# ---- design 1 ----
design_1/placement.png
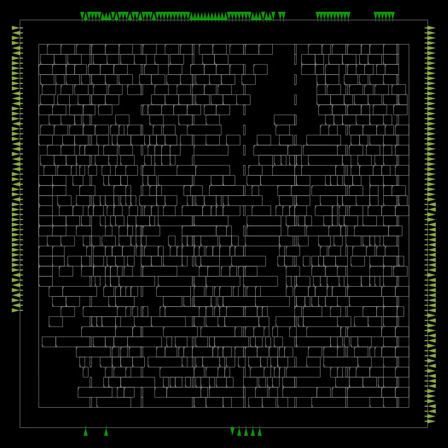
design_1/io_fan.png
Drawn at 2 px/um.
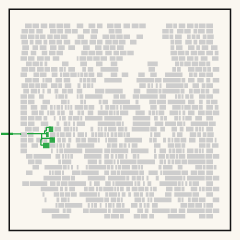
design_1/io_placement.png
Drawn at 4 px/um. Pins as bars across the die edge, other pins in grey.
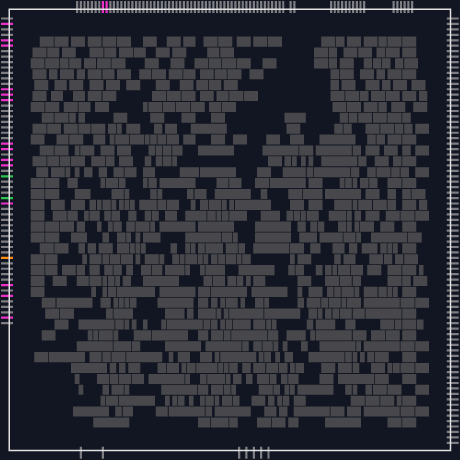
[config.mk]
export PLATFORM = sky130hd
export DESIGN_NAME = ram_arbiter_flat
export DESIGN_NICKNAME = d
export VERILOG_FILES = /design/src/rtl/ram_arbiter_if.sv /design/src/rtl/ram_arbiter.sv /design/src/flat_wrapper.sv
export SDC_FILE = /design/constraint.sdc
export NUM_CORES = 1
export LEC_CHECK = 0
export CAP_MARGIN = 20
export CORE_MARGIN = 5
export CORE_UTILIZATION = 45
export DETAILED_ROUTE_END_ITERATION = 10
export MAX_ROUTING_LAYER = met4
export PLACE_DENSITY = 0.88
export SKIP_CTS_REPAIR_TIMING = 1
export SYNTH_ARGS = -nofsm -noshare
export SYNTH_HDL_FRONTEND = slang
export SYNTH_SLANG_ARGS = --single-unit
[constraint.sdc]
create_clock -name clk -period 6.7 [get_ports clk]
set_clock_uncertainty 0.1 [all_clocks]
set_input_delay 1.005 -clock clk [delete_from_list [all_inputs] [get_ports clk]]
set_output_delay 1.005 -clock clk [all_outputs]
set_load 0.01 [all_outputs]
[src/rtl/ram_arbiter_if.sv]
// Requester and RAM-side signal bundle for ram_arbiter.
// master: requesters plus the RAM model; slave: the arbiter.
interface ram_arbiter_if;
    logic        p0_rd_req,   p1_rd_req;
    logic [15:0] p0_rd_addr,  p1_rd_addr;
    logic        p0_rd_lock,  p1_rd_lock;
    logic        p0_rd_ready, p1_rd_ready;
    logic        p0_rd_valid, p1_rd_valid;
    logic [15:0] p0_rd_data,  p1_rd_data;
    logic        p0_rd_err,   p1_rd_err;
    logic        p0_wr_req,   p1_wr_req;
    logic [15:0] p0_wr_addr,  p1_wr_addr;
    logic [15:0] p0_wr_data,  p1_wr_data;
    logic [1:0]  p0_wr_be,    p1_wr_be;
    logic        p0_wr_lock,  p1_wr_lock;
    logic        p0_wr_ready, p1_wr_ready;
    logic        p0_wr_err,   p1_wr_err;
    logic [15:0] ram_rd_addr;
    logic [15:0] ram_rd_data;
    logic [15:0] ram_wr_addr;
    logic [15:0] ram_wr_data;
    logic [1:0]  ram_wr_en;

    modport master (
        output p0_rd_req, p1_rd_req, p0_rd_addr, p1_rd_addr, p0_rd_lock, p1_rd_lock,
        input  p0_rd_ready, p1_rd_ready, p0_rd_valid, p1_rd_valid,
        input  p0_rd_data, p1_rd_data, p0_rd_err, p1_rd_err,
        output p0_wr_req, p1_wr_req, p0_wr_addr, p1_wr_addr, p0_wr_data, p1_wr_data,
        output p0_wr_be, p1_wr_be, p0_wr_lock, p1_wr_lock,
        input  p0_wr_ready, p1_wr_ready, p0_wr_err, p1_wr_err,
        input  ram_rd_addr, ram_wr_addr, ram_wr_data, ram_wr_en,
        output ram_rd_data
    );

    modport slave (
        input  p0_rd_req, p1_rd_req, p0_rd_addr, p1_rd_addr, p0_rd_lock, p1_rd_lock,
        output p0_rd_ready, p1_rd_ready, p0_rd_valid, p1_rd_valid,
        output p0_rd_data, p1_rd_data, p0_rd_err, p1_rd_err,
        input  p0_wr_req, p1_wr_req, p0_wr_addr, p1_wr_addr, p0_wr_data, p1_wr_data,
        input  p0_wr_be, p1_wr_be, p0_wr_lock, p1_wr_lock,
        output p0_wr_ready, p1_wr_ready, p0_wr_err, p1_wr_err,
        output ram_rd_addr, ram_wr_addr, ram_wr_data, ram_wr_en,
        input  ram_rd_data
    );
endinterface

[src/rtl/ram_arbiter.sv]
// Two-port arbiter for the split-bank data RAM, independent read/write channels.
// Define RAM_ARB_RR_EN for round-robin IDLE tie-break; default is fixed priority to port 0.
module ram_arb_chan #(
    parameter int MAX_WAIT = 8
) (
    input  logic       clk,
    input  logic       rst_n,
    input  logic [1:0] req,
    input  logic [1:0] lock,
    output logic [1:0] gnt
);
    typedef enum logic [1:0] {IDLE, OWN0, OWN1} state_t;
    localparam logic [7:0] MAXW = 8'(MAX_WAIT);

    state_t          state, state_nxt;
    logic [1:0][7:0] wait_cnt;
    logic [1:0]      starved;
    logic [1:0]      gnt_raw;
    logic            own, win;
`ifdef RAM_ARB_RR_EN
    logic            rr_ptr;  // port favoured at the next IDLE tie
`endif

    assign own = (state == OWN1);
    assign gnt = gnt_raw & {2{rst_n}};

    always_comb begin
        for (int i = 0; i < 2; i++) starved[i] = (wait_cnt[i] == MAXW);
    end

    always_comb begin
        gnt_raw   = '0;
        state_nxt = IDLE;
        win       = 1'b0;
        if (state != IDLE && lock[own]) begin
            // owner keeps the channel unless the other port has waited MAX_WAIT cycles
            if (req[~own] && starved[~own]) begin
                gnt_raw[~own] = 1'b1;
                state_nxt     = lock[~own] ? (own ? OWN0 : OWN1) : IDLE;
            end else begin
                gnt_raw[own] = req[own];
                state_nxt    = state;
            end
        end else if (req != 2'b00) begin
            if (req == 2'b11) begin
                if (starved[0])      win = 1'b0;
                else if (starved[1]) win = 1'b1;
`ifdef RAM_ARB_RR_EN
                else                 win = rr_ptr;
`else
                else                 win = 1'b0;
`endif
            end else begin
                win = req[1];
            end
            gnt_raw[win] = 1'b1;
            state_nxt    = lock[win] ? (win ? OWN1 : OWN0) : IDLE;
        end
    end

    always_ff @(posedge clk or negedge rst_n) begin
        if (!rst_n) begin
            state    <= IDLE;
            wait_cnt <= '0;
        end else begin
            state <= state_nxt;
            for (int i = 0; i < 2; i++)
                wait_cnt[i] <= (req[i] && !gnt_raw[i]) ?
                               (starved[i] ? wait_cnt[i] : wait_cnt[i] + 8'd1) : 8'd0;
        end
    end

`ifdef RAM_ARB_RR_EN
    always_ff @(posedge clk or negedge rst_n) begin
        if (!rst_n)              rr_ptr <= 1'b0;
        else if (gnt_raw != '0)  rr_ptr <= ~gnt_raw[1];
    end
`endif
endmodule

module ram_arbiter #(
    parameter logic [15:0] RAM_BASE = 16'h3c00,
    parameter logic [15:0] RAM_TOP  = 16'h3fff,
    parameter int          MAX_WAIT = 8
) (
    input logic          clk,
    input logic          rst_n,
    ram_arbiter_if.slave bus
);
    logic [1:0]       rd_req, rd_lock, rd_gnt, wr_req, wr_lock, wr_gnt;
    logic [1:0][15:0] rd_addr, wr_addr, wr_data;
    logic [1:0][1:0]  wr_be;
    logic [1:0]       rd_vld, rd_err, wr_err_q;
    logic [1:0][15:0] rd_dat;
    logic             rd_sel, rd_acc, rd_ok, wr_sel, wr_acc, wr_ok;
    logic [15:0]      rd_a, wr_a, rd_addr_q;
    logic [1:0]       be;
    logic             tag_vld, tag_port, tag_err;

    function automatic logic in_rng(input logic [16:0] a);
        return (a >= {1'b0, RAM_BASE}) && (a <= {1'b0, RAM_TOP});
    endfunction

    assign rd_req  = {bus.p1_rd_req,  bus.p0_rd_req};
    assign rd_lock = {bus.p1_rd_lock, bus.p0_rd_lock};
    assign rd_addr = {bus.p1_rd_addr, bus.p0_rd_addr};
    assign wr_req  = {bus.p1_wr_req,  bus.p0_wr_req};
    assign wr_lock = {bus.p1_wr_lock, bus.p0_wr_lock};
    assign wr_addr = {bus.p1_wr_addr, bus.p0_wr_addr};
    assign wr_data = {bus.p1_wr_data, bus.p0_wr_data};
    assign wr_be   = {bus.p1_wr_be,   bus.p0_wr_be};

    ram_arb_chan #(.MAX_WAIT(MAX_WAIT)) u_rd (
        .clk(clk), .rst_n(rst_n), .req(rd_req), .lock(rd_lock), .gnt(rd_gnt));
    ram_arb_chan #(.MAX_WAIT(MAX_WAIT)) u_wr (
        .clk(clk), .rst_n(rst_n), .req(wr_req), .lock(wr_lock), .gnt(wr_gnt));

    // read path: address out now, tag returns with the RAM's registered data
    assign rd_sel = rd_gnt[1];
    assign rd_acc = |rd_gnt;
    assign rd_a   = rd_addr[rd_sel];
    assign rd_ok  = ({1'b0, rd_a} >= {1'b0, RAM_BASE}) &&
                    ({1'b0, rd_a} + 17'd1 <= {1'b0, RAM_TOP});
    assign bus.ram_rd_addr = rd_acc ? rd_a : rd_addr_q;

    always_ff @(posedge clk or negedge rst_n) begin
        if (!rst_n) begin
            rd_addr_q <= '0;
            tag_vld   <= 1'b0;
            tag_port  <= 1'b0;
            tag_err   <= 1'b0;
        end else begin
            if (rd_acc) rd_addr_q <= rd_a;
            tag_vld  <= rd_acc;
            tag_port <= rd_sel;
            tag_err  <= rd_acc && !rd_ok;
        end
    end

    for (genvar i = 0; i < 2; i++) begin : g_port
        assign rd_vld[i] = tag_vld && (tag_port == 1'(i));
        assign rd_err[i] = rd_vld[i] && tag_err;
        assign rd_dat[i] = (rd_vld[i] && !tag_err) ? bus.ram_rd_data : 16'h0;
    end

    // write path: out-of-range bytes suppress the whole write
    assign wr_sel = wr_gnt[1];
    assign wr_acc = |wr_gnt;
    assign wr_a   = wr_addr[wr_sel];
    assign be     = wr_be[wr_sel];
    assign wr_ok  = (!be[0] || in_rng({1'b0, wr_a})) &&
                    (!be[1] || in_rng({1'b0, wr_a} + 17'd1));
    assign bus.ram_wr_en   = (wr_acc && wr_ok) ? be : 2'b00;
    assign bus.ram_wr_addr = wr_acc ? wr_a : 16'h0;
    assign bus.ram_wr_data = wr_acc ? wr_data[wr_sel] : 16'h0;

    always_ff @(posedge clk or negedge rst_n) begin
        if (!rst_n) wr_err_q <= '0;
        else        wr_err_q <= wr_gnt & {2{!wr_ok}};
    end

    assign bus.p0_rd_ready = rd_gnt[0];
    assign bus.p1_rd_ready = rd_gnt[1];
    assign bus.p0_rd_valid = rd_vld[0];
    assign bus.p1_rd_valid = rd_vld[1];
    assign bus.p0_rd_data  = rd_dat[0];
    assign bus.p1_rd_data  = rd_dat[1];
    assign bus.p0_rd_err   = rd_err[0];
    assign bus.p1_rd_err   = rd_err[1];
    assign bus.p0_wr_ready = wr_gnt[0];
    assign bus.p1_wr_ready = wr_gnt[1];
    assign bus.p0_wr_err   = wr_err_q[0];
    assign bus.p1_wr_err   = wr_err_q[1];
endmodule

[src/flat_wrapper.sv]
// flat-port wrapper written by rule: the top's interface ports become plain ports
module ram_arbiter_flat 
#(
    parameter logic [15:0] RAM_BASE = 16'h3c00,
    parameter logic [15:0] RAM_TOP  = 16'h3fff,
    parameter int          MAX_WAIT = 8
)
  (clk, rst_n, bus_p0_rd_req, bus_p1_rd_req, bus_p0_rd_addr, bus_p1_rd_addr, bus_p0_rd_lock, bus_p1_rd_lock, bus_p0_rd_ready, bus_p1_rd_ready, bus_p0_rd_valid, bus_p1_rd_valid, bus_p0_rd_data, bus_p1_rd_data, bus_p0_rd_err, bus_p1_rd_err, bus_p0_wr_req, bus_p1_wr_req, bus_p0_wr_addr, bus_p1_wr_addr, bus_p0_wr_data, bus_p1_wr_data, bus_p0_wr_be, bus_p1_wr_be, bus_p0_wr_lock, bus_p1_wr_lock, bus_p0_wr_ready, bus_p1_wr_ready, bus_p0_wr_err, bus_p1_wr_err, bus_ram_rd_addr, bus_ram_wr_addr, bus_ram_wr_data, bus_ram_wr_en, bus_ram_rd_data);
  ram_arbiter_if bus_i ();
  input logic clk;
  input logic rst_n;
  input wire logic [$bits(bus_i.p0_rd_req)-1:0] bus_p0_rd_req;
  input wire logic [$bits(bus_i.p1_rd_req)-1:0] bus_p1_rd_req;
  input wire logic [$bits(bus_i.p0_rd_addr)-1:0] bus_p0_rd_addr;
  input wire logic [$bits(bus_i.p1_rd_addr)-1:0] bus_p1_rd_addr;
  input wire logic [$bits(bus_i.p0_rd_lock)-1:0] bus_p0_rd_lock;
  input wire logic [$bits(bus_i.p1_rd_lock)-1:0] bus_p1_rd_lock;
  output wire logic [$bits(bus_i.p0_rd_ready)-1:0] bus_p0_rd_ready;
  output wire logic [$bits(bus_i.p1_rd_ready)-1:0] bus_p1_rd_ready;
  output wire logic [$bits(bus_i.p0_rd_valid)-1:0] bus_p0_rd_valid;
  output wire logic [$bits(bus_i.p1_rd_valid)-1:0] bus_p1_rd_valid;
  output wire logic [$bits(bus_i.p0_rd_data)-1:0] bus_p0_rd_data;
  output wire logic [$bits(bus_i.p1_rd_data)-1:0] bus_p1_rd_data;
  output wire logic [$bits(bus_i.p0_rd_err)-1:0] bus_p0_rd_err;
  output wire logic [$bits(bus_i.p1_rd_err)-1:0] bus_p1_rd_err;
  input wire logic [$bits(bus_i.p0_wr_req)-1:0] bus_p0_wr_req;
  input wire logic [$bits(bus_i.p1_wr_req)-1:0] bus_p1_wr_req;
  input wire logic [$bits(bus_i.p0_wr_addr)-1:0] bus_p0_wr_addr;
  input wire logic [$bits(bus_i.p1_wr_addr)-1:0] bus_p1_wr_addr;
  input wire logic [$bits(bus_i.p0_wr_data)-1:0] bus_p0_wr_data;
  input wire logic [$bits(bus_i.p1_wr_data)-1:0] bus_p1_wr_data;
  input wire logic [$bits(bus_i.p0_wr_be)-1:0] bus_p0_wr_be;
  input wire logic [$bits(bus_i.p1_wr_be)-1:0] bus_p1_wr_be;
  input wire logic [$bits(bus_i.p0_wr_lock)-1:0] bus_p0_wr_lock;
  input wire logic [$bits(bus_i.p1_wr_lock)-1:0] bus_p1_wr_lock;
  output wire logic [$bits(bus_i.p0_wr_ready)-1:0] bus_p0_wr_ready;
  output wire logic [$bits(bus_i.p1_wr_ready)-1:0] bus_p1_wr_ready;
  output wire logic [$bits(bus_i.p0_wr_err)-1:0] bus_p0_wr_err;
  output wire logic [$bits(bus_i.p1_wr_err)-1:0] bus_p1_wr_err;
  output wire logic [$bits(bus_i.ram_rd_addr)-1:0] bus_ram_rd_addr;
  output wire logic [$bits(bus_i.ram_wr_addr)-1:0] bus_ram_wr_addr;
  output wire logic [$bits(bus_i.ram_wr_data)-1:0] bus_ram_wr_data;
  output wire logic [$bits(bus_i.ram_wr_en)-1:0] bus_ram_wr_en;
  input wire logic [$bits(bus_i.ram_rd_data)-1:0] bus_ram_rd_data;
  assign bus_i.p0_rd_req = bus_p0_rd_req;
  assign bus_i.p1_rd_req = bus_p1_rd_req;
  assign bus_i.p0_rd_addr = bus_p0_rd_addr;
  assign bus_i.p1_rd_addr = bus_p1_rd_addr;
  assign bus_i.p0_rd_lock = bus_p0_rd_lock;
  assign bus_i.p1_rd_lock = bus_p1_rd_lock;
  assign bus_p0_rd_ready = bus_i.p0_rd_ready;
  assign bus_p1_rd_ready = bus_i.p1_rd_ready;
  assign bus_p0_rd_valid = bus_i.p0_rd_valid;
  assign bus_p1_rd_valid = bus_i.p1_rd_valid;
  assign bus_p0_rd_data = bus_i.p0_rd_data;
  assign bus_p1_rd_data = bus_i.p1_rd_data;
  assign bus_p0_rd_err = bus_i.p0_rd_err;
  assign bus_p1_rd_err = bus_i.p1_rd_err;
  assign bus_i.p0_wr_req = bus_p0_wr_req;
  assign bus_i.p1_wr_req = bus_p1_wr_req;
  assign bus_i.p0_wr_addr = bus_p0_wr_addr;
  assign bus_i.p1_wr_addr = bus_p1_wr_addr;
  assign bus_i.p0_wr_data = bus_p0_wr_data;
  assign bus_i.p1_wr_data = bus_p1_wr_data;
  assign bus_i.p0_wr_be = bus_p0_wr_be;
  assign bus_i.p1_wr_be = bus_p1_wr_be;
  assign bus_i.p0_wr_lock = bus_p0_wr_lock;
  assign bus_i.p1_wr_lock = bus_p1_wr_lock;
  assign bus_p0_wr_ready = bus_i.p0_wr_ready;
  assign bus_p1_wr_ready = bus_i.p1_wr_ready;
  assign bus_p0_wr_err = bus_i.p0_wr_err;
  assign bus_p1_wr_err = bus_i.p1_wr_err;
  assign bus_ram_rd_addr = bus_i.ram_rd_addr;
  assign bus_ram_wr_addr = bus_i.ram_wr_addr;
  assign bus_ram_wr_data = bus_i.ram_wr_data;
  assign bus_ram_wr_en = bus_i.ram_wr_en;
  assign bus_i.ram_rd_data = bus_ram_rd_data;
  ram_arbiter #(.RAM_BASE(RAM_BASE), .RAM_TOP(RAM_TOP), .MAX_WAIT(MAX_WAIT)) u_core (.clk(clk), .rst_n(rst_n), .bus(bus_i));
endmodule
==> run summary <==
flow finished, numbers: status finished clean, CTS Buf Count 9, CP max stage delay 0.61 ns, highest-count logic cell in the final layout clkdlybuf4s50_1, post-route ant nets 0, Die H 110 um, reg-to-reg endpoint u_core.tag_err$_DFF_PN0_, initial antenna violation count 0, Mux cell area share 7.33%, Clk. pwr 265 uW, met3 Usage GRT 6.52%, sequential cell area share 20.6%, Placed Instances 862, P_comb 349 uW, top power group sequential cells, xor/xnor cell area share of the yosys netlist 5.46%, commonest cells after routing, fill and taps aside clkdlybuf4s50_1, dfrtp_1, nand2_1, nor2_1, and2_1, period utilisation layout 88.7%, utilization after layout 70.8%, AO/OA Area Share 18.1%, setup TNS 0 ns, max layer used met4, DP Wirelength 12500 um, crit start category input port, global route overflow 0
## Picture notes: design_1/placement.png
number of placement rows: 36
Placeable Area: 9770 um2
tap cells: 133
registers: 57

## Picture notes: design_1/io_fan.png
colour	port	direction	edge	end cells	buffers	wire
green	bus_p1_wr_lock	input	west	4	1	35.4 um

## Picture notes: design_1/io_placement.png
colour	port	pins	direction	edge
magenta	bus_ram_wr_addr	16	output	14 west, 2 north
green	bus_p1_wr_be	2	input	west
orange	bus_p1_wr_lock	1	input	west
all pins by edge	79 east, 75 north, 57 west, 7 south


# ---- design 2 ----
design_2/placement.png
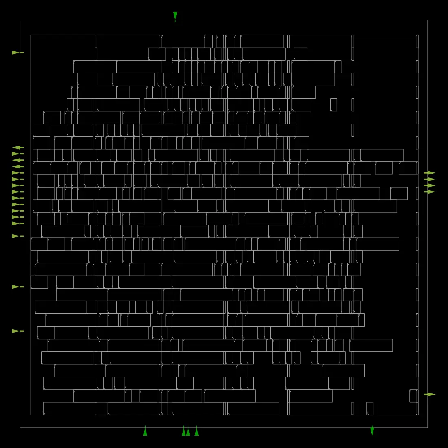
design_2/wires.png
Drawn at 3 px/um. Two of the layers only.
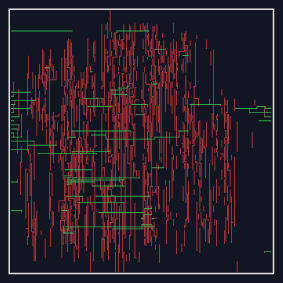
`config.mk`:
```
export PLATFORM = sky130hd
export DESIGN_NAME = pwm_audio
export DESIGN_NICKNAME = d
export VERILOG_FILES = /design/src/rtl/pwm_audio_pkg.sv /design/src/rtl/pwm_fifo.sv /design/src/rtl/pwm_audio.sv
export SDC_FILE = /design/constraint.sdc
export NUM_CORES = 1
export LEC_CHECK = 0
export ABC_AREA = 1
export CAP_MARGIN = 10
export CORE_MARGIN = 2
export CORE_UTILIZATION = 55
export DETAILED_ROUTE_END_ITERATION = 8
export PLACE_DENSITY = 0.85
export SETUP_SLACK_MARGIN = 0.15
export SYNTH_ARGS = -nofsm -noshare
export SYNTH_HDL_FRONTEND = slang
export SYNTH_HIERARCHICAL = 1
export SYNTH_SLANG_ARGS = --single-unit
```
`constraint.sdc`:
```
create_clock -name CLK -period 3.1 [get_ports CLK]
set_input_delay 0.31 -clock CLK [delete_from_list [all_inputs] [get_ports CLK]]
set_output_delay 0.31 -clock CLK [all_outputs]
set_load 0.01 [all_outputs]
```
`src/rtl/pwm_audio_pkg.sv`:
```
// Shared definitions for the audio PWM block: command codes, device number,
// reset sample level and STATUS bit layout.
package pwm_audio_pkg;

   typedef enum logic [1:0] {
      CMD_PUSH = 2'b00,
      CMD_RATE = 2'b01,
      CMD_CTRL = 2'b10,
      CMD_NOP  = 2'b11
   } cmd_e;

   localparam logic [3:0] DEV_PWM    = 4'hE;
   localparam logic [7:0] SAMPLE_MID = 8'h80;

   localparam int unsigned ST_ENABLE   = 7;
   localparam int unsigned ST_UNDERRUN = 6;
   localparam int unsigned ST_OVERFLOW = 5;
   localparam int unsigned ST_CNT_W    = 3;

endpackage

```
`src/rtl/pwm_fifo.sv`:
```
// Sample FIFO with first-word-fall-through head, push/pop/flush and occupancy.
// A push on a full FIFO is accepted only when a pop frees a slot in the same cycle.
module pwm_fifo #(
   parameter int unsigned DEPTH = 4,
   parameter int unsigned WIDTH = 8
) (
   input  logic                     clk_i,
   input  logic                     rst_i,
   input  logic                     push_i,
   input  logic                     pop_i,
   input  logic                     flush_i,
   input  logic [WIDTH-1:0]         data_i,
   output logic [WIDTH-1:0]         head_o,
   output logic                     full_o,
   output logic                     empty_o,
   output logic [$clog2(DEPTH):0]   count_o
);
   localparam int unsigned AW = $clog2(DEPTH);
   localparam int unsigned CW = AW + 1;

   logic [WIDTH-1:0] mem_q [DEPTH];
   logic [AW-1:0]    wr_q, wr_d, rd_q, rd_d;
   logic [CW-1:0]    cnt_q, cnt_d;
   logic             push_ok, pop_ok;

   assign full_o  = (cnt_q == CW'(DEPTH));
   assign empty_o = (cnt_q == '0);
   assign head_o  = mem_q[rd_q];
   assign count_o = cnt_q;

   assign pop_ok  = pop_i && !empty_o && !flush_i;
   assign push_ok = push_i && (!full_o || pop_ok) && !flush_i;

   always_comb begin
      wr_d  = wr_q;
      rd_d  = rd_q;
      cnt_d = cnt_q;
      if (flush_i) begin
         wr_d  = '0;
         rd_d  = '0;
         cnt_d = '0;
      end else begin
         if (push_ok) wr_d = wr_q + 1'b1;
         if (pop_ok)  rd_d = rd_q + 1'b1;
         cnt_d = cnt_q + CW'(push_ok) - CW'(pop_ok);
      end
   end

   always_ff @(posedge clk_i or posedge rst_i) begin
      if (rst_i) begin
         wr_q  <= '0;
         rd_q  <= '0;
         cnt_q <= '0;
      end else begin
         wr_q  <= wr_d;
         rd_q  <= rd_d;
         cnt_q <= cnt_d;
      end
   end

   always_ff @(posedge clk_i) begin
      if (push_ok) mem_q[wr_q] <= data_i;
   end

endmodule

```
`src/rtl/pwm_audio.sv`:
```
// Audio PWM generator: decodes extended ctrl writes, buffers samples and
// plays them as an 8-bit registered PWM waveform at a programmable rate.
module pwm_audio
   import pwm_audio_pkg::*;
#(
   parameter int unsigned DEPTH   = 4,
   parameter logic [3:0]  DEVCODE = DEV_PWM
) (
   input  logic        CLK,
   input  logic        RST,
   input  logic        CTRL_STB,
   input  logic [15:0] CTRL_ADDR,
   output logic        PWM,
   output logic [7:0]  STATUS
);
   localparam int unsigned CW = $clog2(DEPTH) + 1;

   cmd_e          cmd;
   logic          hit, do_push, do_rate, do_ctrl, do_flush;
   logic          wrap, tick, pop;
   logic          fifo_full, fifo_empty;
   logic [7:0]    fifo_head;
   logic [CW-1:0] fifo_cnt;

   logic       enable_q, enable_d;
   logic       underrun_q, underrun_d;
   logic       overflow_q, overflow_d;
   logic [7:0] cur_q, cur_d;
   logic [7:0] rate_q, rate_d;
   logic [7:0] phase_q, phase_d;
   logic [7:0] div_q, div_d;
   logic       pwm_q, pwm_d;

   assign cmd      = cmd_e'(CTRL_ADDR[1:0]);
   assign hit      = CTRL_STB && (CTRL_ADDR[3:2] == 2'b00) && (CTRL_ADDR[7:4] == DEVCODE);
   assign do_push  = hit && (cmd == CMD_PUSH);
   assign do_rate  = hit && (cmd == CMD_RATE);
   assign do_ctrl  = hit && (cmd == CMD_CTRL);
   assign do_flush = do_ctrl && CTRL_ADDR[9];

   // A flush suppresses the tick so nothing is popped into cur alongside the reset.
   assign wrap = enable_q && (phase_q == 8'hFF);
   assign tick = wrap && (div_q == '0) && !do_flush;
   assign pop  = tick && !fifo_empty;

   pwm_fifo #(
      .DEPTH (DEPTH),
      .WIDTH (8)
   ) u_fifo (
      .clk_i   (CLK),
      .rst_i   (RST),
      .push_i  (do_push),
      .pop_i   (pop),
      .flush_i (do_flush),
      .data_i  (CTRL_ADDR[15:8]),
      .head_o  (fifo_head),
      .full_o  (fifo_full),
      .empty_o (fifo_empty),
      .count_o (fifo_cnt)
   );

   always_comb begin
      enable_d   = enable_q;
      underrun_d = underrun_q;
      overflow_d = overflow_q;
      cur_d      = cur_q;
      rate_d     = rate_q;
      phase_d    = enable_q ? phase_q + 8'd1 : '0;
      div_d      = div_q;
      pwm_d      = enable_q && (phase_q < cur_q);

      if (wrap) div_d = (div_q == '0) ? rate_q : div_q - 8'd1;
      if (tick && fifo_empty) underrun_d = 1'b1;
      if (pop) cur_d = fifo_head;
      if (do_push && fifo_full && !pop) overflow_d = 1'b1;
      if (do_rate) rate_d = CTRL_ADDR[15:8];
      if (do_ctrl) enable_d = CTRL_ADDR[8];
      if (do_flush) begin
         underrun_d = 1'b0;
         overflow_d = 1'b0;
         cur_d      = SAMPLE_MID;
         phase_d    = '0;
         div_d      = '0;
      end
   end

   always_ff @(posedge CLK or posedge RST) begin
      if (RST) begin
         enable_q   <= 1'b0;
         underrun_q <= 1'b0;
         overflow_q <= 1'b0;
         cur_q      <= SAMPLE_MID;
         rate_q     <= '0;
         phase_q    <= '0;
         div_q      <= '0;
         pwm_q      <= 1'b0;
      end else begin
         enable_q   <= enable_d;
         underrun_q <= underrun_d;
         overflow_q <= overflow_d;
         cur_q      <= cur_d;
         rate_q     <= rate_d;
         phase_q    <= phase_d;
         div_q      <= div_d;
         pwm_q      <= pwm_d;
      end
   end

   assign PWM = pwm_q;

   always_comb begin
      STATUS              = '0;
      STATUS[ST_ENABLE]   = enable_q;
      STATUS[ST_UNDERRUN] = underrun_q;
      STATUS[ST_OVERFLOW] = overflow_q;
      STATUS[2:0]         = 3'(fifo_cnt);
   end

endmodule

```
==> run summary <==
flow finished, numbers: status finished clean, #FFs+latches synth 75, switching share of power 26.9%, Residual DRC 0, CTS tree yes, global route overflow 0, RSZ-0062 raised after global routing yes, Peak VDD IR 305 uV, Comb area share 32.8%, crit start category register, reg-to-reg endpoint u_fifo/count_o[2]$_DFF_PP0_, fin crit period 2.88 ns, most used cell, CP inv_1, largest net degree at the start of global routing 37, CTS sink cnt 75, Total GRT Usage 22.7%, met2 GRT Util 38.8%, P_comb 157 uW, IO Pins 28, Power Internal 1440 uW, via count 2978
About design_2/placement.png:
tap cells: 96
fillers: 493
utilization after layout: 66.8%
number of placement rows: 30
Finished Layout Cells: 571

About design_2/wires.png:
colour	layer	wire length
red	metal 2	3970 um
green	metal 3	455 um
DR WL/cell: 14.0 um
drt total wl: 8010 um


# ---- design 3 ----
design_3/layer_met2.png
Drawn at 3 px/um.
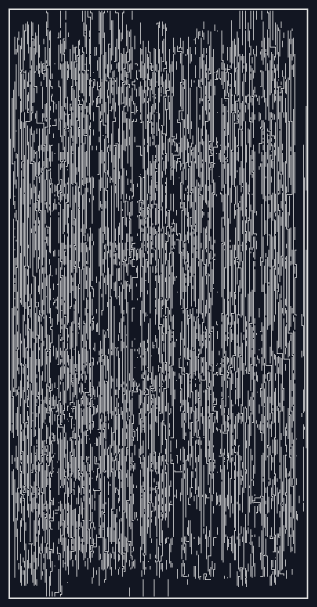
design_3/io_placement.png
Drawn at 3 px/um. Pins as bars across the die edge, other pins in grey.
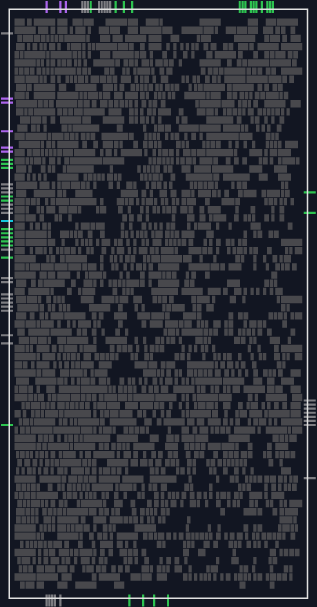
<file path="src/rtl/xocc_dsa_pkg.sv">
// ---------------------------------------------------------------------------
// xocc_dsa_pkg
// Shared definitions for the XOCC DSA accumulate engine:
//   - command word field positions (op / tag / imm)
//   - opcode encodings and the error-response prefix
//   - FSM state encoding
//   - sign extension of the 24-bit immediate
// ---------------------------------------------------------------------------
package xocc_dsa_pkg;

   // Command word field positions
   localparam int OP_MSB  = 31;
   localparam int OP_LSB  = 28;
   localparam int TAG_MSB = 27;
   localparam int TAG_LSB = 24;
   localparam int IMM_MSB = 23;
   localparam int IMM_LSB = 0;

   // Opcodes
   localparam logic [3:0] OP_CLR   = 4'h1;
   localparam logic [3:0] OP_ADD   = 4'h2;
   localparam logic [3:0] OP_SUM_N = 4'h3;
   localparam logic [3:0] OP_READ  = 4'h4;

   // Top nibble of the response produced for an illegal opcode
   localparam logic [3:0] ERR_PREFIX = 4'hE;

   typedef enum logic [1:0] {
      ST_IDLE = 2'd0,
      ST_DATA = 2'd1,
      ST_RESP = 2'd2
   } state_t;

   // ADD immediates are two's complement; widen to the 32-bit accumulator.
   function automatic logic signed [31:0] sext_imm(input logic signed [IMM_MSB:IMM_LSB] imm);
      return 32'(imm);
   endfunction

endpackage

</file>
<file path="src/rtl/xocc_dsa_acc_engine.sv">
// ---------------------------------------------------------------------------
// xocc_dsa_acc_engine
// Accumulator engine sitting behind one XOCC channel. Pops 32-bit commands
// from a first-word-fall-through command FIFO, executes CLR / ADD / SUM_N /
// READ and pushes 32-bit results into the response FIFO.
//
// Ports
//   xocc_clk         in   DSA clock
//   xocc_rst         in   synchronous active-high reset
//   xocc_cmd_buffer  in   head word of the command FIFO (valid when !empty)
//   xocc_cmd_empty   in   command FIFO empty
//   xocc_cmd_rd_en   out  pop the head command word this cycle
//   xocc_rsp_buffer  out  registered response word
//   xocc_rsp_full    in   response FIFO full
//   xocc_rsp_wr_en   out  push xocc_rsp_buffer this cycle
//   busy             out  engine is not idle
//   err_cnt          out  illegal-opcode count, saturating at 255
// ---------------------------------------------------------------------------
module xocc_dsa_acc_engine
   import xocc_dsa_pkg::*;
#(
   parameter int DATA_W = 32,
   parameter int LEN_W  = 16
) (
   input  logic              xocc_clk,
   input  logic              xocc_rst,
   input  logic [DATA_W-1:0] xocc_cmd_buffer,
   input  logic              xocc_cmd_empty,
   output logic              xocc_cmd_rd_en,
   output logic [DATA_W-1:0] xocc_rsp_buffer,
   input  logic              xocc_rsp_full,
   output logic              xocc_rsp_wr_en,
   output logic              busy,
   output logic [7:0]        err_cnt
);

   state_t              state;
   state_t              state_d;
   logic [DATA_W-1:0]   acc;
   logic [DATA_W-1:0]   sum;
   logic [DATA_W-1:0]   sum_nxt;
   logic [DATA_W-1:0]   rsp;
   logic [LEN_W-1:0]    remaining;
   logic [7:0]          errs;
   logic                pop;
   logic                push;

   logic [3:0]          op;
   logic [3:0]          tag;
   logic signed [23:0]  imm;
   logic [LEN_W-1:0]    len;

   function automatic logic [7:0] sat_inc8(input logic [7:0] v);
      return (v == 8'hFF) ? v : v + 8'd1;
   endfunction

   assign op      = xocc_cmd_buffer[OP_MSB:OP_LSB];
   assign tag     = xocc_cmd_buffer[TAG_MSB:TAG_LSB];
   assign imm     = xocc_cmd_buffer[IMM_MSB:IMM_LSB];
   assign len     = xocc_cmd_buffer[LEN_W-1:0];
   assign sum_nxt = sum + xocc_cmd_buffer;

   // Next state and handshakes. Reset forces both handshakes low so the
   // FIFOs see no traffic during any reset cycle. wr_en depends only on
   // state and full, never on the command word.
   always_comb begin
      state_d = state;
      pop     = 1'b0;
      push    = 1'b0;
      if (!xocc_rst) begin
         case (state)
            ST_IDLE: begin
               pop = ~xocc_cmd_empty;
               if (pop) begin
                  case (op)
                     OP_CLR, OP_ADD: state_d = ST_IDLE;
                     OP_SUM_N:       state_d = (len != '0) ? ST_DATA : ST_RESP;
                     default:        state_d = ST_RESP;
                  endcase
               end
            end
            ST_DATA: begin
               pop = ~xocc_cmd_empty;
               if (pop && remaining == LEN_W'(1)) begin
                  state_d = ST_RESP;
               end
            end
            ST_RESP: begin
               push = ~xocc_rsp_full;
               if (push) begin
                  state_d = ST_IDLE;
               end
            end
            default: state_d = ST_IDLE;
         endcase
      end
   end

   // Registered state, accumulator, running sum and response word
   always_ff @(posedge xocc_clk) begin
      if (xocc_rst) begin
         state     <= ST_IDLE;
         acc       <= '0;
         sum       <= '0;
         remaining <= '0;
         rsp       <= '0;
         errs      <= '0;
      end else begin
         state <= state_d;
         if (pop) begin
            case (state)
               ST_IDLE: begin
                  case (op)
                     OP_CLR: acc <= '0;
                     OP_ADD: acc <= acc + DATA_W'(sext_imm(imm));
                     OP_SUM_N: begin
                        if (len != '0) begin
                           sum       <= '0;
                           remaining <= len;
                        end else begin
                           rsp <= '0;
                        end
                     end
                     OP_READ: rsp <= acc;
                     default: begin
                        rsp  <= DATA_W'({ERR_PREFIX, 20'h0, op, tag});
                        errs <= sat_inc8(errs);
                     end
                  endcase
               end
               ST_DATA: begin
                  // Data words are raw operands, never decoded as opcodes.
                  sum       <= sum_nxt;
                  remaining <= remaining - LEN_W'(1);
                  if (remaining == LEN_W'(1)) begin
                     acc <= acc + sum_nxt;
                     rsp <= sum_nxt;
                  end
               end
               default: ;
            endcase
         end
      end
   end

   assign xocc_cmd_rd_en  = pop;
   assign xocc_rsp_wr_en  = push;
   assign xocc_rsp_buffer = rsp;
   assign busy            = (state != ST_IDLE) && !xocc_rst;
   assign err_cnt         = errs;

endmodule

</file>
<file path="config.mk">
export PLATFORM = sky130hd
export DESIGN_NAME = xocc_dsa_acc_engine
export DESIGN_NICKNAME = d
export VERILOG_FILES = /design/src/rtl/xocc_dsa_pkg.sv /design/src/rtl/xocc_dsa_acc_engine.sv
export SDC_FILE = /design/constraint.sdc
export NUM_CORES = 1
export LEC_CHECK = 0
export ABC_AREA = 1
export CAP_MARGIN = 5
export CORE_ASPECT_RATIO = 2
export CORE_UTILIZATION = 60
export CTS_BUF_LIST = sky130_fd_sc_hd__clkbuf_8 sky130_fd_sc_hd__clkbuf_16
export DETAILED_ROUTE_END_ITERATION = 12
export PLACE_DENSITY = 0.81
export RECOVER_POWER = 100
export SYNTH_ARGS = -nofsm -noshare
export SYNTH_HDL_FRONTEND = slang
export SYNTH_SLANG_ARGS = --single-unit
</file>
<file path="constraint.sdc">
create_clock -name xocc_clk -period 9.3 [get_ports xocc_clk]
set_input_delay 0.93 -clock xocc_clk [delete_from_list [all_inputs] [get_ports xocc_clk]]
set_output_delay 0.93 -clock xocc_clk [all_outputs]
set_load 0.02 [all_outputs]
</file>
==> run summary <==
flow finished, numbers: pin slew with the least headroom to its limit 4.61 ns, Clock Skew 0.00956 ns, status finished, violations left, failing checks max-capacitance violations, max-slew violations, Distinct lib cells used 60, CTS H-tree depth 4, Crit Path Category in2reg, NumNets Final 2007, ant diodes 0, Final WS setup 2.24 ns, max-cap violations 4, CP cell instances dlygate4sd3_1 -> clkbuf_1 -> nor2_1 -> nand2_1 -> clkinvlp_2 -> o21ai_0 -> o21ai_0 -> a21oi_1, Peak VDD IR 177 uV, Rel. slew slack -207%, final slew viol count 247, number of placement rows 70, CLK BUF 17, Top non-seq family simple AND/OR/NAND/NOR gates, Latency at later pin 0.44 ns
About design_3/layer_met2.png:
main direction	vertical
share of all routed wire	46%
met2 GRT Util: 79.5%
drt total wl: 46500 um
via count: 13600

About design_3/io_placement.png:
colour	port	pins	direction	edge
green	xocc_rsp_buffer	32	output	14 north, 12 west, 4 south, 2 east
purple	err_cnt	8	output	5 west, 3 north
cyan	xocc_rst	1	input	west
all pins by edge	35 west, 25 north, 10 east, 9 south
chip width: 98.9 um
PortBufs: 78
Die H: 196 um


# ---- design 4 ----
design_4/io_fan.png
Drawn at 6 px/um.
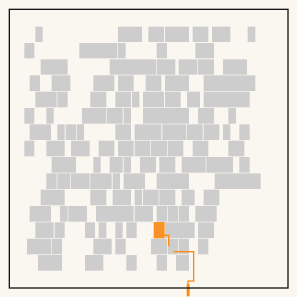
design_4/io_placement.png
Drawn at 10 px/um. Pins as bars across the die edge, other pins in grey.
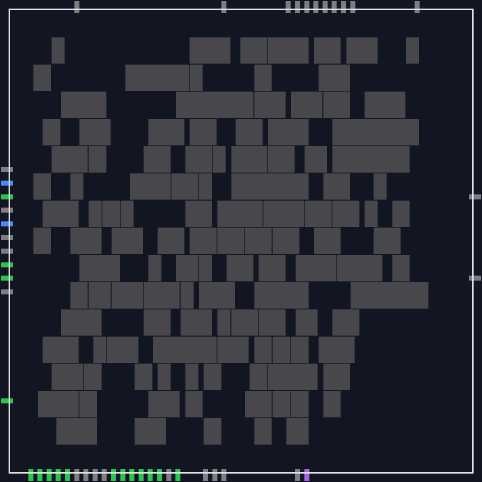
design_4/wires.png
Drawn at 6 px/um. Two of the layers only.
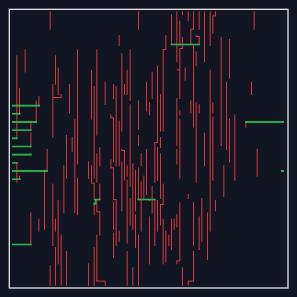
## src/rtl/punc_control_pkg.sv

```systemverilog
// Shared PUnC defines: opcodes, controller states, datapath select encodings
// and the bundled control-word type.
package punc_control_pkg;

    typedef enum logic [2:0] {
        ST_FETCH,
        ST_DECODE,
        ST_EXEC,
        ST_EXEC2,
        ST_HALT
    } state_t;

    typedef enum logic [3:0] {
        OP_BR   = 4'b0000,
        OP_ADD  = 4'b0001,
        OP_LD   = 4'b0010,
        OP_ST   = 4'b0011,
        OP_JSR  = 4'b0100,
        OP_AND  = 4'b0101,
        OP_LDR  = 4'b0110,
        OP_STR  = 4'b0111,
        OP_RTI  = 4'b1000,
        OP_NOT  = 4'b1001,
        OP_LDI  = 4'b1010,
        OP_STI  = 4'b1011,
        OP_JMP  = 4'b1100,
        OP_RSV  = 4'b1101,
        OP_LEA  = 4'b1110,
        OP_TRAP = 4'b1111
    } opcode_t;

    localparam logic [1:0] PC_DATA_SEL_PC_OFF9  = 2'd0;
    localparam logic [1:0] PC_DATA_SEL_PC_OFF11 = 2'd1;
    localparam logic [1:0] PC_DATA_SEL_RQ       = 2'd2;

    localparam logic [1:0] DMEM_R_ADDR_SEL_PC      = 2'd0;
    localparam logic [1:0] DMEM_R_ADDR_SEL_PC_OFF9 = 2'd1;
    localparam logic [1:0] DMEM_R_ADDR_SEL_RP      = 2'd2;
    localparam logic [1:0] DMEM_R_ADDR_SEL_RQ_OFF6 = 2'd3;

    localparam logic [1:0] DMEM_W_ADDR_SEL_PC_OFF9 = 2'd0;
    localparam logic [1:0] DMEM_W_ADDR_SEL_TEMP    = 2'd1;
    localparam logic [1:0] DMEM_W_ADDR_SEL_RQ_OFF6 = 2'd2;

    localparam logic [1:0] RF_W_DATA_SEL_ALU     = 2'd0;
    localparam logic [1:0] RF_W_DATA_SEL_PC_OFF9 = 2'd1;
    localparam logic [1:0] RF_W_DATA_SEL_MEM     = 2'd2;
    localparam logic [1:0] RF_W_DATA_SEL_PC      = 2'd3;

    // Zero selects the destination field so an unnamed write address means ir[11:9].
    localparam logic RF_W_ADDR_SEL_11_9 = 1'b0;
    localparam logic RF_W_ADDR_SEL_R7   = 1'b1;

    localparam logic RF_RP_ADDR_SEL_11_9 = 1'b0;
    localparam logic RF_RP_ADDR_SEL_2_0  = 1'b1;

    localparam logic [1:0] ALU_PASS_A = 2'd0;
    localparam logic [1:0] ALU_ADD    = 2'd1;
    localparam logic [1:0] ALU_AND    = 2'd2;
    localparam logic [1:0] ALU_NOT_B  = 2'd3;

    localparam logic ALU_IN_A_SEL_RP  = 1'b0;
    localparam logic ALU_IN_A_SEL_4_0 = 1'b1;

    typedef struct packed {
        logic       pc_ld;
        logic       pc_clr;
        logic       pc_inc;
        logic [1:0] pc_sel;
        logic       ir_ld;
        logic       ir_clr;
        logic       dmem_rd;
        logic       dmem_wr;
        logic [1:0] dmem_r_addr_sel;
        logic [1:0] dmem_w_addr_sel;
        logic [1:0] rf_w_data_sel;
        logic       rf_w_addr_sel;
        logic       rf_w_wr;
        logic       rf_rp_addr_sel;
        logic       rf_rp_rd;
        logic       rf_rq_rd;
        logic       temp_ld;
        logic       nzp_ld;
        logic       nzp_clr;
        logic [1:0] alu_sel;
        logic       alu_in_a_sel;
        logic       halted;
    } ctrl_t;

    function automatic opcode_t opcode_of(input logic [15:0] instr);
        return opcode_t'(instr[15:12]);
    endfunction

endpackage

```

## src/rtl/punc_control_if.sv

```systemverilog
// Controller <-> datapath bundle: control selects/enables one way, IR and
// branch-match flag back.
interface punc_control_if;
    logic [15:0] ir;
    logic        nzp_match;
    logic        pc_ld;
    logic        pc_clr;
    logic        pc_inc;
    logic [1:0]  pc_sel;
    logic        ir_ld;
    logic        ir_clr;
    logic        dmem_rd;
    logic        dmem_wr;
    logic [1:0]  dmem_r_addr_sel;
    logic [1:0]  dmem_w_addr_sel;
    logic [1:0]  rf_w_data_sel;
    logic        rf_w_addr_sel;
    logic        rf_w_wr;
    logic        rf_rp_addr_sel;
    logic        rf_rp_rd;
    logic        rf_rq_rd;
    logic        temp_ld;
    logic        nzp_ld;
    logic        nzp_clr;
    logic [1:0]  alu_sel;
    logic        alu_in_a_sel;
    logic        halted;

    modport master (
        input  ir, nzp_match,
        output pc_ld, pc_clr, pc_inc, pc_sel, ir_ld, ir_clr, dmem_rd, dmem_wr,
               dmem_r_addr_sel, dmem_w_addr_sel, rf_w_data_sel, rf_w_addr_sel,
               rf_w_wr, rf_rp_addr_sel, rf_rp_rd, rf_rq_rd, temp_ld, nzp_ld,
               nzp_clr, alu_sel, alu_in_a_sel, halted
    );

    modport slave (
        output ir, nzp_match,
        input  pc_ld, pc_clr, pc_inc, pc_sel, ir_ld, ir_clr, dmem_rd, dmem_wr,
               dmem_r_addr_sel, dmem_w_addr_sel, rf_w_data_sel, rf_w_addr_sel,
               rf_w_wr, rf_rp_addr_sel, rf_rp_rd, rf_rq_rd, temp_ld, nzp_ld,
               nzp_clr, alu_sel, alu_in_a_sel, halted
    );
endinterface

```

## src/rtl/punc_control.sv

```systemverilog
// PUnC LC3 sequencing FSM: FETCH / DECODE / EXEC (/ EXEC2 for LDI, STI) / HALT,
// with control outputs decoded combinationally from state, IR and nzp_match.
module punc_control
    import punc_control_pkg::*;
(
    input  logic          clk,
    input  logic          rst,
    punc_control_if.master bus
);

    state_t  state;
    state_t  state_next;
    ctrl_t   c;
    opcode_t op;

    assign op = opcode_of(bus.ir);

    always_ff @(posedge clk) begin
        if (rst) state <= ST_FETCH;
        else     state <= state_next;
    end

    always_comb begin
        c          = '0;
        state_next = state;
        case (state)
            ST_FETCH: begin
                c.dmem_r_addr_sel = DMEM_R_ADDR_SEL_PC;
                c.dmem_rd         = 1'b1;
                c.ir_ld           = 1'b1;
                c.pc_inc          = 1'b1;
                state_next        = ST_DECODE;
            end
            ST_DECODE: state_next = ST_EXEC;
            ST_EXEC: begin
                state_next = ST_FETCH;
                case (op)
                    OP_ADD, OP_AND: begin
                        c.rf_rp_addr_sel = RF_RP_ADDR_SEL_2_0;
                        c.alu_in_a_sel   = bus.ir[5] ? ALU_IN_A_SEL_4_0 : ALU_IN_A_SEL_RP;
                        c.alu_sel        = (op == OP_ADD) ? ALU_ADD : ALU_AND;
                        c.rf_w_data_sel  = RF_W_DATA_SEL_ALU;
                        c.rf_w_addr_sel  = RF_W_ADDR_SEL_11_9;
                        c.rf_w_wr        = 1'b1;
                        c.nzp_ld         = 1'b1;
                    end
                    OP_NOT: begin
                        c.alu_sel       = ALU_NOT_B;
                        c.rf_w_data_sel = RF_W_DATA_SEL_ALU;
                        c.rf_w_addr_sel = RF_W_ADDR_SEL_11_9;
                        c.rf_w_wr       = 1'b1;
                        c.nzp_ld        = 1'b1;
                    end
                    OP_LD, OP_LDR: begin
                        c.dmem_r_addr_sel = (op == OP_LD) ? DMEM_R_ADDR_SEL_PC_OFF9
                                                          : DMEM_R_ADDR_SEL_RQ_OFF6;
                        c.rf_w_data_sel   = RF_W_DATA_SEL_MEM;
                        c.rf_w_addr_sel   = RF_W_ADDR_SEL_11_9;
                        c.rf_w_wr         = 1'b1;
                        c.nzp_ld          = 1'b1;
                    end
                    OP_LEA: begin
                        c.rf_w_data_sel = RF_W_DATA_SEL_PC_OFF9;
                        c.rf_w_wr       = 1'b1;
                        c.nzp_ld        = 1'b1;
                    end
                    OP_ST, OP_STR: begin
                        c.dmem_w_addr_sel = (op == OP_ST) ? DMEM_W_ADDR_SEL_PC_OFF9
                                                          : DMEM_W_ADDR_SEL_RQ_OFF6;
                        c.rf_rp_addr_sel  = RF_RP_ADDR_SEL_11_9;
                        c.dmem_wr         = 1'b1;
                    end
                    OP_BR: begin
                        c.pc_sel = PC_DATA_SEL_PC_OFF9;
                        c.pc_ld  = bus.nzp_match;
                    end
                    OP_JMP: begin
                        c.pc_sel = PC_DATA_SEL_RQ;
                        c.pc_ld  = 1'b1;
                    end
                    // Link and jump share one edge; Rq is read before R7 is overwritten.
                    OP_JSR: begin
                        c.rf_w_addr_sel = RF_W_ADDR_SEL_R7;
                        c.rf_w_data_sel = RF_W_DATA_SEL_PC;
                        c.rf_w_wr       = 1'b1;
                        c.pc_sel        = bus.ir[11] ? PC_DATA_SEL_PC_OFF11 : PC_DATA_SEL_RQ;
                        c.pc_ld         = 1'b1;
                    end
                    OP_LDI, OP_STI: begin
                        c.dmem_r_addr_sel = DMEM_R_ADDR_SEL_PC_OFF9;
                        c.temp_ld         = 1'b1;
                        state_next        = ST_EXEC2;
                    end
                    OP_TRAP: state_next = ST_HALT;
                    default: ;
                endcase
            end
            ST_EXEC2: begin
                state_next = ST_FETCH;
                if (op == OP_LDI) begin
                    c.rf_w_data_sel = RF_W_DATA_SEL_MEM;
                    c.rf_w_wr       = 1'b1;
                    c.nzp_ld        = 1'b1;
                end else if (op == OP_STI) begin
                    c.dmem_w_addr_sel = DMEM_W_ADDR_SEL_TEMP;
                    c.rf_rp_addr_sel  = RF_RP_ADDR_SEL_11_9;
                    c.dmem_wr         = 1'b1;
                end
            end
            ST_HALT: c.halted = 1'b1;
            default: state_next = ST_FETCH;
        endcase
        if (rst) begin
            c          = '0;
            c.pc_clr   = 1'b1;
            c.ir_clr   = 1'b1;
            c.nzp_clr  = 1'b1;
            state_next = ST_FETCH;
        end
    end

    logic unused_ir;
    assign unused_ir = &{1'b0, bus.ir[10:6], bus.ir[4:0]};

    assign bus.pc_ld           = c.pc_ld;
    assign bus.pc_clr          = c.pc_clr;
    assign bus.pc_inc          = c.pc_inc;
    assign bus.pc_sel          = c.pc_sel;
    assign bus.ir_ld           = c.ir_ld;
    assign bus.ir_clr          = c.ir_clr;
    assign bus.dmem_rd         = c.dmem_rd;
    assign bus.dmem_wr         = c.dmem_wr;
    assign bus.dmem_r_addr_sel = c.dmem_r_addr_sel;
    assign bus.dmem_w_addr_sel = c.dmem_w_addr_sel;
    assign bus.rf_w_data_sel   = c.rf_w_data_sel;
    assign bus.rf_w_addr_sel   = c.rf_w_addr_sel;
    assign bus.rf_w_wr         = c.rf_w_wr;
    assign bus.rf_rp_addr_sel  = c.rf_rp_addr_sel;
    assign bus.rf_rp_rd        = c.rf_rp_rd;
    assign bus.rf_rq_rd        = c.rf_rq_rd;
    assign bus.temp_ld         = c.temp_ld;
    assign bus.nzp_ld          = c.nzp_ld;
    assign bus.nzp_clr         = c.nzp_clr;
    assign bus.alu_sel         = c.alu_sel;
    assign bus.alu_in_a_sel    = c.alu_in_a_sel;
    assign bus.halted          = c.halted;

endmodule

```

## src/flat_wrapper.sv

```systemverilog
// flat-port wrapper written by rule: the top's interface ports become plain ports
module punc_control_flat import punc_control_pkg::*;
  (clk, rst, bus_ir, bus_nzp_match, bus_pc_ld, bus_pc_clr, bus_pc_inc, bus_pc_sel, bus_ir_ld, bus_ir_clr, bus_dmem_rd, bus_dmem_wr, bus_dmem_r_addr_sel, bus_dmem_w_addr_sel, bus_rf_w_data_sel, bus_rf_w_addr_sel, bus_rf_w_wr, bus_rf_rp_addr_sel, bus_rf_rp_rd, bus_rf_rq_rd, bus_temp_ld, bus_nzp_ld, bus_nzp_clr, bus_alu_sel, bus_alu_in_a_sel, bus_halted);
  punc_control_if bus_i ();
  input  logic clk;
  input  logic rst;
  input wire logic [$bits(bus_i.ir)-1:0] bus_ir;
  input wire logic [$bits(bus_i.nzp_match)-1:0] bus_nzp_match;
  output wire logic [$bits(bus_i.pc_ld)-1:0] bus_pc_ld;
  output wire logic [$bits(bus_i.pc_clr)-1:0] bus_pc_clr;
  output wire logic [$bits(bus_i.pc_inc)-1:0] bus_pc_inc;
  output wire logic [$bits(bus_i.pc_sel)-1:0] bus_pc_sel;
  output wire logic [$bits(bus_i.ir_ld)-1:0] bus_ir_ld;
  output wire logic [$bits(bus_i.ir_clr)-1:0] bus_ir_clr;
  output wire logic [$bits(bus_i.dmem_rd)-1:0] bus_dmem_rd;
  output wire logic [$bits(bus_i.dmem_wr)-1:0] bus_dmem_wr;
  output wire logic [$bits(bus_i.dmem_r_addr_sel)-1:0] bus_dmem_r_addr_sel;
  output wire logic [$bits(bus_i.dmem_w_addr_sel)-1:0] bus_dmem_w_addr_sel;
  output wire logic [$bits(bus_i.rf_w_data_sel)-1:0] bus_rf_w_data_sel;
  output wire logic [$bits(bus_i.rf_w_addr_sel)-1:0] bus_rf_w_addr_sel;
  output wire logic [$bits(bus_i.rf_w_wr)-1:0] bus_rf_w_wr;
  output wire logic [$bits(bus_i.rf_rp_addr_sel)-1:0] bus_rf_rp_addr_sel;
  output wire logic [$bits(bus_i.rf_rp_rd)-1:0] bus_rf_rp_rd;
  output wire logic [$bits(bus_i.rf_rq_rd)-1:0] bus_rf_rq_rd;
  output wire logic [$bits(bus_i.temp_ld)-1:0] bus_temp_ld;
  output wire logic [$bits(bus_i.nzp_ld)-1:0] bus_nzp_ld;
  output wire logic [$bits(bus_i.nzp_clr)-1:0] bus_nzp_clr;
  output wire logic [$bits(bus_i.alu_sel)-1:0] bus_alu_sel;
  output wire logic [$bits(bus_i.alu_in_a_sel)-1:0] bus_alu_in_a_sel;
  output wire logic [$bits(bus_i.halted)-1:0] bus_halted;
  assign bus_i.ir = bus_ir;
  assign bus_i.nzp_match = bus_nzp_match;
  assign bus_pc_ld = bus_i.pc_ld;
  assign bus_pc_clr = bus_i.pc_clr;
  assign bus_pc_inc = bus_i.pc_inc;
  assign bus_pc_sel = bus_i.pc_sel;
  assign bus_ir_ld = bus_i.ir_ld;
  assign bus_ir_clr = bus_i.ir_clr;
  assign bus_dmem_rd = bus_i.dmem_rd;
  assign bus_dmem_wr = bus_i.dmem_wr;
  assign bus_dmem_r_addr_sel = bus_i.dmem_r_addr_sel;
  assign bus_dmem_w_addr_sel = bus_i.dmem_w_addr_sel;
  assign bus_rf_w_data_sel = bus_i.rf_w_data_sel;
  assign bus_rf_w_addr_sel = bus_i.rf_w_addr_sel;
  assign bus_rf_w_wr = bus_i.rf_w_wr;
  assign bus_rf_rp_addr_sel = bus_i.rf_rp_addr_sel;
  assign bus_rf_rp_rd = bus_i.rf_rp_rd;
  assign bus_rf_rq_rd = bus_i.rf_rq_rd;
  assign bus_temp_ld = bus_i.temp_ld;
  assign bus_nzp_ld = bus_i.nzp_ld;
  assign bus_nzp_clr = bus_i.nzp_clr;
  assign bus_alu_sel = bus_i.alu_sel;
  assign bus_alu_in_a_sel = bus_i.alu_in_a_sel;
  assign bus_halted = bus_i.halted;
  punc_control u_core (.clk(clk), .rst(rst), .bus(bus_i));
endmodule
```

## config.mk

```make
export PLATFORM = sky130hd
export DESIGN_NAME = punc_control_flat
export DESIGN_NICKNAME = d
export VERILOG_FILES = /design/src/rtl/punc_control_pkg.sv /design/src/rtl/punc_control_if.sv /design/src/rtl/punc_control.sv /design/src/flat_wrapper.sv
export SDC_FILE = /design/constraint.sdc
export NUM_CORES = 1
export LEC_CHECK = 0
export CORE_MARGIN = 2
export CORE_UTILIZATION = 25
export DETAILED_ROUTE_END_ITERATION = 10
export HOLD_SLACK_MARGIN = 0.03
export PLACE_DENSITY_LB_ADDON = 0.15
export REMOVE_ABC_BUFFERS = 1
export SYNTH_ARGS = -nofsm -noshare
export SYNTH_HDL_FRONTEND = slang
export SYNTH_SLANG_ARGS = --single-unit
export TNS_END_PERCENT = 30
```

## constraint.sdc

```tcl
create_clock -name clk -period 1.3 [get_ports clk]
set_input_delay 0.26 -clock clk [delete_from_list [all_inputs] [get_ports clk]]
set_output_delay 0.26 -clock clk [all_outputs]
set_load 0.01 [all_outputs]
```

==> run summary <==
flow finished, numbers: status finished, violations left, failing checks negative setup slack, Final Cell Area 993 um2, final-report setup violation count 23, via count 636, min-delay src u_core.state[2]$_SDFFE_PP0P_, P_comb 211 uW, Post-DP Area 867 um2, Final WS setup -0.486 ns, initial antenna violation count 0, Residual DRC 0, tap cells 25, met1 global-route usage 23.8%, f_max 560 MHz, Buffers excl. clock 58, Clk. pwr 170 uW, Final Hold Vio Count 0, Peak VDD IR 207 uV, dpl ws -1.01 ns
## Picture notes: design_4/io_fan.png
colour	port	direction	edge	end cells	buffers	wire
orange	bus_rf_w_wr	output	south	1	1	12.4 um

## Picture notes: design_4/io_placement.png
colour	port	pins	direction	edge
blue	bus_pc_sel	2	output	west
green	bus_ir	16	input	12 south, 4 west
purple	bus_rf_w_wr	1	output	south
all pins by edge	22 south, 11 north, 11 west, 2 east

## Picture notes: design_4/wires.png
colour	layer	wire length
green	metal 3	45.1 um
red	metal 2	886 um


# ---- design 5 ----
design_5/io_fan.png
Drawn at 2 px/um.
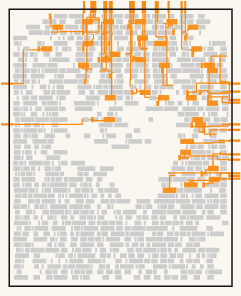
design_5/io_placement.png
Drawn at 3 px/um. Pins as bars across the die edge, other pins in grey.
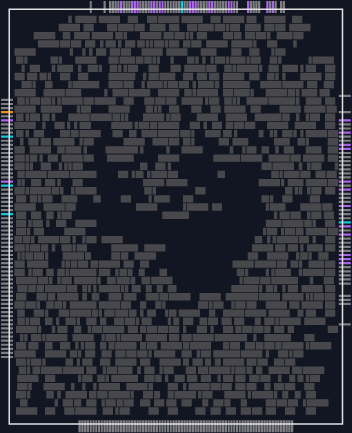
design_5/layer_met2.png
Drawn at 3 px/um.
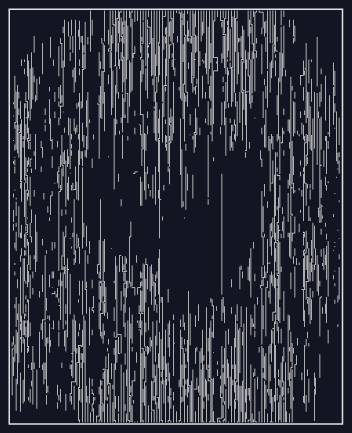
$ cat src/rtl/mips_pkg.sv
// Shared definitions for the MIPS pipeline MEM stage: FSM state type,
// word-offset width and default bus widths.
package mips_pkg;

  localparam int DATA_W_DEF    = 32;
  localparam int ADDR_W_DEF    = 32;
  localparam int REG_W_DEF     = 5;
  localparam int WORD_OFS_BITS = 2;

  typedef enum logic [1:0] {
    IDLE = 2'd0,
    REQ  = 2'd1,
    WAIT = 2'd2
  } mem_state_t;

endpackage

$ cat src/rtl/mem_wb_reg.sv
// MEM/WB pipeline register. Bubble has priority over load; reset clears
// every field so the writeback stage sees a harmless empty slot.
module mem_wb_reg
  import mips_pkg::*;
#(
  parameter int DATA_W = DATA_W_DEF,
  parameter int ADDR_W = ADDR_W_DEF,
  parameter int REG_W  = REG_W_DEF
) (
  input  logic              clk,
  input  logic              rst_n,
  input  logic              load,
  input  logic              bubble,
  input  logic              valid_d,
  input  logic              regwrite_d,
  input  logic              memtoreg_d,
  input  logic [REG_W-1:0]  write_reg_d,
  input  logic [ADDR_W-1:0] alu_out_d,
  input  logic [DATA_W-1:0] readdata_d,
  output logic              wb_valid,
  output logic              wb_regwrite,
  output logic              wb_memtoreg,
  output logic [REG_W-1:0]  wb_write_reg,
  output logic [ADDR_W-1:0] wb_alu_out,
  output logic [DATA_W-1:0] wb_readdata
);

  // Register update: reset, insert bubble, or capture the next instruction.
  always_ff @(posedge clk) begin
    if (!rst_n || bubble) begin
      wb_valid     <= 1'b0;
      wb_regwrite  <= 1'b0;
      wb_memtoreg  <= 1'b0;
      wb_write_reg <= '0;
      wb_alu_out   <= '0;
      wb_readdata  <= '0;
    end else if (load) begin
      wb_valid     <= valid_d;
      wb_regwrite  <= regwrite_d;
      wb_memtoreg  <= memtoreg_d;
      wb_write_reg <= write_reg_d;
      wb_alu_out   <= alu_out_d;
      wb_readdata  <= readdata_d;
    end
  end

endmodule

$ cat src/rtl/mem_access_stage.sv
// MEM stage of the 5-stage MIPS pipeline: issues lw/sw over a req/gnt data
// port, stalls upstream while an access is outstanding and feeds MEM/WB.
// Optional feature macro: MEM_ALIGN_CHECK_EN (misaligned mem ops are
// retired without a request and flagged on mem_misalign).
module mem_access_stage
  import mips_pkg::*;
#(
  parameter int DATA_W = DATA_W_DEF,
  parameter int ADDR_W = ADDR_W_DEF,
  parameter int REG_W  = REG_W_DEF
) (
  input  logic              clk,
  input  logic              rst_n,
  input  logic              ex_valid,
  input  logic              ex_memread,
  input  logic              ex_memwrite,
  input  logic              ex_memtoreg,
  input  logic              ex_regwrite,
  input  logic [ADDR_W-1:0] ex_alu_out,
  input  logic [DATA_W-1:0] ex_store_data,
  input  logic [REG_W-1:0]  ex_write_reg,
  output logic              mem_stall,
  output logic              dmem_req,
  output logic              dmem_we,
  output logic [ADDR_W-1:0] dmem_addr,
  output logic [DATA_W-1:0] dmem_wdata,
  input  logic              dmem_gnt,
  input  logic              dmem_rvalid,
  input  logic [DATA_W-1:0] dmem_rdata,
  output logic              wb_valid,
  output logic              wb_regwrite,
  output logic              wb_memtoreg,
  output logic [REG_W-1:0]  wb_write_reg,
  output logic [ADDR_W-1:0] wb_alu_out,
  output logic [DATA_W-1:0] wb_readdata
`ifdef MEM_ALIGN_CHECK_EN
  ,
  output logic              mem_misalign
`endif
);

  mem_state_t        state_q, state_d;
  logic [ADDR_W-1:0] addr_q, addr_d;
  logic [DATA_W-1:0] wdata_q, wdata_d;
  logic              we_q, we_d;
  logic [REG_W-1:0]  wreg_q, wreg_d;
  logic              regwrite_q, regwrite_d;
  logic              memtoreg_q, memtoreg_d;

  logic              mem_op, misalign, issue, done;
  logic              wb_load, wb_bubble;
  logic              nv_valid, nv_regwrite, nv_memtoreg;
  logic [REG_W-1:0]  nv_wreg;
  logic [ADDR_W-1:0] nv_alu;
  logic [DATA_W-1:0] nv_rdata;

  // Load+store together is treated as a load.
  assign mem_op = ex_valid & (ex_memread | ex_memwrite);
`ifdef MEM_ALIGN_CHECK_EN
  assign misalign = mem_op & (ex_alu_out[WORD_OFS_BITS-1:0] != '0);
`else
  assign misalign = 1'b0;
`endif
  assign issue = mem_op & ~misalign;

  // Request port is driven purely from the hold registers so it stays
  // stable while waiting for a grant; the word offset is dropped.
  assign dmem_req   = (state_q == REQ);
  assign dmem_we    = we_q;
  assign dmem_addr  = {addr_q[ADDR_W-1:WORD_OFS_BITS], {WORD_OFS_BITS{1'b0}}};
  assign dmem_wdata = wdata_q;

  // Next-state, stall and MEM/WB source selection.
  always_comb begin
    state_d     = state_q;
    addr_d      = addr_q;
    wdata_d     = wdata_q;
    we_d        = we_q;
    wreg_d      = wreg_q;
    regwrite_d  = regwrite_q;
    memtoreg_d  = memtoreg_q;
    mem_stall   = 1'b0;
    done        = 1'b0;
    wb_load     = 1'b0;
    wb_bubble   = 1'b0;
    nv_valid    = ex_valid;
    nv_regwrite = ex_regwrite & ex_valid & ~misalign;
    nv_memtoreg = ex_memtoreg;
    nv_wreg     = ex_write_reg;
    nv_alu      = ex_alu_out;
    nv_rdata    = '0;
    unique case (state_q)
      IDLE: begin
        if (issue) begin
          addr_d     = ex_alu_out;
          wdata_d    = ex_store_data;
          we_d       = ex_memwrite & ~ex_memread;
          wreg_d     = ex_write_reg;
          regwrite_d = ex_regwrite;
          memtoreg_d = ex_memtoreg;
          state_d    = REQ;
          mem_stall  = 1'b1;
          wb_bubble  = 1'b1;
        end else begin
          wb_load = 1'b1;
        end
      end
      REQ: begin
        if (dmem_gnt && we_q) begin
          done = 1'b1;
        end else begin
          if (dmem_gnt) state_d = WAIT;
          mem_stall = 1'b1;
          wb_bubble = 1'b1;
        end
      end
      WAIT: begin
        if (dmem_rvalid) begin
          done     = 1'b1;
          nv_rdata = dmem_rdata;
        end else begin
          mem_stall = 1'b1;
          wb_bubble = 1'b1;
        end
      end
      default: begin
        state_d   = IDLE;
        wb_bubble = 1'b1;
      end
    endcase
    if (done) begin
      state_d     = IDLE;
      wb_load     = 1'b1;
      nv_valid    = 1'b1;
      nv_regwrite = regwrite_q & ~we_q;
      nv_memtoreg = memtoreg_q;
      nv_wreg     = wreg_q;
      nv_alu      = addr_q;
    end
  end

  // FSM state and hold registers.
  always_ff @(posedge clk) begin
    if (!rst_n) begin
      state_q    <= IDLE;
      addr_q     <= '0;
      wdata_q    <= '0;
      we_q       <= 1'b0;
      wreg_q     <= '0;
      regwrite_q <= 1'b0;
      memtoreg_q <= 1'b0;
    end else begin
      state_q    <= state_d;
      addr_q     <= addr_d;
      wdata_q    <= wdata_d;
      we_q       <= we_d;
      wreg_q     <= wreg_d;
      regwrite_q <= regwrite_d;
      memtoreg_q <= memtoreg_d;
    end
  end

`ifdef MEM_ALIGN_CHECK_EN
  logic misalign_q;
  // Flag pulse lines up with the MEM/WB update of the misaligned op.
  always_ff @(posedge clk) begin
    if (!rst_n) misalign_q <= 1'b0;
    else        misalign_q <= (state_q == IDLE) & misalign;
  end
  assign mem_misalign = misalign_q;
`endif

  mem_wb_reg #(
    .DATA_W (DATA_W),
    .ADDR_W (ADDR_W),
    .REG_W  (REG_W)
  ) u_mem_wb (
    .clk          (clk),
    .rst_n        (rst_n),
    .load         (wb_load),
    .bubble       (wb_bubble),
    .valid_d      (nv_valid),
    .regwrite_d   (nv_regwrite),
    .memtoreg_d   (nv_memtoreg),
    .write_reg_d  (nv_wreg),
    .alu_out_d    (nv_alu),
    .readdata_d   (nv_rdata),
    .wb_valid     (wb_valid),
    .wb_regwrite  (wb_regwrite),
    .wb_memtoreg  (wb_memtoreg),
    .wb_write_reg (wb_write_reg),
    .wb_alu_out   (wb_alu_out),
    .wb_readdata  (wb_readdata)
  );

endmodule

$ cat config.mk
export PLATFORM = sky130hd
export DESIGN_NAME = mem_access_stage
export DESIGN_NICKNAME = d
export VERILOG_FILES = /design/src/rtl/mips_pkg.sv /design/src/rtl/mem_wb_reg.sv /design/src/rtl/mem_access_stage.sv
export SDC_FILE = /design/constraint.sdc
export NUM_CORES = 1
export LEC_CHECK = 0
export CAP_MARGIN = 0
export CORE_ASPECT_RATIO = 1.25
export CORE_UTILIZATION = 45
export DETAILED_ROUTE_END_ITERATION = 10
export PLACE_DENSITY = 0.83
export SYNTH_ARGS = -nofsm -noshare
export SYNTH_HDL_FRONTEND = slang
export SYNTH_HIERARCHICAL = 1
export SYNTH_SLANG_ARGS = --single-unit
export TNS_END_PERCENT = 20
$ cat constraint.sdc
create_clock -name clk -period 3.1 [get_ports clk]
set_clock_uncertainty 0.2 [all_clocks]
set_input_delay 0.62 -clock clk [delete_from_list [all_inputs] [get_ports clk]]
set_output_delay 0.62 -clock clk [all_outputs]
set_load 0.02 [all_outputs]
==> run summary <==
flow finished, numbers: top power group sequential cells, Comb gates 465, combinational power share 22.7%, Crit path buffers/inverters 2, Peak VDD IR 384 uV, delay-heaviest family, CP buffers and inverters, Critical-path top delay cell clkdlybuf4s50_1, max layer used met4, yosys adder share 0.943%, Finished Layout Cells 1090, r2r setup slk 0.54 ns, Buffers excl. clock 265, DP Wirelength 11600 um, top cells by count, synth nand2_1, dfxtp_1, mux2i_1, nor2_1, a21boi_1, clock network area share 6.27%, part of the power in registers 38.7%, Clk pin slew, worst setup/hold paths 0.06 ns, initial drt markers 212, Non-CTS inverters 4, Power Internal 3920 uW, Clk. pwr 2080 uW, Comb area share 32.7%, CTS Buf Count 17, Residual DRC 0, status finished clean
About design_5/io_fan.png:
colour	port	direction	edge	end cells	buffers	wire
orange	ex_alu_out	input	18 north, 12 east, 2 west	64	32	1090 um
PortBufs: 246
IO Pins: 249

About design_5/io_placement.png:
colour	port	pins	direction	edge
cyan	wb_write_reg	5	output	3 west, 1 north, 1 east
purple	ex_alu_out	32	input	18 north, 12 east, 2 west
orange	wb_memtoreg	1	output	west
all pins by edge	78 south, 64 west, 60 north, 47 east
Die H: 138 um
chip width: 111 um

About design_5/layer_met2.png:
nets with wire on the layer	853
main direction	vertical
share of all routed wire	53%
wire length on this layer	9030 um
drt total wl: 17000 um
met2 GRT Util: 40.5%
via count: 5434


# ---- design 6 ----
[src/rtl/wb_writer.sv]
// Write-back stage: holds the MEM-stage result for one cycle, drives the
// register-file write port, and bypasses the value being written to the
// decode-stage read operands. A stalled entry writes exactly once.
module wb_writer (
  input  logic        clk,
  input  logic        reset,
  input  logic        stall,
  input  logic        flush,
  input  logic        in_valid,
  input  logic        in_reg_write,
  input  logic        in_mem_to_reg,
  input  logic [3:0]  in_dest,
  input  logic [15:0] in_alu_result,
  input  logic [15:0] in_mem_data,
  input  logic [3:0]  rs1,
  input  logic [3:0]  rs2,
  input  logic [15:0] rf_data1,
  input  logic [15:0] rf_data2,
  output logic        RegWrite,
  output logic [3:0]  write_register,
  output logic [15:0] write_data,
  output logic [15:0] fwd_data1,
  output logic [15:0] fwd_data2,
  output logic [15:0] wb_count
);

  logic        valid_q;
  logic        reg_write_q;
  logic        mem_to_reg_q;
  logic [3:0]  dest_q;
  logic [15:0] alu_q;
  logic [15:0] mem_q;
  logic        done_q;
  logic [15:0] wb_count_q;

  // Stage register: flush beats stall; a stalled entry remembers it has written.
  always_ff @(posedge clk or negedge reset) begin
    if (!reset) begin
      valid_q      <= 1'b0;
      reg_write_q  <= 1'b0;
      mem_to_reg_q <= 1'b0;
      dest_q       <= 4'd0;
      alu_q        <= 16'd0;
      mem_q        <= 16'd0;
      done_q       <= 1'b0;
    end else if (flush) begin
      valid_q <= 1'b0;
      done_q  <= 1'b0;
    end else if (!stall) begin
      valid_q      <= in_valid;
      reg_write_q  <= in_reg_write;
      mem_to_reg_q <= in_mem_to_reg;
      dest_q       <= in_dest;
      alu_q        <= in_alu_result;
      mem_q        <= in_mem_data;
      done_q       <= 1'b0;
    end else if (RegWrite) begin
      done_q <= 1'b1;
    end
  end

  // Retired-write counter, wraps naturally at 16 bits.
  always_ff @(posedge clk or negedge reset) begin
    if (!reset) begin
      wb_count_q <= 16'd0;
    end else if (RegWrite) begin
      wb_count_q <= wb_count_q + 16'd1;
    end
  end

  // Write port and zero-cycle bypass; register 0 is an ordinary register.
  always_comb begin
    RegWrite       = valid_q & reg_write_q & ~done_q;
    write_register = dest_q;
    write_data     = mem_to_reg_q ? mem_q : alu_q;
    fwd_data1      = rf_data1;
    fwd_data2      = rf_data2;
    if (RegWrite && (write_register == rs1)) fwd_data1 = write_data;
    if (RegWrite && (write_register == rs2)) fwd_data2 = write_data;
  end

  assign wb_count = wb_count_q;

endmodule

[config.mk]
export PLATFORM = sky130hd
export DESIGN_NAME = wb_writer
export DESIGN_NICKNAME = d
export VERILOG_FILES = /design/src/rtl/wb_writer.sv
export SDC_FILE = /design/constraint.sdc
export NUM_CORES = 1
export LEC_CHECK = 0
export CORE_MARGIN = 10
export CORE_UTILIZATION = 40
export DETAILED_ROUTE_END_ITERATION = 8
export PLACE_DENSITY_LB_ADDON = 0.1
export RECOVER_POWER = 100
export REMOVE_ABC_BUFFERS = 1
export SLEW_MARGIN = 20
export SYNTH_ARGS = -nofsm -noshare
export SYNTH_HDL_FRONTEND = slang
export SYNTH_SLANG_ARGS = --single-unit
[constraint.sdc]
create_clock -name clk -period 2.28 [get_ports clk]
set_input_delay 0.57 -clock clk [delete_from_list [all_inputs] [get_ports clk]]
set_output_delay 0.57 -clock clk [all_outputs]
set_load 0.05 [all_outputs]
design_6/placement.png
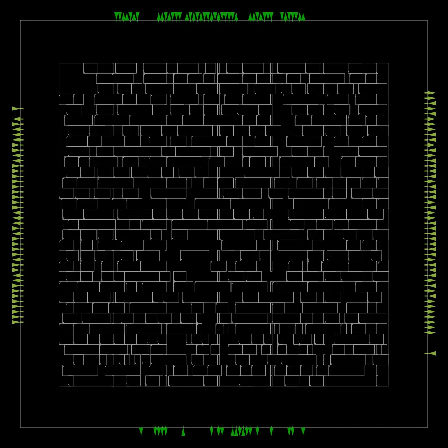
number of placement rows: 31
tap cells: 99

==> run summary <==
flow finished, numbers: Power Internal 1990 uW, RSZ-0062 raised after global routing yes, status finished, violations left, Total GRT Usage 15.9%, final-report setup violation count 32, Simple-Gate Area Share 7.77%, DR WL met3 897 um, Top non-seq family multiplexers, Final WS setup -0.249 ns, r2r setup slk 0.67 ns, die area 11300 um2, Comb area share 31.5%, Yosys Warn Count 0, failing checks negative setup slack, post_cts resized 50, part of the power in registers 38.2%, Distinct lib cells used 29, vias in the first global route 2705, dominant class by area buffers, Critical-path top delay cell mux2_4, combinational power share 44.8%

# ---- design 7 ----
design_7/layer_met2.png
Drawn at 1 px/um.
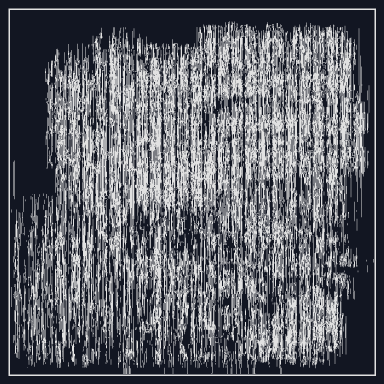
design_7/placement.png
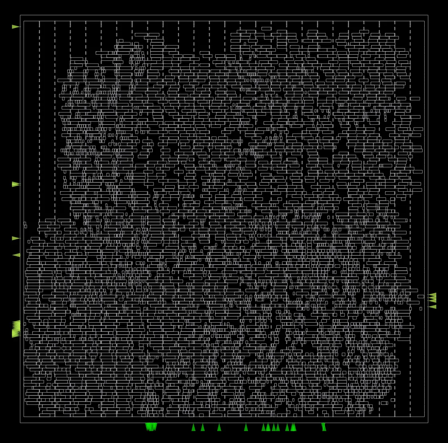
design_7/wires.png
Drawn at 1 px/um. Two of the layers only.
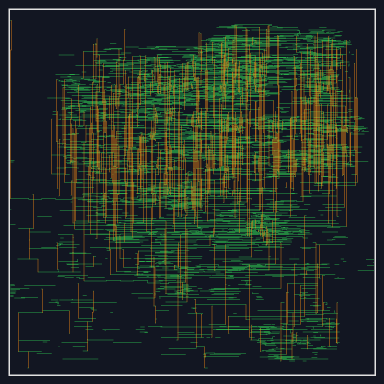
==> config.mk <==
export PLATFORM = sky130hd
export DESIGN_NAME = simmem_linkedlist_resp_bank
export DESIGN_NICKNAME = d
export VERILOG_FILES = /design/src/rtl/simmem_linkedlist_resp_bank.sv
export SDC_FILE = /design/constraint.sdc
export NUM_CORES = 2
export LEC_CHECK = 0
export CORE_MARGIN = 3
export CORE_UTILIZATION = 45
export CTS_CLUSTER_SIZE = 10
export DETAILED_ROUTE_END_ITERATION = 16
export GPL_TIMING_DRIVEN = 0
export SLEW_MARGIN = 20
export SYNTH_ARGS = -nofsm -noshare
export SYNTH_HDL_FRONTEND = slang
export SYNTH_SLANG_ARGS = --single-unit
==> constraint.sdc <==
create_clock -name clk_i -period 10.55 [get_ports clk_i]
set_input_delay 3.165 -clock clk_i [delete_from_list [all_inputs] [get_ports clk_i]]
set_output_delay 3.165 -clock clk_i [all_outputs]
set_load 0.01 [all_outputs]
==> src/rtl/simmem_linkedlist_resp_bank.sv <==
// rtl/simmem_linkedlist_resp_bank.sv - shared-RAM response bank with per-ID linked lists
// Responses are chained per ID so each ID keeps its order; released heads go out round-robin.
module simmem_linkedlist_resp_bank #(
  parameter int IDWidth       = 4,
  parameter int DataWidth     = 3,
  parameter int TotalCapacity = 32
) (
  input  logic                                 clk_i,
  input  logic                                 rst_ni,
  input  logic [IDWidth+DataWidth-1:0]         in_data_i,
  input  logic                                 in_valid_i,
  output logic                                 in_ready_o,
  input  logic [2**IDWidth-1:0]                release_en_i,
  output logic [IDWidth+DataWidth-1:0]         out_data_o,
  output logic                                 out_valid_o,
  input  logic                                 out_ready_i,
  output logic [$clog2(TotalCapacity+1)-1:0]   free_count_o
);

  localparam int NumIds    = 2**IDWidth;
  localparam int AddrWidth = $clog2(TotalCapacity);
  localparam int CntWidth  = $clog2(TotalCapacity+1);
  localparam int W         = IDWidth + DataWidth;

  typedef logic [AddrWidth-1:0] addr_t;
  typedef logic [CntWidth-1:0]  cnt_t;
  typedef logic [IDWidth-1:0]   id_t;

  logic [W-1:0] mem      [TotalCapacity];
  addr_t        next_ptr [TotalCapacity];
  addr_t        head     [NumIds];
  addr_t        tail     [NumIds];
  cnt_t         len      [NumIds];
  addr_t        free_head, free_tail;
  cnt_t         free_count;
  id_t          rr_ptr, lock_id;
  logic         lock;

  logic [NumIds-1:0] eligible, push_vec, pop_vec;
  id_t               rr_sel, idx, sel, in_id;
  logic              found, accept, handshake;
  addr_t             new_slot, pop_slot;

  always_comb begin
    for (int k = 0; k < NumIds; k++) begin
      eligible[k] = (len[k] != '0) && release_en_i[k];
    end
  end

  // Round-robin scan starting at rr_ptr; the id_t add wraps modulo NumIds.
  always_comb begin
    rr_sel = rr_ptr;
    found  = 1'b0;
    idx    = rr_ptr;
    for (int i = 0; i < NumIds; i++) begin
      idx = rr_ptr + id_t'(i);
      if (!found && eligible[idx]) begin
        rr_sel = idx;
        found  = 1'b1;
      end
    end
  end

  assign sel          = lock ? lock_id : rr_sel;
  assign out_valid_o  = lock || found;
  assign out_data_o   = out_valid_o ? mem[head[sel]] : '0;
  assign in_ready_o   = rst_ni && (free_count != '0);
  assign free_count_o = free_count;

  assign in_id     = in_data_i[W-1 -: IDWidth];
  assign accept    = in_valid_i && in_ready_o;
  assign handshake = out_valid_o && out_ready_i;
  assign new_slot  = free_head;
  assign pop_slot  = head[sel];

  always_comb begin
    for (int k = 0; k < NumIds; k++) begin
      push_vec[k] = accept && (in_id == id_t'(k));
      pop_vec[k]  = handshake && (sel == id_t'(k));
    end
  end

  always_ff @(posedge clk_i) begin
    if (accept) mem[new_slot] <= in_data_i;
  end

  always_ff @(posedge clk_i) begin
    if (!rst_ni) begin
      for (int k = 0; k < NumIds; k++) begin
        head[k] <= '0;
        tail[k] <= '0;
        len[k]  <= '0;
      end
      for (int i = 0; i < TotalCapacity; i++) begin
        next_ptr[i] <= addr_t'((i + 1) % TotalCapacity);
      end
      free_head  <= '0;
      free_tail  <= addr_t'(TotalCapacity - 1);
      free_count <= cnt_t'(TotalCapacity);
      rr_ptr     <= '0;
      lock       <= 1'b0;
      lock_id    <= '0;
    end else begin
      if (accept && len[in_id] != '0) next_ptr[tail[in_id]] <= new_slot;
      // The freed slot links behind the free tail unless the free list is (or becomes) empty.
      if (handshake && free_count != '0 && !(accept && free_count == cnt_t'(1)))
        next_ptr[free_tail] <= pop_slot;

      case ({accept, handshake})
        2'b10: free_head <= next_ptr[free_head];
        2'b01: begin
          if (free_count == '0) free_head <= pop_slot;
          free_tail <= pop_slot;
        end
        2'b11: begin
          if (free_count == cnt_t'(1)) free_head <= pop_slot;
          else                         free_head <= next_ptr[free_head];
          free_tail <= pop_slot;
        end
        default: ;
      endcase

      if (accept && !handshake)      free_count <= free_count - cnt_t'(1);
      else if (handshake && !accept) free_count <= free_count + cnt_t'(1);

      for (int k = 0; k < NumIds; k++) begin
        if (pop_vec[k] && push_vec[k] && len[k] == cnt_t'(1)) head[k] <= new_slot;
        else if (pop_vec[k])                                   head[k] <= next_ptr[head[k]];
        else if (push_vec[k] && len[k] == '0)                  head[k] <= new_slot;
        if (push_vec[k]) tail[k] <= new_slot;
        if (push_vec[k] && !pop_vec[k])      len[k] <= len[k] + cnt_t'(1);
        else if (pop_vec[k] && !push_vec[k]) len[k] <= len[k] - cnt_t'(1);
      end

      // A presented but unaccepted response freezes the selection.
      if (handshake) begin
        lock   <= 1'b0;
        rr_ptr <= sel + id_t'(1);
      end else if (out_valid_o) begin
        lock    <= 1'b1;
        lock_id <= sel;
      end
    end
  end

endmodule

==> run summary <==
flow finished, numbers: status finished, violations left, failing checks negative setup slack, WP data arrival 8.57 ns, Total GRT Usage 37.4%, clock network area share 3.90%, Regs by FF count mem (224), next_ptr (160), len (96), Final WS setup -1.18 ns, WP depth 21, P_seq 3500 uW, fraction of power consumed by the clock network 12.0%, RSZ-0062 raised after global routing yes, MI comb area 36500 um2, EDFF count, synth 640, register area share after synthesis 34.3%, post_cts resized 273, yosys adder share 1.45%, CTS Buf Count 82, Critical-path top delay cell mux4_2, Root Driver clkbuf_16, Sw Pwr 10800 uW, Placed Instances 6247, post-route ant nets 0, f_max 85.2 MHz, Hold Slack 0.511 ns, worst min path class reg2reg, R2R Path Start rr_ptr[2]$_SDFFE_PN0P_, final-report setup violation count 7
Notes on design_7/layer_met2.png above:
nets with wire on the layer	4311
longest straight run	105 um
main direction	vertical
wire length on this layer	108 mm
share of all routed wire	43%

Notes on design_7/placement.png above:
fillers: 10900
registers: 670

Notes on design_7/wires.png above:
colour	layer	wire length
orange	metal 4	20.4 mm
green	metal 3	36.8 mm


# ---- design 8 ----
design_8/placement.png
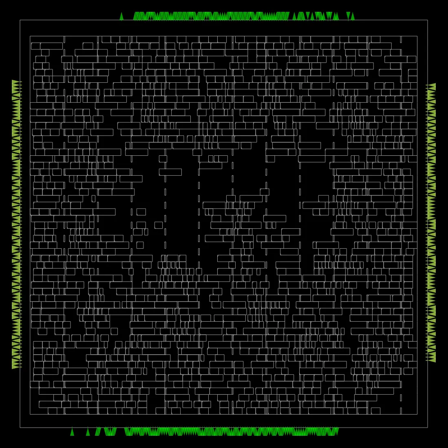
design_8/io_fan.png
Drawn at 1.5 px/um.
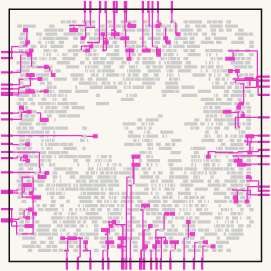
File: src/rtl/present80_round_step.sv
// present80_round_step: one registered PRESENT-80 round (key addition,
// S-box layer, bit permutation) merged with one key-schedule step.
// The round counter is owned by the outer controller and arrives on rc.
//
// Ports:
//   clk, rst_n   rising-edge clock, asynchronous active-low reset
//   in_valid     capture this cycle's state_in/key_in/rc
//   state_in     64-bit cipher state entering the round
//   key_in       80-bit key register entering the round
//   rc           5-bit round counter (any value accepted, 0 included)
//   out_valid    high exactly one cycle after an accepted in_valid
//   state_out    registered round result
//   key_out      registered next key register
//   whiten_out   combinational key addition state_in ^ key_in[79:16]
//   whiten_q     (PRESENT_WHITEN_REG_EN only) registered copy of whiten_out,
//                captured on accepted in_valid
//
// Optional feature macro: PRESENT_WHITEN_REG_EN
module present80_round_step (
    input  logic        clk,
    input  logic        rst_n,
    input  logic        in_valid,
    input  logic [63:0] state_in,
    input  logic [79:0] key_in,
    input  logic [4:0]  rc,
    output logic        out_valid,
    output logic [63:0] state_out,
    output logic [79:0] key_out,
`ifdef PRESENT_WHITEN_REG_EN
    output logic [63:0] whiten_q,
`endif
    output logic [63:0] whiten_out
);

    localparam int unsigned BLOCK_W = 64;
    localparam int unsigned KEY_W   = 80;
    localparam int unsigned NIBBLES = BLOCK_W / 4;

    // PRESENT 4-bit S-box
    function automatic logic [3:0] sbox(input logic [3:0] x);
        logic [3:0] y;
        case (x)
            4'h0: y = 4'hC;
            4'h1: y = 4'h5;
            4'h2: y = 4'h6;
            4'h3: y = 4'hB;
            4'h4: y = 4'h9;
            4'h5: y = 4'h0;
            4'h6: y = 4'hA;
            4'h7: y = 4'hD;
            4'h8: y = 4'h3;
            4'h9: y = 4'hE;
            4'hA: y = 4'hF;
            4'hB: y = 4'h8;
            4'hC: y = 4'h4;
            4'hD: y = 4'h7;
            4'hE: y = 4'h1;
            default: y = 4'h2;
        endcase
        return y;
    endfunction

    logic [BLOCK_W-1:0] add_c;
    logic [BLOCK_W-1:0] sub_c;
    logic [BLOCK_W-1:0] perm_c;
    logic [KEY_W-1:0]   key_rot_c;
    logic [KEY_W-1:0]   key_next_c;

    // Key addition, shared by the round datapath and the whitening output
    assign add_c      = state_in ^ key_in[79:16];
    assign whiten_out = add_c;

    // S-box layer: every nibble substituted independently
    for (genvar n = 0; n < NIBBLES; n++) begin : g_sbox
        assign sub_c[4*n +: 4] = sbox(add_c[4*n +: 4]);
    end

    // Bit permutation: bit i moves to 16*i mod 63, bit 63 stays put
    for (genvar b = 0; b < BLOCK_W - 1; b++) begin : g_perm
        assign perm_c[(16 * b) % 63] = sub_c[b];
    end
    assign perm_c[BLOCK_W-1] = sub_c[BLOCK_W-1];

    // Key schedule: rotate left 61, substitute top nibble, fold in round counter
    assign key_rot_c  = {key_in[18:0], key_in[79:19]};
    assign key_next_c = {sbox(key_rot_c[79:76]),
                         key_rot_c[75:20],
                         key_rot_c[19:15] ^ rc,
                         key_rot_c[14:0]};

    logic               valid_d, valid_q;
    logic [BLOCK_W-1:0] state_d, state_q;
    logic [KEY_W-1:0]   key_d,   key_q;

    // Next-state: capture on in_valid, otherwise hold the last result
    always_comb begin
        valid_d = in_valid;
        state_d = state_q;
        key_d   = key_q;
        if (in_valid) begin
            state_d = perm_c;
            key_d   = key_next_c;
        end
    end

    always_ff @(posedge clk or negedge rst_n) begin
        if (!rst_n) begin
            valid_q <= 1'b0;
            state_q <= '0;
            key_q   <= '0;
        end else begin
            valid_q <= valid_d;
            state_q <= state_d;
            key_q   <= key_d;
        end
    end

    assign out_valid = valid_q;
    assign state_out = state_q;
    assign key_out   = key_q;

`ifdef PRESENT_WHITEN_REG_EN
    logic [BLOCK_W-1:0] whiten_reg_d, whiten_reg_q;

    // Registered whitening so the final ciphertext lines up with out_valid
    always_comb begin
        whiten_reg_d = whiten_reg_q;
        if (in_valid) begin
            whiten_reg_d = add_c;
        end
    end

    always_ff @(posedge clk or negedge rst_n) begin
        if (!rst_n) begin
            whiten_reg_q <= '0;
        end else begin
            whiten_reg_q <= whiten_reg_d;
        end
    end

    assign whiten_q = whiten_reg_q;
`endif

endmodule

File: config.mk
export PLATFORM = sky130hd
export DESIGN_NAME = present80_round_step
export DESIGN_NICKNAME = d
export VERILOG_FILES = /design/src/rtl/present80_round_step.sv
export SDC_FILE = /design/constraint.sdc
export NUM_CORES = 1
export LEC_CHECK = 0
export CORE_MARGIN = 4
export CORE_UTILIZATION = 35
export DETAILED_ROUTE_END_ITERATION = 10
export PLACE_DENSITY = 0.64
export SLEW_MARGIN = 20
export SYNTH_ARGS = -nofsm -noshare
export SYNTH_HDL_FRONTEND = slang
export SYNTH_SLANG_ARGS = --single-unit
File: constraint.sdc
create_clock -name clk -period 2.2 [get_ports clk]
set_clock_uncertainty 0.15 [all_clocks]
set_input_delay 0.22 -clock clk [delete_from_list [all_inputs] [get_ports clk]]
set_output_delay 0.22 -clock clk [all_outputs]
set_load 0.01 [all_outputs]
==> run summary <==
flow finished, numbers: status finished clean, fraction of layout instances using a drive strength above 1 23.1%, Yosys chip area 8860 um2, Worst Hold Path Cells 2, CTS tree yes, Largest register FFs 80, Async SR Flop Fraction 100%, xor/xnor cell area share of the yosys netlist 11.5%, registers 145, fin crit period 2.10 ns, utilization after layout 57.7%, crit path capture whiten_out[49], Placed Instances 1560, Final Hold Vio Count 0, total tool warning count 46
About design_8/placement.png:
fillers: 2181
sequential cell area share: 25.6%

About design_8/io_fan.png:
colour	port	direction	edge	end cells	buffers	wire
magenta	state_in	input	19 west, 19 south, 13 north, 13 east	89	74	1710 um


# ---- design 9 ----
design_9/wires.png
Drawn at 1.5 px/um. Two of the layers only.
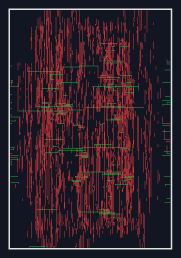
design_9/layer_met2.png
Drawn at 3 px/um.
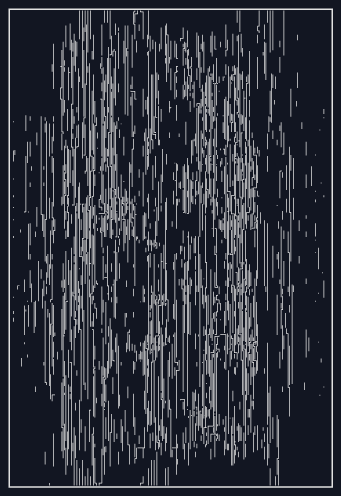
design_9/io_placement.png
Drawn at 3 px/um. Pins as bars across the die edge, other pins in grey.
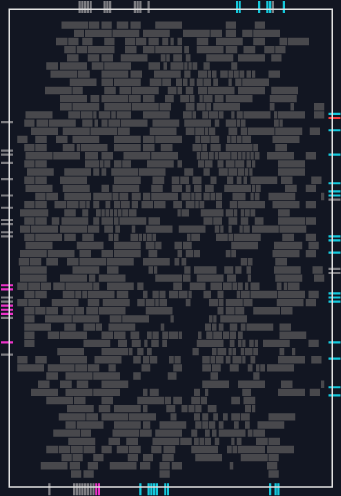
--- src/rtl/boot_data_loader.sv ---
// rtl/boot_data_loader.sv - byte-stream boot loader that fills CPU data memory, then releases CPU reset
//
// Purpose: accepts a little-endian byte stream made of a 4-byte word-count header
// followed by that many payload words. Each payload word is written through the
// CPU's external memory-load port while the CPU is held in reset. The CPU is
// released once the last word has been written.
//
// Optional build macro: BOOT_LOADER_CHECKSUM_EN
//   When defined, one trailing byte must equal the XOR of all header and payload
//   bytes. A match ends in DONE; a mismatch ends in ERR.
//   When undefined, the loader goes straight to DONE. The port list is identical
//   in both builds.
//
// Ports:
//   clk, reset             clock (rising edge), asynchronous active-high reset
//   in_valid, in_data      incoming byte stream
//   in_ready               registered ready, decoded from the FSM state only
//   reload                 one-cycle pulse; restarts loading from DONE or ERR
//   Ext_MemWrite           data memory write strobe (high only in WRITE)
//   Ext_WriteData          word to write
//   Ext_DataAdr            byte address of that word
//   cpu_reset              CPU reset; stays high until the load completes
//   load_done, load_err    status flags for successful or aborted loads
module boot_data_loader #(
  parameter logic [31:0] BASE_ADDR = 32'h0000_0000,
  parameter int          MAX_WORDS = 64
) (
  input  logic        clk,
  input  logic        reset,
  input  logic        in_valid,
  input  logic [7:0]  in_data,
  output logic        in_ready,
  input  logic        reload,
  output logic        Ext_MemWrite,
  output logic [31:0] Ext_WriteData,
  output logic [31:0] Ext_DataAdr,
  output logic        cpu_reset,
  output logic        load_done,
  output logic        load_err
);

  localparam logic [31:0] MaxCount = 32'(MAX_WORDS);

`ifdef BOOT_LOADER_CHECKSUM_EN
  typedef enum logic [2:0] {HDR, DATA, WRITE, CHK, DONE, ERR} state_t;
  localparam state_t AfterLast = CHK;
`else
  typedef enum logic [2:0] {HDR, DATA, WRITE, DONE, ERR} state_t;
  localparam state_t AfterLast = DONE;
`endif

  state_t      state, nextState;
  logic [1:0]  byteCnt;
  logic [23:0] asmWord;    // first three bytes of the current word, byte 0 in [7:0]
  logic [31:0] wordCount;
  logic [31:0] idx;
  logic        accept;
  logic        fillByte;
  logic [31:0] fullWord;
  logic [31:0] idxNext;

`ifdef BOOT_LOADER_CHECKSUM_EN
  logic [7:0]  xorAcc;
`endif

  assign accept   = in_valid && in_ready;
  assign fillByte = accept && ((state == HDR) || (state == DATA));
  assign fullWord = {in_data, asmWord};
  assign idxNext  = idx + 32'd1;

  always_comb begin
    nextState = state;
    case (state)
      HDR: begin
        if (fillByte && (byteCnt == 2'd3)) begin
          if (fullWord == 32'd0)
            nextState = AfterLast;
          else if (fullWord > MaxCount)
            nextState = ERR;
          else
            nextState = DATA;
        end
      end
      DATA: begin
        if (fillByte && (byteCnt == 2'd3))
          nextState = WRITE;
      end
      WRITE: begin
        nextState = (idxNext == wordCount) ? AfterLast : DATA;
      end
`ifdef BOOT_LOADER_CHECKSUM_EN
      CHK: begin
        if (accept)
          nextState = (in_data == xorAcc) ? DONE : ERR;
      end
`endif
      DONE, ERR: begin
        if (reload)
          nextState = HDR;
      end
      default: nextState = HDR;
    endcase
  end

  always_ff @(posedge clk or posedge reset) begin
    if (reset) begin
      state         <= HDR;
      byteCnt       <= 2'd0;
      asmWord       <= 24'd0;
      wordCount     <= 32'd0;
      idx           <= 32'd0;
      in_ready      <= 1'b1;
      Ext_MemWrite  <= 1'b0;
      Ext_WriteData <= 32'd0;
      Ext_DataAdr   <= BASE_ADDR;
      cpu_reset     <= 1'b1;
      load_done     <= 1'b0;
      load_err      <= 1'b0;
`ifdef BOOT_LOADER_CHECKSUM_EN
      xorAcc        <= 8'd0;
`endif
    end else begin
      state <= nextState;

      // All status outputs are decoded from the next state so they take effect
      // on the first cycle in the new state, with no path from in_valid.
      in_ready <= (nextState == HDR) || (nextState == DATA)
`ifdef BOOT_LOADER_CHECKSUM_EN
                  || (nextState == CHK)
`endif
                  ;
      Ext_MemWrite <= (nextState == WRITE);
      cpu_reset    <= (nextState != DONE);
      load_done    <= (nextState == DONE);
      load_err     <= (nextState == ERR);

      if (fillByte) begin
        byteCnt <= byteCnt + 2'd1;
        asmWord <= {in_data, asmWord[23:8]};  // shift in from the top; byte 0 settles in [7:0]
`ifdef BOOT_LOADER_CHECKSUM_EN
        xorAcc  <= xorAcc ^ in_data;
`endif
      end

      if (fillByte && (byteCnt == 2'd3) && (state == HDR))
        wordCount <= fullWord;

      if (fillByte && (byteCnt == 2'd3) && (state == DATA)) begin
        Ext_WriteData <= fullWord;
        Ext_DataAdr   <= BASE_ADDR + (idx << 2);
      end

      if (state == WRITE)
        idx <= idxNext;

      if (((state == DONE) || (state == ERR)) && reload) begin
        idx     <= 32'd0;
        byteCnt <= 2'd0;
`ifdef BOOT_LOADER_CHECKSUM_EN
        xorAcc  <= 8'd0;
`endif
      end
    end
  end

endmodule

--- config.mk ---
export PLATFORM = sky130hd
export DESIGN_NAME = boot_data_loader
export DESIGN_NICKNAME = d
export VERILOG_FILES = /design/src/rtl/boot_data_loader.sv
export SDC_FILE = /design/constraint.sdc
export NUM_CORES = 1
export LEC_CHECK = 0
export CAP_MARGIN = 20
export CORE_ASPECT_RATIO = 1.5
export CORE_MARGIN = 2
export CORE_UTILIZATION = 49
export CTS_CLUSTER_SIZE = 14
export DETAILED_ROUTE_END_ITERATION = 10
export PLACE_DENSITY = 0.73
export SLEW_MARGIN = 20
export SYNTH_ARGS = -nofsm -noshare
export SYNTH_HDL_FRONTEND = slang
export SYNTH_SLANG_ARGS = --single-unit
--- constraint.sdc ---
create_clock -name clk -period 5.3 [get_ports clk]
set_input_delay 1.06 -clock clk [delete_from_list [all_inputs] [get_ports clk]]
set_output_delay 1.06 -clock clk [all_outputs]
set_load 0.005 [all_outputs]
==> run summary <==
flow finished, numbers: status finished clean, CP startpoint idx[0]$_DFFE_PP0P_, #FFs+latches synth 160, period utilisation layout 67.7%, pwr dens 465 nW/um2, FP Util 50.1%, initial antenna violation count 0, MI comb area 3590 um2, fraction of power consumed by the clock network 27.1%, register area share after synthesis 51.2%, sequential cell area share 43.1%, utilization after layout 59.5%, top power group sequential cells, Peak VDD IR 270 uV, highest-count logic cell in the final layout dfrtp_1, Post-Synthesis Cells 695, setup repair bufs after CTS 0, WP depth 7, CLK BUF 20, part of the power in registers 47.1%, Non-CTS inverters 13, f_max 279 MHz, Async SR Flop Fraction 100%, Placeable Area 15600 um2, die area 17000 um2, Clk. pwr 1170 uW, min-delay src Ext_DataAdr[9]$_DFFE_PP0P_, yosys cell count 695
Notes on design_9/wires.png above:
colour	layer	wire length
green	metal 3	860 um
red	metal 2	9160 um

Notes on design_9/layer_met2.png above:
main direction	vertical
share of all routed wire	49%
longest straight run	49.0 um
wire length on this layer	9160 um
nets with wire on the layer	691
via count: 5787
met2 GRT Util: 36.7%
drt total wl: 18700 um

Notes on design_9/io_placement.png above:
colour	port	pins	direction	edge
red	Ext_MemWrite	1	output	east
magenta	in_data	8	input	6 west, 2 south
cyan	Ext_DataAdr	32	output	16 east, 10 south, 6 north
all pins by edge	21 south, 21 west, 20 east, 19 north
PortBufs: 78
chip width: 107 um
Die H: 159 um


# ---- design 10 ----
**src/rtl/adc_sched_pkg.sv**
```systemverilog
`default_nettype none
// ============================================================================
// Module      : adc_sched_pkg
// Description : Shared types and constants for the ADC sample scheduler:
//               FSM state encoding, conversion-owner codes and the default
//               conversion timeout.
// Revision    : 1.0  initial release
// ============================================================================
package adc_sched_pkg;

    // Scheduler FSM states
    typedef enum logic [1:0] {
        ST_IDLE  = 2'd0,
        ST_ISSUE = 2'd1,
        ST_CONV  = 2'd2
    } state_e;

    // Which requester owns the conversion in flight
    typedef enum logic {
        OWN_PULSE = 1'b0,
        OWN_CW    = 1'b1
    } owner_e;

    // Default maximum conv_start -> conv_done wait, in clk cycles
    localparam int TIMEOUT_DEFAULT = 255;

endpackage : adc_sched_pkg
`default_nettype wire

```
**src/rtl/adc_sched_if.sv**
```systemverilog
`default_nettype none
// ============================================================================
// Module      : adc_sched_if
// Description : Conversion handshake between the scheduler and the serial
//               ADC engine.
//               conv_start : one-cycle start strobe   (scheduler -> ADC)
//               conv_done  : one-cycle done strobe    (ADC -> scheduler)
//               conv_data  : result, valid with conv_done (ADC -> scheduler)
//               Modports: master = scheduler side, slave = ADC engine side.
// Revision    : 1.0  initial release
// ============================================================================
interface adc_sched_if #(
    parameter int DATA_W = 16
);
    logic              conv_start;
    logic              conv_done;
    logic [DATA_W-1:0] conv_data;

    modport master (
        output conv_start,
        input  conv_done,
        input  conv_data
    );

    modport slave (
        input  conv_start,
        output conv_done,
        output conv_data
    );
endinterface : adc_sched_if
`default_nettype wire

```
**src/rtl/adc_sched_delay.sv**
```systemverilog
`default_nettype none
// ============================================================================
// Module      : adc_sched_delay
// Description : Loadable down-counter timing the gap between a laser pulse
//               edge and its sample request.
// Ports       : clk, rst   clock / synchronous active-high reset
//               clr_i      clear and hold the counter at 0
//               load_i     load value_i (only asserted while not busy)
//               value_i    delay in clk cycles
//               busy_o     counter running (non-zero)
//               expire_o   one-cycle strobe when the delay has elapsed;
//                          a zero load expires in the load cycle itself
// Revision    : 1.0  initial release
// ============================================================================
module adc_sched_delay #(
    parameter int W = 16
) (
    input  wire logic         clk,
    input  wire logic         rst,
    input  wire logic         clr_i,
    input  wire logic         load_i,
    input  wire logic [W-1:0] value_i,
    output logic              busy_o,
    output logic              expire_o
);

    logic [W-1:0] cnt_q;
    logic [W-1:0] cnt_d;

    always_comb begin
        cnt_d = cnt_q;
        if (clr_i) begin
            cnt_d = '0;
        end else if (load_i) begin
            cnt_d = value_i;
        end else if (cnt_q != '0) begin
            cnt_d = cnt_q - W'(1);
        end
    end

    always_ff @(posedge clk) begin
        if (rst) begin
            cnt_q <= '0;
        end else begin
            cnt_q <= cnt_d;
        end
    end

    assign busy_o   = (cnt_q != '0);
    // Expire on the 1->0 step so a delay of N yields the request N cycles
    // after the load edge; a zero delay expires alongside the load.
    assign expire_o = !clr_i && ((load_i && (value_i == '0)) ||
                                 (!load_i && (cnt_q == W'(1))));

endmodule : adc_sched_delay
`default_nettype wire

```
**src/rtl/adc_sample_scheduler.sv**
```systemverilog
`default_nettype none
// ============================================================================
// Module      : adc_sample_scheduler
// Description : Shares one serial ADC engine between pulse-synchronous
//               sampling (fixed delay after each laser_pulse rising edge)
//               and periodic CW monitor sampling. Issues one-cycle
//               conversion starts, tracks the owner, routes results to
//               per-requester outputs, and flags dropped pulse samples and
//               hung conversions.
// Ports       : clk, rst         clock / synchronous active-high reset
//               enable_i         scheduler enable
//               laser_pulse_i    asynchronous laser gate (2-FF synchronised)
//               pulse_delay_i    cycles from synced edge to pulse request
//               cw_period_i      CW sample interval in cycles, 0 = off
//               clear_i          clears sticky error flags
//               adc              conversion handshake (master modport)
//               pulse_sample_o / pulse_valid_o   last pulse result / strobe
//               cw_sample_o    / cw_valid_o      last CW result / strobe
//               overrun_o        sticky: pulse request dropped
//               timeout_err_o    sticky: conversion exceeded TIMEOUT_CYC
// Config      : ADC_SCHED_CW_AVG_EN - when defined, cw_sample_o is the mean
//               of the last four CW results and cw_valid_o stays low until
//               four CW results have arrived since reset / enable rise.
// Revision    : 1.0  initial release
// ============================================================================
module adc_sample_scheduler
    import adc_sched_pkg::*;
#(
    parameter int DATA_W      = 16,
    parameter int DLY_W       = 16,
    parameter int PER_W       = 24,
    parameter int TIMEOUT_CYC = TIMEOUT_DEFAULT
) (
    input  wire logic              clk,
    input  wire logic              rst,
    input  wire logic              enable_i,
    input  wire logic              laser_pulse_i,
    input  wire logic [DLY_W-1:0]  pulse_delay_i,
    input  wire logic [PER_W-1:0]  cw_period_i,
    input  wire logic              clear_i,
    adc_sched_if.master            adc,
    output logic [DATA_W-1:0]      pulse_sample_o,
    output logic                   pulse_valid_o,
    output logic [DATA_W-1:0]      cw_sample_o,
    output logic                   cw_valid_o,
    output logic                   overrun_o,
    output logic                   timeout_err_o
);

    localparam int          TMR_W    = $clog2(TIMEOUT_CYC + 1);
    localparam logic [TMR_W-1:0] TMR_LAST = TMR_W'(TIMEOUT_CYC - 1);

    // ------------------------------------------------------------------
    // Laser pulse synchroniser and rising-edge detect
    // ------------------------------------------------------------------
    logic sync1_q, sync2_q, sync3_q;

    always_ff @(posedge clk) begin
        if (rst) begin
            sync1_q <= 1'b0;
            sync2_q <= 1'b0;
            sync3_q <= 1'b0;
        end else begin
            sync1_q <= laser_pulse_i;
            sync2_q <= sync1_q;
            sync3_q <= sync2_q;
        end
    end

    state_e            state_q;
    owner_e            owner_q;
    logic              conv_start_q;
    logic [TMR_W-1:0]  timer_q;
    logic              pulse_req_q;
    logic              cw_req_q;
    logic [PER_W-1:0]  cw_cnt_q;
    logic              overrun_q;
    logic              timeout_err_q;
    logic              pulse_valid_q;
    logic [DATA_W-1:0] pulse_sample_q;
    logic              cw_valid_q;
    logic [DATA_W-1:0] cw_sample_q;

    logic w_edge;
    logic w_pulse_busy;
    logic w_accept;
    logic w_drop;
    logic w_dly_busy;
    logic w_dly_expire;
    logic w_cw_wrap;
    logic w_grant;
    logic w_grant_pulse;
    logic w_grant_cw;
    logic w_cw_capture;

    assign w_edge = enable_i && sync2_q && !sync3_q;

    // A new edge is only accepted when the pulse path is completely free:
    // no delay running, no request waiting, no pulse conversion in flight.
    assign w_pulse_busy = w_dly_busy || pulse_req_q ||
                          ((state_q != ST_IDLE) && (owner_q == OWN_PULSE));
    assign w_accept     = w_edge && !w_pulse_busy;
    assign w_drop       = w_edge &&  w_pulse_busy;

    adc_sched_delay #(
        .W (DLY_W)
    ) u_delay (
        .clk      (clk),
        .rst      (rst),
        .clr_i    (!enable_i),
        .load_i   (w_accept),
        .value_i  (pulse_delay_i),
        .busy_o   (w_dly_busy),
        .expire_o (w_dly_expire)
    );

    // ------------------------------------------------------------------
    // Request arbitration (pulse has priority over CW)
    // ------------------------------------------------------------------
    assign w_cw_wrap     = enable_i && (cw_period_i != '0) &&
                           (cw_cnt_q >= (cw_period_i - PER_W'(1)));
    assign w_grant       = (state_q == ST_IDLE) && enable_i &&
                           (pulse_req_q || cw_req_q);
    assign w_grant_pulse = w_grant &&  pulse_req_q;
    assign w_grant_cw    = w_grant && !pulse_req_q;
    assign w_cw_capture  = (state_q == ST_CONV) && adc.conv_done &&
                           (owner_q == OWN_CW);

    // Pending requests, CW interval counter and overrun flag. Setting a
    // request wins over clearing it on grant, so a CW wrap coinciding with
    // its own grant leaves a fresh request pending.
    always_ff @(posedge clk) begin
        if (rst) begin
            pulse_req_q <= 1'b0;
            cw_req_q    <= 1'b0;
            cw_cnt_q    <= '0;
            overrun_q   <= 1'b0;
        end else begin
            if (!enable_i) begin
                pulse_req_q <= 1'b0;
            end else if (w_dly_expire) begin
                pulse_req_q <= 1'b1;
            end else if (w_grant_pulse) begin
                pulse_req_q <= 1'b0;
            end

            if (!enable_i) begin
                cw_req_q <= 1'b0;
            end else if (w_cw_wrap) begin
                cw_req_q <= 1'b1;
            end else if (w_grant_cw) begin
                cw_req_q <= 1'b0;
            end

            if (!enable_i || (cw_period_i == '0) || w_cw_wrap) begin
                cw_cnt_q <= '0;
            end else begin
                cw_cnt_q <= cw_cnt_q + PER_W'(1);
            end

            if (w_drop) begin
                overrun_q <= 1'b1;
            end else if (clear_i) begin
                overrun_q <= 1'b0;
            end
        end
    end

    // ------------------------------------------------------------------
    // Conversion FSM
    // ------------------------------------------------------------------
    always_ff @(posedge clk) begin
        if (rst) begin
            state_q        <= ST_IDLE;
            owner_q        <= OWN_PULSE;
            conv_start_q   <= 1'b0;
            timer_q        <= '0;
            timeout_err_q  <= 1'b0;
            pulse_valid_q  <= 1'b0;
            pulse_sample_q <= '0;
        end else begin
            conv_start_q  <= 1'b0;
            pulse_valid_q <= 1'b0;
            if (clear_i) begin
                timeout_err_q <= 1'b0;
            end

            case (state_q)
                ST_IDLE: begin
                    if (w_grant) begin
                        state_q      <= ST_ISSUE;
                        conv_start_q <= 1'b1;
                        owner_q      <= pulse_req_q ? OWN_PULSE : OWN_CW;
                    end
                end
                ST_ISSUE: begin
                    state_q <= ST_CONV;
                    timer_q <= '0;
                end
                ST_CONV: begin
                    if (adc.conv_done) begin
                        state_q <= ST_IDLE;
                        if (owner_q == OWN_PULSE) begin
                            pulse_sample_q <= adc.conv_data;
                            pulse_valid_q  <= 1'b1;
                        end
                    end else if (timer_q == TMR_LAST) begin
                        // Set after the clear above so a coincident
                        // clear loses to the new error.
                        timeout_err_q <= 1'b1;
                        state_q       <= ST_IDLE;
                    end else begin
                        timer_q <= timer_q + TMR_W'(1);
                    end
                end
                default: begin
                    state_q <= ST_IDLE;
                end
            endcase
        end
    end

    // ------------------------------------------------------------------
    // CW result path
    // ------------------------------------------------------------------
`ifdef ADC_SCHED_CW_AVG_EN
    logic [DATA_W-1:0] hist0_q, hist1_q, hist2_q;
    logic [1:0]        avg_cnt_q;
    logic              en_dly_q;
    logic              w_en_rise;
    logic [DATA_W+1:0] w_sum;

    assign w_en_rise = enable_i && !en_dly_q;
    assign w_sum     = {2'b00, adc.conv_data} + {2'b00, hist0_q} +
                       {2'b00, hist1_q}       + {2'b00, hist2_q};

    always_ff @(posedge clk) begin
        if (rst) begin
            hist0_q     <= '0;
            hist1_q     <= '0;
            hist2_q     <= '0;
            avg_cnt_q   <= 2'd0;
            en_dly_q    <= 1'b0;
            cw_valid_q  <= 1'b0;
            cw_sample_q <= '0;
        end else begin
            en_dly_q   <= enable_i;
            cw_valid_q <= 1'b0;
            if (w_cw_capture) begin
                hist0_q <= adc.conv_data;
                hist1_q <= hist0_q;
                hist2_q <= hist1_q;
            end
            // avg_cnt_q == 3 means three results are already in the
            // history, so this capture completes a full window of four.
            if (w_en_rise) begin
                avg_cnt_q <= 2'd0;
            end else if (w_cw_capture) begin
                if (avg_cnt_q == 2'd3) begin
                    cw_sample_q <= w_sum[DATA_W+1:2];
                    cw_valid_q  <= 1'b1;
                end else begin
                    avg_cnt_q <= avg_cnt_q + 2'd1;
                end
            end
        end
    end
`else
    always_ff @(posedge clk) begin
        if (rst) begin
            cw_valid_q  <= 1'b0;
            cw_sample_q <= '0;
        end else begin
            cw_valid_q <= 1'b0;
            if (w_cw_capture) begin
                cw_sample_q <= adc.conv_data;
                cw_valid_q  <= 1'b1;
            end
        end
    end
`endif

    assign adc.conv_start = conv_start_q;
    assign pulse_sample_o = pulse_sample_q;
    assign pulse_valid_o  = pulse_valid_q;
    assign cw_sample_o    = cw_sample_q;
    assign cw_valid_o     = cw_valid_q;
    assign overrun_o      = overrun_q;
    assign timeout_err_o  = timeout_err_q;

endmodule : adc_sample_scheduler
`default_nettype wire

```
**src/flat_wrapper.sv**
```systemverilog
// flat-port wrapper written by rule: the top's interface ports become plain ports
module adc_sample_scheduler_flat import adc_sched_pkg::*;
#(
    parameter int DATA_W      = 16,
    parameter int DLY_W       = 16,
    parameter int PER_W       = 24,
    parameter int TIMEOUT_CYC = TIMEOUT_DEFAULT
)
  (clk, rst, enable_i, laser_pulse_i, pulse_delay_i, cw_period_i, clear_i, pulse_sample_o, pulse_valid_o, cw_sample_o, cw_valid_o, overrun_o, timeout_err_o, adc_conv_start, adc_conv_done, adc_conv_data);
  adc_sched_if #(.DATA_W(DATA_W)) adc_i ();
  input  wire logic clk;
  input  wire logic rst;
  input  wire logic enable_i;
  input  wire logic laser_pulse_i;
  input  wire logic [DLY_W-1:0] pulse_delay_i;
  input  wire logic [PER_W-1:0] cw_period_i;
  input  wire logic clear_i;
  output logic [DATA_W-1:0] pulse_sample_o;
  output logic pulse_valid_o;
  output logic [DATA_W-1:0] cw_sample_o;
  output logic cw_valid_o;
  output logic overrun_o;
  output logic timeout_err_o;
  output wire logic [$bits(adc_i.conv_start)-1:0] adc_conv_start;
  input wire logic [$bits(adc_i.conv_done)-1:0] adc_conv_done;
  input wire logic [$bits(adc_i.conv_data)-1:0] adc_conv_data;
  assign adc_conv_start = adc_i.conv_start;
  assign adc_i.conv_done = adc_conv_done;
  assign adc_i.conv_data = adc_conv_data;
  adc_sample_scheduler #(.DATA_W(DATA_W), .DLY_W(DLY_W), .PER_W(PER_W), .TIMEOUT_CYC(TIMEOUT_CYC)) u_core (.clk(clk), .rst(rst), .enable_i(enable_i), .laser_pulse_i(laser_pulse_i), .pulse_delay_i(pulse_delay_i), .cw_period_i(cw_period_i), .clear_i(clear_i), .adc(adc_i), .pulse_sample_o(pulse_sample_o), .pulse_valid_o(pulse_valid_o), .cw_sample_o(cw_sample_o), .cw_valid_o(cw_valid_o), .overrun_o(overrun_o), .timeout_err_o(timeout_err_o));
endmodule
```
**config.mk**
```make
export PLATFORM = sky130hd
export DESIGN_NAME = adc_sample_scheduler_flat
export DESIGN_NICKNAME = d
export VERILOG_FILES = /design/src/rtl/adc_sched_pkg.sv /design/src/rtl/adc_sched_if.sv /design/src/rtl/adc_sched_delay.sv /design/src/rtl/adc_sample_scheduler.sv /design/src/flat_wrapper.sv
export SDC_FILE = /design/constraint.sdc
export NUM_CORES = 1
export LEC_CHECK = 0
export CORE_MARGIN = 2
export CORE_UTILIZATION = 32
export CTS_BUF_LIST = sky130_fd_sc_hd__clkbuf_4
export DETAILED_ROUTE_END_ITERATION = 8
export SYNTH_ARGS = -nofsm -noshare
export SYNTH_HDL_FRONTEND = slang
export SYNTH_SLANG_ARGS = --single-unit
```
**constraint.sdc**
```tcl
create_clock -name clk -period 6.5 [get_ports clk]
set_input_delay 0.65 -clock clk [delete_from_list [all_inputs] [get_ports clk]]
set_output_delay 0.65 -clock clk [all_outputs]
set_load 0.05 [all_outputs]
```
design_10/layer_met2.png
Drawn at 4 px/um.
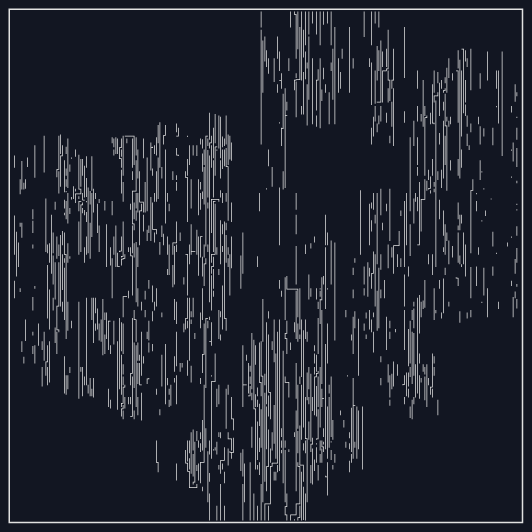
nets with wire on the layer	629
share of all routed wire	46%
drt total wl: 12000 um
met2 GRT Util: 24.8%
via count: 4435

design_10/placement.png
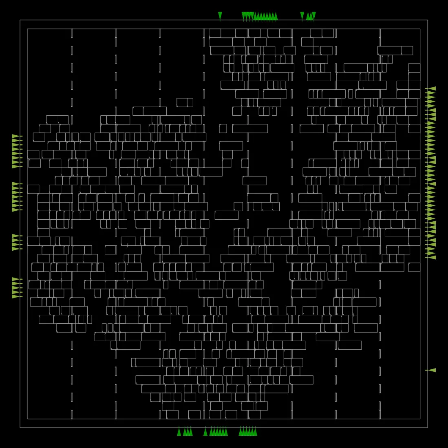
Finished Layout Cells: 869
number of placement rows: 45

==> run summary <==
flow finished, numbers: final-report setup violation count 0, min-delay src u_core.sync1_q$_SDFF_PP0_, grt peak-use layer met2, setup repair bufs after CTS 0, yosys cell count 591, Total GRT Usage 14.7%, status finished clean, Clk pin slew, worst setup/hold paths 0.13 ns, top cells by count, synth dfxtp_1, nand2_1, a21oi_1, Crit Path Category in2reg, fraction of power consumed by the clock network 21.9%, Distinct lib cells used 54, P_comb 586 uW, chip width 128 um, Root Driver clkbuf_4, Placeable Area 15100 um2, dpl ws 1.44 ns, Comb gates 462

# ---- design 11 ----
[config.mk]
export PLATFORM = sky130hd
export DESIGN_NAME = cordic_vector
export DESIGN_NICKNAME = d
export VERILOG_FILES = /design/src/rtl/cordic_vector.sv
export SDC_FILE = /design/constraint.sdc
export NUM_CORES = 2
export LEC_CHECK = 0
export CORE_ASPECT_RATIO = 1.25
export CORE_MARGIN = 1.5
export CORE_UTILIZATION = 50
export CTS_BUF_LIST = sky130_fd_sc_hd__clkbuf_2
export CTS_CLUSTER_DIAMETER = 50
export DETAILED_ROUTE_END_ITERATION = 10
export PLACE_DENSITY = 0.67
export SYNTH_ARGS = -nofsm -noshare
export SYNTH_HDL_FRONTEND = slang
export SYNTH_SLANG_ARGS = --single-unit
[constraint.sdc]
create_clock -name clk -period 7.5 [get_ports clk]
set_input_delay 0.75 -clock clk [delete_from_list [all_inputs] [get_ports clk]]
set_output_delay 0.75 -clock clk [all_outputs]
set_load 0.1 [all_outputs]
[src/rtl/cordic_vector.sv]
// Iterative vectoring-mode CORDIC: returns |(x,y)| or atan2(y,x) for Q2.30 operands.
// Multi-cycle custom-instruction handshake: start in, done pulse out after ITER+1 enabled cycles.
module cordic_vector #(
  parameter int ITER = 20,
  parameter int W    = 34
) (
  input  logic        clk,
  input  logic        reset,
  input  logic        clk_en,
  input  logic        start,
  input  logic [31:0] dataa,
  input  logic [31:0] datab,
  input  logic        n,
  output logic        done,
  output logic [31:0] result
);

  localparam logic [1:0] IDLE = 2'd0;
  localparam logic [1:0] ROT  = 2'd1;
  localparam logic [1:0] COMP = 2'd2;

  localparam int          PW      = W + 33;
  localparam logic [31:0] K_GAIN  = 32'h26DD3B6A;
  localparam logic signed [W-1:0] HALF_PI = W'(32'sh6487ED51);

  // atan(2^-i) in Q2.30; shared with the rotation-mode core
  localparam logic [31:0] ATAN [30] = '{
    32'h3243F6A9, 32'h1DAC6705, 32'h0FADBAFD, 32'h07F56EA7, 32'h03FEAB77,
    32'h01FFD55C, 32'h00FFFAAB, 32'h007FFF55, 32'h003FFFEB, 32'h001FFFFD,
    32'h00100000, 32'h00080000, 32'h00040000, 32'h00020000, 32'h00010000,
    32'h00008000, 32'h00004000, 32'h00002000, 32'h00001000, 32'h00000800,
    32'h00000400, 32'h00000200, 32'h00000100, 32'h00000080, 32'h00000040,
    32'h00000020, 32'h00000010, 32'h00000008, 32'h00000004, 32'h00000002
  };

  logic [1:0]          state;
  logic [4:0]          cnt;
  logic signed [W-1:0] x, y, z;
  logic                n_q, zero_q;

  logic signed [W-1:0] ax, ay, x_sh, y_sh, atan_ext;
  logic signed [PW-1:0] x_ext, k_ext, prod;
  logic                ovf;
  logic [31:0]         mag, ang;
  logic                unused_bits;

  always_comb begin
    ax       = {{(W-32){dataa[31]}}, dataa};
    ay       = {{(W-32){datab[31]}}, datab};
    x_sh     = x >>> cnt;
    y_sh     = y >>> cnt;
    atan_ext = {{(W-32){1'b0}}, ATAN[cnt]};
  end

  // Gain compensation: mag = x * K >>> 30, clamped to the unsigned-valued Q2.30 range
  always_comb begin
    x_ext = PW'(x);
    k_ext = PW'(K_GAIN);
    prod  = x_ext * k_ext;
    ovf   = |prod[PW-2:61];
    if (prod[PW-1])  mag = 32'h0;
    else if (ovf)    mag = 32'h7FFFFFFF;
    else             mag = prod[61:30];
    ang = z[32:1];
  end

  assign unused_bits = ^{prod[29:0], z[W-1:33], z[0]};

  always_ff @(posedge clk or posedge reset) begin
    if (reset) begin
      state  <= IDLE;
      cnt    <= '0;
      x      <= '0;
      y      <= '0;
      z      <= '0;
      n_q    <= 1'b0;
      zero_q <= 1'b0;
      done   <= 1'b0;
      result <= '0;
    end else if (clk_en) begin
      done <= 1'b0;
      case (state)
        IDLE: begin
          if (start) begin
            n_q    <= n;
            zero_q <= (dataa == 32'h0) && (datab == 32'h0);
            cnt    <= '0;
            if (!ax[W-1]) begin
              x <= ax;  y <= ay;  z <= '0;
            end else if (!ay[W-1]) begin
              x <= ay;  y <= -ax; z <= HALF_PI;
            end else begin
              x <= -ay; y <= ax;  z <= -HALF_PI;
            end
            state <= ROT;
          end
        end
        ROT: begin
          // NOTE: non-blocking updates make x and y both use the pre-iteration values.
          if (!y[W-1]) begin
            x <= x + y_sh;
            y <= y - x_sh;
            z <= z + atan_ext;
          end else begin
            x <= x - y_sh;
            y <= y + x_sh;
            z <= z - atan_ext;
          end
          cnt <= cnt + 5'd1;
          if (cnt == 5'(ITER - 1)) state <= COMP;
        end
        COMP: begin
          if (zero_q)   result <= 32'h0;
          else if (n_q) result <= ang;
          else          result <= mag;
          done  <= 1'b1;
          state <= IDLE;
        end
        default: state <= IDLE;
      endcase
    end
  end

endmodule

design_11/io_fan.png
Drawn at 1 px/um.
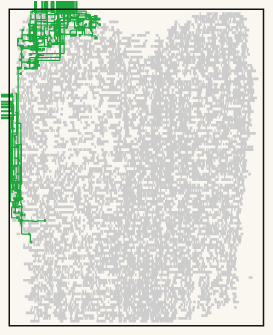
colour	port	direction	edge	end cells	buffers	wire
green	datab	input	24 north, 8 west	146	33	3080 um

==> run summary <==
flow finished, numbers: top cells by count, synth inv_1, fa_1, ha_1, status finished, violations left, final-report setup violation count 27, Post-DP Area 44100 um2, Crit path buffers/inverters 11, Pre-Repair DR Iteration Count 6, Final WS setup -0.165 ns, CP startpoint x[17]$_DFFE_PP0P_, Die H 315 um, DR WL met3 7680 um, MI comb area 32600 um2, Regs by FF count x (34), y (34), z (33), yosys cell count 4480, failing checks negative setup slack, Simple-Gate Area Share 11.3%, CTS Buf Count 17, global route overflow 0, grt peak-use layer met2, number of placement rows 114
design_11/layer_met2.png
Drawn at 1.5 px/um.
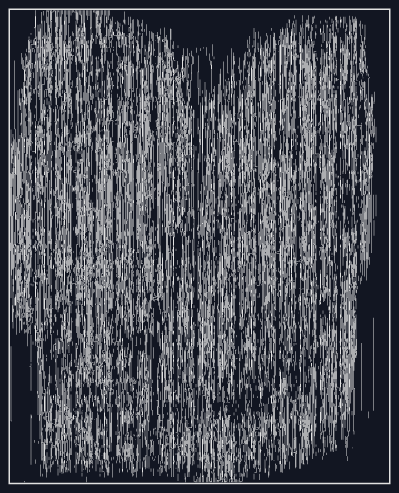
wire length on this layer	68.9 mm
share of all routed wire	50%


# ---- design 12 ----
--- src/rtl/hilo_muldiv_unit.sv ---
// HI/LO multiply/divide unit for the execute stage.
// Owns the HI and LO registers, runs MULT/MULTU/DIV/DIVU one bit per cycle
// while stalling the pipeline, and performs single-cycle MTHI/MTLO writes.
module hilo_muldiv_unit #(
  parameter int WIDTH = 32,
  parameter int CNT_W = 6
) (
  input  logic             clk,
  input  logic             rst,
  input  logic             validE,
  input  logic [2:0]       opE,
  input  logic [WIDTH-1:0] srcaE,
  input  logic [WIDTH-1:0] srcbE,
  input  logic             cancelE,
  output logic             stallE,
  output logic [WIDTH-1:0] hi_o,
  output logic [WIDTH-1:0] lo_o,
  output logic             busy_o
);

  typedef enum logic [1:0] {IDLE, BUSY, DONE} state_t;

  localparam logic [2:0] OP_MULT  = 3'd1;
  localparam logic [2:0] OP_MULTU = 3'd2;
  localparam logic [2:0] OP_DIV   = 3'd3;
  localparam logic [2:0] OP_DIVU  = 3'd4;
  localparam logic [2:0] OP_MTHI  = 3'd5;
  localparam logic [2:0] OP_MTLO  = 3'd6;

  localparam logic [CNT_W-1:0] LAST_ITER = CNT_W'(WIDTH - 1);
  localparam logic [CNT_W-1:0] CNT_ONE   = CNT_W'(1);

  state_t             state_reg, state_next;
  logic [WIDTH-1:0]   hi_reg, lo_reg;
  logic [CNT_W-1:0]   cnt_reg;
  logic [WIDTH-1:0]   acc_reg;       // partial product high word / partial remainder
  logic [WIDTH-1:0]   mq_reg;        // multiplier shifting out / quotient shifting in
  logic [WIDTH-1:0]   mcand_reg;     // multiplicand or divisor magnitude
  logic [WIDTH-1:0]   dividend_reg;  // dividend as given, for the divide-by-zero HI result
  logic               is_div_reg;
  logic               neg_res_reg;   // operand signs differ
  logic               neg_rem_reg;   // signed dividend was negative
  logic               div_zero_reg;

  logic               is_arith;
  logic               is_signed;
  logic               accept;
  logic               a_neg, b_neg;
  logic [WIDTH-1:0]   mag_a, mag_b;

  logic [WIDTH:0]     mul_sum;
  logic [WIDTH:0]     div_shift;
  logic [WIDTH:0]     div_diff;
  logic               div_ge;

  logic [2*WIDTH-1:0] prod_mag, prod_fix;
  logic [WIDTH-1:0]   quo_fix, rem_fix;
  logic [WIDTH-1:0]   hi_fix, lo_fix;

  // Request decode and operand magnitude preparation
  always_comb begin
    is_arith  = (opE >= OP_MULT) && (opE <= OP_DIVU);
    is_signed = (opE == OP_MULT) || (opE == OP_DIV);
    accept    = (state_reg == IDLE) && validE && !cancelE && is_arith;
    a_neg     = is_signed && srcaE[WIDTH-1];
    b_neg     = is_signed && srcbE[WIDTH-1];
    mag_a     = a_neg ? -srcaE : srcaE;
    mag_b     = b_neg ? -srcbE : srcbE;
  end

  // One iteration step: shift-add multiply or restoring shift-subtract divide
  always_comb begin
    mul_sum   = {1'b0, acc_reg} + {1'b0, mcand_reg & {WIDTH{mq_reg[0]}}};
    div_shift = {acc_reg, mq_reg[WIDTH-1]};
    div_diff  = div_shift - {1'b0, mcand_reg};
    div_ge    = !div_diff[WIDTH];
  end

  // Final sign fixups applied while in DONE
  always_comb begin
    prod_mag = {acc_reg, mq_reg};
    prod_fix = neg_res_reg ? -prod_mag : prod_mag;
    quo_fix  = neg_res_reg ? -mq_reg : mq_reg;
    rem_fix  = neg_rem_reg ? -acc_reg : acc_reg;
    hi_fix   = prod_fix[2*WIDTH-1:WIDTH];
    lo_fix   = prod_fix[WIDTH-1:0];
    if (is_div_reg) begin
      if (div_zero_reg) begin
        hi_fix = dividend_reg;
        lo_fix = {WIDTH{1'b1}};
      end else begin
        hi_fix = rem_fix;
        lo_fix = quo_fix;
      end
    end
  end

  // State register
  always_ff @(posedge clk) begin
    if (rst) state_reg <= IDLE;
    else     state_reg <= state_next;
  end

  // Next-state and stall generation
  always_comb begin
    state_next = state_reg;
    stallE     = 1'b0;
    case (state_reg)
      IDLE: begin
        if (accept) begin
          stallE     = 1'b1;
          state_next = BUSY;
        end
      end
      BUSY: begin
        if (cancelE) begin
          state_next = IDLE;
        end else begin
          stallE = 1'b1;
          if (cnt_reg == LAST_ITER) state_next = DONE;
        end
      end
      DONE:    state_next = IDLE;
      default: state_next = IDLE;
    endcase
  end

  // Datapath: operand latch, iteration, HI/LO writes
  always_ff @(posedge clk) begin
    if (rst) begin
      hi_reg       <= '0;
      lo_reg       <= '0;
      cnt_reg      <= '0;
      acc_reg      <= '0;
      mq_reg       <= '0;
      mcand_reg    <= '0;
      dividend_reg <= '0;
      is_div_reg   <= 1'b0;
      neg_res_reg  <= 1'b0;
      neg_rem_reg  <= 1'b0;
      div_zero_reg <= 1'b0;
    end else begin
      case (state_reg)
        IDLE: begin
          if (accept) begin
            is_div_reg   <= (opE == OP_DIV) || (opE == OP_DIVU);
            neg_res_reg  <= a_neg ^ b_neg;
            neg_rem_reg  <= a_neg;
            div_zero_reg <= (srcbE == '0);
            dividend_reg <= srcaE;
            cnt_reg      <= '0;
            acc_reg      <= '0;
            if ((opE == OP_DIV) || (opE == OP_DIVU)) begin
              mq_reg    <= mag_a;
              mcand_reg <= mag_b;
            end else begin
              mq_reg    <= mag_b;
              mcand_reg <= mag_a;
            end
          end else if (validE && !cancelE && (opE == OP_MTHI)) begin
            hi_reg <= srcaE;
          end else if (validE && !cancelE && (opE == OP_MTLO)) begin
            lo_reg <= srcaE;
          end
        end
        BUSY: begin
          if (!cancelE) begin
            cnt_reg <= cnt_reg + CNT_ONE;
            if (is_div_reg) begin
              acc_reg <= div_ge ? div_diff[WIDTH-1:0] : div_shift[WIDTH-1:0];
              mq_reg  <= {mq_reg[WIDTH-2:0], div_ge};
            end else begin
              acc_reg <= mul_sum[WIDTH:1];
              mq_reg  <= {mul_sum[0], mq_reg[WIDTH-1:1]};
            end
          end
        end
        DONE: begin
          if (!cancelE) begin
            hi_reg <= hi_fix;
            lo_reg <= lo_fix;
          end
        end
        default: ;
      endcase
    end
  end

  assign hi_o   = hi_reg;
  assign lo_o   = lo_reg;
  assign busy_o = (state_reg == BUSY);

endmodule

--- config.mk ---
export PLATFORM = sky130hd
export DESIGN_NAME = hilo_muldiv_unit
export DESIGN_NICKNAME = d
export VERILOG_FILES = /design/src/rtl/hilo_muldiv_unit.sv
export SDC_FILE = /design/constraint.sdc
export NUM_CORES = 1
export LEC_CHECK = 0
export CAP_MARGIN = 20
export CORE_ASPECT_RATIO = 0.6
export CORE_MARGIN = 4
export CORE_UTILIZATION = 60
export CTS_CLUSTER_DIAMETER = 40
export DETAILED_ROUTE_END_ITERATION = 12
export PLACE_DENSITY = 0.81
export SYNTH_ARGS = -nofsm -noshare
export SYNTH_HDL_FRONTEND = slang
export SYNTH_SLANG_ARGS = --single-unit
--- constraint.sdc ---
create_clock -name clk -period 4 [get_ports clk]
set_input_delay 1 -clock clk [delete_from_list [all_inputs] [get_ports clk]]
set_output_delay 1 -clock clk [all_outputs]
set_load 0.01 [all_outputs]
==> run summary <==
flow finished, numbers: initial drt markers 3369, global route overflow 0, Clk pin slew, worst setup/hold paths 0.05 ns, Top cell area share 24.4%, yosys cell count 2350, CTS Hold Buffers Added 0, WP data arrival 2.89 ns, status finished clean, top cells, area dfxtp_1, nand2_1, a21oi_1, xnor2_1, ha_1, setup repair bufs after CTS 3, Post-Syn Area 16700 um2, Crit path buffers/inverters 3, Critical-path top delay cell clkdlybuf4s50_1, Clock Skew 0.0293 ns, layout overhead on the synthesized area 21.5%, yosys adder share 5.41%, area leader, netlist dfxtp_1
design_12/io_fan.png
Drawn at 1.5 px/um.
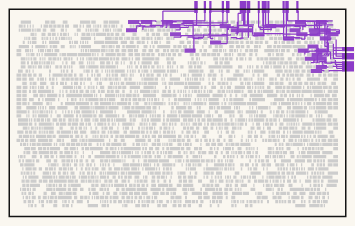
colour	port	direction	edge	end cells	buffers	wire
purple	lo_o	output	22 north, 10 east	32	32	1210 um

design_12/layer_met2.png
Drawn at 3 px/um.
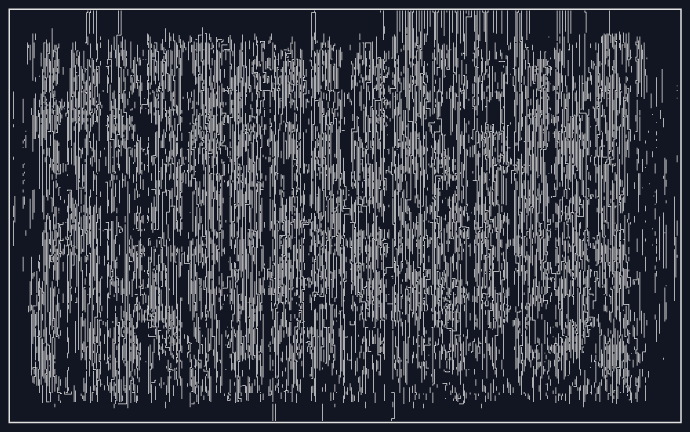
wire length on this layer	25.8 mm
nets with wire on the layer	2243
main direction	vertical
longest straight run	54.1 um
share of all routed wire	37%
met2 GRT Util: 57.6%
via count: 19700
drt total wl: 69100 um

design_12/placement.png
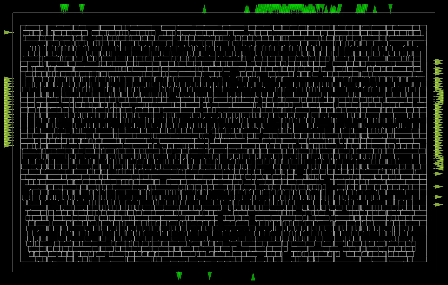
tap cells: 360
number of placement rows: 46
fillers: 2049


# ---- design 13 ----
design_13/placement.png
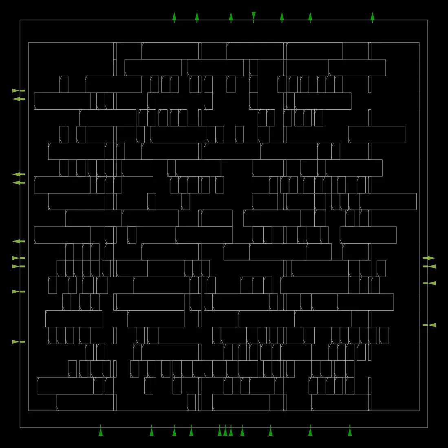
design_13/wires.png
Drawn at 4 px/um. Two of the layers only.
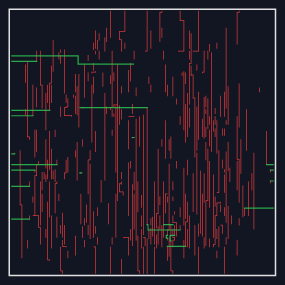
$ cat config.mk
export PLATFORM = sky130hd
export DESIGN_NAME = serial_sub_ctrl
export DESIGN_NICKNAME = d
export VERILOG_FILES = /design/src/rtl/serial_sub_ctrl.sv
export SDC_FILE = /design/constraint.sdc
export NUM_CORES = 1
export LEC_CHECK = 0
export ABC_AREA = 1
export CAP_MARGIN = 10
export CORE_MARGIN = 1
export CORE_UTILIZATION = 45
export CTS_CLUSTER_DIAMETER = 200
export DETAILED_ROUTE_END_ITERATION = 7
export DONT_BUFFER_PORTS = 1
export GPL_TIMING_DRIVEN = 0
export SKIP_CTS_REPAIR_TIMING = 1
export SYNTH_ARGS = -nofsm -noshare
export SYNTH_HDL_FRONTEND = slang
export SYNTH_SLANG_ARGS = --single-unit
$ cat constraint.sdc
create_clock -name clk -period 3.04 [get_ports clk]
set_input_delay 0.608 -clock clk [delete_from_list [all_inputs] [get_ports clk]]
set_output_delay 0.608 -clock clk [all_outputs]
set_load 0.005 [all_outputs]
$ cat src/rtl/serial_sub_ctrl.sv
// Bit-serial subtractor: one full-subtract cell iterated LSB-first over WIDTH cycles.
// Define SERIAL_SUB_ZERO_FLAG_EN to add the registered zero-result flag output.
module serial_sub_ctrl #(
    parameter int WIDTH = 8
) (
    input  logic             clk,
    input  logic             rst,
    input  logic             start,
    input  logic [WIDTH-1:0] a,
    input  logic [WIDTH-1:0] b,
    input  logic             bin,
    output logic             busy,
    output logic             done,
    output logic [WIDTH-1:0] diff,
    output logic             bout
`ifdef SERIAL_SUB_ZERO_FLAG_EN
    ,
    output logic             zero
`endif
);

    localparam int CW = $clog2(WIDTH + 1);
    localparam logic [CW-1:0] LAST_BIT = CW'(WIDTH - 1);

    localparam logic [1:0] S_IDLE  = 2'd0;
    localparam logic [1:0] S_SHIFT = 2'd1;
    localparam logic [1:0] S_DONE  = 2'd2;

    // Returns {borrow_out, difference} of x - y - c.
    function automatic logic [1:0] sub_cell(input logic x, input logic y, input logic c);
        sub_cell = {(~x & y) | (~(x ^ y) & c), x ^ y ^ c};
    endfunction

    logic [1:0]       r_state;
    logic [WIDTH-1:0] r_a_sr;
    logic [WIDTH-1:0] r_b_sr;
    logic [WIDTH-1:0] r_d_sr;
    logic             r_c;
    logic [CW-1:0]    r_cnt;
    logic             r_busy;
    logic             r_done;
    logic [WIDTH-1:0] r_diff;
    logic             r_bout;
`ifdef SERIAL_SUB_ZERO_FLAG_EN
    logic             r_zero;
`endif

    logic [1:0]       w_cell;
    logic             w_d;
    logic             w_nb;
    logic [WIDTH-1:0] w_d_ins;
    logic [WIDTH-1:0] w_d_sr_next;
    logic [1:0]       w_state_next;
    logic             w_last;

    // Bit cell and the difference shift register's next value (d enters at the MSB).
    always_comb begin
        w_cell              = sub_cell(r_a_sr[0], r_b_sr[0], r_c);
        w_d                 = w_cell[0];
        w_nb                = w_cell[1];
        w_d_ins             = {WIDTH{1'b0}};
        w_d_ins[WIDTH-1]    = w_d;
        w_d_sr_next         = (r_d_sr >> 1) | w_d_ins;
        w_last              = (r_state == S_SHIFT) && (r_cnt == LAST_BIT);
    end

    // Next-state decode; start is only looked at in IDLE so it is never queued.
    always_comb begin
        w_state_next = r_state;
        case (r_state)
            S_IDLE: begin
                if (start) begin
                    w_state_next = S_SHIFT;
                end else begin
                    w_state_next = S_IDLE;
                end
            end
            S_SHIFT: begin
                if (r_cnt == LAST_BIT) begin
                    w_state_next = S_DONE;
                end else begin
                    w_state_next = S_SHIFT;
                end
            end
            S_DONE:  w_state_next = S_IDLE;
            default: w_state_next = S_IDLE;
        endcase
    end

    // State register.
    always_ff @(posedge clk or posedge rst) begin
        if (rst) begin
            r_state <= S_IDLE;
        end else begin
            r_state <= w_state_next;
        end
    end

    // Operand/borrow/difference shift datapath.
    always_ff @(posedge clk or posedge rst) begin
        if (rst) begin
            r_a_sr <= {WIDTH{1'b0}};
            r_b_sr <= {WIDTH{1'b0}};
            r_d_sr <= {WIDTH{1'b0}};
            r_c    <= 1'b0;
            r_cnt  <= {CW{1'b0}};
        end else begin
            case (r_state)
                S_IDLE: begin
                    if (start) begin
                        r_a_sr <= a;
                        r_b_sr <= b;
                        r_d_sr <= {WIDTH{1'b0}};
                        r_c    <= bin;
                        r_cnt  <= {CW{1'b0}};
                    end
                end
                S_SHIFT: begin
                    r_a_sr <= r_a_sr >> 1;
                    r_b_sr <= r_b_sr >> 1;
                    r_d_sr <= w_d_sr_next;
                    r_c    <= w_nb;
                    r_cnt  <= r_cnt + CW'(1);
                end
                default: begin
                    r_cnt <= r_cnt;
                end
            endcase
        end
    end

    // Status and result registers; results change only on entry to DONE.
    always_ff @(posedge clk or posedge rst) begin
        if (rst) begin
            r_busy <= 1'b0;
            r_done <= 1'b0;
            r_diff <= {WIDTH{1'b0}};
            r_bout <= 1'b0;
`ifdef SERIAL_SUB_ZERO_FLAG_EN
            r_zero <= 1'b1;
`endif
        end else begin
            r_busy <= (w_state_next != S_IDLE);
            r_done <= (w_state_next == S_DONE);
            if (w_last) begin
                r_diff <= w_d_sr_next;
                r_bout <= w_nb;
`ifdef SERIAL_SUB_ZERO_FLAG_EN
                r_zero <= (w_d_sr_next == {WIDTH{1'b0}});
`endif
            end
        end
    end

    assign busy = r_busy;
    assign done = r_done;
    assign diff = r_diff;
    assign bout = r_bout;
`ifdef SERIAL_SUB_ZERO_FLAG_EN
    assign zero = r_zero;
`endif

endmodule

==> run summary <==
flow finished, numbers: status finished clean, Comb area share 34.6%, met1 wire length 1750 um, worst min path class in2async, Crit path buffers/inverters 0, Peak VDD IR 498 uV, fin crit period 1.31 ns, AO/OA Area Share 1.82%, clock network area share 6.53%, switching share of power 37.0%, max-cap violations 0, combinational power share 34.4%, Post-Synthesis Cells 228, WP data arrival 1.50 ns, Total GRT Usage 20.8%, Syn Nets 250, CP cell instances ha_1 -> nand2_1 -> nor2_1 -> nand2_2 -> nand2_1 -> nand2_1, pin slew with the least headroom to its limit 0.826 ns, P_comb 766 uW, Dominant Register Cell dfrtp_1, Power Internal 1400 uW, initial antenna violation count 0
About design_13/placement.png:
registers: 41
utilization after layout: 54.0%
Finished Layout Cells: 284
tap cells: 48

About design_13/wires.png:
colour	layer	wire length
red	metal 2	1800 um
green	metal 3	127 um


# ---- design 14 ----
design_14/wires.png
Drawn at 2 px/um. Two of the layers only.
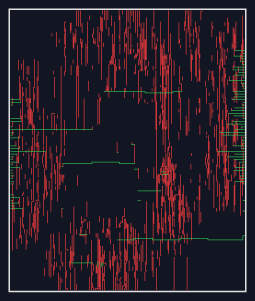
===== src/rtl/mem_sram_ctrl.sv =====
// MEM-stage data-memory unit: each 32-bit load/store becomes two 16-bit SRAM
// transfers (low half first) with programmable write wait states.
module mem_sram_ctrl #(
   parameter int ADDR_W    = 17,
   parameter int WAIT_CYC  = 1,
   parameter int DATA_BASE = 1024
) (
   input  logic              clk,
   input  logic              rst,
   input  logic              MEM_R_EN,
   input  logic              MEM_W_EN,
   input  logic [31:0]       ALU_result,
   input  logic [31:0]       ST_val,
   output logic [31:0]       MEM_read_value,
   output logic              Freeze,
   output logic [ADDR_W-1:0] SRAM_ADDR,
   output logic [15:0]       SRAM_DQ_out,
   output logic              SRAM_DQ_oe,
   input  logic [15:0]       SRAM_DQ_in,
   output logic              SRAM_WE_N,
   output logic              SRAM_OE_N
);
   typedef enum logic [1:0] {IDLE, LO, HI, DONE} state_t;
   localparam logic [2:0] LAST_PHASE = 3'(WAIT_CYC);

   state_t            state;
   logic [2:0]        phase;
   logic [2:0]        next_phase;
   logic              is_write;
   logic [ADDR_W-2:0] word_addr;
   logic [15:0]       st_hi;
   logic [31:0]       offset;
   logic              request;
   logic              unused_offset;

   // Only the word-address bits that fit the SRAM are kept; the rest wrap away.
   assign offset        = ALU_result - 32'(DATA_BASE);
   assign unused_offset = ^offset;
   assign request       = MEM_R_EN | MEM_W_EN;
   assign next_phase    = phase + 3'd1;

   assign Freeze = !rst && ((state == IDLE && request) || state == LO || state == HI);

   // SRAM pins are registered; each phase ends with one hold cycle where the
   // write strobe is already high but address and data are still driven.
   always_ff @(posedge clk or posedge rst) begin
      if (rst) begin
         state          <= IDLE;
         phase          <= 3'd0;
         is_write       <= 1'b0;
         word_addr      <= '0;
         st_hi          <= 16'h0;
         MEM_read_value <= 32'h0;
         SRAM_ADDR      <= '0;
         SRAM_DQ_out    <= 16'h0;
         SRAM_DQ_oe     <= 1'b0;
         SRAM_WE_N      <= 1'b1;
         SRAM_OE_N      <= 1'b1;
      end else begin
         case (state)
            IDLE: begin
               if (request) begin
                  is_write   <= MEM_W_EN;
                  word_addr  <= offset[ADDR_W:2];
                  st_hi      <= ST_val[31:16];
                  phase      <= 3'd0;
                  state      <= LO;
                  SRAM_ADDR  <= {offset[ADDR_W:2], 1'b0};
                  SRAM_DQ_oe <= MEM_W_EN;
                  SRAM_WE_N  <= !MEM_W_EN;
                  SRAM_OE_N  <= MEM_W_EN;
                  if (MEM_W_EN) begin
                     SRAM_DQ_out <= ST_val[15:0];
                  end
               end
            end
            LO: begin
               if (phase == LAST_PHASE) begin
                  if (!is_write) begin
                     MEM_read_value[15:0] <= SRAM_DQ_in;
                  end else begin
                     SRAM_DQ_out <= st_hi;
                  end
                  phase     <= 3'd0;
                  state     <= HI;
                  SRAM_ADDR <= {word_addr, 1'b1};
                  SRAM_WE_N <= !is_write;
               end else begin
                  phase     <= next_phase;
                  SRAM_WE_N <= !(is_write && (next_phase < LAST_PHASE));
               end
            end
            HI: begin
               if (phase == LAST_PHASE) begin
                  if (!is_write) begin
                     MEM_read_value[31:16] <= SRAM_DQ_in;
                  end
                  phase      <= 3'd0;
                  state      <= DONE;
                  SRAM_DQ_oe <= 1'b0;
                  SRAM_WE_N  <= 1'b1;
                  SRAM_OE_N  <= 1'b1;
               end else begin
                  phase     <= next_phase;
                  SRAM_WE_N <= !(is_write && (next_phase < LAST_PHASE));
               end
            end
            DONE: begin
               state <= IDLE;
            end
            default: begin
               state <= IDLE;
            end
         endcase
      end
   end
endmodule


===== config.mk =====
export PLATFORM = sky130hd
export DESIGN_NAME = mem_sram_ctrl
export DESIGN_NICKNAME = d
export VERILOG_FILES = /design/src/rtl/mem_sram_ctrl.sv
export SDC_FILE = /design/constraint.sdc
export NUM_CORES = 1
export LEC_CHECK = 0
export CAP_MARGIN = 20
export CORE_ASPECT_RATIO = 1.2
export CORE_MARGIN = 1.5
export CORE_UTILIZATION = 30
export DETAILED_ROUTE_END_ITERATION = 8
export MAX_ROUTING_LAYER = met4
export PLACE_DENSITY = 0.62
export SLEW_MARGIN = 25
export SYNTH_ARGS = -nofsm -noshare
export SYNTH_HDL_FRONTEND = slang
export SYNTH_SLANG_ARGS = --single-unit

===== constraint.sdc =====
create_clock -name clk -period 3.29 [get_ports clk]
set_input_delay 0.4935 -clock clk [delete_from_list [all_inputs] [get_ports clk]]
set_output_delay 0.4935 -clock clk [all_outputs]
set_load 0.02 [all_outputs]

==> run summary <==
flow finished, numbers: worst min path class reg2reg, Sw Pwr 2580 uW, global route overflow 0, Async SR Flop Fraction 100%, Top cell area share 55.2%, status finished clean, tap cells 208, Comb area share 28.9%, crit path capture type output port, DP Wirelength 7490 um, highest-count logic cell in the final layout clkdlybuf4s50_1, largest net degree at the start of global routing 48, pin slew with the least headroom to its limit 0.680 ns, CP max stage delay 0.63 ns, crit path capture Freeze, Critical-path top delay cell clkdlybuf4s50_1, MI comb area 1910 um2, Power Internal 4350 uW
Notes on design_14/wires.png above:
colour	layer	wire length
red	metal 2	5440 um
green	metal 3	523 um
Total GRT Usage: 13.5%
via count: 3321
drt total wl: 10700 um
DR WL/cell: 14.7 um


# ---- design 15 ----
[config.mk]
export PLATFORM = sky130hd
export DESIGN_NAME = ibex_register_file_sb
export DESIGN_NICKNAME = d
export VERILOG_FILES = /design/src/rtl/ibex_rf_pkg.sv /design/src/rtl/ibex_rf_scoreboard.sv /design/src/rtl/ibex_register_file_sb.sv
export SDC_FILE = /design/constraint.sdc
export NUM_CORES = 2
export LEC_CHECK = 0
export CAP_MARGIN = 25
export CORE_ASPECT_RATIO = 1.2
export CORE_MARGIN = 3
export CORE_UTILIZATION = 38
export DETAILED_ROUTE_END_ITERATION = 6
export RECOVER_POWER = 25
export SLEW_MARGIN = 20
export SYNTH_ARGS = -nofsm -noshare
export SYNTH_HDL_FRONTEND = slang
export SYNTH_SLANG_ARGS = --single-unit
[constraint.sdc]
create_clock -name clk_i -period 45.1 [get_ports clk_i]
set_clock_uncertainty 0.15 [all_clocks]
set_input_delay 9.02 -clock clk_i [delete_from_list [all_inputs] [get_ports clk_i]]
set_output_delay 9.02 -clock clk_i [all_outputs]
set_load 0.01 [all_outputs]
[src/rtl/ibex_rf_pkg.sv]
// Shared types and helpers for the scoreboarded register file.
package ibex_rf_pkg;

   localparam int unsigned RF_MAX_RD_PORTS = 4;
   localparam int unsigned RF_MAX_AW       = 5;

   typedef logic [RF_MAX_AW-1:0] rf_addr_t;

   // Address width: RV32E has 16 registers, RV32I has 32.
   function automatic int unsigned rf_addr_width(input bit rv32e);
      return rv32e ? 32'd4 : 32'd5;
   endfunction

endpackage

[src/rtl/ibex_rf_scoreboard.sv]
// Busy vector for outstanding long-latency destinations, claim/release
// arbitration, busy count and write-after-write check for port A.
module ibex_rf_scoreboard
   import ibex_rf_pkg::*;
#(
   parameter  int unsigned AW      = 5,
   localparam int unsigned NumRegs = 1 << AW
) (
   input  logic               clk,
   input  logic               rst,
   input  logic               we_a,
   input  logic [AW-1:0]      waddr_a,
   input  logic               we_b,
   input  logic [AW-1:0]      waddr_b,
   input  logic               claim,
   input  logic [AW-1:0]      claim_addr,
   output logic [NumRegs-1:0] busy,
   output logic               claim_ready,
   output logic               a_block,
   output logic               waw_err,
   output logic [AW:0]        busy_cnt
);

   localparam logic [AW:0] CntMax = (AW+1)'(NumRegs - 1);

   logic [NumRegs-1:0] busy_next;
   logic [AW:0]        cnt_next;
   logic               release_hit;
   logic               set_hit;
   logic               inc;
   logic               dec;

   // Claim acceptance, busy-vector update and count delta.
   always_comb begin
      busy_next   = busy;
      cnt_next    = busy_cnt;
      release_hit = 1'b0;
      set_hit     = 1'b0;
      inc         = 1'b0;
      dec         = 1'b0;
      claim_ready = 1'b0;
      a_block     = 1'b0;

      release_hit = we_b && (waddr_b != '0);
      claim_ready = claim && ((claim_addr == '0) || !busy[claim_addr] ||
                              (we_b && (waddr_b == claim_addr)));
      set_hit     = claim_ready && (claim_addr != '0);
      // busy[0] is never set, so x0 writes are never blocked here.
      a_block     = we_a && busy[waddr_a];

      if (release_hit) busy_next[waddr_b] = 1'b0;
      // A claim in the same cycle as a release of the same register wins.
      if (set_hit) busy_next[claim_addr] = 1'b1;

      inc = set_hit && !busy[claim_addr];
      dec = release_hit && busy[waddr_b] && !(set_hit && (claim_addr == waddr_b));

      if (inc && !dec && (busy_cnt != CntMax)) begin
         cnt_next = busy_cnt + (AW+1)'(1);
      end else if (dec && !inc && (busy_cnt != '0)) begin
         cnt_next = busy_cnt - (AW+1)'(1);
      end
   end

   // Scoreboard state and the one-cycle WAW error pulse.
   always_ff @(posedge clk or posedge rst) begin
      if (rst) begin
         busy     <= '0;
         busy_cnt <= '0;
         waw_err  <= 1'b0;
      end else begin
         busy     <= busy_next;
         busy_cnt <= cnt_next;
         waw_err  <= a_block;
      end
   end

endmodule

[src/rtl/ibex_register_file_sb.sv]
// Flip-flop register file with configurable read ports, two write ports,
// optional write bypass and an integrated long-latency scoreboard.
module ibex_register_file_sb
   import ibex_rf_pkg::*;
#(
   parameter  int unsigned DataWidth  = 32,
   parameter  bit          RV32E      = 1'b0,
   parameter  int unsigned NumRdPorts = 2,
   parameter  bit          WrBypass   = 1'b1,
   localparam int unsigned AW         = rf_addr_width(RV32E)
) (
   input  logic                            clk_i,
   input  logic                            rst_i,
   input  logic [NumRdPorts*AW-1:0]        raddr_i,
   output logic [NumRdPorts*DataWidth-1:0] rdata_o,
   output logic [NumRdPorts-1:0]           rbusy_o,
   input  logic [AW-1:0]                   waddr_a_i,
   input  logic [DataWidth-1:0]            wdata_a_i,
   input  logic                            we_a_i,
   input  logic [AW-1:0]                   waddr_b_i,
   input  logic [DataWidth-1:0]            wdata_b_i,
   input  logic                            we_b_i,
   input  logic                            claim_i,
   input  logic [AW-1:0]                   claim_addr_i,
   output logic                            claim_ready_o,
   output logic                            waw_err_o,
   output logic [AW:0]                     busy_cnt_o
);

   localparam int unsigned NumRegs = 1 << AW;
   localparam int unsigned RdPorts = (NumRdPorts > RF_MAX_RD_PORTS) ? RF_MAX_RD_PORTS
                                                                      : NumRdPorts;

   logic [DataWidth-1:0] mem [NumRegs];
   logic [NumRegs-1:0]   busy;
   logic                 a_block;
   logic [AW-1:0]        addr;
   logic [DataWidth-1:0] data;

   ibex_rf_scoreboard #(
      .AW (AW)
   ) u_scoreboard (
      .clk         (clk_i),
      .rst         (rst_i),
      .we_a        (we_a_i),
      .waddr_a     (waddr_a_i),
      .we_b        (we_b_i),
      .waddr_b     (waddr_b_i),
      .claim       (claim_i),
      .claim_addr  (claim_addr_i),
      .busy        (busy),
      .claim_ready (claim_ready_o),
      .a_block     (a_block),
      .waw_err     (waw_err_o),
      .busy_cnt    (busy_cnt_o)
   );

   // Data array; port B is applied last so it wins on an address collision.
   always_ff @(posedge clk_i or posedge rst_i) begin
      if (rst_i) begin
         for (int unsigned i = 0; i < NumRegs; i++) begin
            mem[i] <= '0;
         end
      end else begin
         if (we_a_i && !a_block && (waddr_a_i != '0)) begin
            mem[waddr_a_i] <= wdata_a_i;
         end
         if (we_b_i && (waddr_b_i != '0)) begin
            mem[waddr_b_i] <= wdata_b_i;
         end
      end
   end

   // Per-port read mux with optional same-cycle bypass and busy lookup.
   always_comb begin
      rdata_o = '0;
      rbusy_o = '0;
      addr    = '0;
      data    = '0;
      for (int unsigned p = 0; p < RdPorts; p++) begin
         addr = raddr_i[p*AW +: AW];
         data = (addr == '0) ? '0 : mem[addr];
         if (WrBypass && (addr != '0)) begin
            if (we_b_i && (waddr_b_i == addr)) begin
               data = wdata_b_i;
            end else if (we_a_i && !a_block && (waddr_a_i == addr)) begin
               data = wdata_a_i;
            end
         end
         rdata_o[p*DataWidth +: DataWidth] = data;
         rbusy_o[p] = busy[addr] && !(WrBypass && we_b_i && (waddr_b_i == addr));
      end
   end

endmodule
design_15/wires.png
Drawn at 1 px/um. Two of the layers only.
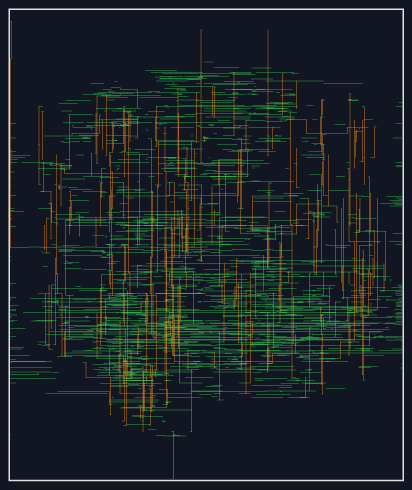
colour	layer	wire length
orange	metal 4	12300 um
green	metal 3	26.4 mm

design_15/io_fan.png
Drawn at 1 px/um.
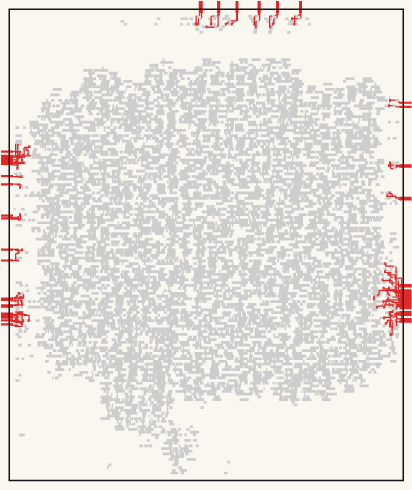
colour	port	direction	edge	end cells	buffers	wire
red	rdata_o	output	28 east, 24 west, 12 north	64	64	1230 um
IO Pins: 168
PortBufs: 167

==> run summary <==
flow finished, numbers: critical path peak fanout 20, final-report setup violation count 0, Total GRT Usage 27.4%, status finished, violations left, final slew viol count 670, sequential cell area share 35.2%, setup repair bufs after CTS 0, Worst Hold Path Cells 0, max layer used met5, highest-count logic cell in the final layout mux2i_1, met2 GRT Util 42.9%, P_seq 1430 uW, P_comb 946 uW, dpl ws 22.08 ns, fraction of layout instances using a drive strength above 1 20.7%, failing checks max-capacitance violations, max-slew violations, top power group sequential cells, met3 Usage GRT 6.53%, Reg with most FFs mem, die area 184000 um2, placer congestion estimate 0.849, max-cap violations 7, Peak VDD IR 33.1 uV, CP max stage delay 1.11 ns, registers 1063

# ---- design 16 ----
$ cat src/rtl/mfcc_pkg.sv
// Shared constants and state encoding for the MFCC melbank coefficient readers.
// Every melbank ROM reader imports this package so they agree on ROM geometry.
package mfcc_pkg;

    localparam int MEL_ADDR_WIDTH = 4;
    localparam int MEL_DATA_WIDTH = 16;
    localparam int MEL_ROM_LAT    = 0;

    typedef enum logic [1:0] {
        IDLE  = 2'd0,
        FETCH = 2'd1,
        DRAIN = 2'd2
    } mel_rd_state_t;

endpackage

$ cat src/rtl/mfcc_coef_fifo2.sv
// Two-entry {data, last} FIFO that sits between the ROM capture point and the MAC.
// The head entry is presented combinationally; push and pop in one cycle keep occupancy.
module mfcc_coef_fifo2 #(
    parameter int DATA_WIDTH = 16
) (
    input  logic                  clk,
    input  logic                  rst,
    input  logic                  push,
    input  logic [DATA_WIDTH-1:0] push_data,
    input  logic                  push_last,
    input  logic                  pop,
    output logic [DATA_WIDTH-1:0] head_data,
    output logic                  head_last,
    output logic                  full,
    output logic                  empty
);

    logic [DATA_WIDTH-1:0] mem_data [2];
    logic                  mem_last [2];
    logic                  wr_ptr;
    logic                  rd_ptr;
    logic [1:0]            count;
    logic                  do_pop;

    assign do_pop = pop && !empty;

    always_ff @(posedge clk or posedge rst) begin
        if (rst) begin
            mem_data[0] <= '0;
            mem_data[1] <= '0;
            mem_last[0] <= 1'b0;
            mem_last[1] <= 1'b0;
            wr_ptr      <= 1'b0;
            rd_ptr      <= 1'b0;
            count       <= 2'd0;
        end else begin
            if (push) begin
                mem_data[wr_ptr] <= push_data;
                mem_last[wr_ptr] <= push_last;
                wr_ptr           <= !wr_ptr;
            end
            if (do_pop) begin
                rd_ptr <= !rd_ptr;
            end
            case ({push, do_pop})
                2'b10:   count <= count + 2'd1;
                2'b01:   count <= count - 2'd1;
                default: ;
            endcase
        end
    end

    assign head_data = mem_data[rd_ptr];
    assign head_last = mem_last[rd_ptr];
    assign full      = (count == 2'd2);
    assign empty     = (count == 2'd0);

endmodule

$ cat src/rtl/mfcc_melbank_coef_reader.sv
// Read sequencer for one melbank coefficient ROM: issues a run of addresses and
// streams the returned words to the mel-energy MAC over valid/ready.
module mfcc_melbank_coef_reader
    import mfcc_pkg::*;
#(
    parameter int ADDR_WIDTH = MEL_ADDR_WIDTH,
    parameter int DATA_WIDTH = MEL_DATA_WIDTH,
    parameter int ROM_LAT    = MEL_ROM_LAT
) (
    input  logic                  clk,
    input  logic                  rst,
    input  logic                  start,
    input  logic [ADDR_WIDTH-1:0] base_addr,
    input  logic [ADDR_WIDTH-1:0] len_m1,
    output logic                  busy,
    output logic                  done,
    output logic [ADDR_WIDTH-1:0] rom_addr,
    input  logic [DATA_WIDTH-1:0] rom_data,
    output logic [DATA_WIDTH-1:0] coef_data,
    output logic                  coef_valid,
    input  logic                  coef_ready,
    output logic                  coef_last
);

    localparam logic [ADDR_WIDTH-1:0] ONE = ADDR_WIDTH'(1);

    mel_rd_state_t         state, state_nxt;
    logic [ADDR_WIDTH-1:0] addr_cnt;
    logic [ADDR_WIDTH-1:0] issue_cnt;
    logic [ADDR_WIDTH-1:0] addr_hold;
    logic                  done_p1;
    logic                  accept;
    logic                  issue;
    logic                  pop;
    logic                  push;
    logic                  push_last;
    logic [DATA_WIDTH-1:0] push_data;
    logic                  inflight;
    logic                  fifo_full;
    logic                  fifo_empty;
    logic [1:0]            occ;
    logic [2:0]            occ_sum;

    // A start landing in the done cycle belongs to the finished run and is dropped.
    assign accept = (state == IDLE) && start && !done_p1;
    assign pop    = coef_valid && coef_ready;

    // Occupancy counts buffered words plus the read still in flight from the ROM.
    assign occ     = {fifo_full, !fifo_empty && !fifo_full};
    assign occ_sum = {1'b0, occ} + {2'b00, inflight};
    assign issue   = (state == FETCH) && (occ_sum < (3'd2 + {2'b00, pop}));

    always_ff @(posedge clk or posedge rst) begin
        if (rst) begin
            state     <= IDLE;
            addr_cnt  <= '0;
            issue_cnt <= '0;
            addr_hold <= '0;
            done_p1   <= 1'b0;
        end else begin
            state   <= state_nxt;
            done_p1 <= (state == DRAIN) && pop && coef_last;
            if (accept) begin
                addr_cnt  <= base_addr;
                issue_cnt <= len_m1;
            end else if (issue) begin
                addr_cnt  <= addr_cnt + ONE;
                issue_cnt <= issue_cnt - ONE;
                addr_hold <= addr_cnt;
            end
        end
    end

    always_comb begin
        state_nxt = state;
        case (state)
            IDLE:    if (accept) state_nxt = FETCH;
            FETCH:   if (issue && (issue_cnt == '0)) state_nxt = DRAIN;
            DRAIN:   if (pop && coef_last) state_nxt = IDLE;
            default: state_nxt = IDLE;
        endcase
    end

    generate
        if (ROM_LAT == 0) begin : g_comb_rom
            assign inflight  = 1'b0;
            assign push      = issue;
            assign push_last = (issue_cnt == '0);
            assign push_data = rom_data;
        end else begin : g_reg_rom
            logic tag_p1;
            logic last_p1;

            // ---- issue -> ROM output register boundary ----
            always_ff @(posedge clk or posedge rst) begin
                if (rst) begin
                    tag_p1  <= 1'b0;
                    last_p1 <= 1'b0;
                end else begin
                    tag_p1  <= issue;
                    last_p1 <= issue && (issue_cnt == '0);
                end
            end

            assign inflight  = tag_p1;
            assign push      = tag_p1;
            assign push_last = last_p1;
            assign push_data = rom_data;
        end
    endgenerate

    mfcc_coef_fifo2 #(
        .DATA_WIDTH(DATA_WIDTH)
    ) u_fifo (
        .clk       (clk),
        .rst       (rst),
        .push      (push),
        .push_data (push_data),
        .push_last (push_last),
        .pop       (pop),
        .head_data (coef_data),
        .head_last (coef_last),
        .full      (fifo_full),
        .empty     (fifo_empty)
    );

    assign coef_valid = !fifo_empty;
    assign busy       = (state != IDLE);
    assign done       = done_p1;
    assign rom_addr   = issue ? addr_cnt : addr_hold;

endmodule

$ cat config.mk
export PLATFORM = sky130hd
export DESIGN_NAME = mfcc_melbank_coef_reader
export DESIGN_NICKNAME = d
export VERILOG_FILES = /design/src/rtl/mfcc_pkg.sv /design/src/rtl/mfcc_coef_fifo2.sv /design/src/rtl/mfcc_melbank_coef_reader.sv
export SDC_FILE = /design/constraint.sdc
export NUM_CORES = 1
export LEC_CHECK = 0
export CAP_MARGIN = 25
export CORE_MARGIN = 4
export CORE_UTILIZATION = 46
export DETAILED_ROUTE_END_ITERATION = 8
export PLACE_DENSITY_LB_ADDON = 0.3
export SYNTH_ARGS = -nofsm -noshare
export SYNTH_HDL_FRONTEND = slang
export SYNTH_SLANG_ARGS = --single-unit
export TNS_END_PERCENT = 20
$ cat constraint.sdc
create_clock -name clk -period 2.3 [get_ports clk]
set_clock_uncertainty 0.05 [all_clocks]
set_input_delay 0.69 -clock clk [delete_from_list [all_inputs] [get_ports clk]]
set_output_delay 0.69 -clock clk [all_outputs]
set_load 0.02 [all_outputs]
design_16/io_placement.png
Drawn at 6 px/um. Pins as bars across the die edge, other pins in grey.
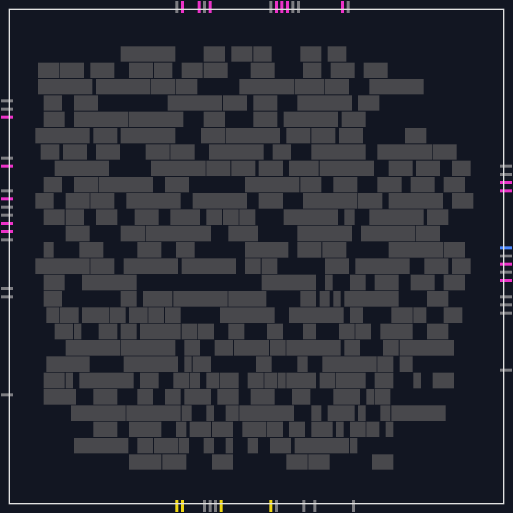
colour	port	pins	direction	edge
yellow	rom_addr	4	output	south
blue	coef_last	1	output	east
magenta	rom_data	16	input	7 north, 5 west, 4 east
chip width: 82.1 um
Die H: 82.1 um
PortBufs: 51

==> run summary <==
flow finished, numbers: Top cell area share 52.4%, Non-CTS inverters 6, post-route ant nets 0, Hold Slack 0.440 ns, CTS Hold Buffers Added 0, drt total wl 4960 um, layout overhead on the synthesized area 32.8%, Peak VDD IR 799 uV, dominant class by area flip-flops and latches, Final Cell Area 3360 um2, CP cell instances buf_8 -> nor3b_4 -> nor2_2 -> inv_2 -> mux2_4 -> buf_6, CP max stage delay 0.30 ns, crit path capture rom_addr[1], DR WL met3 176 um, failing checks negative setup slack, final-report setup violation count 2, Mux cell area share 25.4%, status finished, violations left, final slew viol count 0, area leader, netlist dfrtp_1, crit path capture type output port, combinational power share 56.3%, xor/xnor cell area share of the yosys netlist 1.73%, yosys cell count 186, CTS H-tree depth 2, WP data arrival 1.61 ns, Final WS setup -0.0496 ns, DR WL/cell 15.1 um, IO Pins 52, reg-to-reg endpoint u_fifo.mem_last[0]$_DFFE_PP0P_

# ---- design 17 ----
design_17/placement.png
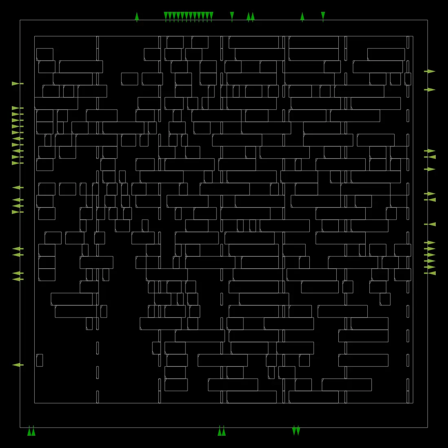
design_17/wires.png
Drawn at 3 px/um. Two of the layers only.
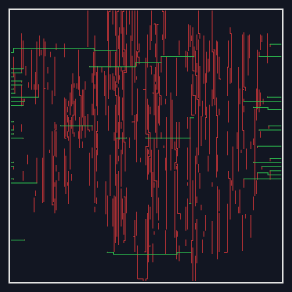
<file path="src/rtl/snd_ports_fifo.sv">
// Z80-side sound ports: volume and sample writes are queued in a
// first-word fall-through FIFO and drained over valid/ready.
module snd_ports_fifo #(
  parameter int         CHANS      = 8,
  parameter int         FIFO_DEPTH = 4,
  parameter logic [5:0] VOL_BASE   = 6'h20,
  parameter logic [5:0] STAT_PORT  = 6'h1F,
  localparam int AW = $clog2(CHANS),
  localparam int LW = $clog2(FIFO_DEPTH) + 1
) (
  input  logic          cpu_clock,
  input  logic          rst_n,
  input  logic [15:0]   a,
  input  logic [7:0]    din,
  output logic [7:0]    dout,
  output logic          busin,
  input  logic          iorq_n,
  input  logic          mreq_n,
  input  logic          rd_n,
  input  logic          wr_n,
  input  logic          mode_full,
  output logic          out_valid,
  input  logic          out_ready,
  output logic          out_datnvol,
  output logic [AW-1:0] out_addr,
  output logic [7:0]    out_data,
  output logic [LW-1:0] fifo_level,
  output logic          overflow
);

  localparam int PW = LW - 1;
  localparam int EW = 1 + AW + 8;

  logic          r_iowr_prev;
  logic          r_memrd_prev;
  logic [EW-1:0] r_mem [FIFO_DEPTH];
  logic [PW-1:0] r_wptr;
  logic [PW-1:0] r_rptr;
  logic [LW-1:0] r_level;
  logic          r_ovf;

  logic          w_iowr_stb;
  logic          w_memrd_stb;
  logic          w_win;
  logic [5:0]    w_port;
  logic [5:0]    w_voff;
  logic          w_vol_hit;
  logic          w_vol_en;
  logic          w_vol_push;
  logic          w_smp_push;
  logic          w_stat_wr;
  logic          w_flush;
  logic          w_clr;
  logic [AW-1:0] w_sch;
  logic          w_push_req;
  logic [EW-1:0] w_push_ent;
  logic          w_full;
  logic          w_empty;
  logic          w_pop;
  logic          w_push;
  logic          w_drop;
  logic [EW-1:0] w_head;

  assign w_iowr_stb  = ~(iorq_n | wr_n) & r_iowr_prev;
  assign w_memrd_stb = ~(mreq_n | rd_n) & r_memrd_prev;

  assign w_win  = a[7:6] == 2'b00;
  assign w_port = a[5:0];
  assign w_voff = w_port - VOL_BASE;

  assign w_vol_hit = w_win && (w_port >= VOL_BASE)
                     && (w_voff < 6'(CHANS));
  assign w_vol_en  = mode_full || (w_voff < 6'(CHANS / 2));
  assign w_vol_push = w_iowr_stb && w_vol_hit && w_vol_en;

  assign w_smp_push = w_memrd_stb && (a[15:13] == 3'b011);

  assign w_stat_wr = w_iowr_stb && w_win && (w_port == STAT_PORT);
  assign w_flush   = w_stat_wr && din[6];
  assign w_clr     = w_stat_wr && din[7];

  // Half mode folds the upper channel bank onto the lower one
  always_comb begin
    w_sch = a[8 +: AW];
    w_sch[AW-1] = a[8+AW-1] & mode_full;
  end

  assign w_push_req = w_vol_push || w_smp_push;
  assign w_push_ent = w_smp_push ? {1'b1, w_sch, din}
                                 : {1'b0, w_voff[AW-1:0], din};

  assign w_full  = r_level == LW'(FIFO_DEPTH);
  assign w_empty = r_level == '0;
  assign w_pop   = !w_empty && out_ready;
  assign w_push  = w_push_req && (!w_full || w_pop) && !w_flush;

  // A colliding io write loses to the mem strobe and counts as a drop
  assign w_drop = (w_push_req && w_full && !w_pop && !w_flush)
                  || (w_vol_push && w_smp_push);

  always_ff @(posedge cpu_clock or negedge rst_n) begin
    if (!rst_n) begin
      r_iowr_prev  <= 1'b1;
      r_memrd_prev <= 1'b1;
      r_wptr       <= '0;
      r_rptr       <= '0;
      r_level      <= '0;
      r_ovf        <= 1'b0;
    end else begin
      r_iowr_prev  <= iorq_n | wr_n;
      r_memrd_prev <= mreq_n | rd_n;
      if (w_flush) begin
        r_wptr  <= '0;
        r_rptr  <= '0;
        r_level <= '0;
      end else begin
        if (w_push)
          r_wptr <= r_wptr + PW'(1);
        if (w_pop)
          r_rptr <= r_rptr + PW'(1);
        if (w_push && !w_pop)
          r_level <= r_level + LW'(1);
        else if (!w_push && w_pop)
          r_level <= r_level - LW'(1);
      end
      if (w_drop)
        r_ovf <= 1'b1;
      else if (w_clr)
        r_ovf <= 1'b0;
    end
  end

  always_ff @(posedge cpu_clock) begin
    if (w_push)
      r_mem[r_wptr] <= w_push_ent;
  end

  assign w_head = w_empty ? '0 : r_mem[r_rptr];

  assign out_valid   = !w_empty;
  assign out_datnvol = w_head[EW-1];
  assign out_addr    = w_head[8 +: AW];
  assign out_data    = w_head[7:0];
  assign fifo_level  = r_level;
  assign overflow    = r_ovf;

  assign dout  = {r_ovf, w_full, w_empty, 5'(r_level)};
  assign busin = ~(w_win & ~iorq_n & ~rd_n
                   & (w_port == STAT_PORT));

endmodule

</file>
<file path="config.mk">
export PLATFORM = sky130hd
export DESIGN_NAME = snd_ports_fifo
export DESIGN_NICKNAME = d
export VERILOG_FILES = /design/src/rtl/snd_ports_fifo.sv
export SDC_FILE = /design/constraint.sdc
export NUM_CORES = 1
export LEC_CHECK = 0
export CELL_PAD_IN_SITES_DETAIL_PLACEMENT = 1
export CELL_PAD_IN_SITES_GLOBAL_PLACEMENT = 2
export CORE_MARGIN = 3
export CORE_UTILIZATION = 38
export DETAILED_ROUTE_END_ITERATION = 6
export PLACE_DENSITY_LB_ADDON = 0.25
export SLEW_MARGIN = 40
export SYNTH_ARGS = -nofsm -noshare
export SYNTH_HDL_FRONTEND = slang
export SYNTH_SLANG_ARGS = --single-unit
</file>
<file path="constraint.sdc">
create_clock -name cpu_clock -period 6.7 [get_ports cpu_clock]
set_input_delay 1.34 -clock cpu_clock [delete_from_list [all_inputs] [get_ports cpu_clock]]
set_output_delay 1.34 -clock cpu_clock [all_outputs]
set_load 0.01 [all_outputs]
</file>
==> run summary <==
flow finished, numbers: Final WS setup 2.52 ns, NonClk Buf Share 15.3%, met2 GRT Util 26.6%, max-cap violations 0, drt total wl 5810 um, WP depth 5, ant diodes 0, sequential cell area 1700 um2, Mux cell area share 11.1%, Comb gates 95, CP max stage delay 0.50 ns, status finished clean, CP Data Required Time 5.36 ns, Post-Syn Area 2720 um2, Latency at later pin 0.33 ns, part of the power in registers 39.6%, placer congestion estimate 0.733, Clock Path Buffers 2, initial antenna violation count 0, AO/OA Area Share 5.01%, R2R Path Start r_iowr_prev$_DFF_PN1_, PortBufs 53
Notes on design_17/placement.png above:
utilization after layout: 50.4%
Finished Layout Cells: 326

Notes on design_17/wires.png above:
colour	layer	wire length
red	metal 2	3080 um
green	metal 3	287 um


# ---- design 18 ----
--- src/rtl/uart_port_pkg.sv ---
// rexta: shared register map, STATUS bit positions and serializer state type
// for the uart_port peripheral.
package rexta;

  localparam logic [1:0] UART_REG_DATA   = 2'd0;
  localparam logic [1:0] UART_REG_STATUS = 2'd1;
  localparam logic [1:0] UART_REG_DIV    = 2'd2;

  localparam int STAT_TX_FULL     = 0;
  localparam int STAT_TX_IDLE     = 1;
  localparam int STAT_TX_OVERFLOW = 2;
  localparam int STAT_RX_VALID    = 3;
  localparam int STAT_RX_OVERRUN  = 4;
  localparam int STAT_COUNT_LSB   = 8;

  typedef enum logic [1:0] {UART_IDLE, UART_START, UART_DATA, UART_STOP} uart_tx_state_t;

  // Clocks per bit, rounded to nearest.
  function automatic int uart_divisor(input int clk_hz, input int baud);
    return (clk_hz + baud / 2) / baud;
  endfunction

endpackage

--- src/rtl/uart_fifo.sv ---
// uart_fifo: synchronous FIFO with first-word fall-through read data.
// Pushes while full and pops while empty are ignored.
module uart_fifo #(
  parameter int WIDTH = 8,
  parameter int DEPTH = 8
) (
  input  logic                   clk,
  input  logic                   reset_n,
  input  logic                   push,
  input  logic [WIDTH-1:0]       push_data,
  input  logic                   pop,
  output logic [WIDTH-1:0]       pop_data,
  output logic                   full,
  output logic                   empty,
  output logic [$clog2(DEPTH):0] count
);

  localparam int PTR_W = $clog2(DEPTH);

  logic [WIDTH-1:0] mem [DEPTH];
  logic [PTR_W-1:0] wr_ptr;
  logic [PTR_W-1:0] rd_ptr;
  logic             do_push;
  logic             do_pop;

  assign full     = (count == (PTR_W + 1)'(DEPTH));
  assign empty    = (count == '0);
  assign do_push  = push && !full;
  assign do_pop   = pop && !empty;
  assign pop_data = mem[rd_ptr];

  // NOTE: storage is deliberately not reset; pointers and count alone define which entries are valid.
  always_ff @(posedge clk) begin
    if (do_push) mem[wr_ptr] <= push_data;
  end

  // NOTE: state registers use non-blocking assignments so every flop samples pre-edge values.
  always_ff @(posedge clk) begin
    if (!reset_n) begin
      wr_ptr <= '0;
      rd_ptr <= '0;
      count  <= '0;
    end else begin
      if (do_push) wr_ptr <= wr_ptr + 1'b1;
      if (do_pop)  rd_ptr <= rd_ptr + 1'b1;
      case ({do_push, do_pop})
        2'b10:   count <= count + 1'b1;
        2'b01:   count <= count - 1'b1;
        default: count <= count;
      endcase
    end
  end

endmodule

--- src/rtl/uart_port.sv ---
// uart_port: memory-mapped 8N1 UART slave with a TX FIFO and serializer.
// Define UART_RX_EN to build the receiver; otherwise rx is ignored and RX fields read 0.
module uart_port
  import rexta::*;
#(
  parameter int CLK_HZ     = 50_000_000,
  parameter int BAUD       = 115200,
  parameter int FIFO_DEPTH = 8
) (
  input  logic        clk,
  input  logic        reset_n,
  input  logic        cs,
  input  logic        we,
  input  logic [31:0] addr,
  input  logic [31:0] wdata,
  output logic [31:0] rdata,
  output logic        ready,
  output logic        tx,
  input  logic        rx
);

  localparam int DIVISOR = uart_divisor(CLK_HZ, BAUD);
  localparam int CNT_W   = $clog2(DIVISOR + 1);
  localparam logic [CNT_W-1:0] BIT_RELOAD  = CNT_W'(DIVISOR - 1);
  localparam logic [CNT_W-1:0] HALF_RELOAD = CNT_W'(DIVISOR / 2 - 1);

  // ---------------- bus decode ----------------
  logic        accept;
  logic [1:0]  reg_sel;
  logic        push;
  logic        data_rd;
  logic        status_rd;
  logic [31:0] rd_mux;

  logic                          fifo_full;
  logic                          fifo_empty;
  logic [$clog2(FIFO_DEPTH):0]   fifo_count;
  logic [7:0]                    fifo_dout;
  logic                          tx_load;

  logic       tx_overflow;
  logic       rx_valid;
  logic       rx_overrun;
  logic [7:0] rx_byte;

  uart_tx_state_t tx_state;
  logic [CNT_W-1:0] tx_cnt;
  logic [2:0]       tx_bit;
  logic [7:0]       tx_shift;

  // cs is ignored while ready is high, so each access takes two cycles.
  assign accept    = cs && !ready;
  assign reg_sel   = addr[3:2];
  assign push      = accept && we && (reg_sel == UART_REG_DATA);
  assign data_rd   = accept && !we && (reg_sel == UART_REG_DATA);
  assign status_rd = accept && !we && (reg_sel == UART_REG_STATUS);

  logic unused_bits;
  assign unused_bits = ^{addr[31:4], addr[1:0], wdata[31:8]};

  always_comb begin
    // NOTE: default first so every path assigns rd_mux and no latch is inferred.
    rd_mux = '0;
    case (reg_sel)
      UART_REG_DATA: rd_mux = {24'b0, rx_byte};
      UART_REG_STATUS: begin
        rd_mux[STAT_TX_FULL]           = fifo_full;
        rd_mux[STAT_TX_IDLE]           = fifo_empty && (tx_state == UART_IDLE);
        rd_mux[STAT_TX_OVERFLOW]       = tx_overflow;
        rd_mux[STAT_RX_VALID]          = rx_valid;
        rd_mux[STAT_RX_OVERRUN]        = rx_overrun;
        rd_mux[STAT_COUNT_LSB +: 4]    = 4'(fifo_count);
      end
      UART_REG_DIV: rd_mux = 32'(DIVISOR);
      default:      rd_mux = '0;
    endcase
  end

  always_ff @(posedge clk) begin
    if (!reset_n) begin
      ready       <= 1'b0;
      rdata       <= '0;
      tx_overflow <= 1'b0;
    end else begin
      ready <= accept;
      rdata <= (accept && !we) ? rd_mux : '0;
      // Full is judged before this edge's pop, so a push to a full FIFO is always lost.
      if (push && fifo_full)  tx_overflow <= 1'b1;
      else if (status_rd)     tx_overflow <= 1'b0;
    end
  end

  // ---------------- TX FIFO ----------------
  uart_fifo #(
    .WIDTH (8),
    .DEPTH (FIFO_DEPTH)
  ) u_fifo (
    .clk       (clk),
    .reset_n   (reset_n),
    .push      (push),
    .push_data (wdata[7:0]),
    .pop       (tx_load),
    .pop_data  (fifo_dout),
    .full      (fifo_full),
    .empty     (fifo_empty),
    .count     (fifo_count)
  );

  // ---------------- serializer ----------------
  // A byte is loaded from IDLE, or at the end of STOP for back-to-back frames.
  assign tx_load = !fifo_empty &&
                   ((tx_state == UART_IDLE) || ((tx_state == UART_STOP) && (tx_cnt == '0)));

  // tx is registered from the current state, so the line lags the FSM by one clock.
  always_ff @(posedge clk) begin
    if (!reset_n) begin
      tx_state <= UART_IDLE;
      tx_cnt   <= '0;
      tx_bit   <= '0;
      tx_shift <= '0;
      tx       <= 1'b1;
    end else begin
      case (tx_state)
        UART_IDLE: begin
          tx <= 1'b1;
          if (tx_load) begin
            tx_shift <= fifo_dout;
            tx_cnt   <= BIT_RELOAD;
            tx_state <= UART_START;
          end
        end
        UART_START: begin
          tx <= 1'b0;
          if (tx_cnt == '0) begin
            tx_cnt   <= BIT_RELOAD;
            tx_bit   <= '0;
            tx_state <= UART_DATA;
          end else begin
            tx_cnt <= tx_cnt - 1'b1;
          end
        end
        UART_DATA: begin
          tx <= tx_shift[0];
          if (tx_cnt == '0) begin
            tx_cnt   <= BIT_RELOAD;
            tx_shift <= tx_shift >> 1;
            tx_bit   <= tx_bit + 1'b1;
            if (tx_bit == 3'd7) tx_state <= UART_STOP;
          end else begin
            tx_cnt <= tx_cnt - 1'b1;
          end
        end
        UART_STOP: begin
          tx <= 1'b1;
          if (tx_cnt == '0) begin
            if (tx_load) begin
              tx_shift <= fifo_dout;
              tx_cnt   <= BIT_RELOAD;
              tx_state <= UART_START;
            end else begin
              tx_state <= UART_IDLE;
            end
          end else begin
            tx_cnt <= tx_cnt - 1'b1;
          end
        end
        default: tx_state <= UART_IDLE;
      endcase
    end
  end

  // ---------------- receiver ----------------
`ifdef UART_RX_EN
  logic             rx_s1;
  logic             rx_s2;
  logic             rx_prev;
  uart_tx_state_t   rx_state;
  logic [CNT_W-1:0] rx_cnt;
  logic [2:0]       rx_bit;
  logic [7:0]       rx_shift;

  always_ff @(posedge clk) begin
    if (!reset_n) begin
      rx_s1      <= 1'b1;
      rx_s2      <= 1'b1;
      rx_prev    <= 1'b1;
      rx_state   <= UART_IDLE;
      rx_cnt     <= '0;
      rx_bit     <= '0;
      rx_shift   <= '0;
      rx_byte    <= '0;
      rx_valid   <= 1'b0;
      rx_overrun <= 1'b0;
    end else begin
      rx_s1   <= rx;
      rx_s2   <= rx_s1;
      rx_prev <= rx_s2;
      // Bus clears come first so a completing byte in the same cycle wins.
      if (data_rd)   rx_valid   <= 1'b0;
      if (status_rd) rx_overrun <= 1'b0;
      case (rx_state)
        UART_IDLE: begin
          if (rx_prev && !rx_s2) begin
            rx_cnt   <= HALF_RELOAD;
            rx_state <= UART_START;
          end
        end
        UART_START: begin
          if (rx_cnt == '0) begin
            if (!rx_s2) begin
              rx_cnt   <= BIT_RELOAD;
              rx_bit   <= '0;
              rx_state <= UART_DATA;
            end else begin
              rx_state <= UART_IDLE;
            end
          end else begin
            rx_cnt <= rx_cnt - 1'b1;
          end
        end
        UART_DATA: begin
          if (rx_cnt == '0) begin
            rx_cnt   <= BIT_RELOAD;
            rx_shift <= {rx_s2, rx_shift[7:1]};
            rx_bit   <= rx_bit + 1'b1;
            if (rx_bit == 3'd7) rx_state <= UART_STOP;
          end else begin
            rx_cnt <= rx_cnt - 1'b1;
          end
        end
        UART_STOP: begin
          if (rx_cnt == '0) begin
            rx_state <= UART_IDLE;
            if (rx_s2) begin
              if (rx_valid && !data_rd) begin
                rx_overrun <= 1'b1;
              end else begin
                rx_byte  <= rx_shift;
                rx_valid <= 1'b1;
              end
            end
          end else begin
            rx_cnt <= rx_cnt - 1'b1;
          end
        end
        default: rx_state <= UART_IDLE;
      endcase
    end
  end
`else
  assign rx_valid   = 1'b0;
  assign rx_overrun = 1'b0;
  assign rx_byte    = '0;

  logic unused_rx;
  assign unused_rx = rx ^ data_rd;
`endif

endmodule
--- config.mk ---
export PLATFORM = sky130hd
export DESIGN_NAME = uart_port
export DESIGN_NICKNAME = d
export VERILOG_FILES = /design/src/rtl/uart_port_pkg.sv /design/src/rtl/uart_fifo.sv /design/src/rtl/uart_port.sv
export SDC_FILE = /design/constraint.sdc
export NUM_CORES = 1
export LEC_CHECK = 0
export ABC_AREA = 1
export CAP_MARGIN = 20
export CORE_MARGIN = 2
export CORE_UTILIZATION = 50
export DETAILED_ROUTE_END_ITERATION = 10
export GPL_TIMING_DRIVEN = 0
export PLACE_DENSITY = 0.8
export SLEW_MARGIN = 25
export SYNTH_ARGS = -nofsm -noshare
export SYNTH_HDL_FRONTEND = slang
export SYNTH_SLANG_ARGS = --single-unit
--- constraint.sdc ---
create_clock -name clk -period 2.4 [get_ports clk]
set_clock_uncertainty 0.05 [all_clocks]
set_input_delay 0.48 -clock clk [delete_from_list [all_inputs] [get_ports clk]]
set_output_delay 0.48 -clock clk [all_outputs]
set_load 0.05 [all_outputs]
design_18/layer_met2.png
Drawn at 4 px/um.
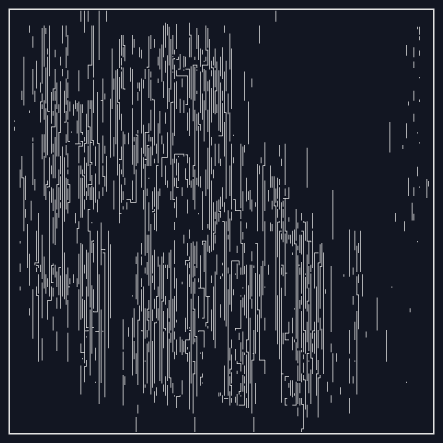
nets with wire on the layer	504
wire length on this layer	5120 um
main direction	vertical
share of all routed wire	48%
drt total wl: 10700 um
via count: 3887
met2 GRT Util: 32.6%

design_18/io_placement.png
Drawn at 4 px/um. Pins as bars across the die edge, other pins in grey.
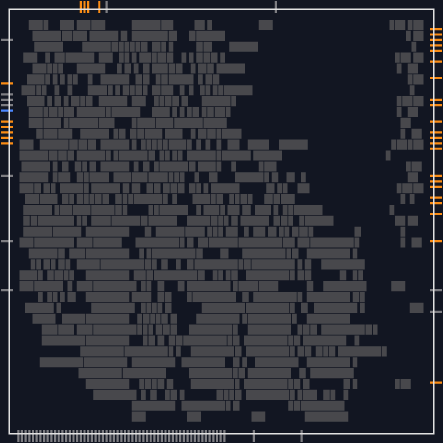
colour	port	pins	direction	edge
orange	rdata	32	output	22 east, 6 west, 4 north
blue	we	1	input	west

==> run summary <==
flow finished, numbers: Clock Path Buffers 2, Non-CTS inverters 54, RSZ-0062 raised after global routing yes, Async SR Flop Fraction 0%, register area share after synthesis 54.9%, Final Hold Vio Count 0, Clk pin slew, worst setup/hold paths 0.12 ns, pwr dens 1100 nW/um2, DR vias/cell 5.11, fillers 807, Mux cell area share 0%, registers 110, CLK BUF 9, met1 wire length 4710 um, grt peak-use layer met2, setup repair bufs after CTS 0, DR WL/cell 14.0 um, Worst Hold Path Cells 2, CP cell instances inv_1 -> ha_4 -> nand2_2 -> nor2_2 -> nand3_2 -> nand2_4 -> nand2_8 -> inv_4 -> ha_4 -> xor2_4 -> nand3_1 -> a21oi_1 -> o21ai_0 -> nand2_1 -> nand2_1 -> nor2_1, global route overflow 0, first-pass GRT wire length 17100 um, met2 WL 5120 um, CP max stage delay 0.33 ns, most frequent cell after synthesis nand2_1, status finished clean, reg-to-reg endpoint u_fifo.count[3]$_SDFFE_PN0P_, setup TNS 0 ns, Peak VDD IR 1010 uV, delay-heaviest family, CP simple AND/OR/NAND/NOR gates, Sw Pwr 2910 uW
design_18/wires.png
Drawn at 2 px/um. Two of the layers only.
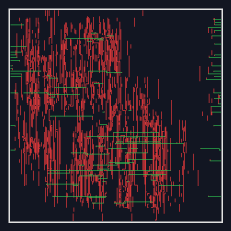
colour	layer	wire length
red	metal 2	5120 um
green	metal 3	712 um


# ---- design 19 ----
--- src/rtl/stopwatch_ctrl.sv ---
// Stopwatch control: prescaled one-second tick, saturating BCD MM:SS counter,
// start/stop/lap/clear sequencing and registered display/status outputs.
module stopwatch_ctrl #(
  parameter int CLK_DIV = 24000,
  parameter int MAX_MIN = 9
) (
  input  logic       clk,
  input  logic       res,
  input  logic       btn_ss,
  input  logic       btn_lap,
  input  logic       btn_clr,
  output logic [3:0] sec_lo,
  output logic [3:0] sec_hi,
  output logic [3:0] min,
  output logic       running,
  output logic       lap_hold,
  output logic       s_pulse,
  output logic       ovf
);
  localparam int                PRE_W     = $clog2(CLK_DIV);
  localparam logic [PRE_W-1:0]  PRE_LAST  = PRE_W'(CLK_DIV - 1);
  localparam logic [11:0]       COUNT_MAX = {4'(MAX_MIN), 4'd5, 4'd9};

  localparam logic [2:0] S_IDLE  = 3'd0;
  localparam logic [2:0] S_RUN   = 3'd1;
  localparam logic [2:0] S_PAUSE = 3'd2;
  localparam logic [2:0] S_LAP   = 3'd3;
  localparam logic [2:0] S_DONE  = 3'd4;

  logic [2:0]       state_q, state_d;
  logic [PRE_W-1:0] pre_q, pre_d;
  logic [11:0]      live_q, live_d;  // {min, sec_hi, sec_lo}, BCD
  logic [11:0]      lap_q, lap_d;
  logic [11:0]      disp_q, disp_d;
  logic             running_q, running_d;
  logic             lap_hold_q, lap_hold_d;
  logic             s_pulse_q, s_pulse_d;
  logic             ovf_q, ovf_d;

  logic        counting, tick, sat, clear;
  logic [11:0] live_inc;

  assign counting = (state_q == S_RUN) || (state_q == S_LAP);
  assign tick     = counting && (pre_q == PRE_LAST);
  assign sat      = tick && (live_q == COUNT_MAX);

  // NOTE: every always_comb output gets a default first, so no path leaves it unassigned (no latch).
  always_comb begin
    live_inc = live_q;
    if (live_q[3:0] != 4'd9) begin
      live_inc[3:0] = live_q[3:0] + 4'd1;
    end else begin
      live_inc[3:0] = 4'd0;
      if (live_q[7:4] != 4'd5) begin
        live_inc[7:4] = live_q[7:4] + 4'd1;
      end else begin
        live_inc[7:4]  = 4'd0;
        live_inc[11:8] = live_q[11:8] + 4'd1;
      end
    end
  end

  always_comb begin
    state_d = state_q;
    lap_d   = lap_q;
    clear   = 1'b0;
    case (state_q)
      S_IDLE:  if (btn_clr) clear = 1'b1; else if (btn_ss) state_d = S_RUN;
      S_RUN: begin
        if (btn_ss) begin
          state_d = S_PAUSE;
        end else if (btn_lap) begin
          state_d = S_LAP;
          lap_d   = live_q;
        end
      end
      S_LAP:   if (btn_ss) state_d = S_PAUSE; else if (btn_lap) state_d = S_RUN;
      S_PAUSE: if (btn_clr) clear = 1'b1; else if (btn_ss) state_d = S_RUN;
      S_DONE:  if (btn_clr) clear = 1'b1;
      default: state_d = S_IDLE;
    endcase
    // Saturation only happens while counting, so it never collides with an accepted clear.
    if (sat)   state_d = S_DONE;
    if (clear) begin
      state_d = S_IDLE;
      lap_d   = '0;
    end
  end

  always_comb begin
    pre_d  = pre_q;
    live_d = live_q;
    if (counting)               pre_d = tick ? '0 : pre_q + 1'b1;
    else if (state_q == S_IDLE) pre_d = '0;
    if (tick && !sat) live_d = live_inc;
    if (clear) begin
      pre_d  = '0;
      live_d = '0;
    end
  end

  always_comb begin
    disp_d     = (state_q == S_LAP) ? lap_q : live_q;
    running_d  = counting;
    lap_hold_d = (state_q == S_LAP);
    s_pulse_d  = tick && !sat;
    ovf_d      = (state_q == S_DONE);
  end

  // NOTE: sequential state uses non-blocking assignments so all flops sample pre-edge values.
  always_ff @(posedge clk or posedge res) begin
    if (res) begin
      state_q    <= S_IDLE;
      pre_q      <= '0;
      live_q     <= '0;
      lap_q      <= '0;
      disp_q     <= '0;
      running_q  <= 1'b0;
      lap_hold_q <= 1'b0;
      s_pulse_q  <= 1'b0;
      ovf_q      <= 1'b0;
    end else begin
      state_q    <= state_d;
      pre_q      <= pre_d;
      live_q     <= live_d;
      lap_q      <= lap_d;
      disp_q     <= disp_d;
      running_q  <= running_d;
      lap_hold_q <= lap_hold_d;
      s_pulse_q  <= s_pulse_d;
      ovf_q      <= ovf_d;
    end
  end

  assign min      = disp_q[11:8];
  assign sec_hi   = disp_q[7:4];
  assign sec_lo   = disp_q[3:0];
  assign running  = running_q;
  assign lap_hold = lap_hold_q;
  assign s_pulse  = s_pulse_q;
  assign ovf      = ovf_q;

endmodule
--- config.mk ---
export PLATFORM = sky130hd
export DESIGN_NAME = stopwatch_ctrl
export DESIGN_NICKNAME = d
export VERILOG_FILES = /design/src/rtl/stopwatch_ctrl.sv
export SDC_FILE = /design/constraint.sdc
export NUM_CORES = 1
export LEC_CHECK = 0
export CAP_MARGIN = 20
export CORE_ASPECT_RATIO = 1.4
export CORE_MARGIN = 2
export CORE_UTILIZATION = 30
export DETAILED_ROUTE_END_ITERATION = 12
export REMOVE_ABC_BUFFERS = 1
export SYNTH_ARGS = -nofsm -noshare
export SYNTH_HDL_FRONTEND = slang
export SYNTH_SLANG_ARGS = --single-unit
--- constraint.sdc ---
create_clock -name clk -period 3.1 [get_ports clk]
set_input_delay 0.31 -clock clk [delete_from_list [all_inputs] [get_ports clk]]
set_output_delay 0.31 -clock clk [all_outputs]
set_load 0.005 [all_outputs]
design_19/io_placement.png
Drawn at 4 px/um. Pins as bars across the die edge, other pins in grey.
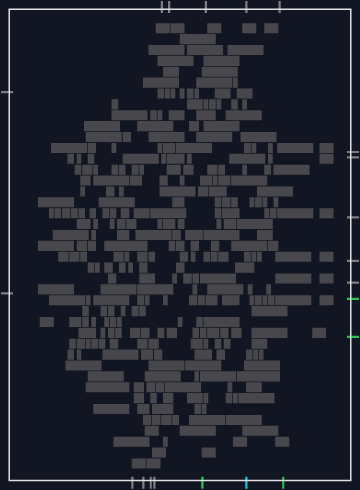
colour	port	pins	direction	edge
green	sec_lo	4	output	2 south, 2 east
cyan	s_pulse	1	output	south
PortBufs: 20
Die H: 117 um

design_19/layer_met2.png
Drawn at 4 px/um.
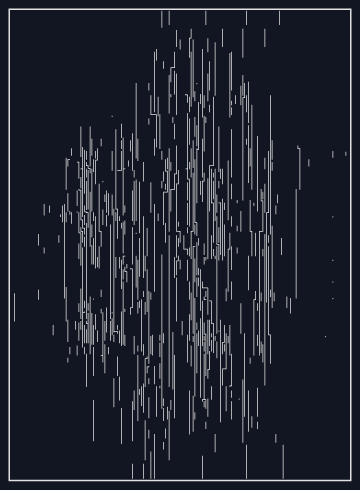
nets with wire on the layer	255
main direction	vertical
longest straight run	38.4 um
share of all routed wire	53%
wire length on this layer	3030 um
via count: 2136
drt total wl: 5730 um
met2 GRT Util: 21.4%

==> run summary <==
flow finished, numbers: total tool warning count 28, Post-DP Area 3070 um2, Placeable Area 8980 um2, fraction of power consumed by the clock network 49.6%, Crit path buffers/inverters 0, Total GRT Usage 12.7%, Power Internal 1730 uW, Placed Instances 401, Hold Slack 0.435 ns, Pre-Repair DR Iteration Count 4, utilization after layout 38.2%, Critical-path top delay cell or4_4, met1 global-route usage 14.2%, f_max 399 MHz, status finished clean, part of the power in registers 36.3%, top cells by count, synth dfrtp_1, nand2_1, o21ai_0, met2 WL 3030 um, RSZ-0062 raised after global routing no, Clock Path Buffers 2, Yosys chip area 2760 um2, ant diodes 0, WP data arrival 2.75 ns, highest-count logic cell in the final layout dfrtp_1, yosys adder share 3.18%, Latency at later pin 0.32 ns
design_19/io_fan.png
Drawn at 2 px/um.
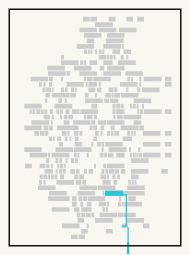
colour	port	direction	edge	end cells	buffers	wire
cyan	s_pulse	output	south	1	1	28.1 um


# ---- design 20 ----
### config.mk
export PLATFORM = sky130hd
export DESIGN_NAME = systolic_row_feeder
export DESIGN_NICKNAME = d
export VERILOG_FILES = /design/src/rtl/systolic_pkg.sv /design/src/rtl/feeder_tile_buf.sv /design/src/rtl/systolic_row_feeder.sv
export SDC_FILE = /design/constraint.sdc
export NUM_CORES = 1
export LEC_CHECK = 0
export CAP_MARGIN = 15
export CORE_MARGIN = 4
export CORE_UTILIZATION = 64
export DETAILED_ROUTE_END_ITERATION = 10
export DONT_BUFFER_PORTS = 1
export GPL_TIMING_DRIVEN = 1
export PLACE_DENSITY_LB_ADDON = 0.25
export SYNTH_ARGS = -nofsm -noshare
export SYNTH_HDL_FRONTEND = slang
export SYNTH_SLANG_ARGS = --single-unit
### constraint.sdc
create_clock -name clk_i -period 4.2 [get_ports clk_i]
set_clock_uncertainty 0.1 [all_clocks]
set_input_delay 0.42 -clock clk_i [delete_from_list [all_inputs] [get_ports clk_i]]
set_output_delay 0.42 -clock clk_i [all_outputs]
set_load 0.02 [all_outputs]
### src/rtl/systolic_pkg.sv
// Shared types and sizing helpers for the systolic array west-edge feeder and
// the array controller.
//   feeder_state_e : feeder FSM states (fill the tile buffer / drain it skewed)
//   beat_count     : beats per skewed tile, rows + kdim - 1
//   cnt_width      : counter width for a count of n values, at least 1 bit
package systolic_pkg;

  typedef enum logic [0:0] {
    StFill,
    StDrain
  } feeder_state_e;

  function automatic int unsigned beat_count(input int unsigned rows, input int unsigned kdim);
    return rows + kdim - 1;
  endfunction

  function automatic int unsigned cnt_width(input int unsigned n);
    return (n > 1) ? $clog2(n) : 1;
  endfunction

endpackage

### src/rtl/feeder_tile_buf.sv
// Operand tile register file: rows_p x kdim_p entries, one write port,
// all entries exposed flat for the lane muxes. Entry index is row-major,
// so the fill counter addresses it directly. No reset: contents are always
// rewritten before they are read.
//   clk_i     : clock
//   we_i      : write enable
//   waddr_i   : entry index (row * kdim_p + k)
//   wdata_i   : element to write
//   entries_o : entry i at [i*width_p +: width_p]
module feeder_tile_buf
  import systolic_pkg::*;
#(
  parameter int unsigned width_p = 8,
  parameter int unsigned rows_p  = 4,
  parameter int unsigned kdim_p  = 4
) (
  input  logic                                   clk_i,
  input  logic                                   we_i,
  input  logic [cnt_width(rows_p*kdim_p)-1:0]    waddr_i,
  input  logic [width_p-1:0]                     wdata_i,
  output logic [rows_p*kdim_p*width_p-1:0]       entries_o
);

  localparam int unsigned Entries = rows_p * kdim_p;

  logic [width_p-1:0] mem_q [Entries];

  always_ff @(posedge clk_i) begin
    if (we_i) begin
      mem_q[waddr_i] <= wdata_i;
    end
  end

  for (genvar i = 0; i < Entries; i++) begin : g_flat
    assign entries_o[i*width_p +: width_p] = mem_q[i];
  end

endmodule

### src/rtl/systolic_row_feeder.sv
// Buffered, skewing feeder from the input FIFO to the systolic array west edge.
// Pops a full rows_p x kdim_p tile, then streams it with lane r delayed r beats.
// Strictly alternates fill and drain (single buffer).
//   clk_i, reset_i : clock, asynchronous active-high reset
//   valid_i/data_i : FIFO head; yumi_o pops it
//   ready_i        : array accepts the beat on data_o this cycle
//   valid_o/data_o : beat, lane r at [r*width_p +: width_p]
//   lane_valid_o   : per-lane real-element flags (lane data is zero otherwise)
//   last_o         : final beat of the tile
module systolic_row_feeder
  import systolic_pkg::*;
#(
  parameter int unsigned width_p = 8,
  parameter int unsigned rows_p  = 4,
  parameter int unsigned kdim_p  = 4
) (
  input  logic                        clk_i,
  input  logic                        reset_i,
  input  logic                        valid_i,
  input  logic [width_p-1:0]          data_i,
  output logic                        yumi_o,
  input  logic                        ready_i,
  output logic                        valid_o,
  output logic [rows_p*width_p-1:0]   data_o,
  output logic [rows_p-1:0]           lane_valid_o,
  output logic                        last_o
);

  localparam int unsigned Total = rows_p * kdim_p;
  localparam int unsigned Beats = beat_count(rows_p, kdim_p);
  localparam int unsigned FillW = cnt_width(Total);
  localparam int unsigned BeatW = cnt_width(Beats);
  localparam logic [FillW-1:0] FillLast = FillW'(Total - 1);
  localparam logic [BeatW-1:0] BeatLast = BeatW'(Beats - 1);

  feeder_state_e            state_q;
  logic [FillW-1:0]         fill_q;
  logic [BeatW-1:0]         beat_q;
  logic [Total*width_p-1:0] entries;

  // reset_i gates the pop so no element is consumed while the block is held.
  assign yumi_o  = (state_q == StFill) && valid_i && !reset_i;
  assign valid_o = (state_q == StDrain);
  assign last_o  = valid_o && (beat_q == BeatLast);

  always_ff @(posedge clk_i or posedge reset_i) begin
    if (reset_i) begin
      state_q <= StFill;
      fill_q  <= '0;
      beat_q  <= '0;
    end else begin
      unique case (state_q)
        StFill: begin
          if (valid_i) begin
            if (fill_q == FillLast) begin
              fill_q  <= '0;
              state_q <= StDrain;
            end else begin
              fill_q <= fill_q + 1'b1;
            end
          end
        end
        StDrain: begin
          if (ready_i) begin
            if (beat_q == BeatLast) begin
              beat_q  <= '0;
              state_q <= StFill;
            end else begin
              beat_q <= beat_q + 1'b1;
            end
          end
        end
        default: state_q <= StFill;
      endcase
    end
  end

  feeder_tile_buf #(
    .width_p (width_p),
    .rows_p  (rows_p),
    .kdim_p  (kdim_p)
  ) u_tile_buf (
    .clk_i     (clk_i),
    .we_i      (yumi_o),
    .waddr_i   (fill_q),
    .wdata_i   (data_i),
    .entries_o (entries)
  );

  // Skew mux: lane r shows k = t - r. Signed difference so lanes not yet
  // started (t < r) never alias onto a real element.
  always_comb begin
    int d;
    d            = 0;
    data_o       = '0;
    lane_valid_o = '0;
    if (state_q == StDrain) begin
      for (int r = 0; r < int'(rows_p); r++) begin
        d = int'(beat_q) - r;
        if (d >= 0 && d < int'(kdim_p)) begin
          data_o[r*width_p +: width_p] = entries[(r*int'(kdim_p) + d)*int'(width_p) +: width_p];
          lane_valid_o[r] = 1'b1;
        end
      end
    end
  end

endmodule

design_20/io_placement.png
Drawn at 4 px/um. Pins as bars across the die edge, other pins in grey.
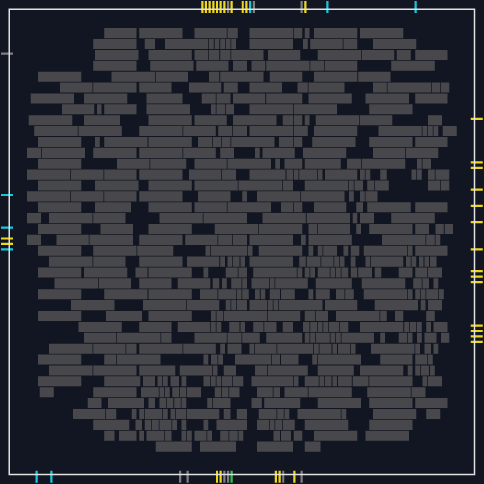
colour	port	pins	direction	edge
cyan	data_i	8	input	3 north, 3 west, 2 south
yellow	data_o	32	output	14 east, 11 north, 5 south, 2 west
green	valid_o	1	output	south
all pins by edge	17 north, 14 south, 14 east, 6 west

==> run summary <==
flow finished, numbers: max layer used met4, min-delay src ready_i, number of placement rows 39, fraction of power consumed by the clock network 24.0%, Regs by FF count u_tile_buf.mem_q (128), fill_q (4), beat_q (3), crit start category register, Clock Path Buffers 2, Hold Slack 0.0591 ns, AO/OA Area Share 4.63%, FP Util 65.3%, fraction of layout instances using a drive strength above 1 25.1%, CP Data Required Time 3.68 ns, status finished clean, IO Pins 51, setup repair bufs after CTS 0, registers 136, Top cell area share 51.5%, static leakage 0.00304 uW, post_cts resized 0, top cells, area edfxtp_1, mux4_2, nand2_1, mux2i_1, dfrtp_1, Non-CTS inverters 14, Clk. pwr 1680 uW, R2R Path Start valid_o$_DFF_PP0_, met2 GRT Util 46.9%
design_20/wires.png
Drawn at 2 px/um. Two of the layers only.
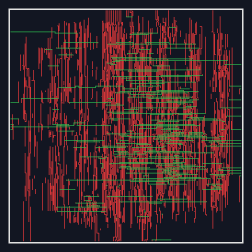
colour	layer	wire length
red	metal 2	9320 um
green	metal 3	2430 um
drt total wl: 19400 um
DR WL/cell: 28.0 um
via count: 4936
Total GRT Usage: 30.1%


# ---- design 21 ----
design_21/placement.png
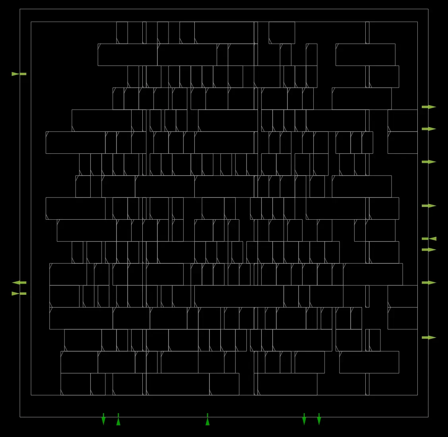
design_21/wires.png
Drawn at 6 px/um. Two of the layers only.
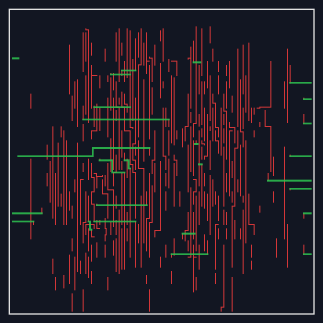
## config.mk

```make
export PLATFORM = sky130hd
export DESIGN_NAME = serial_byte_assembler
export DESIGN_NICKNAME = d
export VERILOG_FILES = /design/src/rtl/serial_pkg.sv /design/src/rtl/serial_byte_assembler_shift_reg_8.sv /design/src/rtl/serial_byte_assembler.sv
export SDC_FILE = /design/constraint.sdc
export NUM_CORES = 1
export LEC_CHECK = 0
export ABC_AREA = 1
export ABC_CLOCK_PERIOD_IN_PS = 2250
export CORE_UTILIZATION = 55
export DETAILED_ROUTE_END_ITERATION = 12
export PLACE_DENSITY = 0.88
export RECOVER_POWER = 25
export SETUP_SLACK_MARGIN = 0.4
export SLEW_MARGIN = 20
export SYNTH_ARGS = -nofsm -noshare
export SYNTH_HDL_FRONTEND = slang
export SYNTH_HIERARCHICAL = 1
export SYNTH_SLANG_ARGS = --single-unit
```

## constraint.sdc

```tcl
create_clock -name clk -period 2.25 [get_ports clk]
set_input_delay 0.225 -clock clk [delete_from_list [all_inputs] [get_ports clk]]
set_output_delay 0.225 -clock clk [all_outputs]
set_load 0.01 [all_outputs]
```

## src/rtl/serial_pkg.sv

```systemverilog
// Shared constants and state encoding for the serial byte assembler.
package serial_pkg;

  localparam int BYTE_W = 8;
  localparam int CNT_W  = 3;

  typedef logic [1:0] state_t;

  localparam state_t ST_IDLE   = 2'b00;
  localparam state_t ST_SHIFT  = 2'b01;
  localparam state_t ST_PARITY = 2'b10;
  localparam state_t ST_DONE   = 2'b11;

endpackage

```

## src/rtl/serial_byte_assembler_shift_reg_8.sv

```systemverilog
// 8-bit register loaded one bit at a time by index, with synchronous clear.
module shift_reg_8 (
  input  logic                            clk,
  input  logic                            clr,
  input  logic                            en,
  input  logic [serial_pkg::CNT_W-1:0]    idx,
  input  logic                            bit_in,
  output logic [serial_pkg::BYTE_W-1:0]   data
);

  logic [serial_pkg::BYTE_W-1:0] data_q;
  logic [serial_pkg::BYTE_W-1:0] data_d;

  // Clear wins over a load arriving on the same edge.
  always_comb begin
    data_d = data_q;
    if (clr) begin
      data_d = '0;
    end else if (en) begin
      data_d[idx] = bit_in;
    end
  end

  always_ff @(posedge clk) begin
    data_q <= data_d;
  end

  assign data = data_q;

endmodule

```

## src/rtl/serial_byte_assembler.sv

```systemverilog
// Assembles an LSB-first serial stream into a byte, optionally checks even parity.
module serial_byte_assembler #(
  parameter int PARITY_EN = 0,
  parameter int BYTE_W    = 8
) (
  input  logic              clk,
  input  logic              reset_n,
  input  logic              start,
  input  logic              serial_in,
  input  logic              serial_valid,
  output logic [BYTE_W-1:0] byte_out,
  output logic              byte_valid,
  output logic              busy,
  output logic              parity_error
);

  import serial_pkg::CNT_W;
  import serial_pkg::state_t;
  import serial_pkg::ST_IDLE;
  import serial_pkg::ST_SHIFT;
  import serial_pkg::ST_PARITY;
  import serial_pkg::ST_DONE;

  state_t             state_q, state_d;
  logic [CNT_W-1:0]   cnt_q, cnt_d;
  logic [BYTE_W-1:0]  byte_q, byte_d;
  logic               perr_q, perr_d;
  logic               sr_clr, sr_en;
  logic [BYTE_W-1:0]  sr_data;
  logic [BYTE_W-1:0]  merged;

  shift_reg_8 u_shift_reg (
    .clk    (clk),
    .clr    (sr_clr | ~reset_n),
    .en     (sr_en & reset_n),
    .idx    (cnt_q),
    .bit_in (serial_in),
    .data   (sr_data)
  );

  always_comb begin
    state_d = state_q;
    cnt_d   = cnt_q;
    byte_d  = byte_q;
    perr_d  = perr_q;
    sr_clr  = 1'b0;
    sr_en   = 1'b0;
    // The final data bit lands in the shift register on the same edge that
    // loads byte_out, so the holding register takes the merged view.
    merged         = sr_data;
    merged[cnt_q]  = serial_in;
    case (state_q)
      ST_IDLE: begin
        if (start) begin
          state_d = ST_SHIFT;
          cnt_d   = '0;
          sr_clr  = 1'b1;
        end
      end
      ST_SHIFT: begin
        if (serial_valid) begin
          sr_en = 1'b1;
          cnt_d = cnt_q + CNT_W'(1);
          if (cnt_q == CNT_W'(BYTE_W - 1)) begin
            if (PARITY_EN != 0) begin
              state_d = ST_PARITY;
            end else begin
              state_d = ST_DONE;
              byte_d  = merged;
              perr_d  = 1'b0;
            end
          end
        end
      end
      ST_PARITY: begin
        if (serial_valid) begin
          state_d = ST_DONE;
          byte_d  = sr_data;
          perr_d  = serial_in ^ (^sr_data);
        end
      end
      ST_DONE: begin
        state_d = ST_IDLE;
      end
      default: begin
        state_d = ST_IDLE;
      end
    endcase
  end

  always_ff @(posedge clk) begin
    if (!reset_n) begin
      state_q <= ST_IDLE;
      cnt_q   <= '0;
      byte_q  <= '0;
      perr_q  <= 1'b0;
    end else begin
      state_q <= state_d;
      cnt_q   <= cnt_d;
      byte_q  <= byte_d;
      perr_q  <= perr_d;
    end
  end

  assign byte_out     = byte_q;
  assign byte_valid   = (state_q == ST_DONE);
  assign busy         = (state_q != ST_IDLE);
  assign parity_error = perr_q;

endmodule
```

==> run summary <==
flow finished, numbers: CTS Buf Count 3, WP data arrival 1.96 ns, CP cell instances ha_1 -> ha_1 -> nor2_2 -> nor3_2 -> inv_2 -> a21oi_1 -> o21ai_0 -> a21oi_1, IO Pins 16, grt peak-use layer met2, crit path capture type register, Simple-Gate Area Share 31.2%, Top cell area share 34.0%, CP max stage delay 0.54 ns, fraction of layout instances using a drive strength above 1 8.37%, Async SR Flop Fraction 0%, MI comb area 737 um2, top cells by count, synth nand2_1, a21oi_1, inv_1, switching share of power 38.4%, sequential cell area 443 um2, FF-to-FF path depth 8, xor/xnor cell area share of the yosys netlist 3.38%, EDFF count, synth 0, NumNets Final 228, #FFs+latches synth 22, pin slew with the least headroom to its limit 0.387 ns, Post-DP Area 1470 um2, DP Wirelength 2070 um, status finished clean, pwr dens 821 nW/um2, syn_area_per_cell 6.58 um2, Sw Pwr 484 uW, Die H 50.5 um
## Picture notes: design_21/placement.png
utilization after layout: 69.5%
Placeable Area: 2210 um2

## Picture notes: design_21/wires.png
colour	layer	wire length
red	metal 2	1430 um
green	metal 3	115 um


# ---- design 22 ----
==> config.mk <==
export PLATFORM = sky130hd
export DESIGN_NAME = tree_loader
export DESIGN_NICKNAME = d
export VERILOG_FILES = /design/src/rtl/tree_loader.sv
export SDC_FILE = /design/constraint.sdc
export NUM_CORES = 1
export LEC_CHECK = 0
export CAP_MARGIN = 40
export CELL_PAD_IN_SITES_DETAIL_PLACEMENT = 1
export CELL_PAD_IN_SITES_GLOBAL_PLACEMENT = 1
export CORE_MARGIN = 2
export CORE_UTILIZATION = 40
export DETAILED_ROUTE_END_ITERATION = 10
export GPL_TIMING_DRIVEN = 0
export PLACE_DENSITY_LB_ADDON = 0.1
export SYNTH_ARGS = -nofsm -noshare
export SYNTH_HDL_FRONTEND = slang
export SYNTH_SLANG_ARGS = --single-unit
==> constraint.sdc <==
create_clock -name clk -period 3.8 [get_ports clk]
set_input_delay 1.14 -clock clk [delete_from_list [all_inputs] [get_ports clk]]
set_output_delay 1.14 -clock clk [all_outputs]
set_load 0.02 [all_outputs]
==> src/rtl/tree_loader.sv <==
// rtl/tree_loader.sv - Loads a game tree into the evaluator tables, starts it and returns the result
module tree_loader #(
  parameter int W_ADDR   = 10,
  parameter int W_N_DATA = 10,
  parameter int W_C_DATA = 10,
  parameter int W_ACTION = 3,
  parameter int TIMEOUT  = 64
) (
  input  logic                clk,
  input  logic                rst,
  input  logic                cfg_valid,
  output logic                cfg_ready,
  input  logic [W_C_DATA-1:0] cfg_count,
  input  logic                nd_valid,
  output logic                nd_ready,
  input  logic [W_ADDR-1:0]   nd_parent,
  input  logic [W_N_DATA-1:0] nd_reward,
  input  logic                nd_strat,
  input  logic [W_ACTION-1:0] nd_action,
  input  logic [W_N_DATA-1:0] nd_weight,
  output logic                conf_nodes,
  output logic [W_C_DATA-1:0] conf_data,
  output logic                mem_par,
  output logic                mem_rew,
  output logic                mem_act,
  output logic                mem_weight,
  output logic [W_ADDR-1:0]   mem_addr,
  output logic [W_N_DATA-1:0] mem_data,
  output logic                eval_start,
  input  logic                exp_change,
  input  logic [W_N_DATA-1:0] exp,
  input  logic [W_ACTION-1:0] act,
  output logic                res_valid,
  input  logic                res_ready,
  output logic [W_N_DATA-1:0] res_exp,
  output logic [W_ACTION-1:0] res_act,
  output logic                res_timeout,
  output logic                busy
);

  localparam int W_CNT = $clog2(TIMEOUT) + 1;
  localparam logic [W_C_DATA-1:0] C_ONE      = W_C_DATA'(1);
  localparam logic [W_CNT-1:0]    C_CNT_ONE  = W_CNT'(1);
  localparam logic [W_CNT-1:0]    C_CNT_LAST = W_CNT'(TIMEOUT - 1);
  localparam logic [W_ADDR-1:0]   C_A_ONE    = W_ADDR'(1);

  typedef enum logic [3:0] {
    S_IDLE, S_CONF, S_WAIT_NODE, S_W_PAR, S_W_REW, S_W_ACT, S_W_WGT, S_START, S_EVAL, S_RESULT
  } state_t;

  state_t                r_state;
  logic [W_C_DATA-1:0]   r_count;
  logic [W_ADDR-1:0]     r_idx;
  logic [W_CNT-1:0]      r_cnt;
  logic [W_ADDR-1:0]     r_parent;
  logic [W_N_DATA-1:0]   r_reward;
  logic                  r_strat;
  logic [W_ACTION-1:0]   r_action;
  logic [W_N_DATA-1:0]   r_weight;

  logic                  w_last;
  logic [W_CNT-1:0]      w_cnt_next;
  logic [W_N_DATA-1:0]   w_act_data;
  logic [W_N_DATA-1:0]   w_par_data;

  // Node index compare, evaluation counter increment and table word packing
  always_comb begin
    w_last     = (W_C_DATA'(r_idx) == (r_count - C_ONE));
    w_cnt_next = r_cnt + C_CNT_ONE;
    w_act_data = W_N_DATA'({r_strat, r_action});
    w_par_data = W_N_DATA'(r_parent);
  end

  // Control FSM; every output is registered and set on entry to the state that owns it
  always_ff @(posedge clk or negedge rst) begin
    if (!rst) begin
      r_state     <= S_IDLE;
      r_count     <= '0;
      r_idx       <= '0;
      r_cnt       <= '0;
      r_parent    <= '0;
      r_reward    <= '0;
      r_strat     <= 1'b0;
      r_action    <= '0;
      r_weight    <= '0;
      cfg_ready   <= 1'b1;
      nd_ready    <= 1'b0;
      busy        <= 1'b0;
      conf_nodes  <= 1'b0;
      conf_data   <= '0;
      mem_par     <= 1'b0;
      mem_rew     <= 1'b0;
      mem_act     <= 1'b0;
      mem_weight  <= 1'b0;
      mem_addr    <= '0;
      mem_data    <= '0;
      eval_start  <= 1'b0;
      res_valid   <= 1'b0;
      res_exp     <= '0;
      res_act     <= '0;
      res_timeout <= 1'b0;
    end else begin
      // Strobes are single-cycle; the write bus returns to zero unless a state drives it
      conf_nodes <= 1'b0;
      conf_data  <= '0;
      mem_par    <= 1'b0;
      mem_rew    <= 1'b0;
      mem_act    <= 1'b0;
      mem_weight <= 1'b0;
      mem_addr   <= '0;
      mem_data   <= '0;
      eval_start <= 1'b0;
      case (r_state)
        S_IDLE: begin
          // A zero count is consumed without leaving IDLE
          if (cfg_valid && (cfg_count != '0)) begin
            r_count    <= cfg_count;
            r_idx      <= '0;
            r_state    <= S_CONF;
            cfg_ready  <= 1'b0;
            busy       <= 1'b1;
            conf_nodes <= 1'b1;
            conf_data  <= cfg_count;
          end
        end
        S_CONF: begin
          r_state  <= S_WAIT_NODE;
          nd_ready <= 1'b1;
        end
        S_WAIT_NODE: begin
          if (nd_valid) begin
            r_parent <= nd_parent;
            r_reward <= nd_reward;
            r_strat  <= nd_strat;
            r_action <= nd_action;
            r_weight <= nd_weight;
            nd_ready <= 1'b0;
            mem_addr <= r_idx;
            // The root has no parent entry
            if (r_idx != '0) begin
              r_state  <= S_W_PAR;
              mem_par  <= 1'b1;
              mem_data <= W_N_DATA'(nd_parent);
            end else begin
              r_state  <= S_W_REW;
              mem_rew  <= 1'b1;
              mem_data <= nd_reward;
            end
          end
        end
        S_W_PAR: begin
          r_state  <= S_W_REW;
          mem_rew  <= 1'b1;
          mem_addr <= r_idx;
          mem_data <= r_reward;
        end
        S_W_REW: begin
          r_state  <= S_W_ACT;
          mem_act  <= 1'b1;
          mem_addr <= r_idx;
          mem_data <= w_act_data;
        end
        S_W_ACT: begin
          r_state    <= S_W_WGT;
          mem_weight <= 1'b1;
          mem_addr   <= r_idx;
          mem_data   <= r_weight;
        end
        S_W_WGT: begin
          if (w_last) begin
            r_state    <= S_START;
            eval_start <= 1'b1;
            r_cnt      <= '0;
          end else begin
            r_idx    <= r_idx + C_A_ONE;
            r_state  <= S_WAIT_NODE;
            nd_ready <= 1'b1;
          end
        end
        S_START: begin
          r_cnt   <= '0;
          r_state <= S_EVAL;
        end
        S_EVAL: begin
          r_cnt <= w_cnt_next;
          // A result arriving on the expiry cycle still counts as success
          if (exp_change) begin
            r_state     <= S_RESULT;
            res_valid   <= 1'b1;
            res_exp     <= exp;
            res_act     <= act;
            res_timeout <= 1'b0;
          end else if (w_cnt_next == C_CNT_LAST) begin
            r_state     <= S_RESULT;
            res_valid   <= 1'b1;
            res_exp     <= exp;
            res_act     <= act;
            res_timeout <= 1'b1;
          end
        end
        S_RESULT: begin
          if (res_ready) begin
            r_state   <= S_IDLE;
            res_valid <= 1'b0;
            busy      <= 1'b0;
            cfg_ready <= 1'b1;
          end
        end
        default: begin
          r_state   <= S_IDLE;
          nd_ready  <= 1'b0;
          res_valid <= 1'b0;
          busy      <= 1'b0;
          cfg_ready <= 1'b1;
        end
      endcase
    end
  end

endmodule

design_22/wires.png
Drawn at 2 px/um. Two of the layers only.
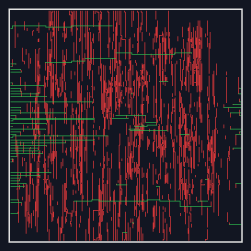
colour	layer	wire length
red	metal 2	6520 um
green	metal 3	868 um
DR WL/cell: 17.6 um
Total GRT Usage: 21.0%
via count: 3874
drt total wl: 13100 um

design_22/io_fan.png
Drawn at 2 px/um.
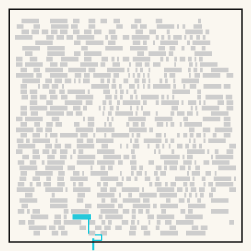
colour	port	direction	edge	end cells	buffers	wire
cyan	mem_weight	output	south	1	1	18.6 um
IO Pins: 117
PortBufs: 116

==> run summary <==
flow finished, numbers: Placed Instances 727, Clk pin slew, worst setup/hold paths 0.07 ns, commonest cells after routing, fill and taps aside clkdlybuf4s50_1, dfrtp_1, mux2_2, CTS Buf Count 9, Post-Synthesis Cells 441, EDFF count, synth 0, CTS tree yes, post-route ant nets 0, CTS Hold Buffers Added 0, status finished clean, NonClk Buf Share 19.0%, FP Util 41.2%, Sw Pwr 1730 uW, P_comb 1920 uW, fraction of power consumed by the clock network 19.8%, Final WS setup 0.650 ns, CP max stage delay 0.49 ns, vias in the first global route 4223, met2 WL 6520 um, met3 Usage GRT 8.11%, Critical-path top delay cell clkdlybuf4s50_1, post_cts resized 0, CP startpoint cfg_count[7]
design_22/layer_met2.png
Drawn at 4 px/um.
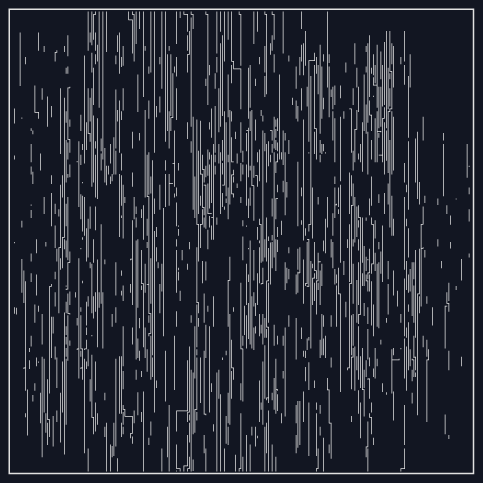
nets with wire on the layer	574
longest straight run	48.6 um
wire length on this layer	6520 um
main direction	vertical
met2 GRT Util: 34.9%


# ---- design 23 ----
`config.mk`:
```
export PLATFORM = sky130hd
export DESIGN_NAME = usr_shift_register_flat
export DESIGN_NICKNAME = d
export VERILOG_FILES = /design/src/rtl/usr_shift_register_if.sv /design/src/rtl/usr_shift_register.sv /design/src/flat_wrapper.sv
export SDC_FILE = /design/constraint.sdc
export NUM_CORES = 1
export LEC_CHECK = 0
export ABC_AREA = 1
export CAP_MARGIN = 25
export CORE_MARGIN = 2
export CORE_UTILIZATION = 47
export CTS_CLUSTER_SIZE = 40
export DETAILED_ROUTE_END_ITERATION = 7
export PLACE_DENSITY = 0.8
export SYNTH_ARGS = -nofsm -noshare
export SYNTH_HDL_FRONTEND = slang
export SYNTH_SLANG_ARGS = --single-unit
export TNS_END_PERCENT = 20
```
`constraint.sdc`:
```
create_clock -name clk -period 2 [get_ports clk]
set_clock_uncertainty 0.1 [all_clocks]
set_input_delay 0.4 -clock clk [delete_from_list [all_inputs] [get_ports clk]]
set_output_delay 0.4 -clock clk [all_outputs]
set_load 0.01 [all_outputs]
```
`src/rtl/usr_shift_register_if.sv`:
```
// Handshake/data bundle for usr_shift_register; master drives requests, slave returns register state.
// The parity signal exists only when USR_PARITY_EN is defined.
interface usr_shift_register_if #(
  parameter  int WIDTH = 8,
  localparam int AW    = $clog2(WIDTH + 1)
);
  logic             start;
  logic [2:0]       op;
  logic [AW-1:0]    amt;
  logic [WIDTH-1:0] din;
  logic             sin_l;
  logic             sin_r;
  logic [WIDTH-1:0] q;
  logic             sout_l;
  logic             sout_r;
  logic             busy;
  logic             done;
`ifdef USR_PARITY_EN
  logic             parity;

  modport master (output start, op, amt, din, sin_l, sin_r,
                  input  q, sout_l, sout_r, busy, done, parity);
  modport slave  (input  start, op, amt, din, sin_l, sin_r,
                  output q, sout_l, sout_r, busy, done, parity);
`else
  modport master (output start, op, amt, din, sin_l, sin_r,
                  input  q, sout_l, sout_r, busy, done);
  modport slave  (input  start, op, amt, din, sin_l, sin_r,
                  output q, sout_l, sout_r, busy, done);
`endif
endinterface

```
`src/rtl/usr_shift_register.sv`:
```
// Universal shift register: load/clear, multi-cycle shift/rotate by a saturating amount, start/busy/done.
// Optional registered parity output of q is enabled by defining USR_PARITY_EN.
module usr_shift_register #(
  parameter  int WIDTH = 8,
  localparam int AW    = $clog2(WIDTH + 1)
) (
  input  logic               clk,
  input  logic               rst_n,
  usr_shift_register_if.slave bus
);

  localparam logic [2:0] OP_NOP  = 3'b000;
  localparam logic [2:0] OP_LOAD = 3'b001;
  localparam logic [2:0] OP_SHL  = 3'b010;
  localparam logic [2:0] OP_SHR  = 3'b011;
  localparam logic [2:0] OP_ROL  = 3'b100;
  localparam logic [2:0] OP_ROR  = 3'b101;
  localparam logic [2:0] OP_ASR  = 3'b110;
  localparam logic [2:0] OP_CLR  = 3'b111;

  typedef enum logic {IDLE, RUN} state_t;

  state_t           state;
  logic [2:0]       op_r;
  logic [AW-1:0]    cnt;
  logic [WIDTH-1:0] q_r;
  logic [WIDTH-1:0] q_nxt;
  logic [AW-1:0]    n_sat;
  logic             busy_r;
  logic             done_r;
  logic             is_shift;

  function automatic logic [WIDTH-1:0] shift1(input logic [2:0] o, input logic [WIDTH-1:0] v,
                                              input logic sl, input logic sr);
    logic [WIDTH-1:0] r;
    r = v;
    case (o)
      OP_SHL:  r = {v[WIDTH-2:0], sr};
      OP_SHR:  r = {sl, v[WIDTH-1:1]};
      OP_ROL:  r = {v[WIDTH-2:0], v[WIDTH-1]};
      OP_ROR:  r = {v[0], v[WIDTH-1:1]};
      OP_ASR:  r = {v[WIDTH-1], v[WIDTH-1:1]};
      default: r = v;
    endcase
    return r;
  endfunction

  always_comb begin
    n_sat    = (bus.amt > AW'(WIDTH)) ? AW'(WIDTH) : bus.amt;
    is_shift = (bus.op >= OP_SHL) && (bus.op <= OP_ASR);
  end

  // Serial inputs feed shift1 live on every RUN edge so callers can stream bits in.
  always_comb begin
    q_nxt = q_r;
    if (state == IDLE) begin
      if (bus.start) begin
        case (bus.op)
          OP_LOAD: q_nxt = bus.din;
          OP_CLR:  q_nxt = '0;
          default: q_nxt = q_r;
        endcase
      end
    end else begin
      q_nxt = shift1(op_r, q_r, bus.sin_l, bus.sin_r);
    end
  end

`ifdef USR_PARITY_EN
  logic parity_r;
`endif

  always_ff @(posedge clk or negedge rst_n) begin
    if (!rst_n) begin
      state  <= IDLE;
      op_r   <= OP_NOP;
      cnt    <= '0;
      q_r    <= '0;
      busy_r <= 1'b0;
      done_r <= 1'b0;
`ifdef USR_PARITY_EN
      parity_r <= 1'b0;
`endif
    end else begin
      q_r    <= q_nxt;
      done_r <= 1'b0;
`ifdef USR_PARITY_EN
      parity_r <= ^q_nxt;
`endif
      case (state)
        IDLE: begin
          if (bus.start) begin
            op_r <= bus.op;
            if (is_shift && (n_sat != '0)) begin
              state  <= RUN;
              busy_r <= 1'b1;
              cnt    <= n_sat;
            end else begin
              done_r <= 1'b1;
            end
          end
        end
        RUN: begin
          cnt <= cnt - AW'(1);
          if (cnt == AW'(1)) begin
            state  <= IDLE;
            busy_r <= 1'b0;
            done_r <= 1'b1;
          end
        end
        default: state <= IDLE;
      endcase
    end
  end

  assign bus.q      = q_r;
  assign bus.sout_l = q_r[WIDTH-1];
  assign bus.sout_r = q_r[0];
  assign bus.busy   = busy_r;
  assign bus.done   = done_r;
`ifdef USR_PARITY_EN
  assign bus.parity = parity_r;
`endif

endmodule

```
`src/flat_wrapper.sv`:
```
// flat-port wrapper written by rule: the top's interface ports become plain ports
module usr_shift_register_flat 
#(
  parameter  int WIDTH = 8,
  localparam int AW    = $clog2(WIDTH + 1)
)
  (clk, rst_n, bus_start, bus_op, bus_amt, bus_din, bus_sin_l, bus_sin_r, bus_q, bus_sout_l, bus_sout_r, bus_busy, bus_done);
  usr_shift_register_if #(.WIDTH(WIDTH)) bus_i ();
  input  logic clk;
  input  logic rst_n;
  input wire logic [$bits(bus_i.start)-1:0] bus_start;
  input wire logic [$bits(bus_i.op)-1:0] bus_op;
  input wire logic [$bits(bus_i.amt)-1:0] bus_amt;
  input wire logic [$bits(bus_i.din)-1:0] bus_din;
  input wire logic [$bits(bus_i.sin_l)-1:0] bus_sin_l;
  input wire logic [$bits(bus_i.sin_r)-1:0] bus_sin_r;
  output wire logic [$bits(bus_i.q)-1:0] bus_q;
  output wire logic [$bits(bus_i.sout_l)-1:0] bus_sout_l;
  output wire logic [$bits(bus_i.sout_r)-1:0] bus_sout_r;
  output wire logic [$bits(bus_i.busy)-1:0] bus_busy;
  output wire logic [$bits(bus_i.done)-1:0] bus_done;
  assign bus_i.start = bus_start;
  assign bus_i.op = bus_op;
  assign bus_i.amt = bus_amt;
  assign bus_i.din = bus_din;
  assign bus_i.sin_l = bus_sin_l;
  assign bus_i.sin_r = bus_sin_r;
  assign bus_q = bus_i.q;
  assign bus_sout_l = bus_i.sout_l;
  assign bus_sout_r = bus_i.sout_r;
  assign bus_busy = bus_i.busy;
  assign bus_done = bus_i.done;
  usr_shift_register #(.WIDTH(WIDTH)) u_core (.clk(clk), .rst_n(rst_n), .bus(bus_i));
endmodule
```
design_23/layer_met2.png
Drawn at 8 px/um.
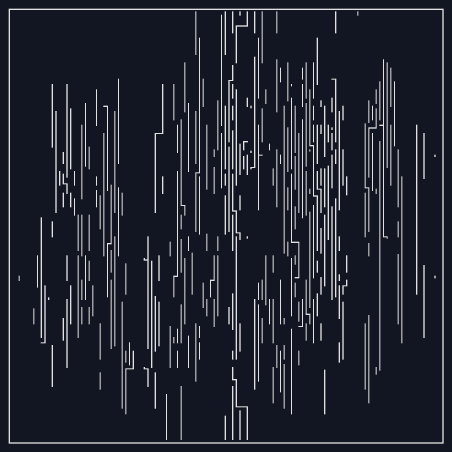
wire length on this layer	1480 um
longest straight run	28.6 um
nets with wire on the layer	184
share of all routed wire	51%
main direction	vertical

design_23/wires.png
Drawn at 4 px/um. Two of the layers only.
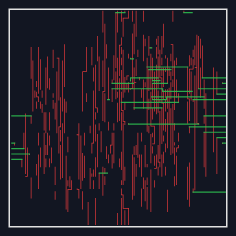
colour	layer	wire length
green	metal 3	187 um
red	metal 2	1480 um
via count: 1274
drt total wl: 2890 um
Total GRT Usage: 22.5%
DR WL/cell: 12.3 um

design_23/placement.png
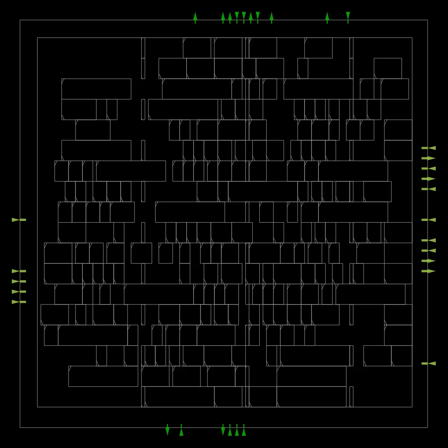
number of placement rows: 18
registers: 18

==> run summary <==
flow finished, numbers: Clk pin slew, worst setup/hold paths 0.11 ns, PortBufs 31, r2r setup slk 0.33 ns, top power group combinational cells, fraction of power consumed by the clock network 9.9%, CTS sink cnt 18, final-report setup violation count 0, WP data arrival 1.32 ns, Root Driver clkbuf_4, CP Data Required Time 1.50 ns, syn_area_per_cell 6.84 um2, ant diodes 0, fin crit period 1.82 ns, CP startpoint u_core.bus.q[0]$_DFFE_PN0P_, met1 wire length 1170 um, crit path capture bus_q[0], EDFF count, synth 0, Die H 54.0 um, status finished clean

# ---- design 24 ----
[src/rtl/store_buffer_if.sv]
// Core-facing store/load request bus of the store buffer.
// The core drives the master side and the buffer implements the slave side.
interface store_buffer_if #(
    parameter int unsigned REG_WIDTH = 64
);
    logic                 st_valid;
    logic                 st_ready;
    logic [REG_WIDTH-1:0] st_addr;
    logic [REG_WIDTH-1:0] st_data;
    logic [1:0]           st_width;

    logic                 ld_req;
    logic [REG_WIDTH-1:0] ld_addr;
    logic [1:0]           ld_width;
    logic                 ld_unsigned;
    logic                 ld_stall;
    logic                 ld_rvalid;

    modport master (
        output st_valid, st_addr, st_data, st_width,
        output ld_req, ld_addr, ld_width, ld_unsigned,
        input  st_ready, ld_stall, ld_rvalid
    );

    modport slave (
        input  st_valid, st_addr, st_data, st_width,
        input  ld_req, ld_addr, ld_width, ld_unsigned,
        output st_ready, ld_stall, ld_rvalid
    );
endinterface

[src/rtl/store_buffer.sv]
// Store FIFO in front of the single-ported data_mem: loads win the port, queued
// stores drain in order on free cycles, and loads wait on granule-overlapping stores.
module store_buffer #(
    parameter int unsigned REG_WIDTH  = 64,
    parameter int unsigned ADDR_WIDTH = 10,
    parameter int unsigned DEPTH      = 4
) (
    input  logic                 clk,
    input  logic                 rst,
    store_buffer_if.slave        core,
    output logic                 mem_read,
    output logic                 mem_write,
    output logic [1:0]           mem_width,
    output logic                 mem_sign,
    output logic [REG_WIDTH-1:0] mem_addr,
    output logic [REG_WIDTH-1:0] mem_wdata,
    output logic                 empty
);
    localparam int unsigned PTR_W  = $clog2(DEPTH);
    localparam int unsigned CNT_W  = $clog2(DEPTH + 1);
    localparam int unsigned GRAN_W = ADDR_WIDTH - 3;

    typedef struct packed {
        logic [REG_WIDTH-1:0] addr;
        logic [REG_WIDTH-1:0] data;
        logic [1:0]           width;
        logic [GRAN_W-1:0]    g_start;
        logic [GRAN_W-1:0]    g_end;
    } entry_t;

    entry_t            entries [DEPTH];
    logic [PTR_W-1:0]  head;
    logic [PTR_W-1:0]  tail;
    logic [CNT_W-1:0]  count;

    logic              full;
    logic              push;
    logic              issue;
    logic              drain;
    logic [DEPTH-1:0]  hit;
    logic [GRAN_W-1:0] ld_g_start;
    logic [GRAN_W-1:0] ld_g_end;
    logic [GRAN_W-1:0] st_g_start;
    logic [GRAN_W-1:0] st_g_end;

    // Granule holding the last byte of an access, wrapping within the low address window.
    function automatic logic [GRAN_W-1:0] end_gran(input logic [ADDR_WIDTH-1:0] addr,
                                                   input logic [1:0]            width);
        logic [ADDR_WIDTH-1:0] last;
        last = addr + ((ADDR_WIDTH'(1) << width) - ADDR_WIDTH'(1));
        return last[ADDR_WIDTH-1:3];
    endfunction

    // Slot idx is occupied when it lies within count entries of head.
    function automatic logic slot_live(input logic [PTR_W-1:0] idx,
                                       input logic [PTR_W-1:0] hd,
                                       input logic [CNT_W-1:0] cnt);
        logic [PTR_W-1:0] off;
        off = idx - hd;
        return CNT_W'(off) < cnt;
    endfunction

    assign ld_g_start = core.ld_addr[ADDR_WIDTH-1:3];
    assign ld_g_end   = end_gran(core.ld_addr[ADDR_WIDTH-1:0], core.ld_width);
    assign st_g_start = core.st_addr[ADDR_WIDTH-1:3];
    assign st_g_end   = end_gran(core.st_addr[ADDR_WIDTH-1:0], core.st_width);

    // Conservative overlap of the load against every occupied slot.
    always_comb begin
        hit = '0;
        for (int unsigned i = 0; i < DEPTH; i++) begin
            if (slot_live(PTR_W'(i), head, count) &&
                ((ld_g_start == entries[i].g_start) || (ld_g_start == entries[i].g_end) ||
                 (ld_g_end   == entries[i].g_start) || (ld_g_end   == entries[i].g_end))) begin
                hit[i] = 1'b1;
            end
        end
    end

    assign full          = (count == CNT_W'(DEPTH));
    assign empty         = (count == '0);
    assign core.st_ready = !rst && !full;
    assign push          = core.st_valid && core.st_ready;
    assign core.ld_stall = core.ld_req && (rst || (|hit) || full);
    assign issue         = core.ld_req && !core.ld_stall;
    assign drain         = !rst && !issue && !empty;

    // Port arbitration: load issue, then head drain, else idle.
    always_comb begin
        mem_read  = 1'b0;
        mem_write = 1'b0;
        mem_width = 2'd0;
        mem_sign  = 1'b0;
        mem_addr  = '0;
        mem_wdata = '0;
        if (issue) begin
            mem_read  = 1'b1;
            mem_width = core.ld_width;
            mem_sign  = core.ld_unsigned;
            mem_addr  = core.ld_addr;
        end else if (drain) begin
            mem_write = 1'b1;
            mem_width = entries[head].width;
            mem_addr  = entries[head].addr;
            mem_wdata = entries[head].data;
        end
    end

    always_ff @(posedge clk) begin
        if (rst) begin
            head           <= '0;
            tail           <= '0;
            count          <= '0;
            core.ld_rvalid <= 1'b0;
        end else begin
            if (push) begin
                tail <= tail + PTR_W'(1);
            end
            if (drain) begin
                head <= head + PTR_W'(1);
            end
            case ({push, drain})
                2'b10:   count <= count + CNT_W'(1);
                2'b01:   count <= count - CNT_W'(1);
                default: count <= count;
            endcase
            core.ld_rvalid <= issue;
        end
    end

    // Payload storage; granules are precomputed so the overlap check sees only registers.
    always_ff @(posedge clk) begin
        if (push) begin
            entries[tail] <= '{addr:    core.st_addr,
                               data:    core.st_data,
                               width:   core.st_width,
                               g_start: st_g_start,
                               g_end:   st_g_end};
        end
    end
endmodule

[src/flat_wrapper.sv]
// flat-port wrapper written by rule: the top's interface ports become plain ports
module store_buffer_flat 
#(
    parameter int unsigned REG_WIDTH  = 64,
    parameter int unsigned ADDR_WIDTH = 10,
    parameter int unsigned DEPTH      = 4
)
  (clk, rst, mem_read, mem_write, mem_width, mem_sign, mem_addr, mem_wdata, empty, core_st_valid, core_st_addr, core_st_data, core_st_width, core_ld_req, core_ld_addr, core_ld_width, core_ld_unsigned, core_st_ready, core_ld_stall, core_ld_rvalid);
  store_buffer_if #(.REG_WIDTH(REG_WIDTH)) core_i ();
  input  logic clk;
  input  logic rst;
  output logic mem_read;
  output logic mem_write;
  output logic [1:0] mem_width;
  output logic mem_sign;
  output logic [REG_WIDTH-1:0] mem_addr;
  output logic [REG_WIDTH-1:0] mem_wdata;
  output logic empty;
  input wire logic [$bits(core_i.st_valid)-1:0] core_st_valid;
  input wire logic [$bits(core_i.st_addr)-1:0] core_st_addr;
  input wire logic [$bits(core_i.st_data)-1:0] core_st_data;
  input wire logic [$bits(core_i.st_width)-1:0] core_st_width;
  input wire logic [$bits(core_i.ld_req)-1:0] core_ld_req;
  input wire logic [$bits(core_i.ld_addr)-1:0] core_ld_addr;
  input wire logic [$bits(core_i.ld_width)-1:0] core_ld_width;
  input wire logic [$bits(core_i.ld_unsigned)-1:0] core_ld_unsigned;
  output wire logic [$bits(core_i.st_ready)-1:0] core_st_ready;
  output wire logic [$bits(core_i.ld_stall)-1:0] core_ld_stall;
  output wire logic [$bits(core_i.ld_rvalid)-1:0] core_ld_rvalid;
  assign core_i.st_valid = core_st_valid;
  assign core_i.st_addr = core_st_addr;
  assign core_i.st_data = core_st_data;
  assign core_i.st_width = core_st_width;
  assign core_i.ld_req = core_ld_req;
  assign core_i.ld_addr = core_ld_addr;
  assign core_i.ld_width = core_ld_width;
  assign core_i.ld_unsigned = core_ld_unsigned;
  assign core_st_ready = core_i.st_ready;
  assign core_ld_stall = core_i.ld_stall;
  assign core_ld_rvalid = core_i.ld_rvalid;
  store_buffer #(.REG_WIDTH(REG_WIDTH), .ADDR_WIDTH(ADDR_WIDTH), .DEPTH(DEPTH)) u_core (.clk(clk), .rst(rst), .core(core_i), .mem_read(mem_read), .mem_write(mem_write), .mem_width(mem_width), .mem_sign(mem_sign), .mem_addr(mem_addr), .mem_wdata(mem_wdata), .empty(empty));
endmodule
[config.mk]
export PLATFORM = sky130hd
export DESIGN_NAME = store_buffer_flat
export DESIGN_NICKNAME = d
export VERILOG_FILES = /design/src/rtl/store_buffer_if.sv /design/src/rtl/store_buffer.sv /design/src/flat_wrapper.sv
export SDC_FILE = /design/constraint.sdc
export NUM_CORES = 1
export LEC_CHECK = 0
export ABC_CLOCK_PERIOD_IN_PS = 10600
export CORE_MARGIN = 4
export CORE_UTILIZATION = 40
export CTS_CLUSTER_DIAMETER = 150
export DETAILED_ROUTE_END_ITERATION = 8
export PLACE_DENSITY = 0.58
export SYNTH_ARGS = -nofsm -noshare
export SYNTH_HDL_FRONTEND = slang
export SYNTH_SLANG_ARGS = --single-unit
[constraint.sdc]
create_clock -name clk -period 10.6 [get_ports clk]
set_input_delay 2.12 -clock clk [delete_from_list [all_inputs] [get_ports clk]]
set_output_delay 2.12 -clock clk [all_outputs]
set_load 0.1 [all_outputs]
design_24/placement.png
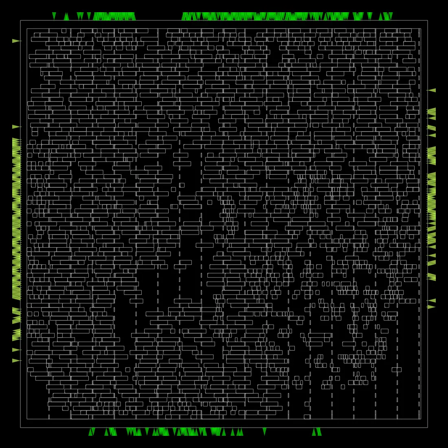
number of placement rows: 91
registers: 558
utilization after layout: 51.2%
sequential cell area share: 52.6%
Finished Layout Cells: 2667

==> run summary <==
flow finished, numbers: DR WL/cell 24.5 um, status finished clean, period utilisation layout 91.7%, PortBufs 337, Total GRT Usage 19.3%, vias in the first global route 14700, post_cts resized 0, Yosys chip area 25000 um2, clock network area share 5.94%, met3 Usage GRT 5.23%, Clock Skew 0.0195 ns, Post-DP Area 29800 um2, register area share after synthesis 66.5%, crit path capture type output port, Pre-Repair DR Iteration Count 5, DR WL met3 4780 um, commonest cells after routing, fill and taps aside edfxtp_1, clkdlybuf4s50_1, mux4_2, PnR Total Power 6530 uW, post-route ant nets 0, dpl ws 0.880 ns

# ---- design 25 ----
design_25/io_fan.png
Drawn at 3 px/um.
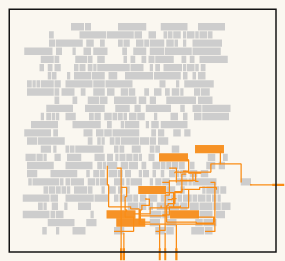
design_25/layer_met2.png
Drawn at 6 px/um.
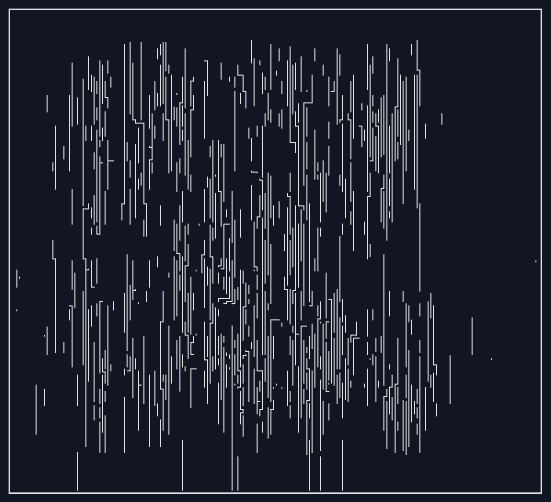
## src/rtl/lvds_dci_cal_pkg.sv

```systemverilog
// Shared definitions for the LVDS DCI impedance calibration controller:
// FSM state encoding, default parameter values and a counter-width helper.
package lvds_dci_cal_pkg;

  localparam int unsigned DEF_CODE_W       = 6;
  localparam int unsigned DEF_SETTLE       = 8;
  localparam int unsigned DEF_RECAL_PERIOD = 1024;

  typedef enum logic [2:0] {
    ST_IDLE     = 3'd0,
    ST_SAR_SET  = 3'd1,
    ST_SAR_WAIT = 3'd2,
    ST_SAR_EVAL = 3'd3,
    ST_LOCKED   = 3'd4,
    ST_TRK_WAIT = 3'd5,
    ST_TRK_EVAL = 3'd6
  } cal_state_e;

  // Bits needed to hold values 0..max_val, never less than 1.
  function automatic int unsigned cnt_w(input int unsigned max_val);
    int unsigned w;
    w = $clog2(max_val + 1);
    return (w < 1) ? 1 : w;
  endfunction

endpackage

```

## src/rtl/dci_cmp_sync.sv

```systemverilog
// Two-flop synchronizer for the asynchronous reference comparator output.
// Ports: clk, rst_n (async active-low), d (async input), q (synchronized).
module dci_cmp_sync (
  input  logic clk,
  input  logic rst_n,
  input  logic d,
  output logic q
);

  logic meta;

  always_ff @(posedge clk or negedge rst_n) begin
    if (!rst_n) begin
      meta <= 1'b0;
      q    <= 1'b0;
    end else begin
      meta <= d;
      q    <= meta;
    end
  end

endmodule

```

## src/rtl/lvds_dci_cal_ctrl.sv

```systemverilog
// DCI impedance calibration controller for an LVDS bank. A START request
// runs a successive-approximation search of the impedance code against the
// reference comparator; once locked, the code is nudged by one step every
// RECAL_PERIOD cycles to track drift. HOLD freezes all sequencing.
// Ports:
//   clk, rst_n   clock, async active-low reset
//   start        one-cycle full-calibration request
//   cmp          async comparator, 1 = code too low
//   hold         freeze FSM, counters and code
//   code         impedance code to the buffers
//   code_valid   code is a locked result
//   busy         full calibration in progress
//   done         one-cycle pulse at end of full calibration
//   err          sticky: tracking step blocked at a code limit
module lvds_dci_cal_ctrl
  import lvds_dci_cal_pkg::*;
#(
  parameter int unsigned CODE_W       = DEF_CODE_W,
  parameter int unsigned SETTLE       = DEF_SETTLE,
  parameter int unsigned RECAL_PERIOD = DEF_RECAL_PERIOD
) (
  input  logic              clk,
  input  logic              rst_n,
  input  logic              start,
  input  logic              cmp,
  input  logic              hold,
  output logic [CODE_W-1:0] code,
  output logic              code_valid,
  output logic              busy,
  output logic              done,
  output logic              err
);

  localparam int unsigned IDX_W = cnt_w(CODE_W - 1);
  localparam int unsigned SET_W = 8;
  localparam int unsigned IVL_W = cnt_w(RECAL_PERIOD);
  localparam logic [CODE_W-1:0] CODE_MAX = '1;

  cal_state_e        state;
  logic [IDX_W-1:0]  idx;
  logic [SET_W-1:0]  settle_cnt;
  logic [IVL_W-1:0]  ivl_cnt;
  logic              cmp_s;
  logic [CODE_W-1:0] bit_mask_c;
  logic              start_ok_c;
  logic              settled_c;

  dci_cmp_sync u_cmp_sync (
    .clk   (clk),
    .rst_n (rst_n),
    .d     (cmp),
    .q     (cmp_s)
  );

  // START is honoured only outside the SAR search.
  assign start_ok_c = start && ((state == ST_IDLE) || (state == ST_LOCKED) ||
                                (state == ST_TRK_WAIT) || (state == ST_TRK_EVAL));
  assign bit_mask_c = CODE_W'(1) << idx;
  assign settled_c  = (settle_cnt == SET_W'(SETTLE - 1));

  // Calibration sequencer; HOLD freezes everything except the DONE pulse.
  always_ff @(posedge clk or negedge rst_n) begin
    if (!rst_n) begin
      state      <= ST_IDLE;
      code       <= '0;
      idx        <= '0;
      settle_cnt <= '0;
      ivl_cnt    <= '0;
      code_valid <= 1'b0;
      busy       <= 1'b0;
      done       <= 1'b0;
      err        <= 1'b0;
    end else begin
      done <= 1'b0;
      if (!hold) begin
        if (start_ok_c) begin
          state      <= ST_SAR_SET;
          code       <= '0;
          idx        <= IDX_W'(CODE_W - 1);
          settle_cnt <= '0;
          ivl_cnt    <= '0;
          err        <= 1'b0;
          code_valid <= 1'b0;
          busy       <= 1'b1;
        end else begin
          case (state)
            ST_SAR_SET: begin
              code       <= code | bit_mask_c;
              settle_cnt <= '0;
              state      <= ST_SAR_WAIT;
            end
            ST_SAR_WAIT: begin
              if (settled_c) begin
                settle_cnt <= '0;
                state      <= ST_SAR_EVAL;
              end else begin
                settle_cnt <= settle_cnt + SET_W'(1);
              end
            end
            ST_SAR_EVAL: begin
              if (!cmp_s) code <= code & ~bit_mask_c;
              if (idx == '0) begin
                state      <= ST_LOCKED;
                ivl_cnt    <= '0;
                busy       <= 1'b0;
                code_valid <= 1'b1;
                done       <= 1'b1;
              end else begin
                idx   <= idx - IDX_W'(1);
                state <= ST_SAR_SET;
              end
            end
            ST_LOCKED: begin
              if (RECAL_PERIOD != 0) begin
                if (ivl_cnt == IVL_W'(RECAL_PERIOD - 1)) begin
                  ivl_cnt    <= '0;
                  settle_cnt <= '0;
                  state      <= ST_TRK_WAIT;
                end else begin
                  ivl_cnt <= ivl_cnt + IVL_W'(1);
                end
              end
            end
            ST_TRK_WAIT: begin
              if (settled_c) begin
                settle_cnt <= '0;
                state      <= ST_TRK_EVAL;
              end else begin
                settle_cnt <= settle_cnt + SET_W'(1);
              end
            end
            ST_TRK_EVAL: begin
              // Single saturating step; a blocked step raises the sticky error.
              if (cmp_s) begin
                if (code == CODE_MAX) err <= 1'b1;
                else                  code <= code + CODE_W'(1);
              end else begin
                if (code == '0) err <= 1'b1;
                else            code <= code - CODE_W'(1);
              end
              ivl_cnt <= '0;
              state   <= ST_LOCKED;
            end
            default: state <= ST_IDLE;
          endcase
        end
      end
    end
  end

endmodule

```

## config.mk

```make
export PLATFORM = sky130hd
export DESIGN_NAME = lvds_dci_cal_ctrl
export DESIGN_NICKNAME = d
export VERILOG_FILES = /design/src/rtl/lvds_dci_cal_pkg.sv /design/src/rtl/dci_cmp_sync.sv /design/src/rtl/lvds_dci_cal_ctrl.sv
export SDC_FILE = /design/constraint.sdc
export NUM_CORES = 1
export LEC_CHECK = 0
export CAP_MARGIN = 20
export CELL_PAD_IN_SITES_DETAIL_PLACEMENT = 0
export CELL_PAD_IN_SITES_GLOBAL_PLACEMENT = 1
export CORE_ASPECT_RATIO = 0.9
export CORE_MARGIN = 4
export CORE_UTILIZATION = 41
export DETAILED_ROUTE_END_ITERATION = 6
export GPL_TIMING_DRIVEN = 0
export PLACE_DENSITY = 0.82
export SETUP_SLACK_MARGIN = 0.15
export SYNTH_ARGS = -nofsm -noshare
export SYNTH_HDL_FRONTEND = slang
export SYNTH_SLANG_ARGS = --single-unit
```

## constraint.sdc

```tcl
create_clock -name clk -period 2.1 [get_ports clk]
set_input_delay 0.63 -clock clk [delete_from_list [all_inputs] [get_ports clk]]
set_output_delay 0.63 -clock clk [all_outputs]
set_load 0.005 [all_outputs]
```

==> run summary <==
flow finished, numbers: DR vias/cell 5.84, FF-to-FF path depth 6, NonClk Buf Share 12.1%, highest-count logic cell in the final layout buf_4, fin crit period 1.98 ns, Latency at later pin 0.30 ns, fraction of layout instances using a drive strength above 1 31.9%, WP data arrival 2.16 ns, CP Data Required Time 2.28 ns, Power Internal 2000 uW, setup repair bufs after CTS 17, Residual DRC 0, Comb area share 50.5%, status finished clean, worst min path class reg2reg, CLK BUF 6
Notes on design_25/io_fan.png above:
colour	port	direction	edge	end cells	buffers	wire
orange	code	output	5 south, 1 east	6	8	398 um
PortBufs: 12
IO Pins: 15

Notes on design_25/layer_met2.png above:
share of all routed wire	46%
wire length on this layer	2990 um
longest straight run	32.6 um
main direction	vertical
drt total wl: 6440 um
via count: 2311


# ---- design 26 ----
--- config.mk ---
export PLATFORM = sky130hd
export DESIGN_NAME = mux153_rr_sched
export DESIGN_NICKNAME = d
export VERILOG_FILES = /design/src/rtl/mux153_rr_sched_pkg.sv /design/src/rtl/mux153_rr_sched_rr_pick4.sv /design/src/rtl/mux153_rr_sched.sv
export SDC_FILE = /design/constraint.sdc
export NUM_CORES = 1
export LEC_CHECK = 0
export CORE_ASPECT_RATIO = 0.8
export CORE_UTILIZATION = 25
export DETAILED_ROUTE_END_ITERATION = 10
export HOLD_SLACK_MARGIN = 0.05
export PLACE_DENSITY_LB_ADDON = 0.05
export SYNTH_ARGS = -nofsm -noshare
export SYNTH_HDL_FRONTEND = slang
export SYNTH_SLANG_ARGS = --single-unit
--- constraint.sdc ---
create_clock -name clk -period 2.3 [get_ports clk]
set_input_delay 0.46 -clock clk [delete_from_list [all_inputs] [get_ports clk]]
set_output_delay 0.46 -clock clk [all_outputs]
set_load 0.01 [all_outputs]
--- src/rtl/mux153_rr_sched_pkg.sv ---
// mux153_rr_sched_pkg
//   Shared definitions for the SN74XX153 round-robin scheduler: FSM state
//   codes (2'd3 is unused and recovers to IDLE), the strobe-off level and a
//   one-hot helper.
package mux153_rr_sched_pkg;

  typedef enum logic [1:0] {
    ST_IDLE  = 2'd0,
    ST_SETUP = 2'd1,
    ST_GRANT = 2'd2
  } state_t;

  // '153 strobe is active low: 1 forces the mux output to 00.
  localparam logic STR_OFF = 1'b1;

  function automatic logic [3:0] onehot4(input logic [1:0] idx);
    return 4'b0001 << idx;
  endfunction

endpackage

--- src/rtl/mux153_rr_sched_rr_pick4.sv ---
// rr_pick4
//   Combinational 4-way round-robin picker. Scans req starting at ptr and
//   wrapping modulo 4; returns the first set index.
//   Ports:
//     req    in  [3:0]  request vector
//     ptr    in  [1:0]  highest-priority index this round
//     winner out [1:0]  first set bit at or after ptr (00 when none)
//     any    out        req != 0
module rr_pick4 (
  input  logic [3:0] req,
  input  logic [1:0] ptr,
  output logic [1:0] winner,
  output logic       any
);

  always_comb begin
    logic [1:0] idx;
    idx    = 2'd0;
    winner = 2'd0;
    any    = |req;
    // Walk from the farthest offset back to ptr so the nearest hit wins.
    for (int i = 3; i >= 0; i--) begin
      idx = ptr + 2'(i);
      if (req[idx]) winner = idx;
    end
  end

endmodule

--- src/rtl/mux153_rr_sched.sv ---
// mux153_rr_sched
//   Shares one SN74XX153 dual 4:1 mux between four requesters (requester k
//   owns mux input k). sel is only changed while the strobe is off, and a
//   SETUP cycle separates the select change from enabling the output.
//   Ports:
//     clk        in        rising-edge clock
//     rst        in        synchronous active-high reset
//     req        in  [3:0] level requests
//     mux_out    in  [1:0] '153 output
//     sel        out [1:0] mux select (registered)
//     str        out       mux strobe (registered, 1 = output forced 00)
//     gnt        out [3:0] one-hot grant (registered)
//     dout       out [1:0] registered sample of mux_out
//     dout_valid out       dout came from the granted input this cycle
//     busy       out       FSM not in IDLE
module mux153_rr_sched
  import mux153_rr_sched_pkg::*;
#(
  parameter int HOLD = 4,
  parameter int CW   = 8
) (
  input  logic       clk,
  input  logic       rst,
  input  logic [3:0] req,
  input  logic [1:0] mux_out,
  output logic [1:0] sel,
  output logic       str,
  output logic [3:0] gnt,
  output logic [1:0] dout,
  output logic       dout_valid,
  output logic       busy
);

  // HOLD=0 behaves as HOLD=1.
  localparam int            HOLD_EFF = (HOLD < 1) ? 1 : HOLD;
  localparam logic [CW-1:0] CNT_LOAD = CW'(HOLD_EFF - 1);

  state_t        r_state;
  logic [1:0]    r_sel;
  logic          r_str;
  logic [3:0]    r_gnt;
  logic [1:0]    r_dout;
  logic          r_dout_valid;
  logic [1:0]    r_ptr;
  logic [CW-1:0] r_cnt;

  logic [1:0]    w_winner;
  logic          w_any;
  logic          w_req_sel;

  rr_pick4 u_pick (
    .req    (req),
    .ptr    (r_ptr),
    .winner (w_winner),
    .any    (w_any)
  );

  assign w_req_sel = req[r_sel];

  always_ff @(posedge clk) begin
    if (rst) begin
      r_state      <= ST_IDLE;
      r_sel        <= 2'd0;
      r_str        <= STR_OFF;
      r_gnt        <= 4'd0;
      r_dout       <= 2'd0;
      r_dout_valid <= 1'b0;
      r_ptr        <= 2'd0;
      r_cnt        <= '0;
    end else begin
      r_dout_valid <= 1'b0;
      case (r_state)
        ST_IDLE: begin
          r_str <= STR_OFF;
          r_gnt <= 4'd0;
          if (w_any) begin
            r_sel   <= w_winner;
            r_gnt   <= onehot4(w_winner);
            r_state <= ST_SETUP;
          end
        end
        ST_SETUP: begin
          // Strobe stays off for this cycle so sel settles first.
          if (w_req_sel) begin
            r_str   <= ~STR_OFF;
            r_cnt   <= CNT_LOAD;
            r_state <= ST_GRANT;
          end else begin
            r_gnt   <= 4'd0;
            r_ptr   <= r_sel + 2'd1;
            r_state <= ST_IDLE;
          end
        end
        ST_GRANT: begin
          if (w_req_sel) begin
            r_dout       <= mux_out;
            r_dout_valid <= 1'b1;
          end
          if (r_cnt == '0 || !w_req_sel) begin
            r_str   <= STR_OFF;
            r_gnt   <= 4'd0;
            r_ptr   <= r_sel + 2'd1;
            r_state <= ST_IDLE;
          end else begin
            r_cnt <= r_cnt - 1'b1;
          end
        end
        default: begin
          r_str   <= STR_OFF;
          r_gnt   <= 4'd0;
          r_state <= ST_IDLE;
        end
      endcase
    end
  end

  assign sel        = r_sel;
  assign str        = r_str;
  assign gnt        = r_gnt;
  assign dout       = r_dout;
  assign dout_valid = r_dout_valid;
  assign busy       = (r_state != ST_IDLE);

endmodule

==> run summary <==
flow finished, numbers: status finished clean, Clk. pwr 284 uW, PnR Total Power 1060 uW, Post-Synthesis Cells 116, NonClk Buf Share 16.3%, area leader, netlist dfxtp_1, EDFF count, synth 0, P_seq 466 uW, Comb area share 41.6%, P_comb 313 uW, dominant class by area combinational gates, f_max 520 MHz, Rel. slew slack 74.4%, Worst Hold Path Cells 2, register area share after synthesis 41.6%, Placed Instances 191, initial antenna violation count 0, Clock Skew 0.00199 ns, xor/xnor cell area share of the yosys netlist 7.33%, Peak VDD IR 307 uV, global route overflow 0, chip width 74.8 um, Reg with most FFs r_cnt, met2 WL 859 um, delay-heaviest family, CP multiplexers, AO/OA Area Share 15.0%, clock network area share 3.97%, setup TNS 0 ns, CP cell instances clkdlybuf4s50_1 -> mux4_2 -> o211a_1 -> nand3_1 -> xor2_1 -> nor2_1
design_26/io_fan.png
Drawn at 4 px/um.
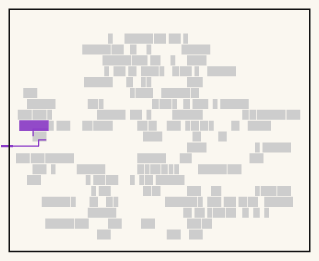
colour	port	direction	edge	end cells	buffers	wire
purple	dout_valid	output	west	1	1	15.4 um

design_26/wires.png
Drawn at 4 px/um. Two of the layers only.
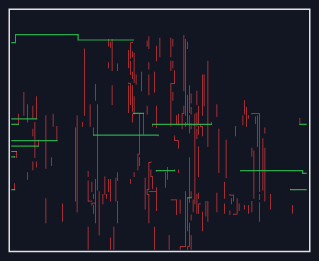
colour	layer	wire length
red	metal 2	859 um
green	metal 3	124 um
drt total wl: 2320 um
via count: 854
Total GRT Usage: 11.9%
DR WL/cell: 11.9 um

design_26/placement.png
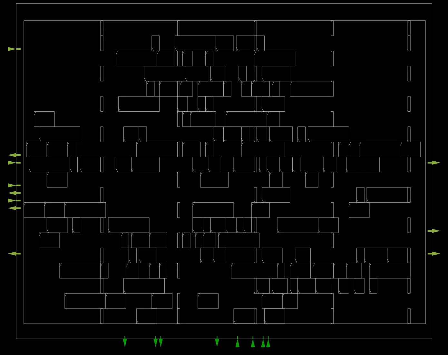
number of placement rows: 20
utilization after layout: 35.3%
tap cells: 55
registers: 22



==> layout pictures side by side <==
Nets reached from selected ports.
panel A
Drawn at 2 px/um.
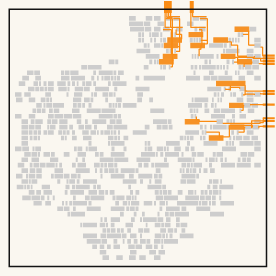
panel B
Drawn at 3 px/um.
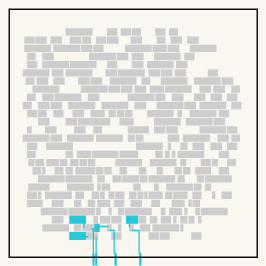
panel C
Drawn at 4 px/um.
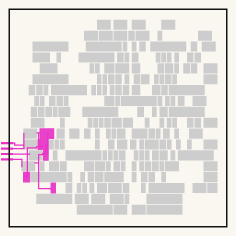
panel D
Drawn at 1.5 px/um.
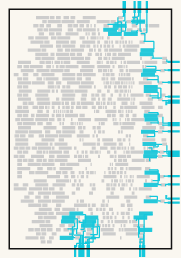
panel E
Drawn at 2 px/um.
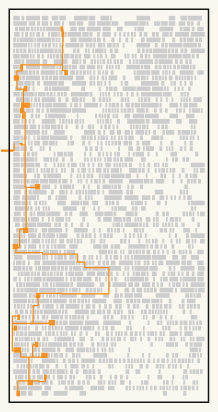
panel F
Drawn at 3 px/um.
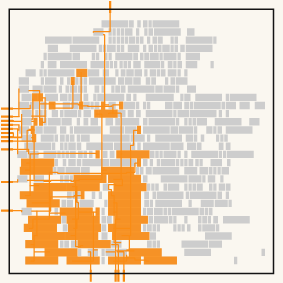
Panel B comes from design 16.
Panel C comes from design 23.
Panel A comes from design 10.
Panel E comes from design 3.
Panel D comes from design 9.
Panel F comes from design 2.
- smallest die: panel C
- fewest cells: panel C

Key to panel F:
colour	port	direction	edge	end cells	buffers	wire
orange	CTRL_ADDR	input	11 west, 4 south, 1 north	52	17	714 um


==> notes/layouts.md <==
Pictures saved along the way, in no particular order.

I/O pins on the die edge.
shot_01.png
Drawn at 4 px/um. Pins as bars across the die edge, other pins in grey.
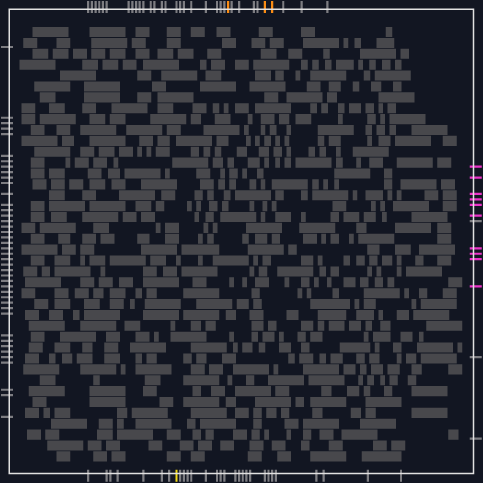
shot_02.png
Drawn at 8 px/um. Pins as bars across the die edge, other pins in grey.
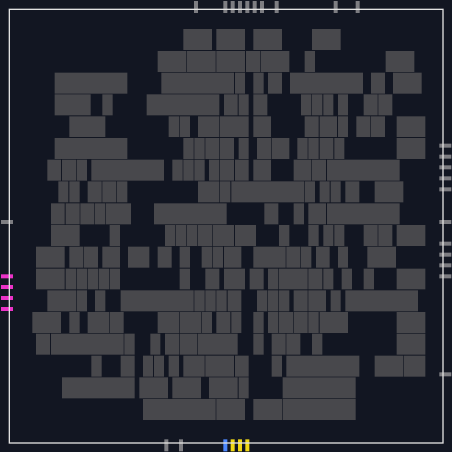
shot_03.png
Drawn at 4 px/um. Pins as bars across the die edge, other pins in grey.
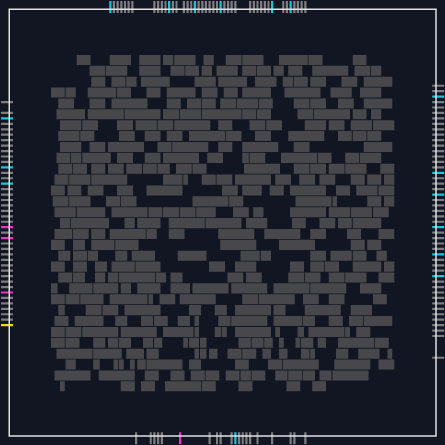
shot_04.png
Drawn at 3 px/um. Pins as bars across the die edge, other pins in grey.
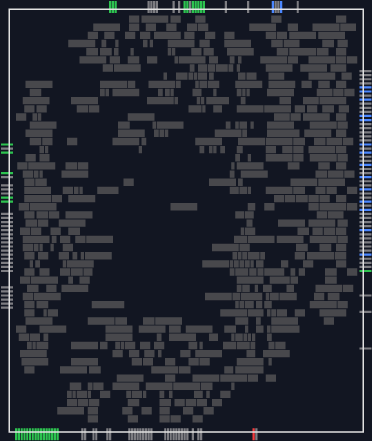
shot_05.png
Drawn at 8 px/um. Pins as bars across the die edge, other pins in grey.
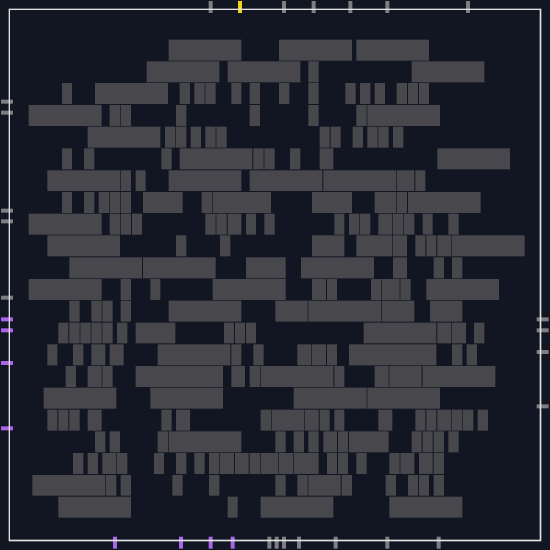
shot_06.png
Drawn at 4 px/um. Pins as bars across the die edge, other pins in grey.
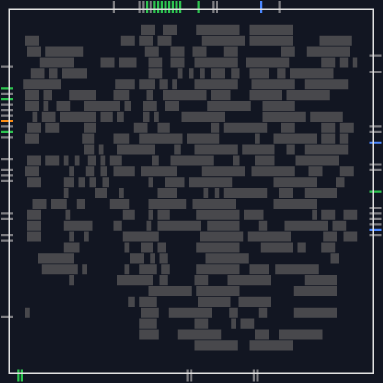
| picture | from |
|---|---|
| shot_03.png | design 6 |
| shot_02.png | design 23 |
| shot_01.png | design 22 |
| shot_04.png | design 14 |
| shot_06.png | design 17 |
| shot_05.png | design 13 |

Power figures rest on the tool's default switching activity, not on a simulated workload.
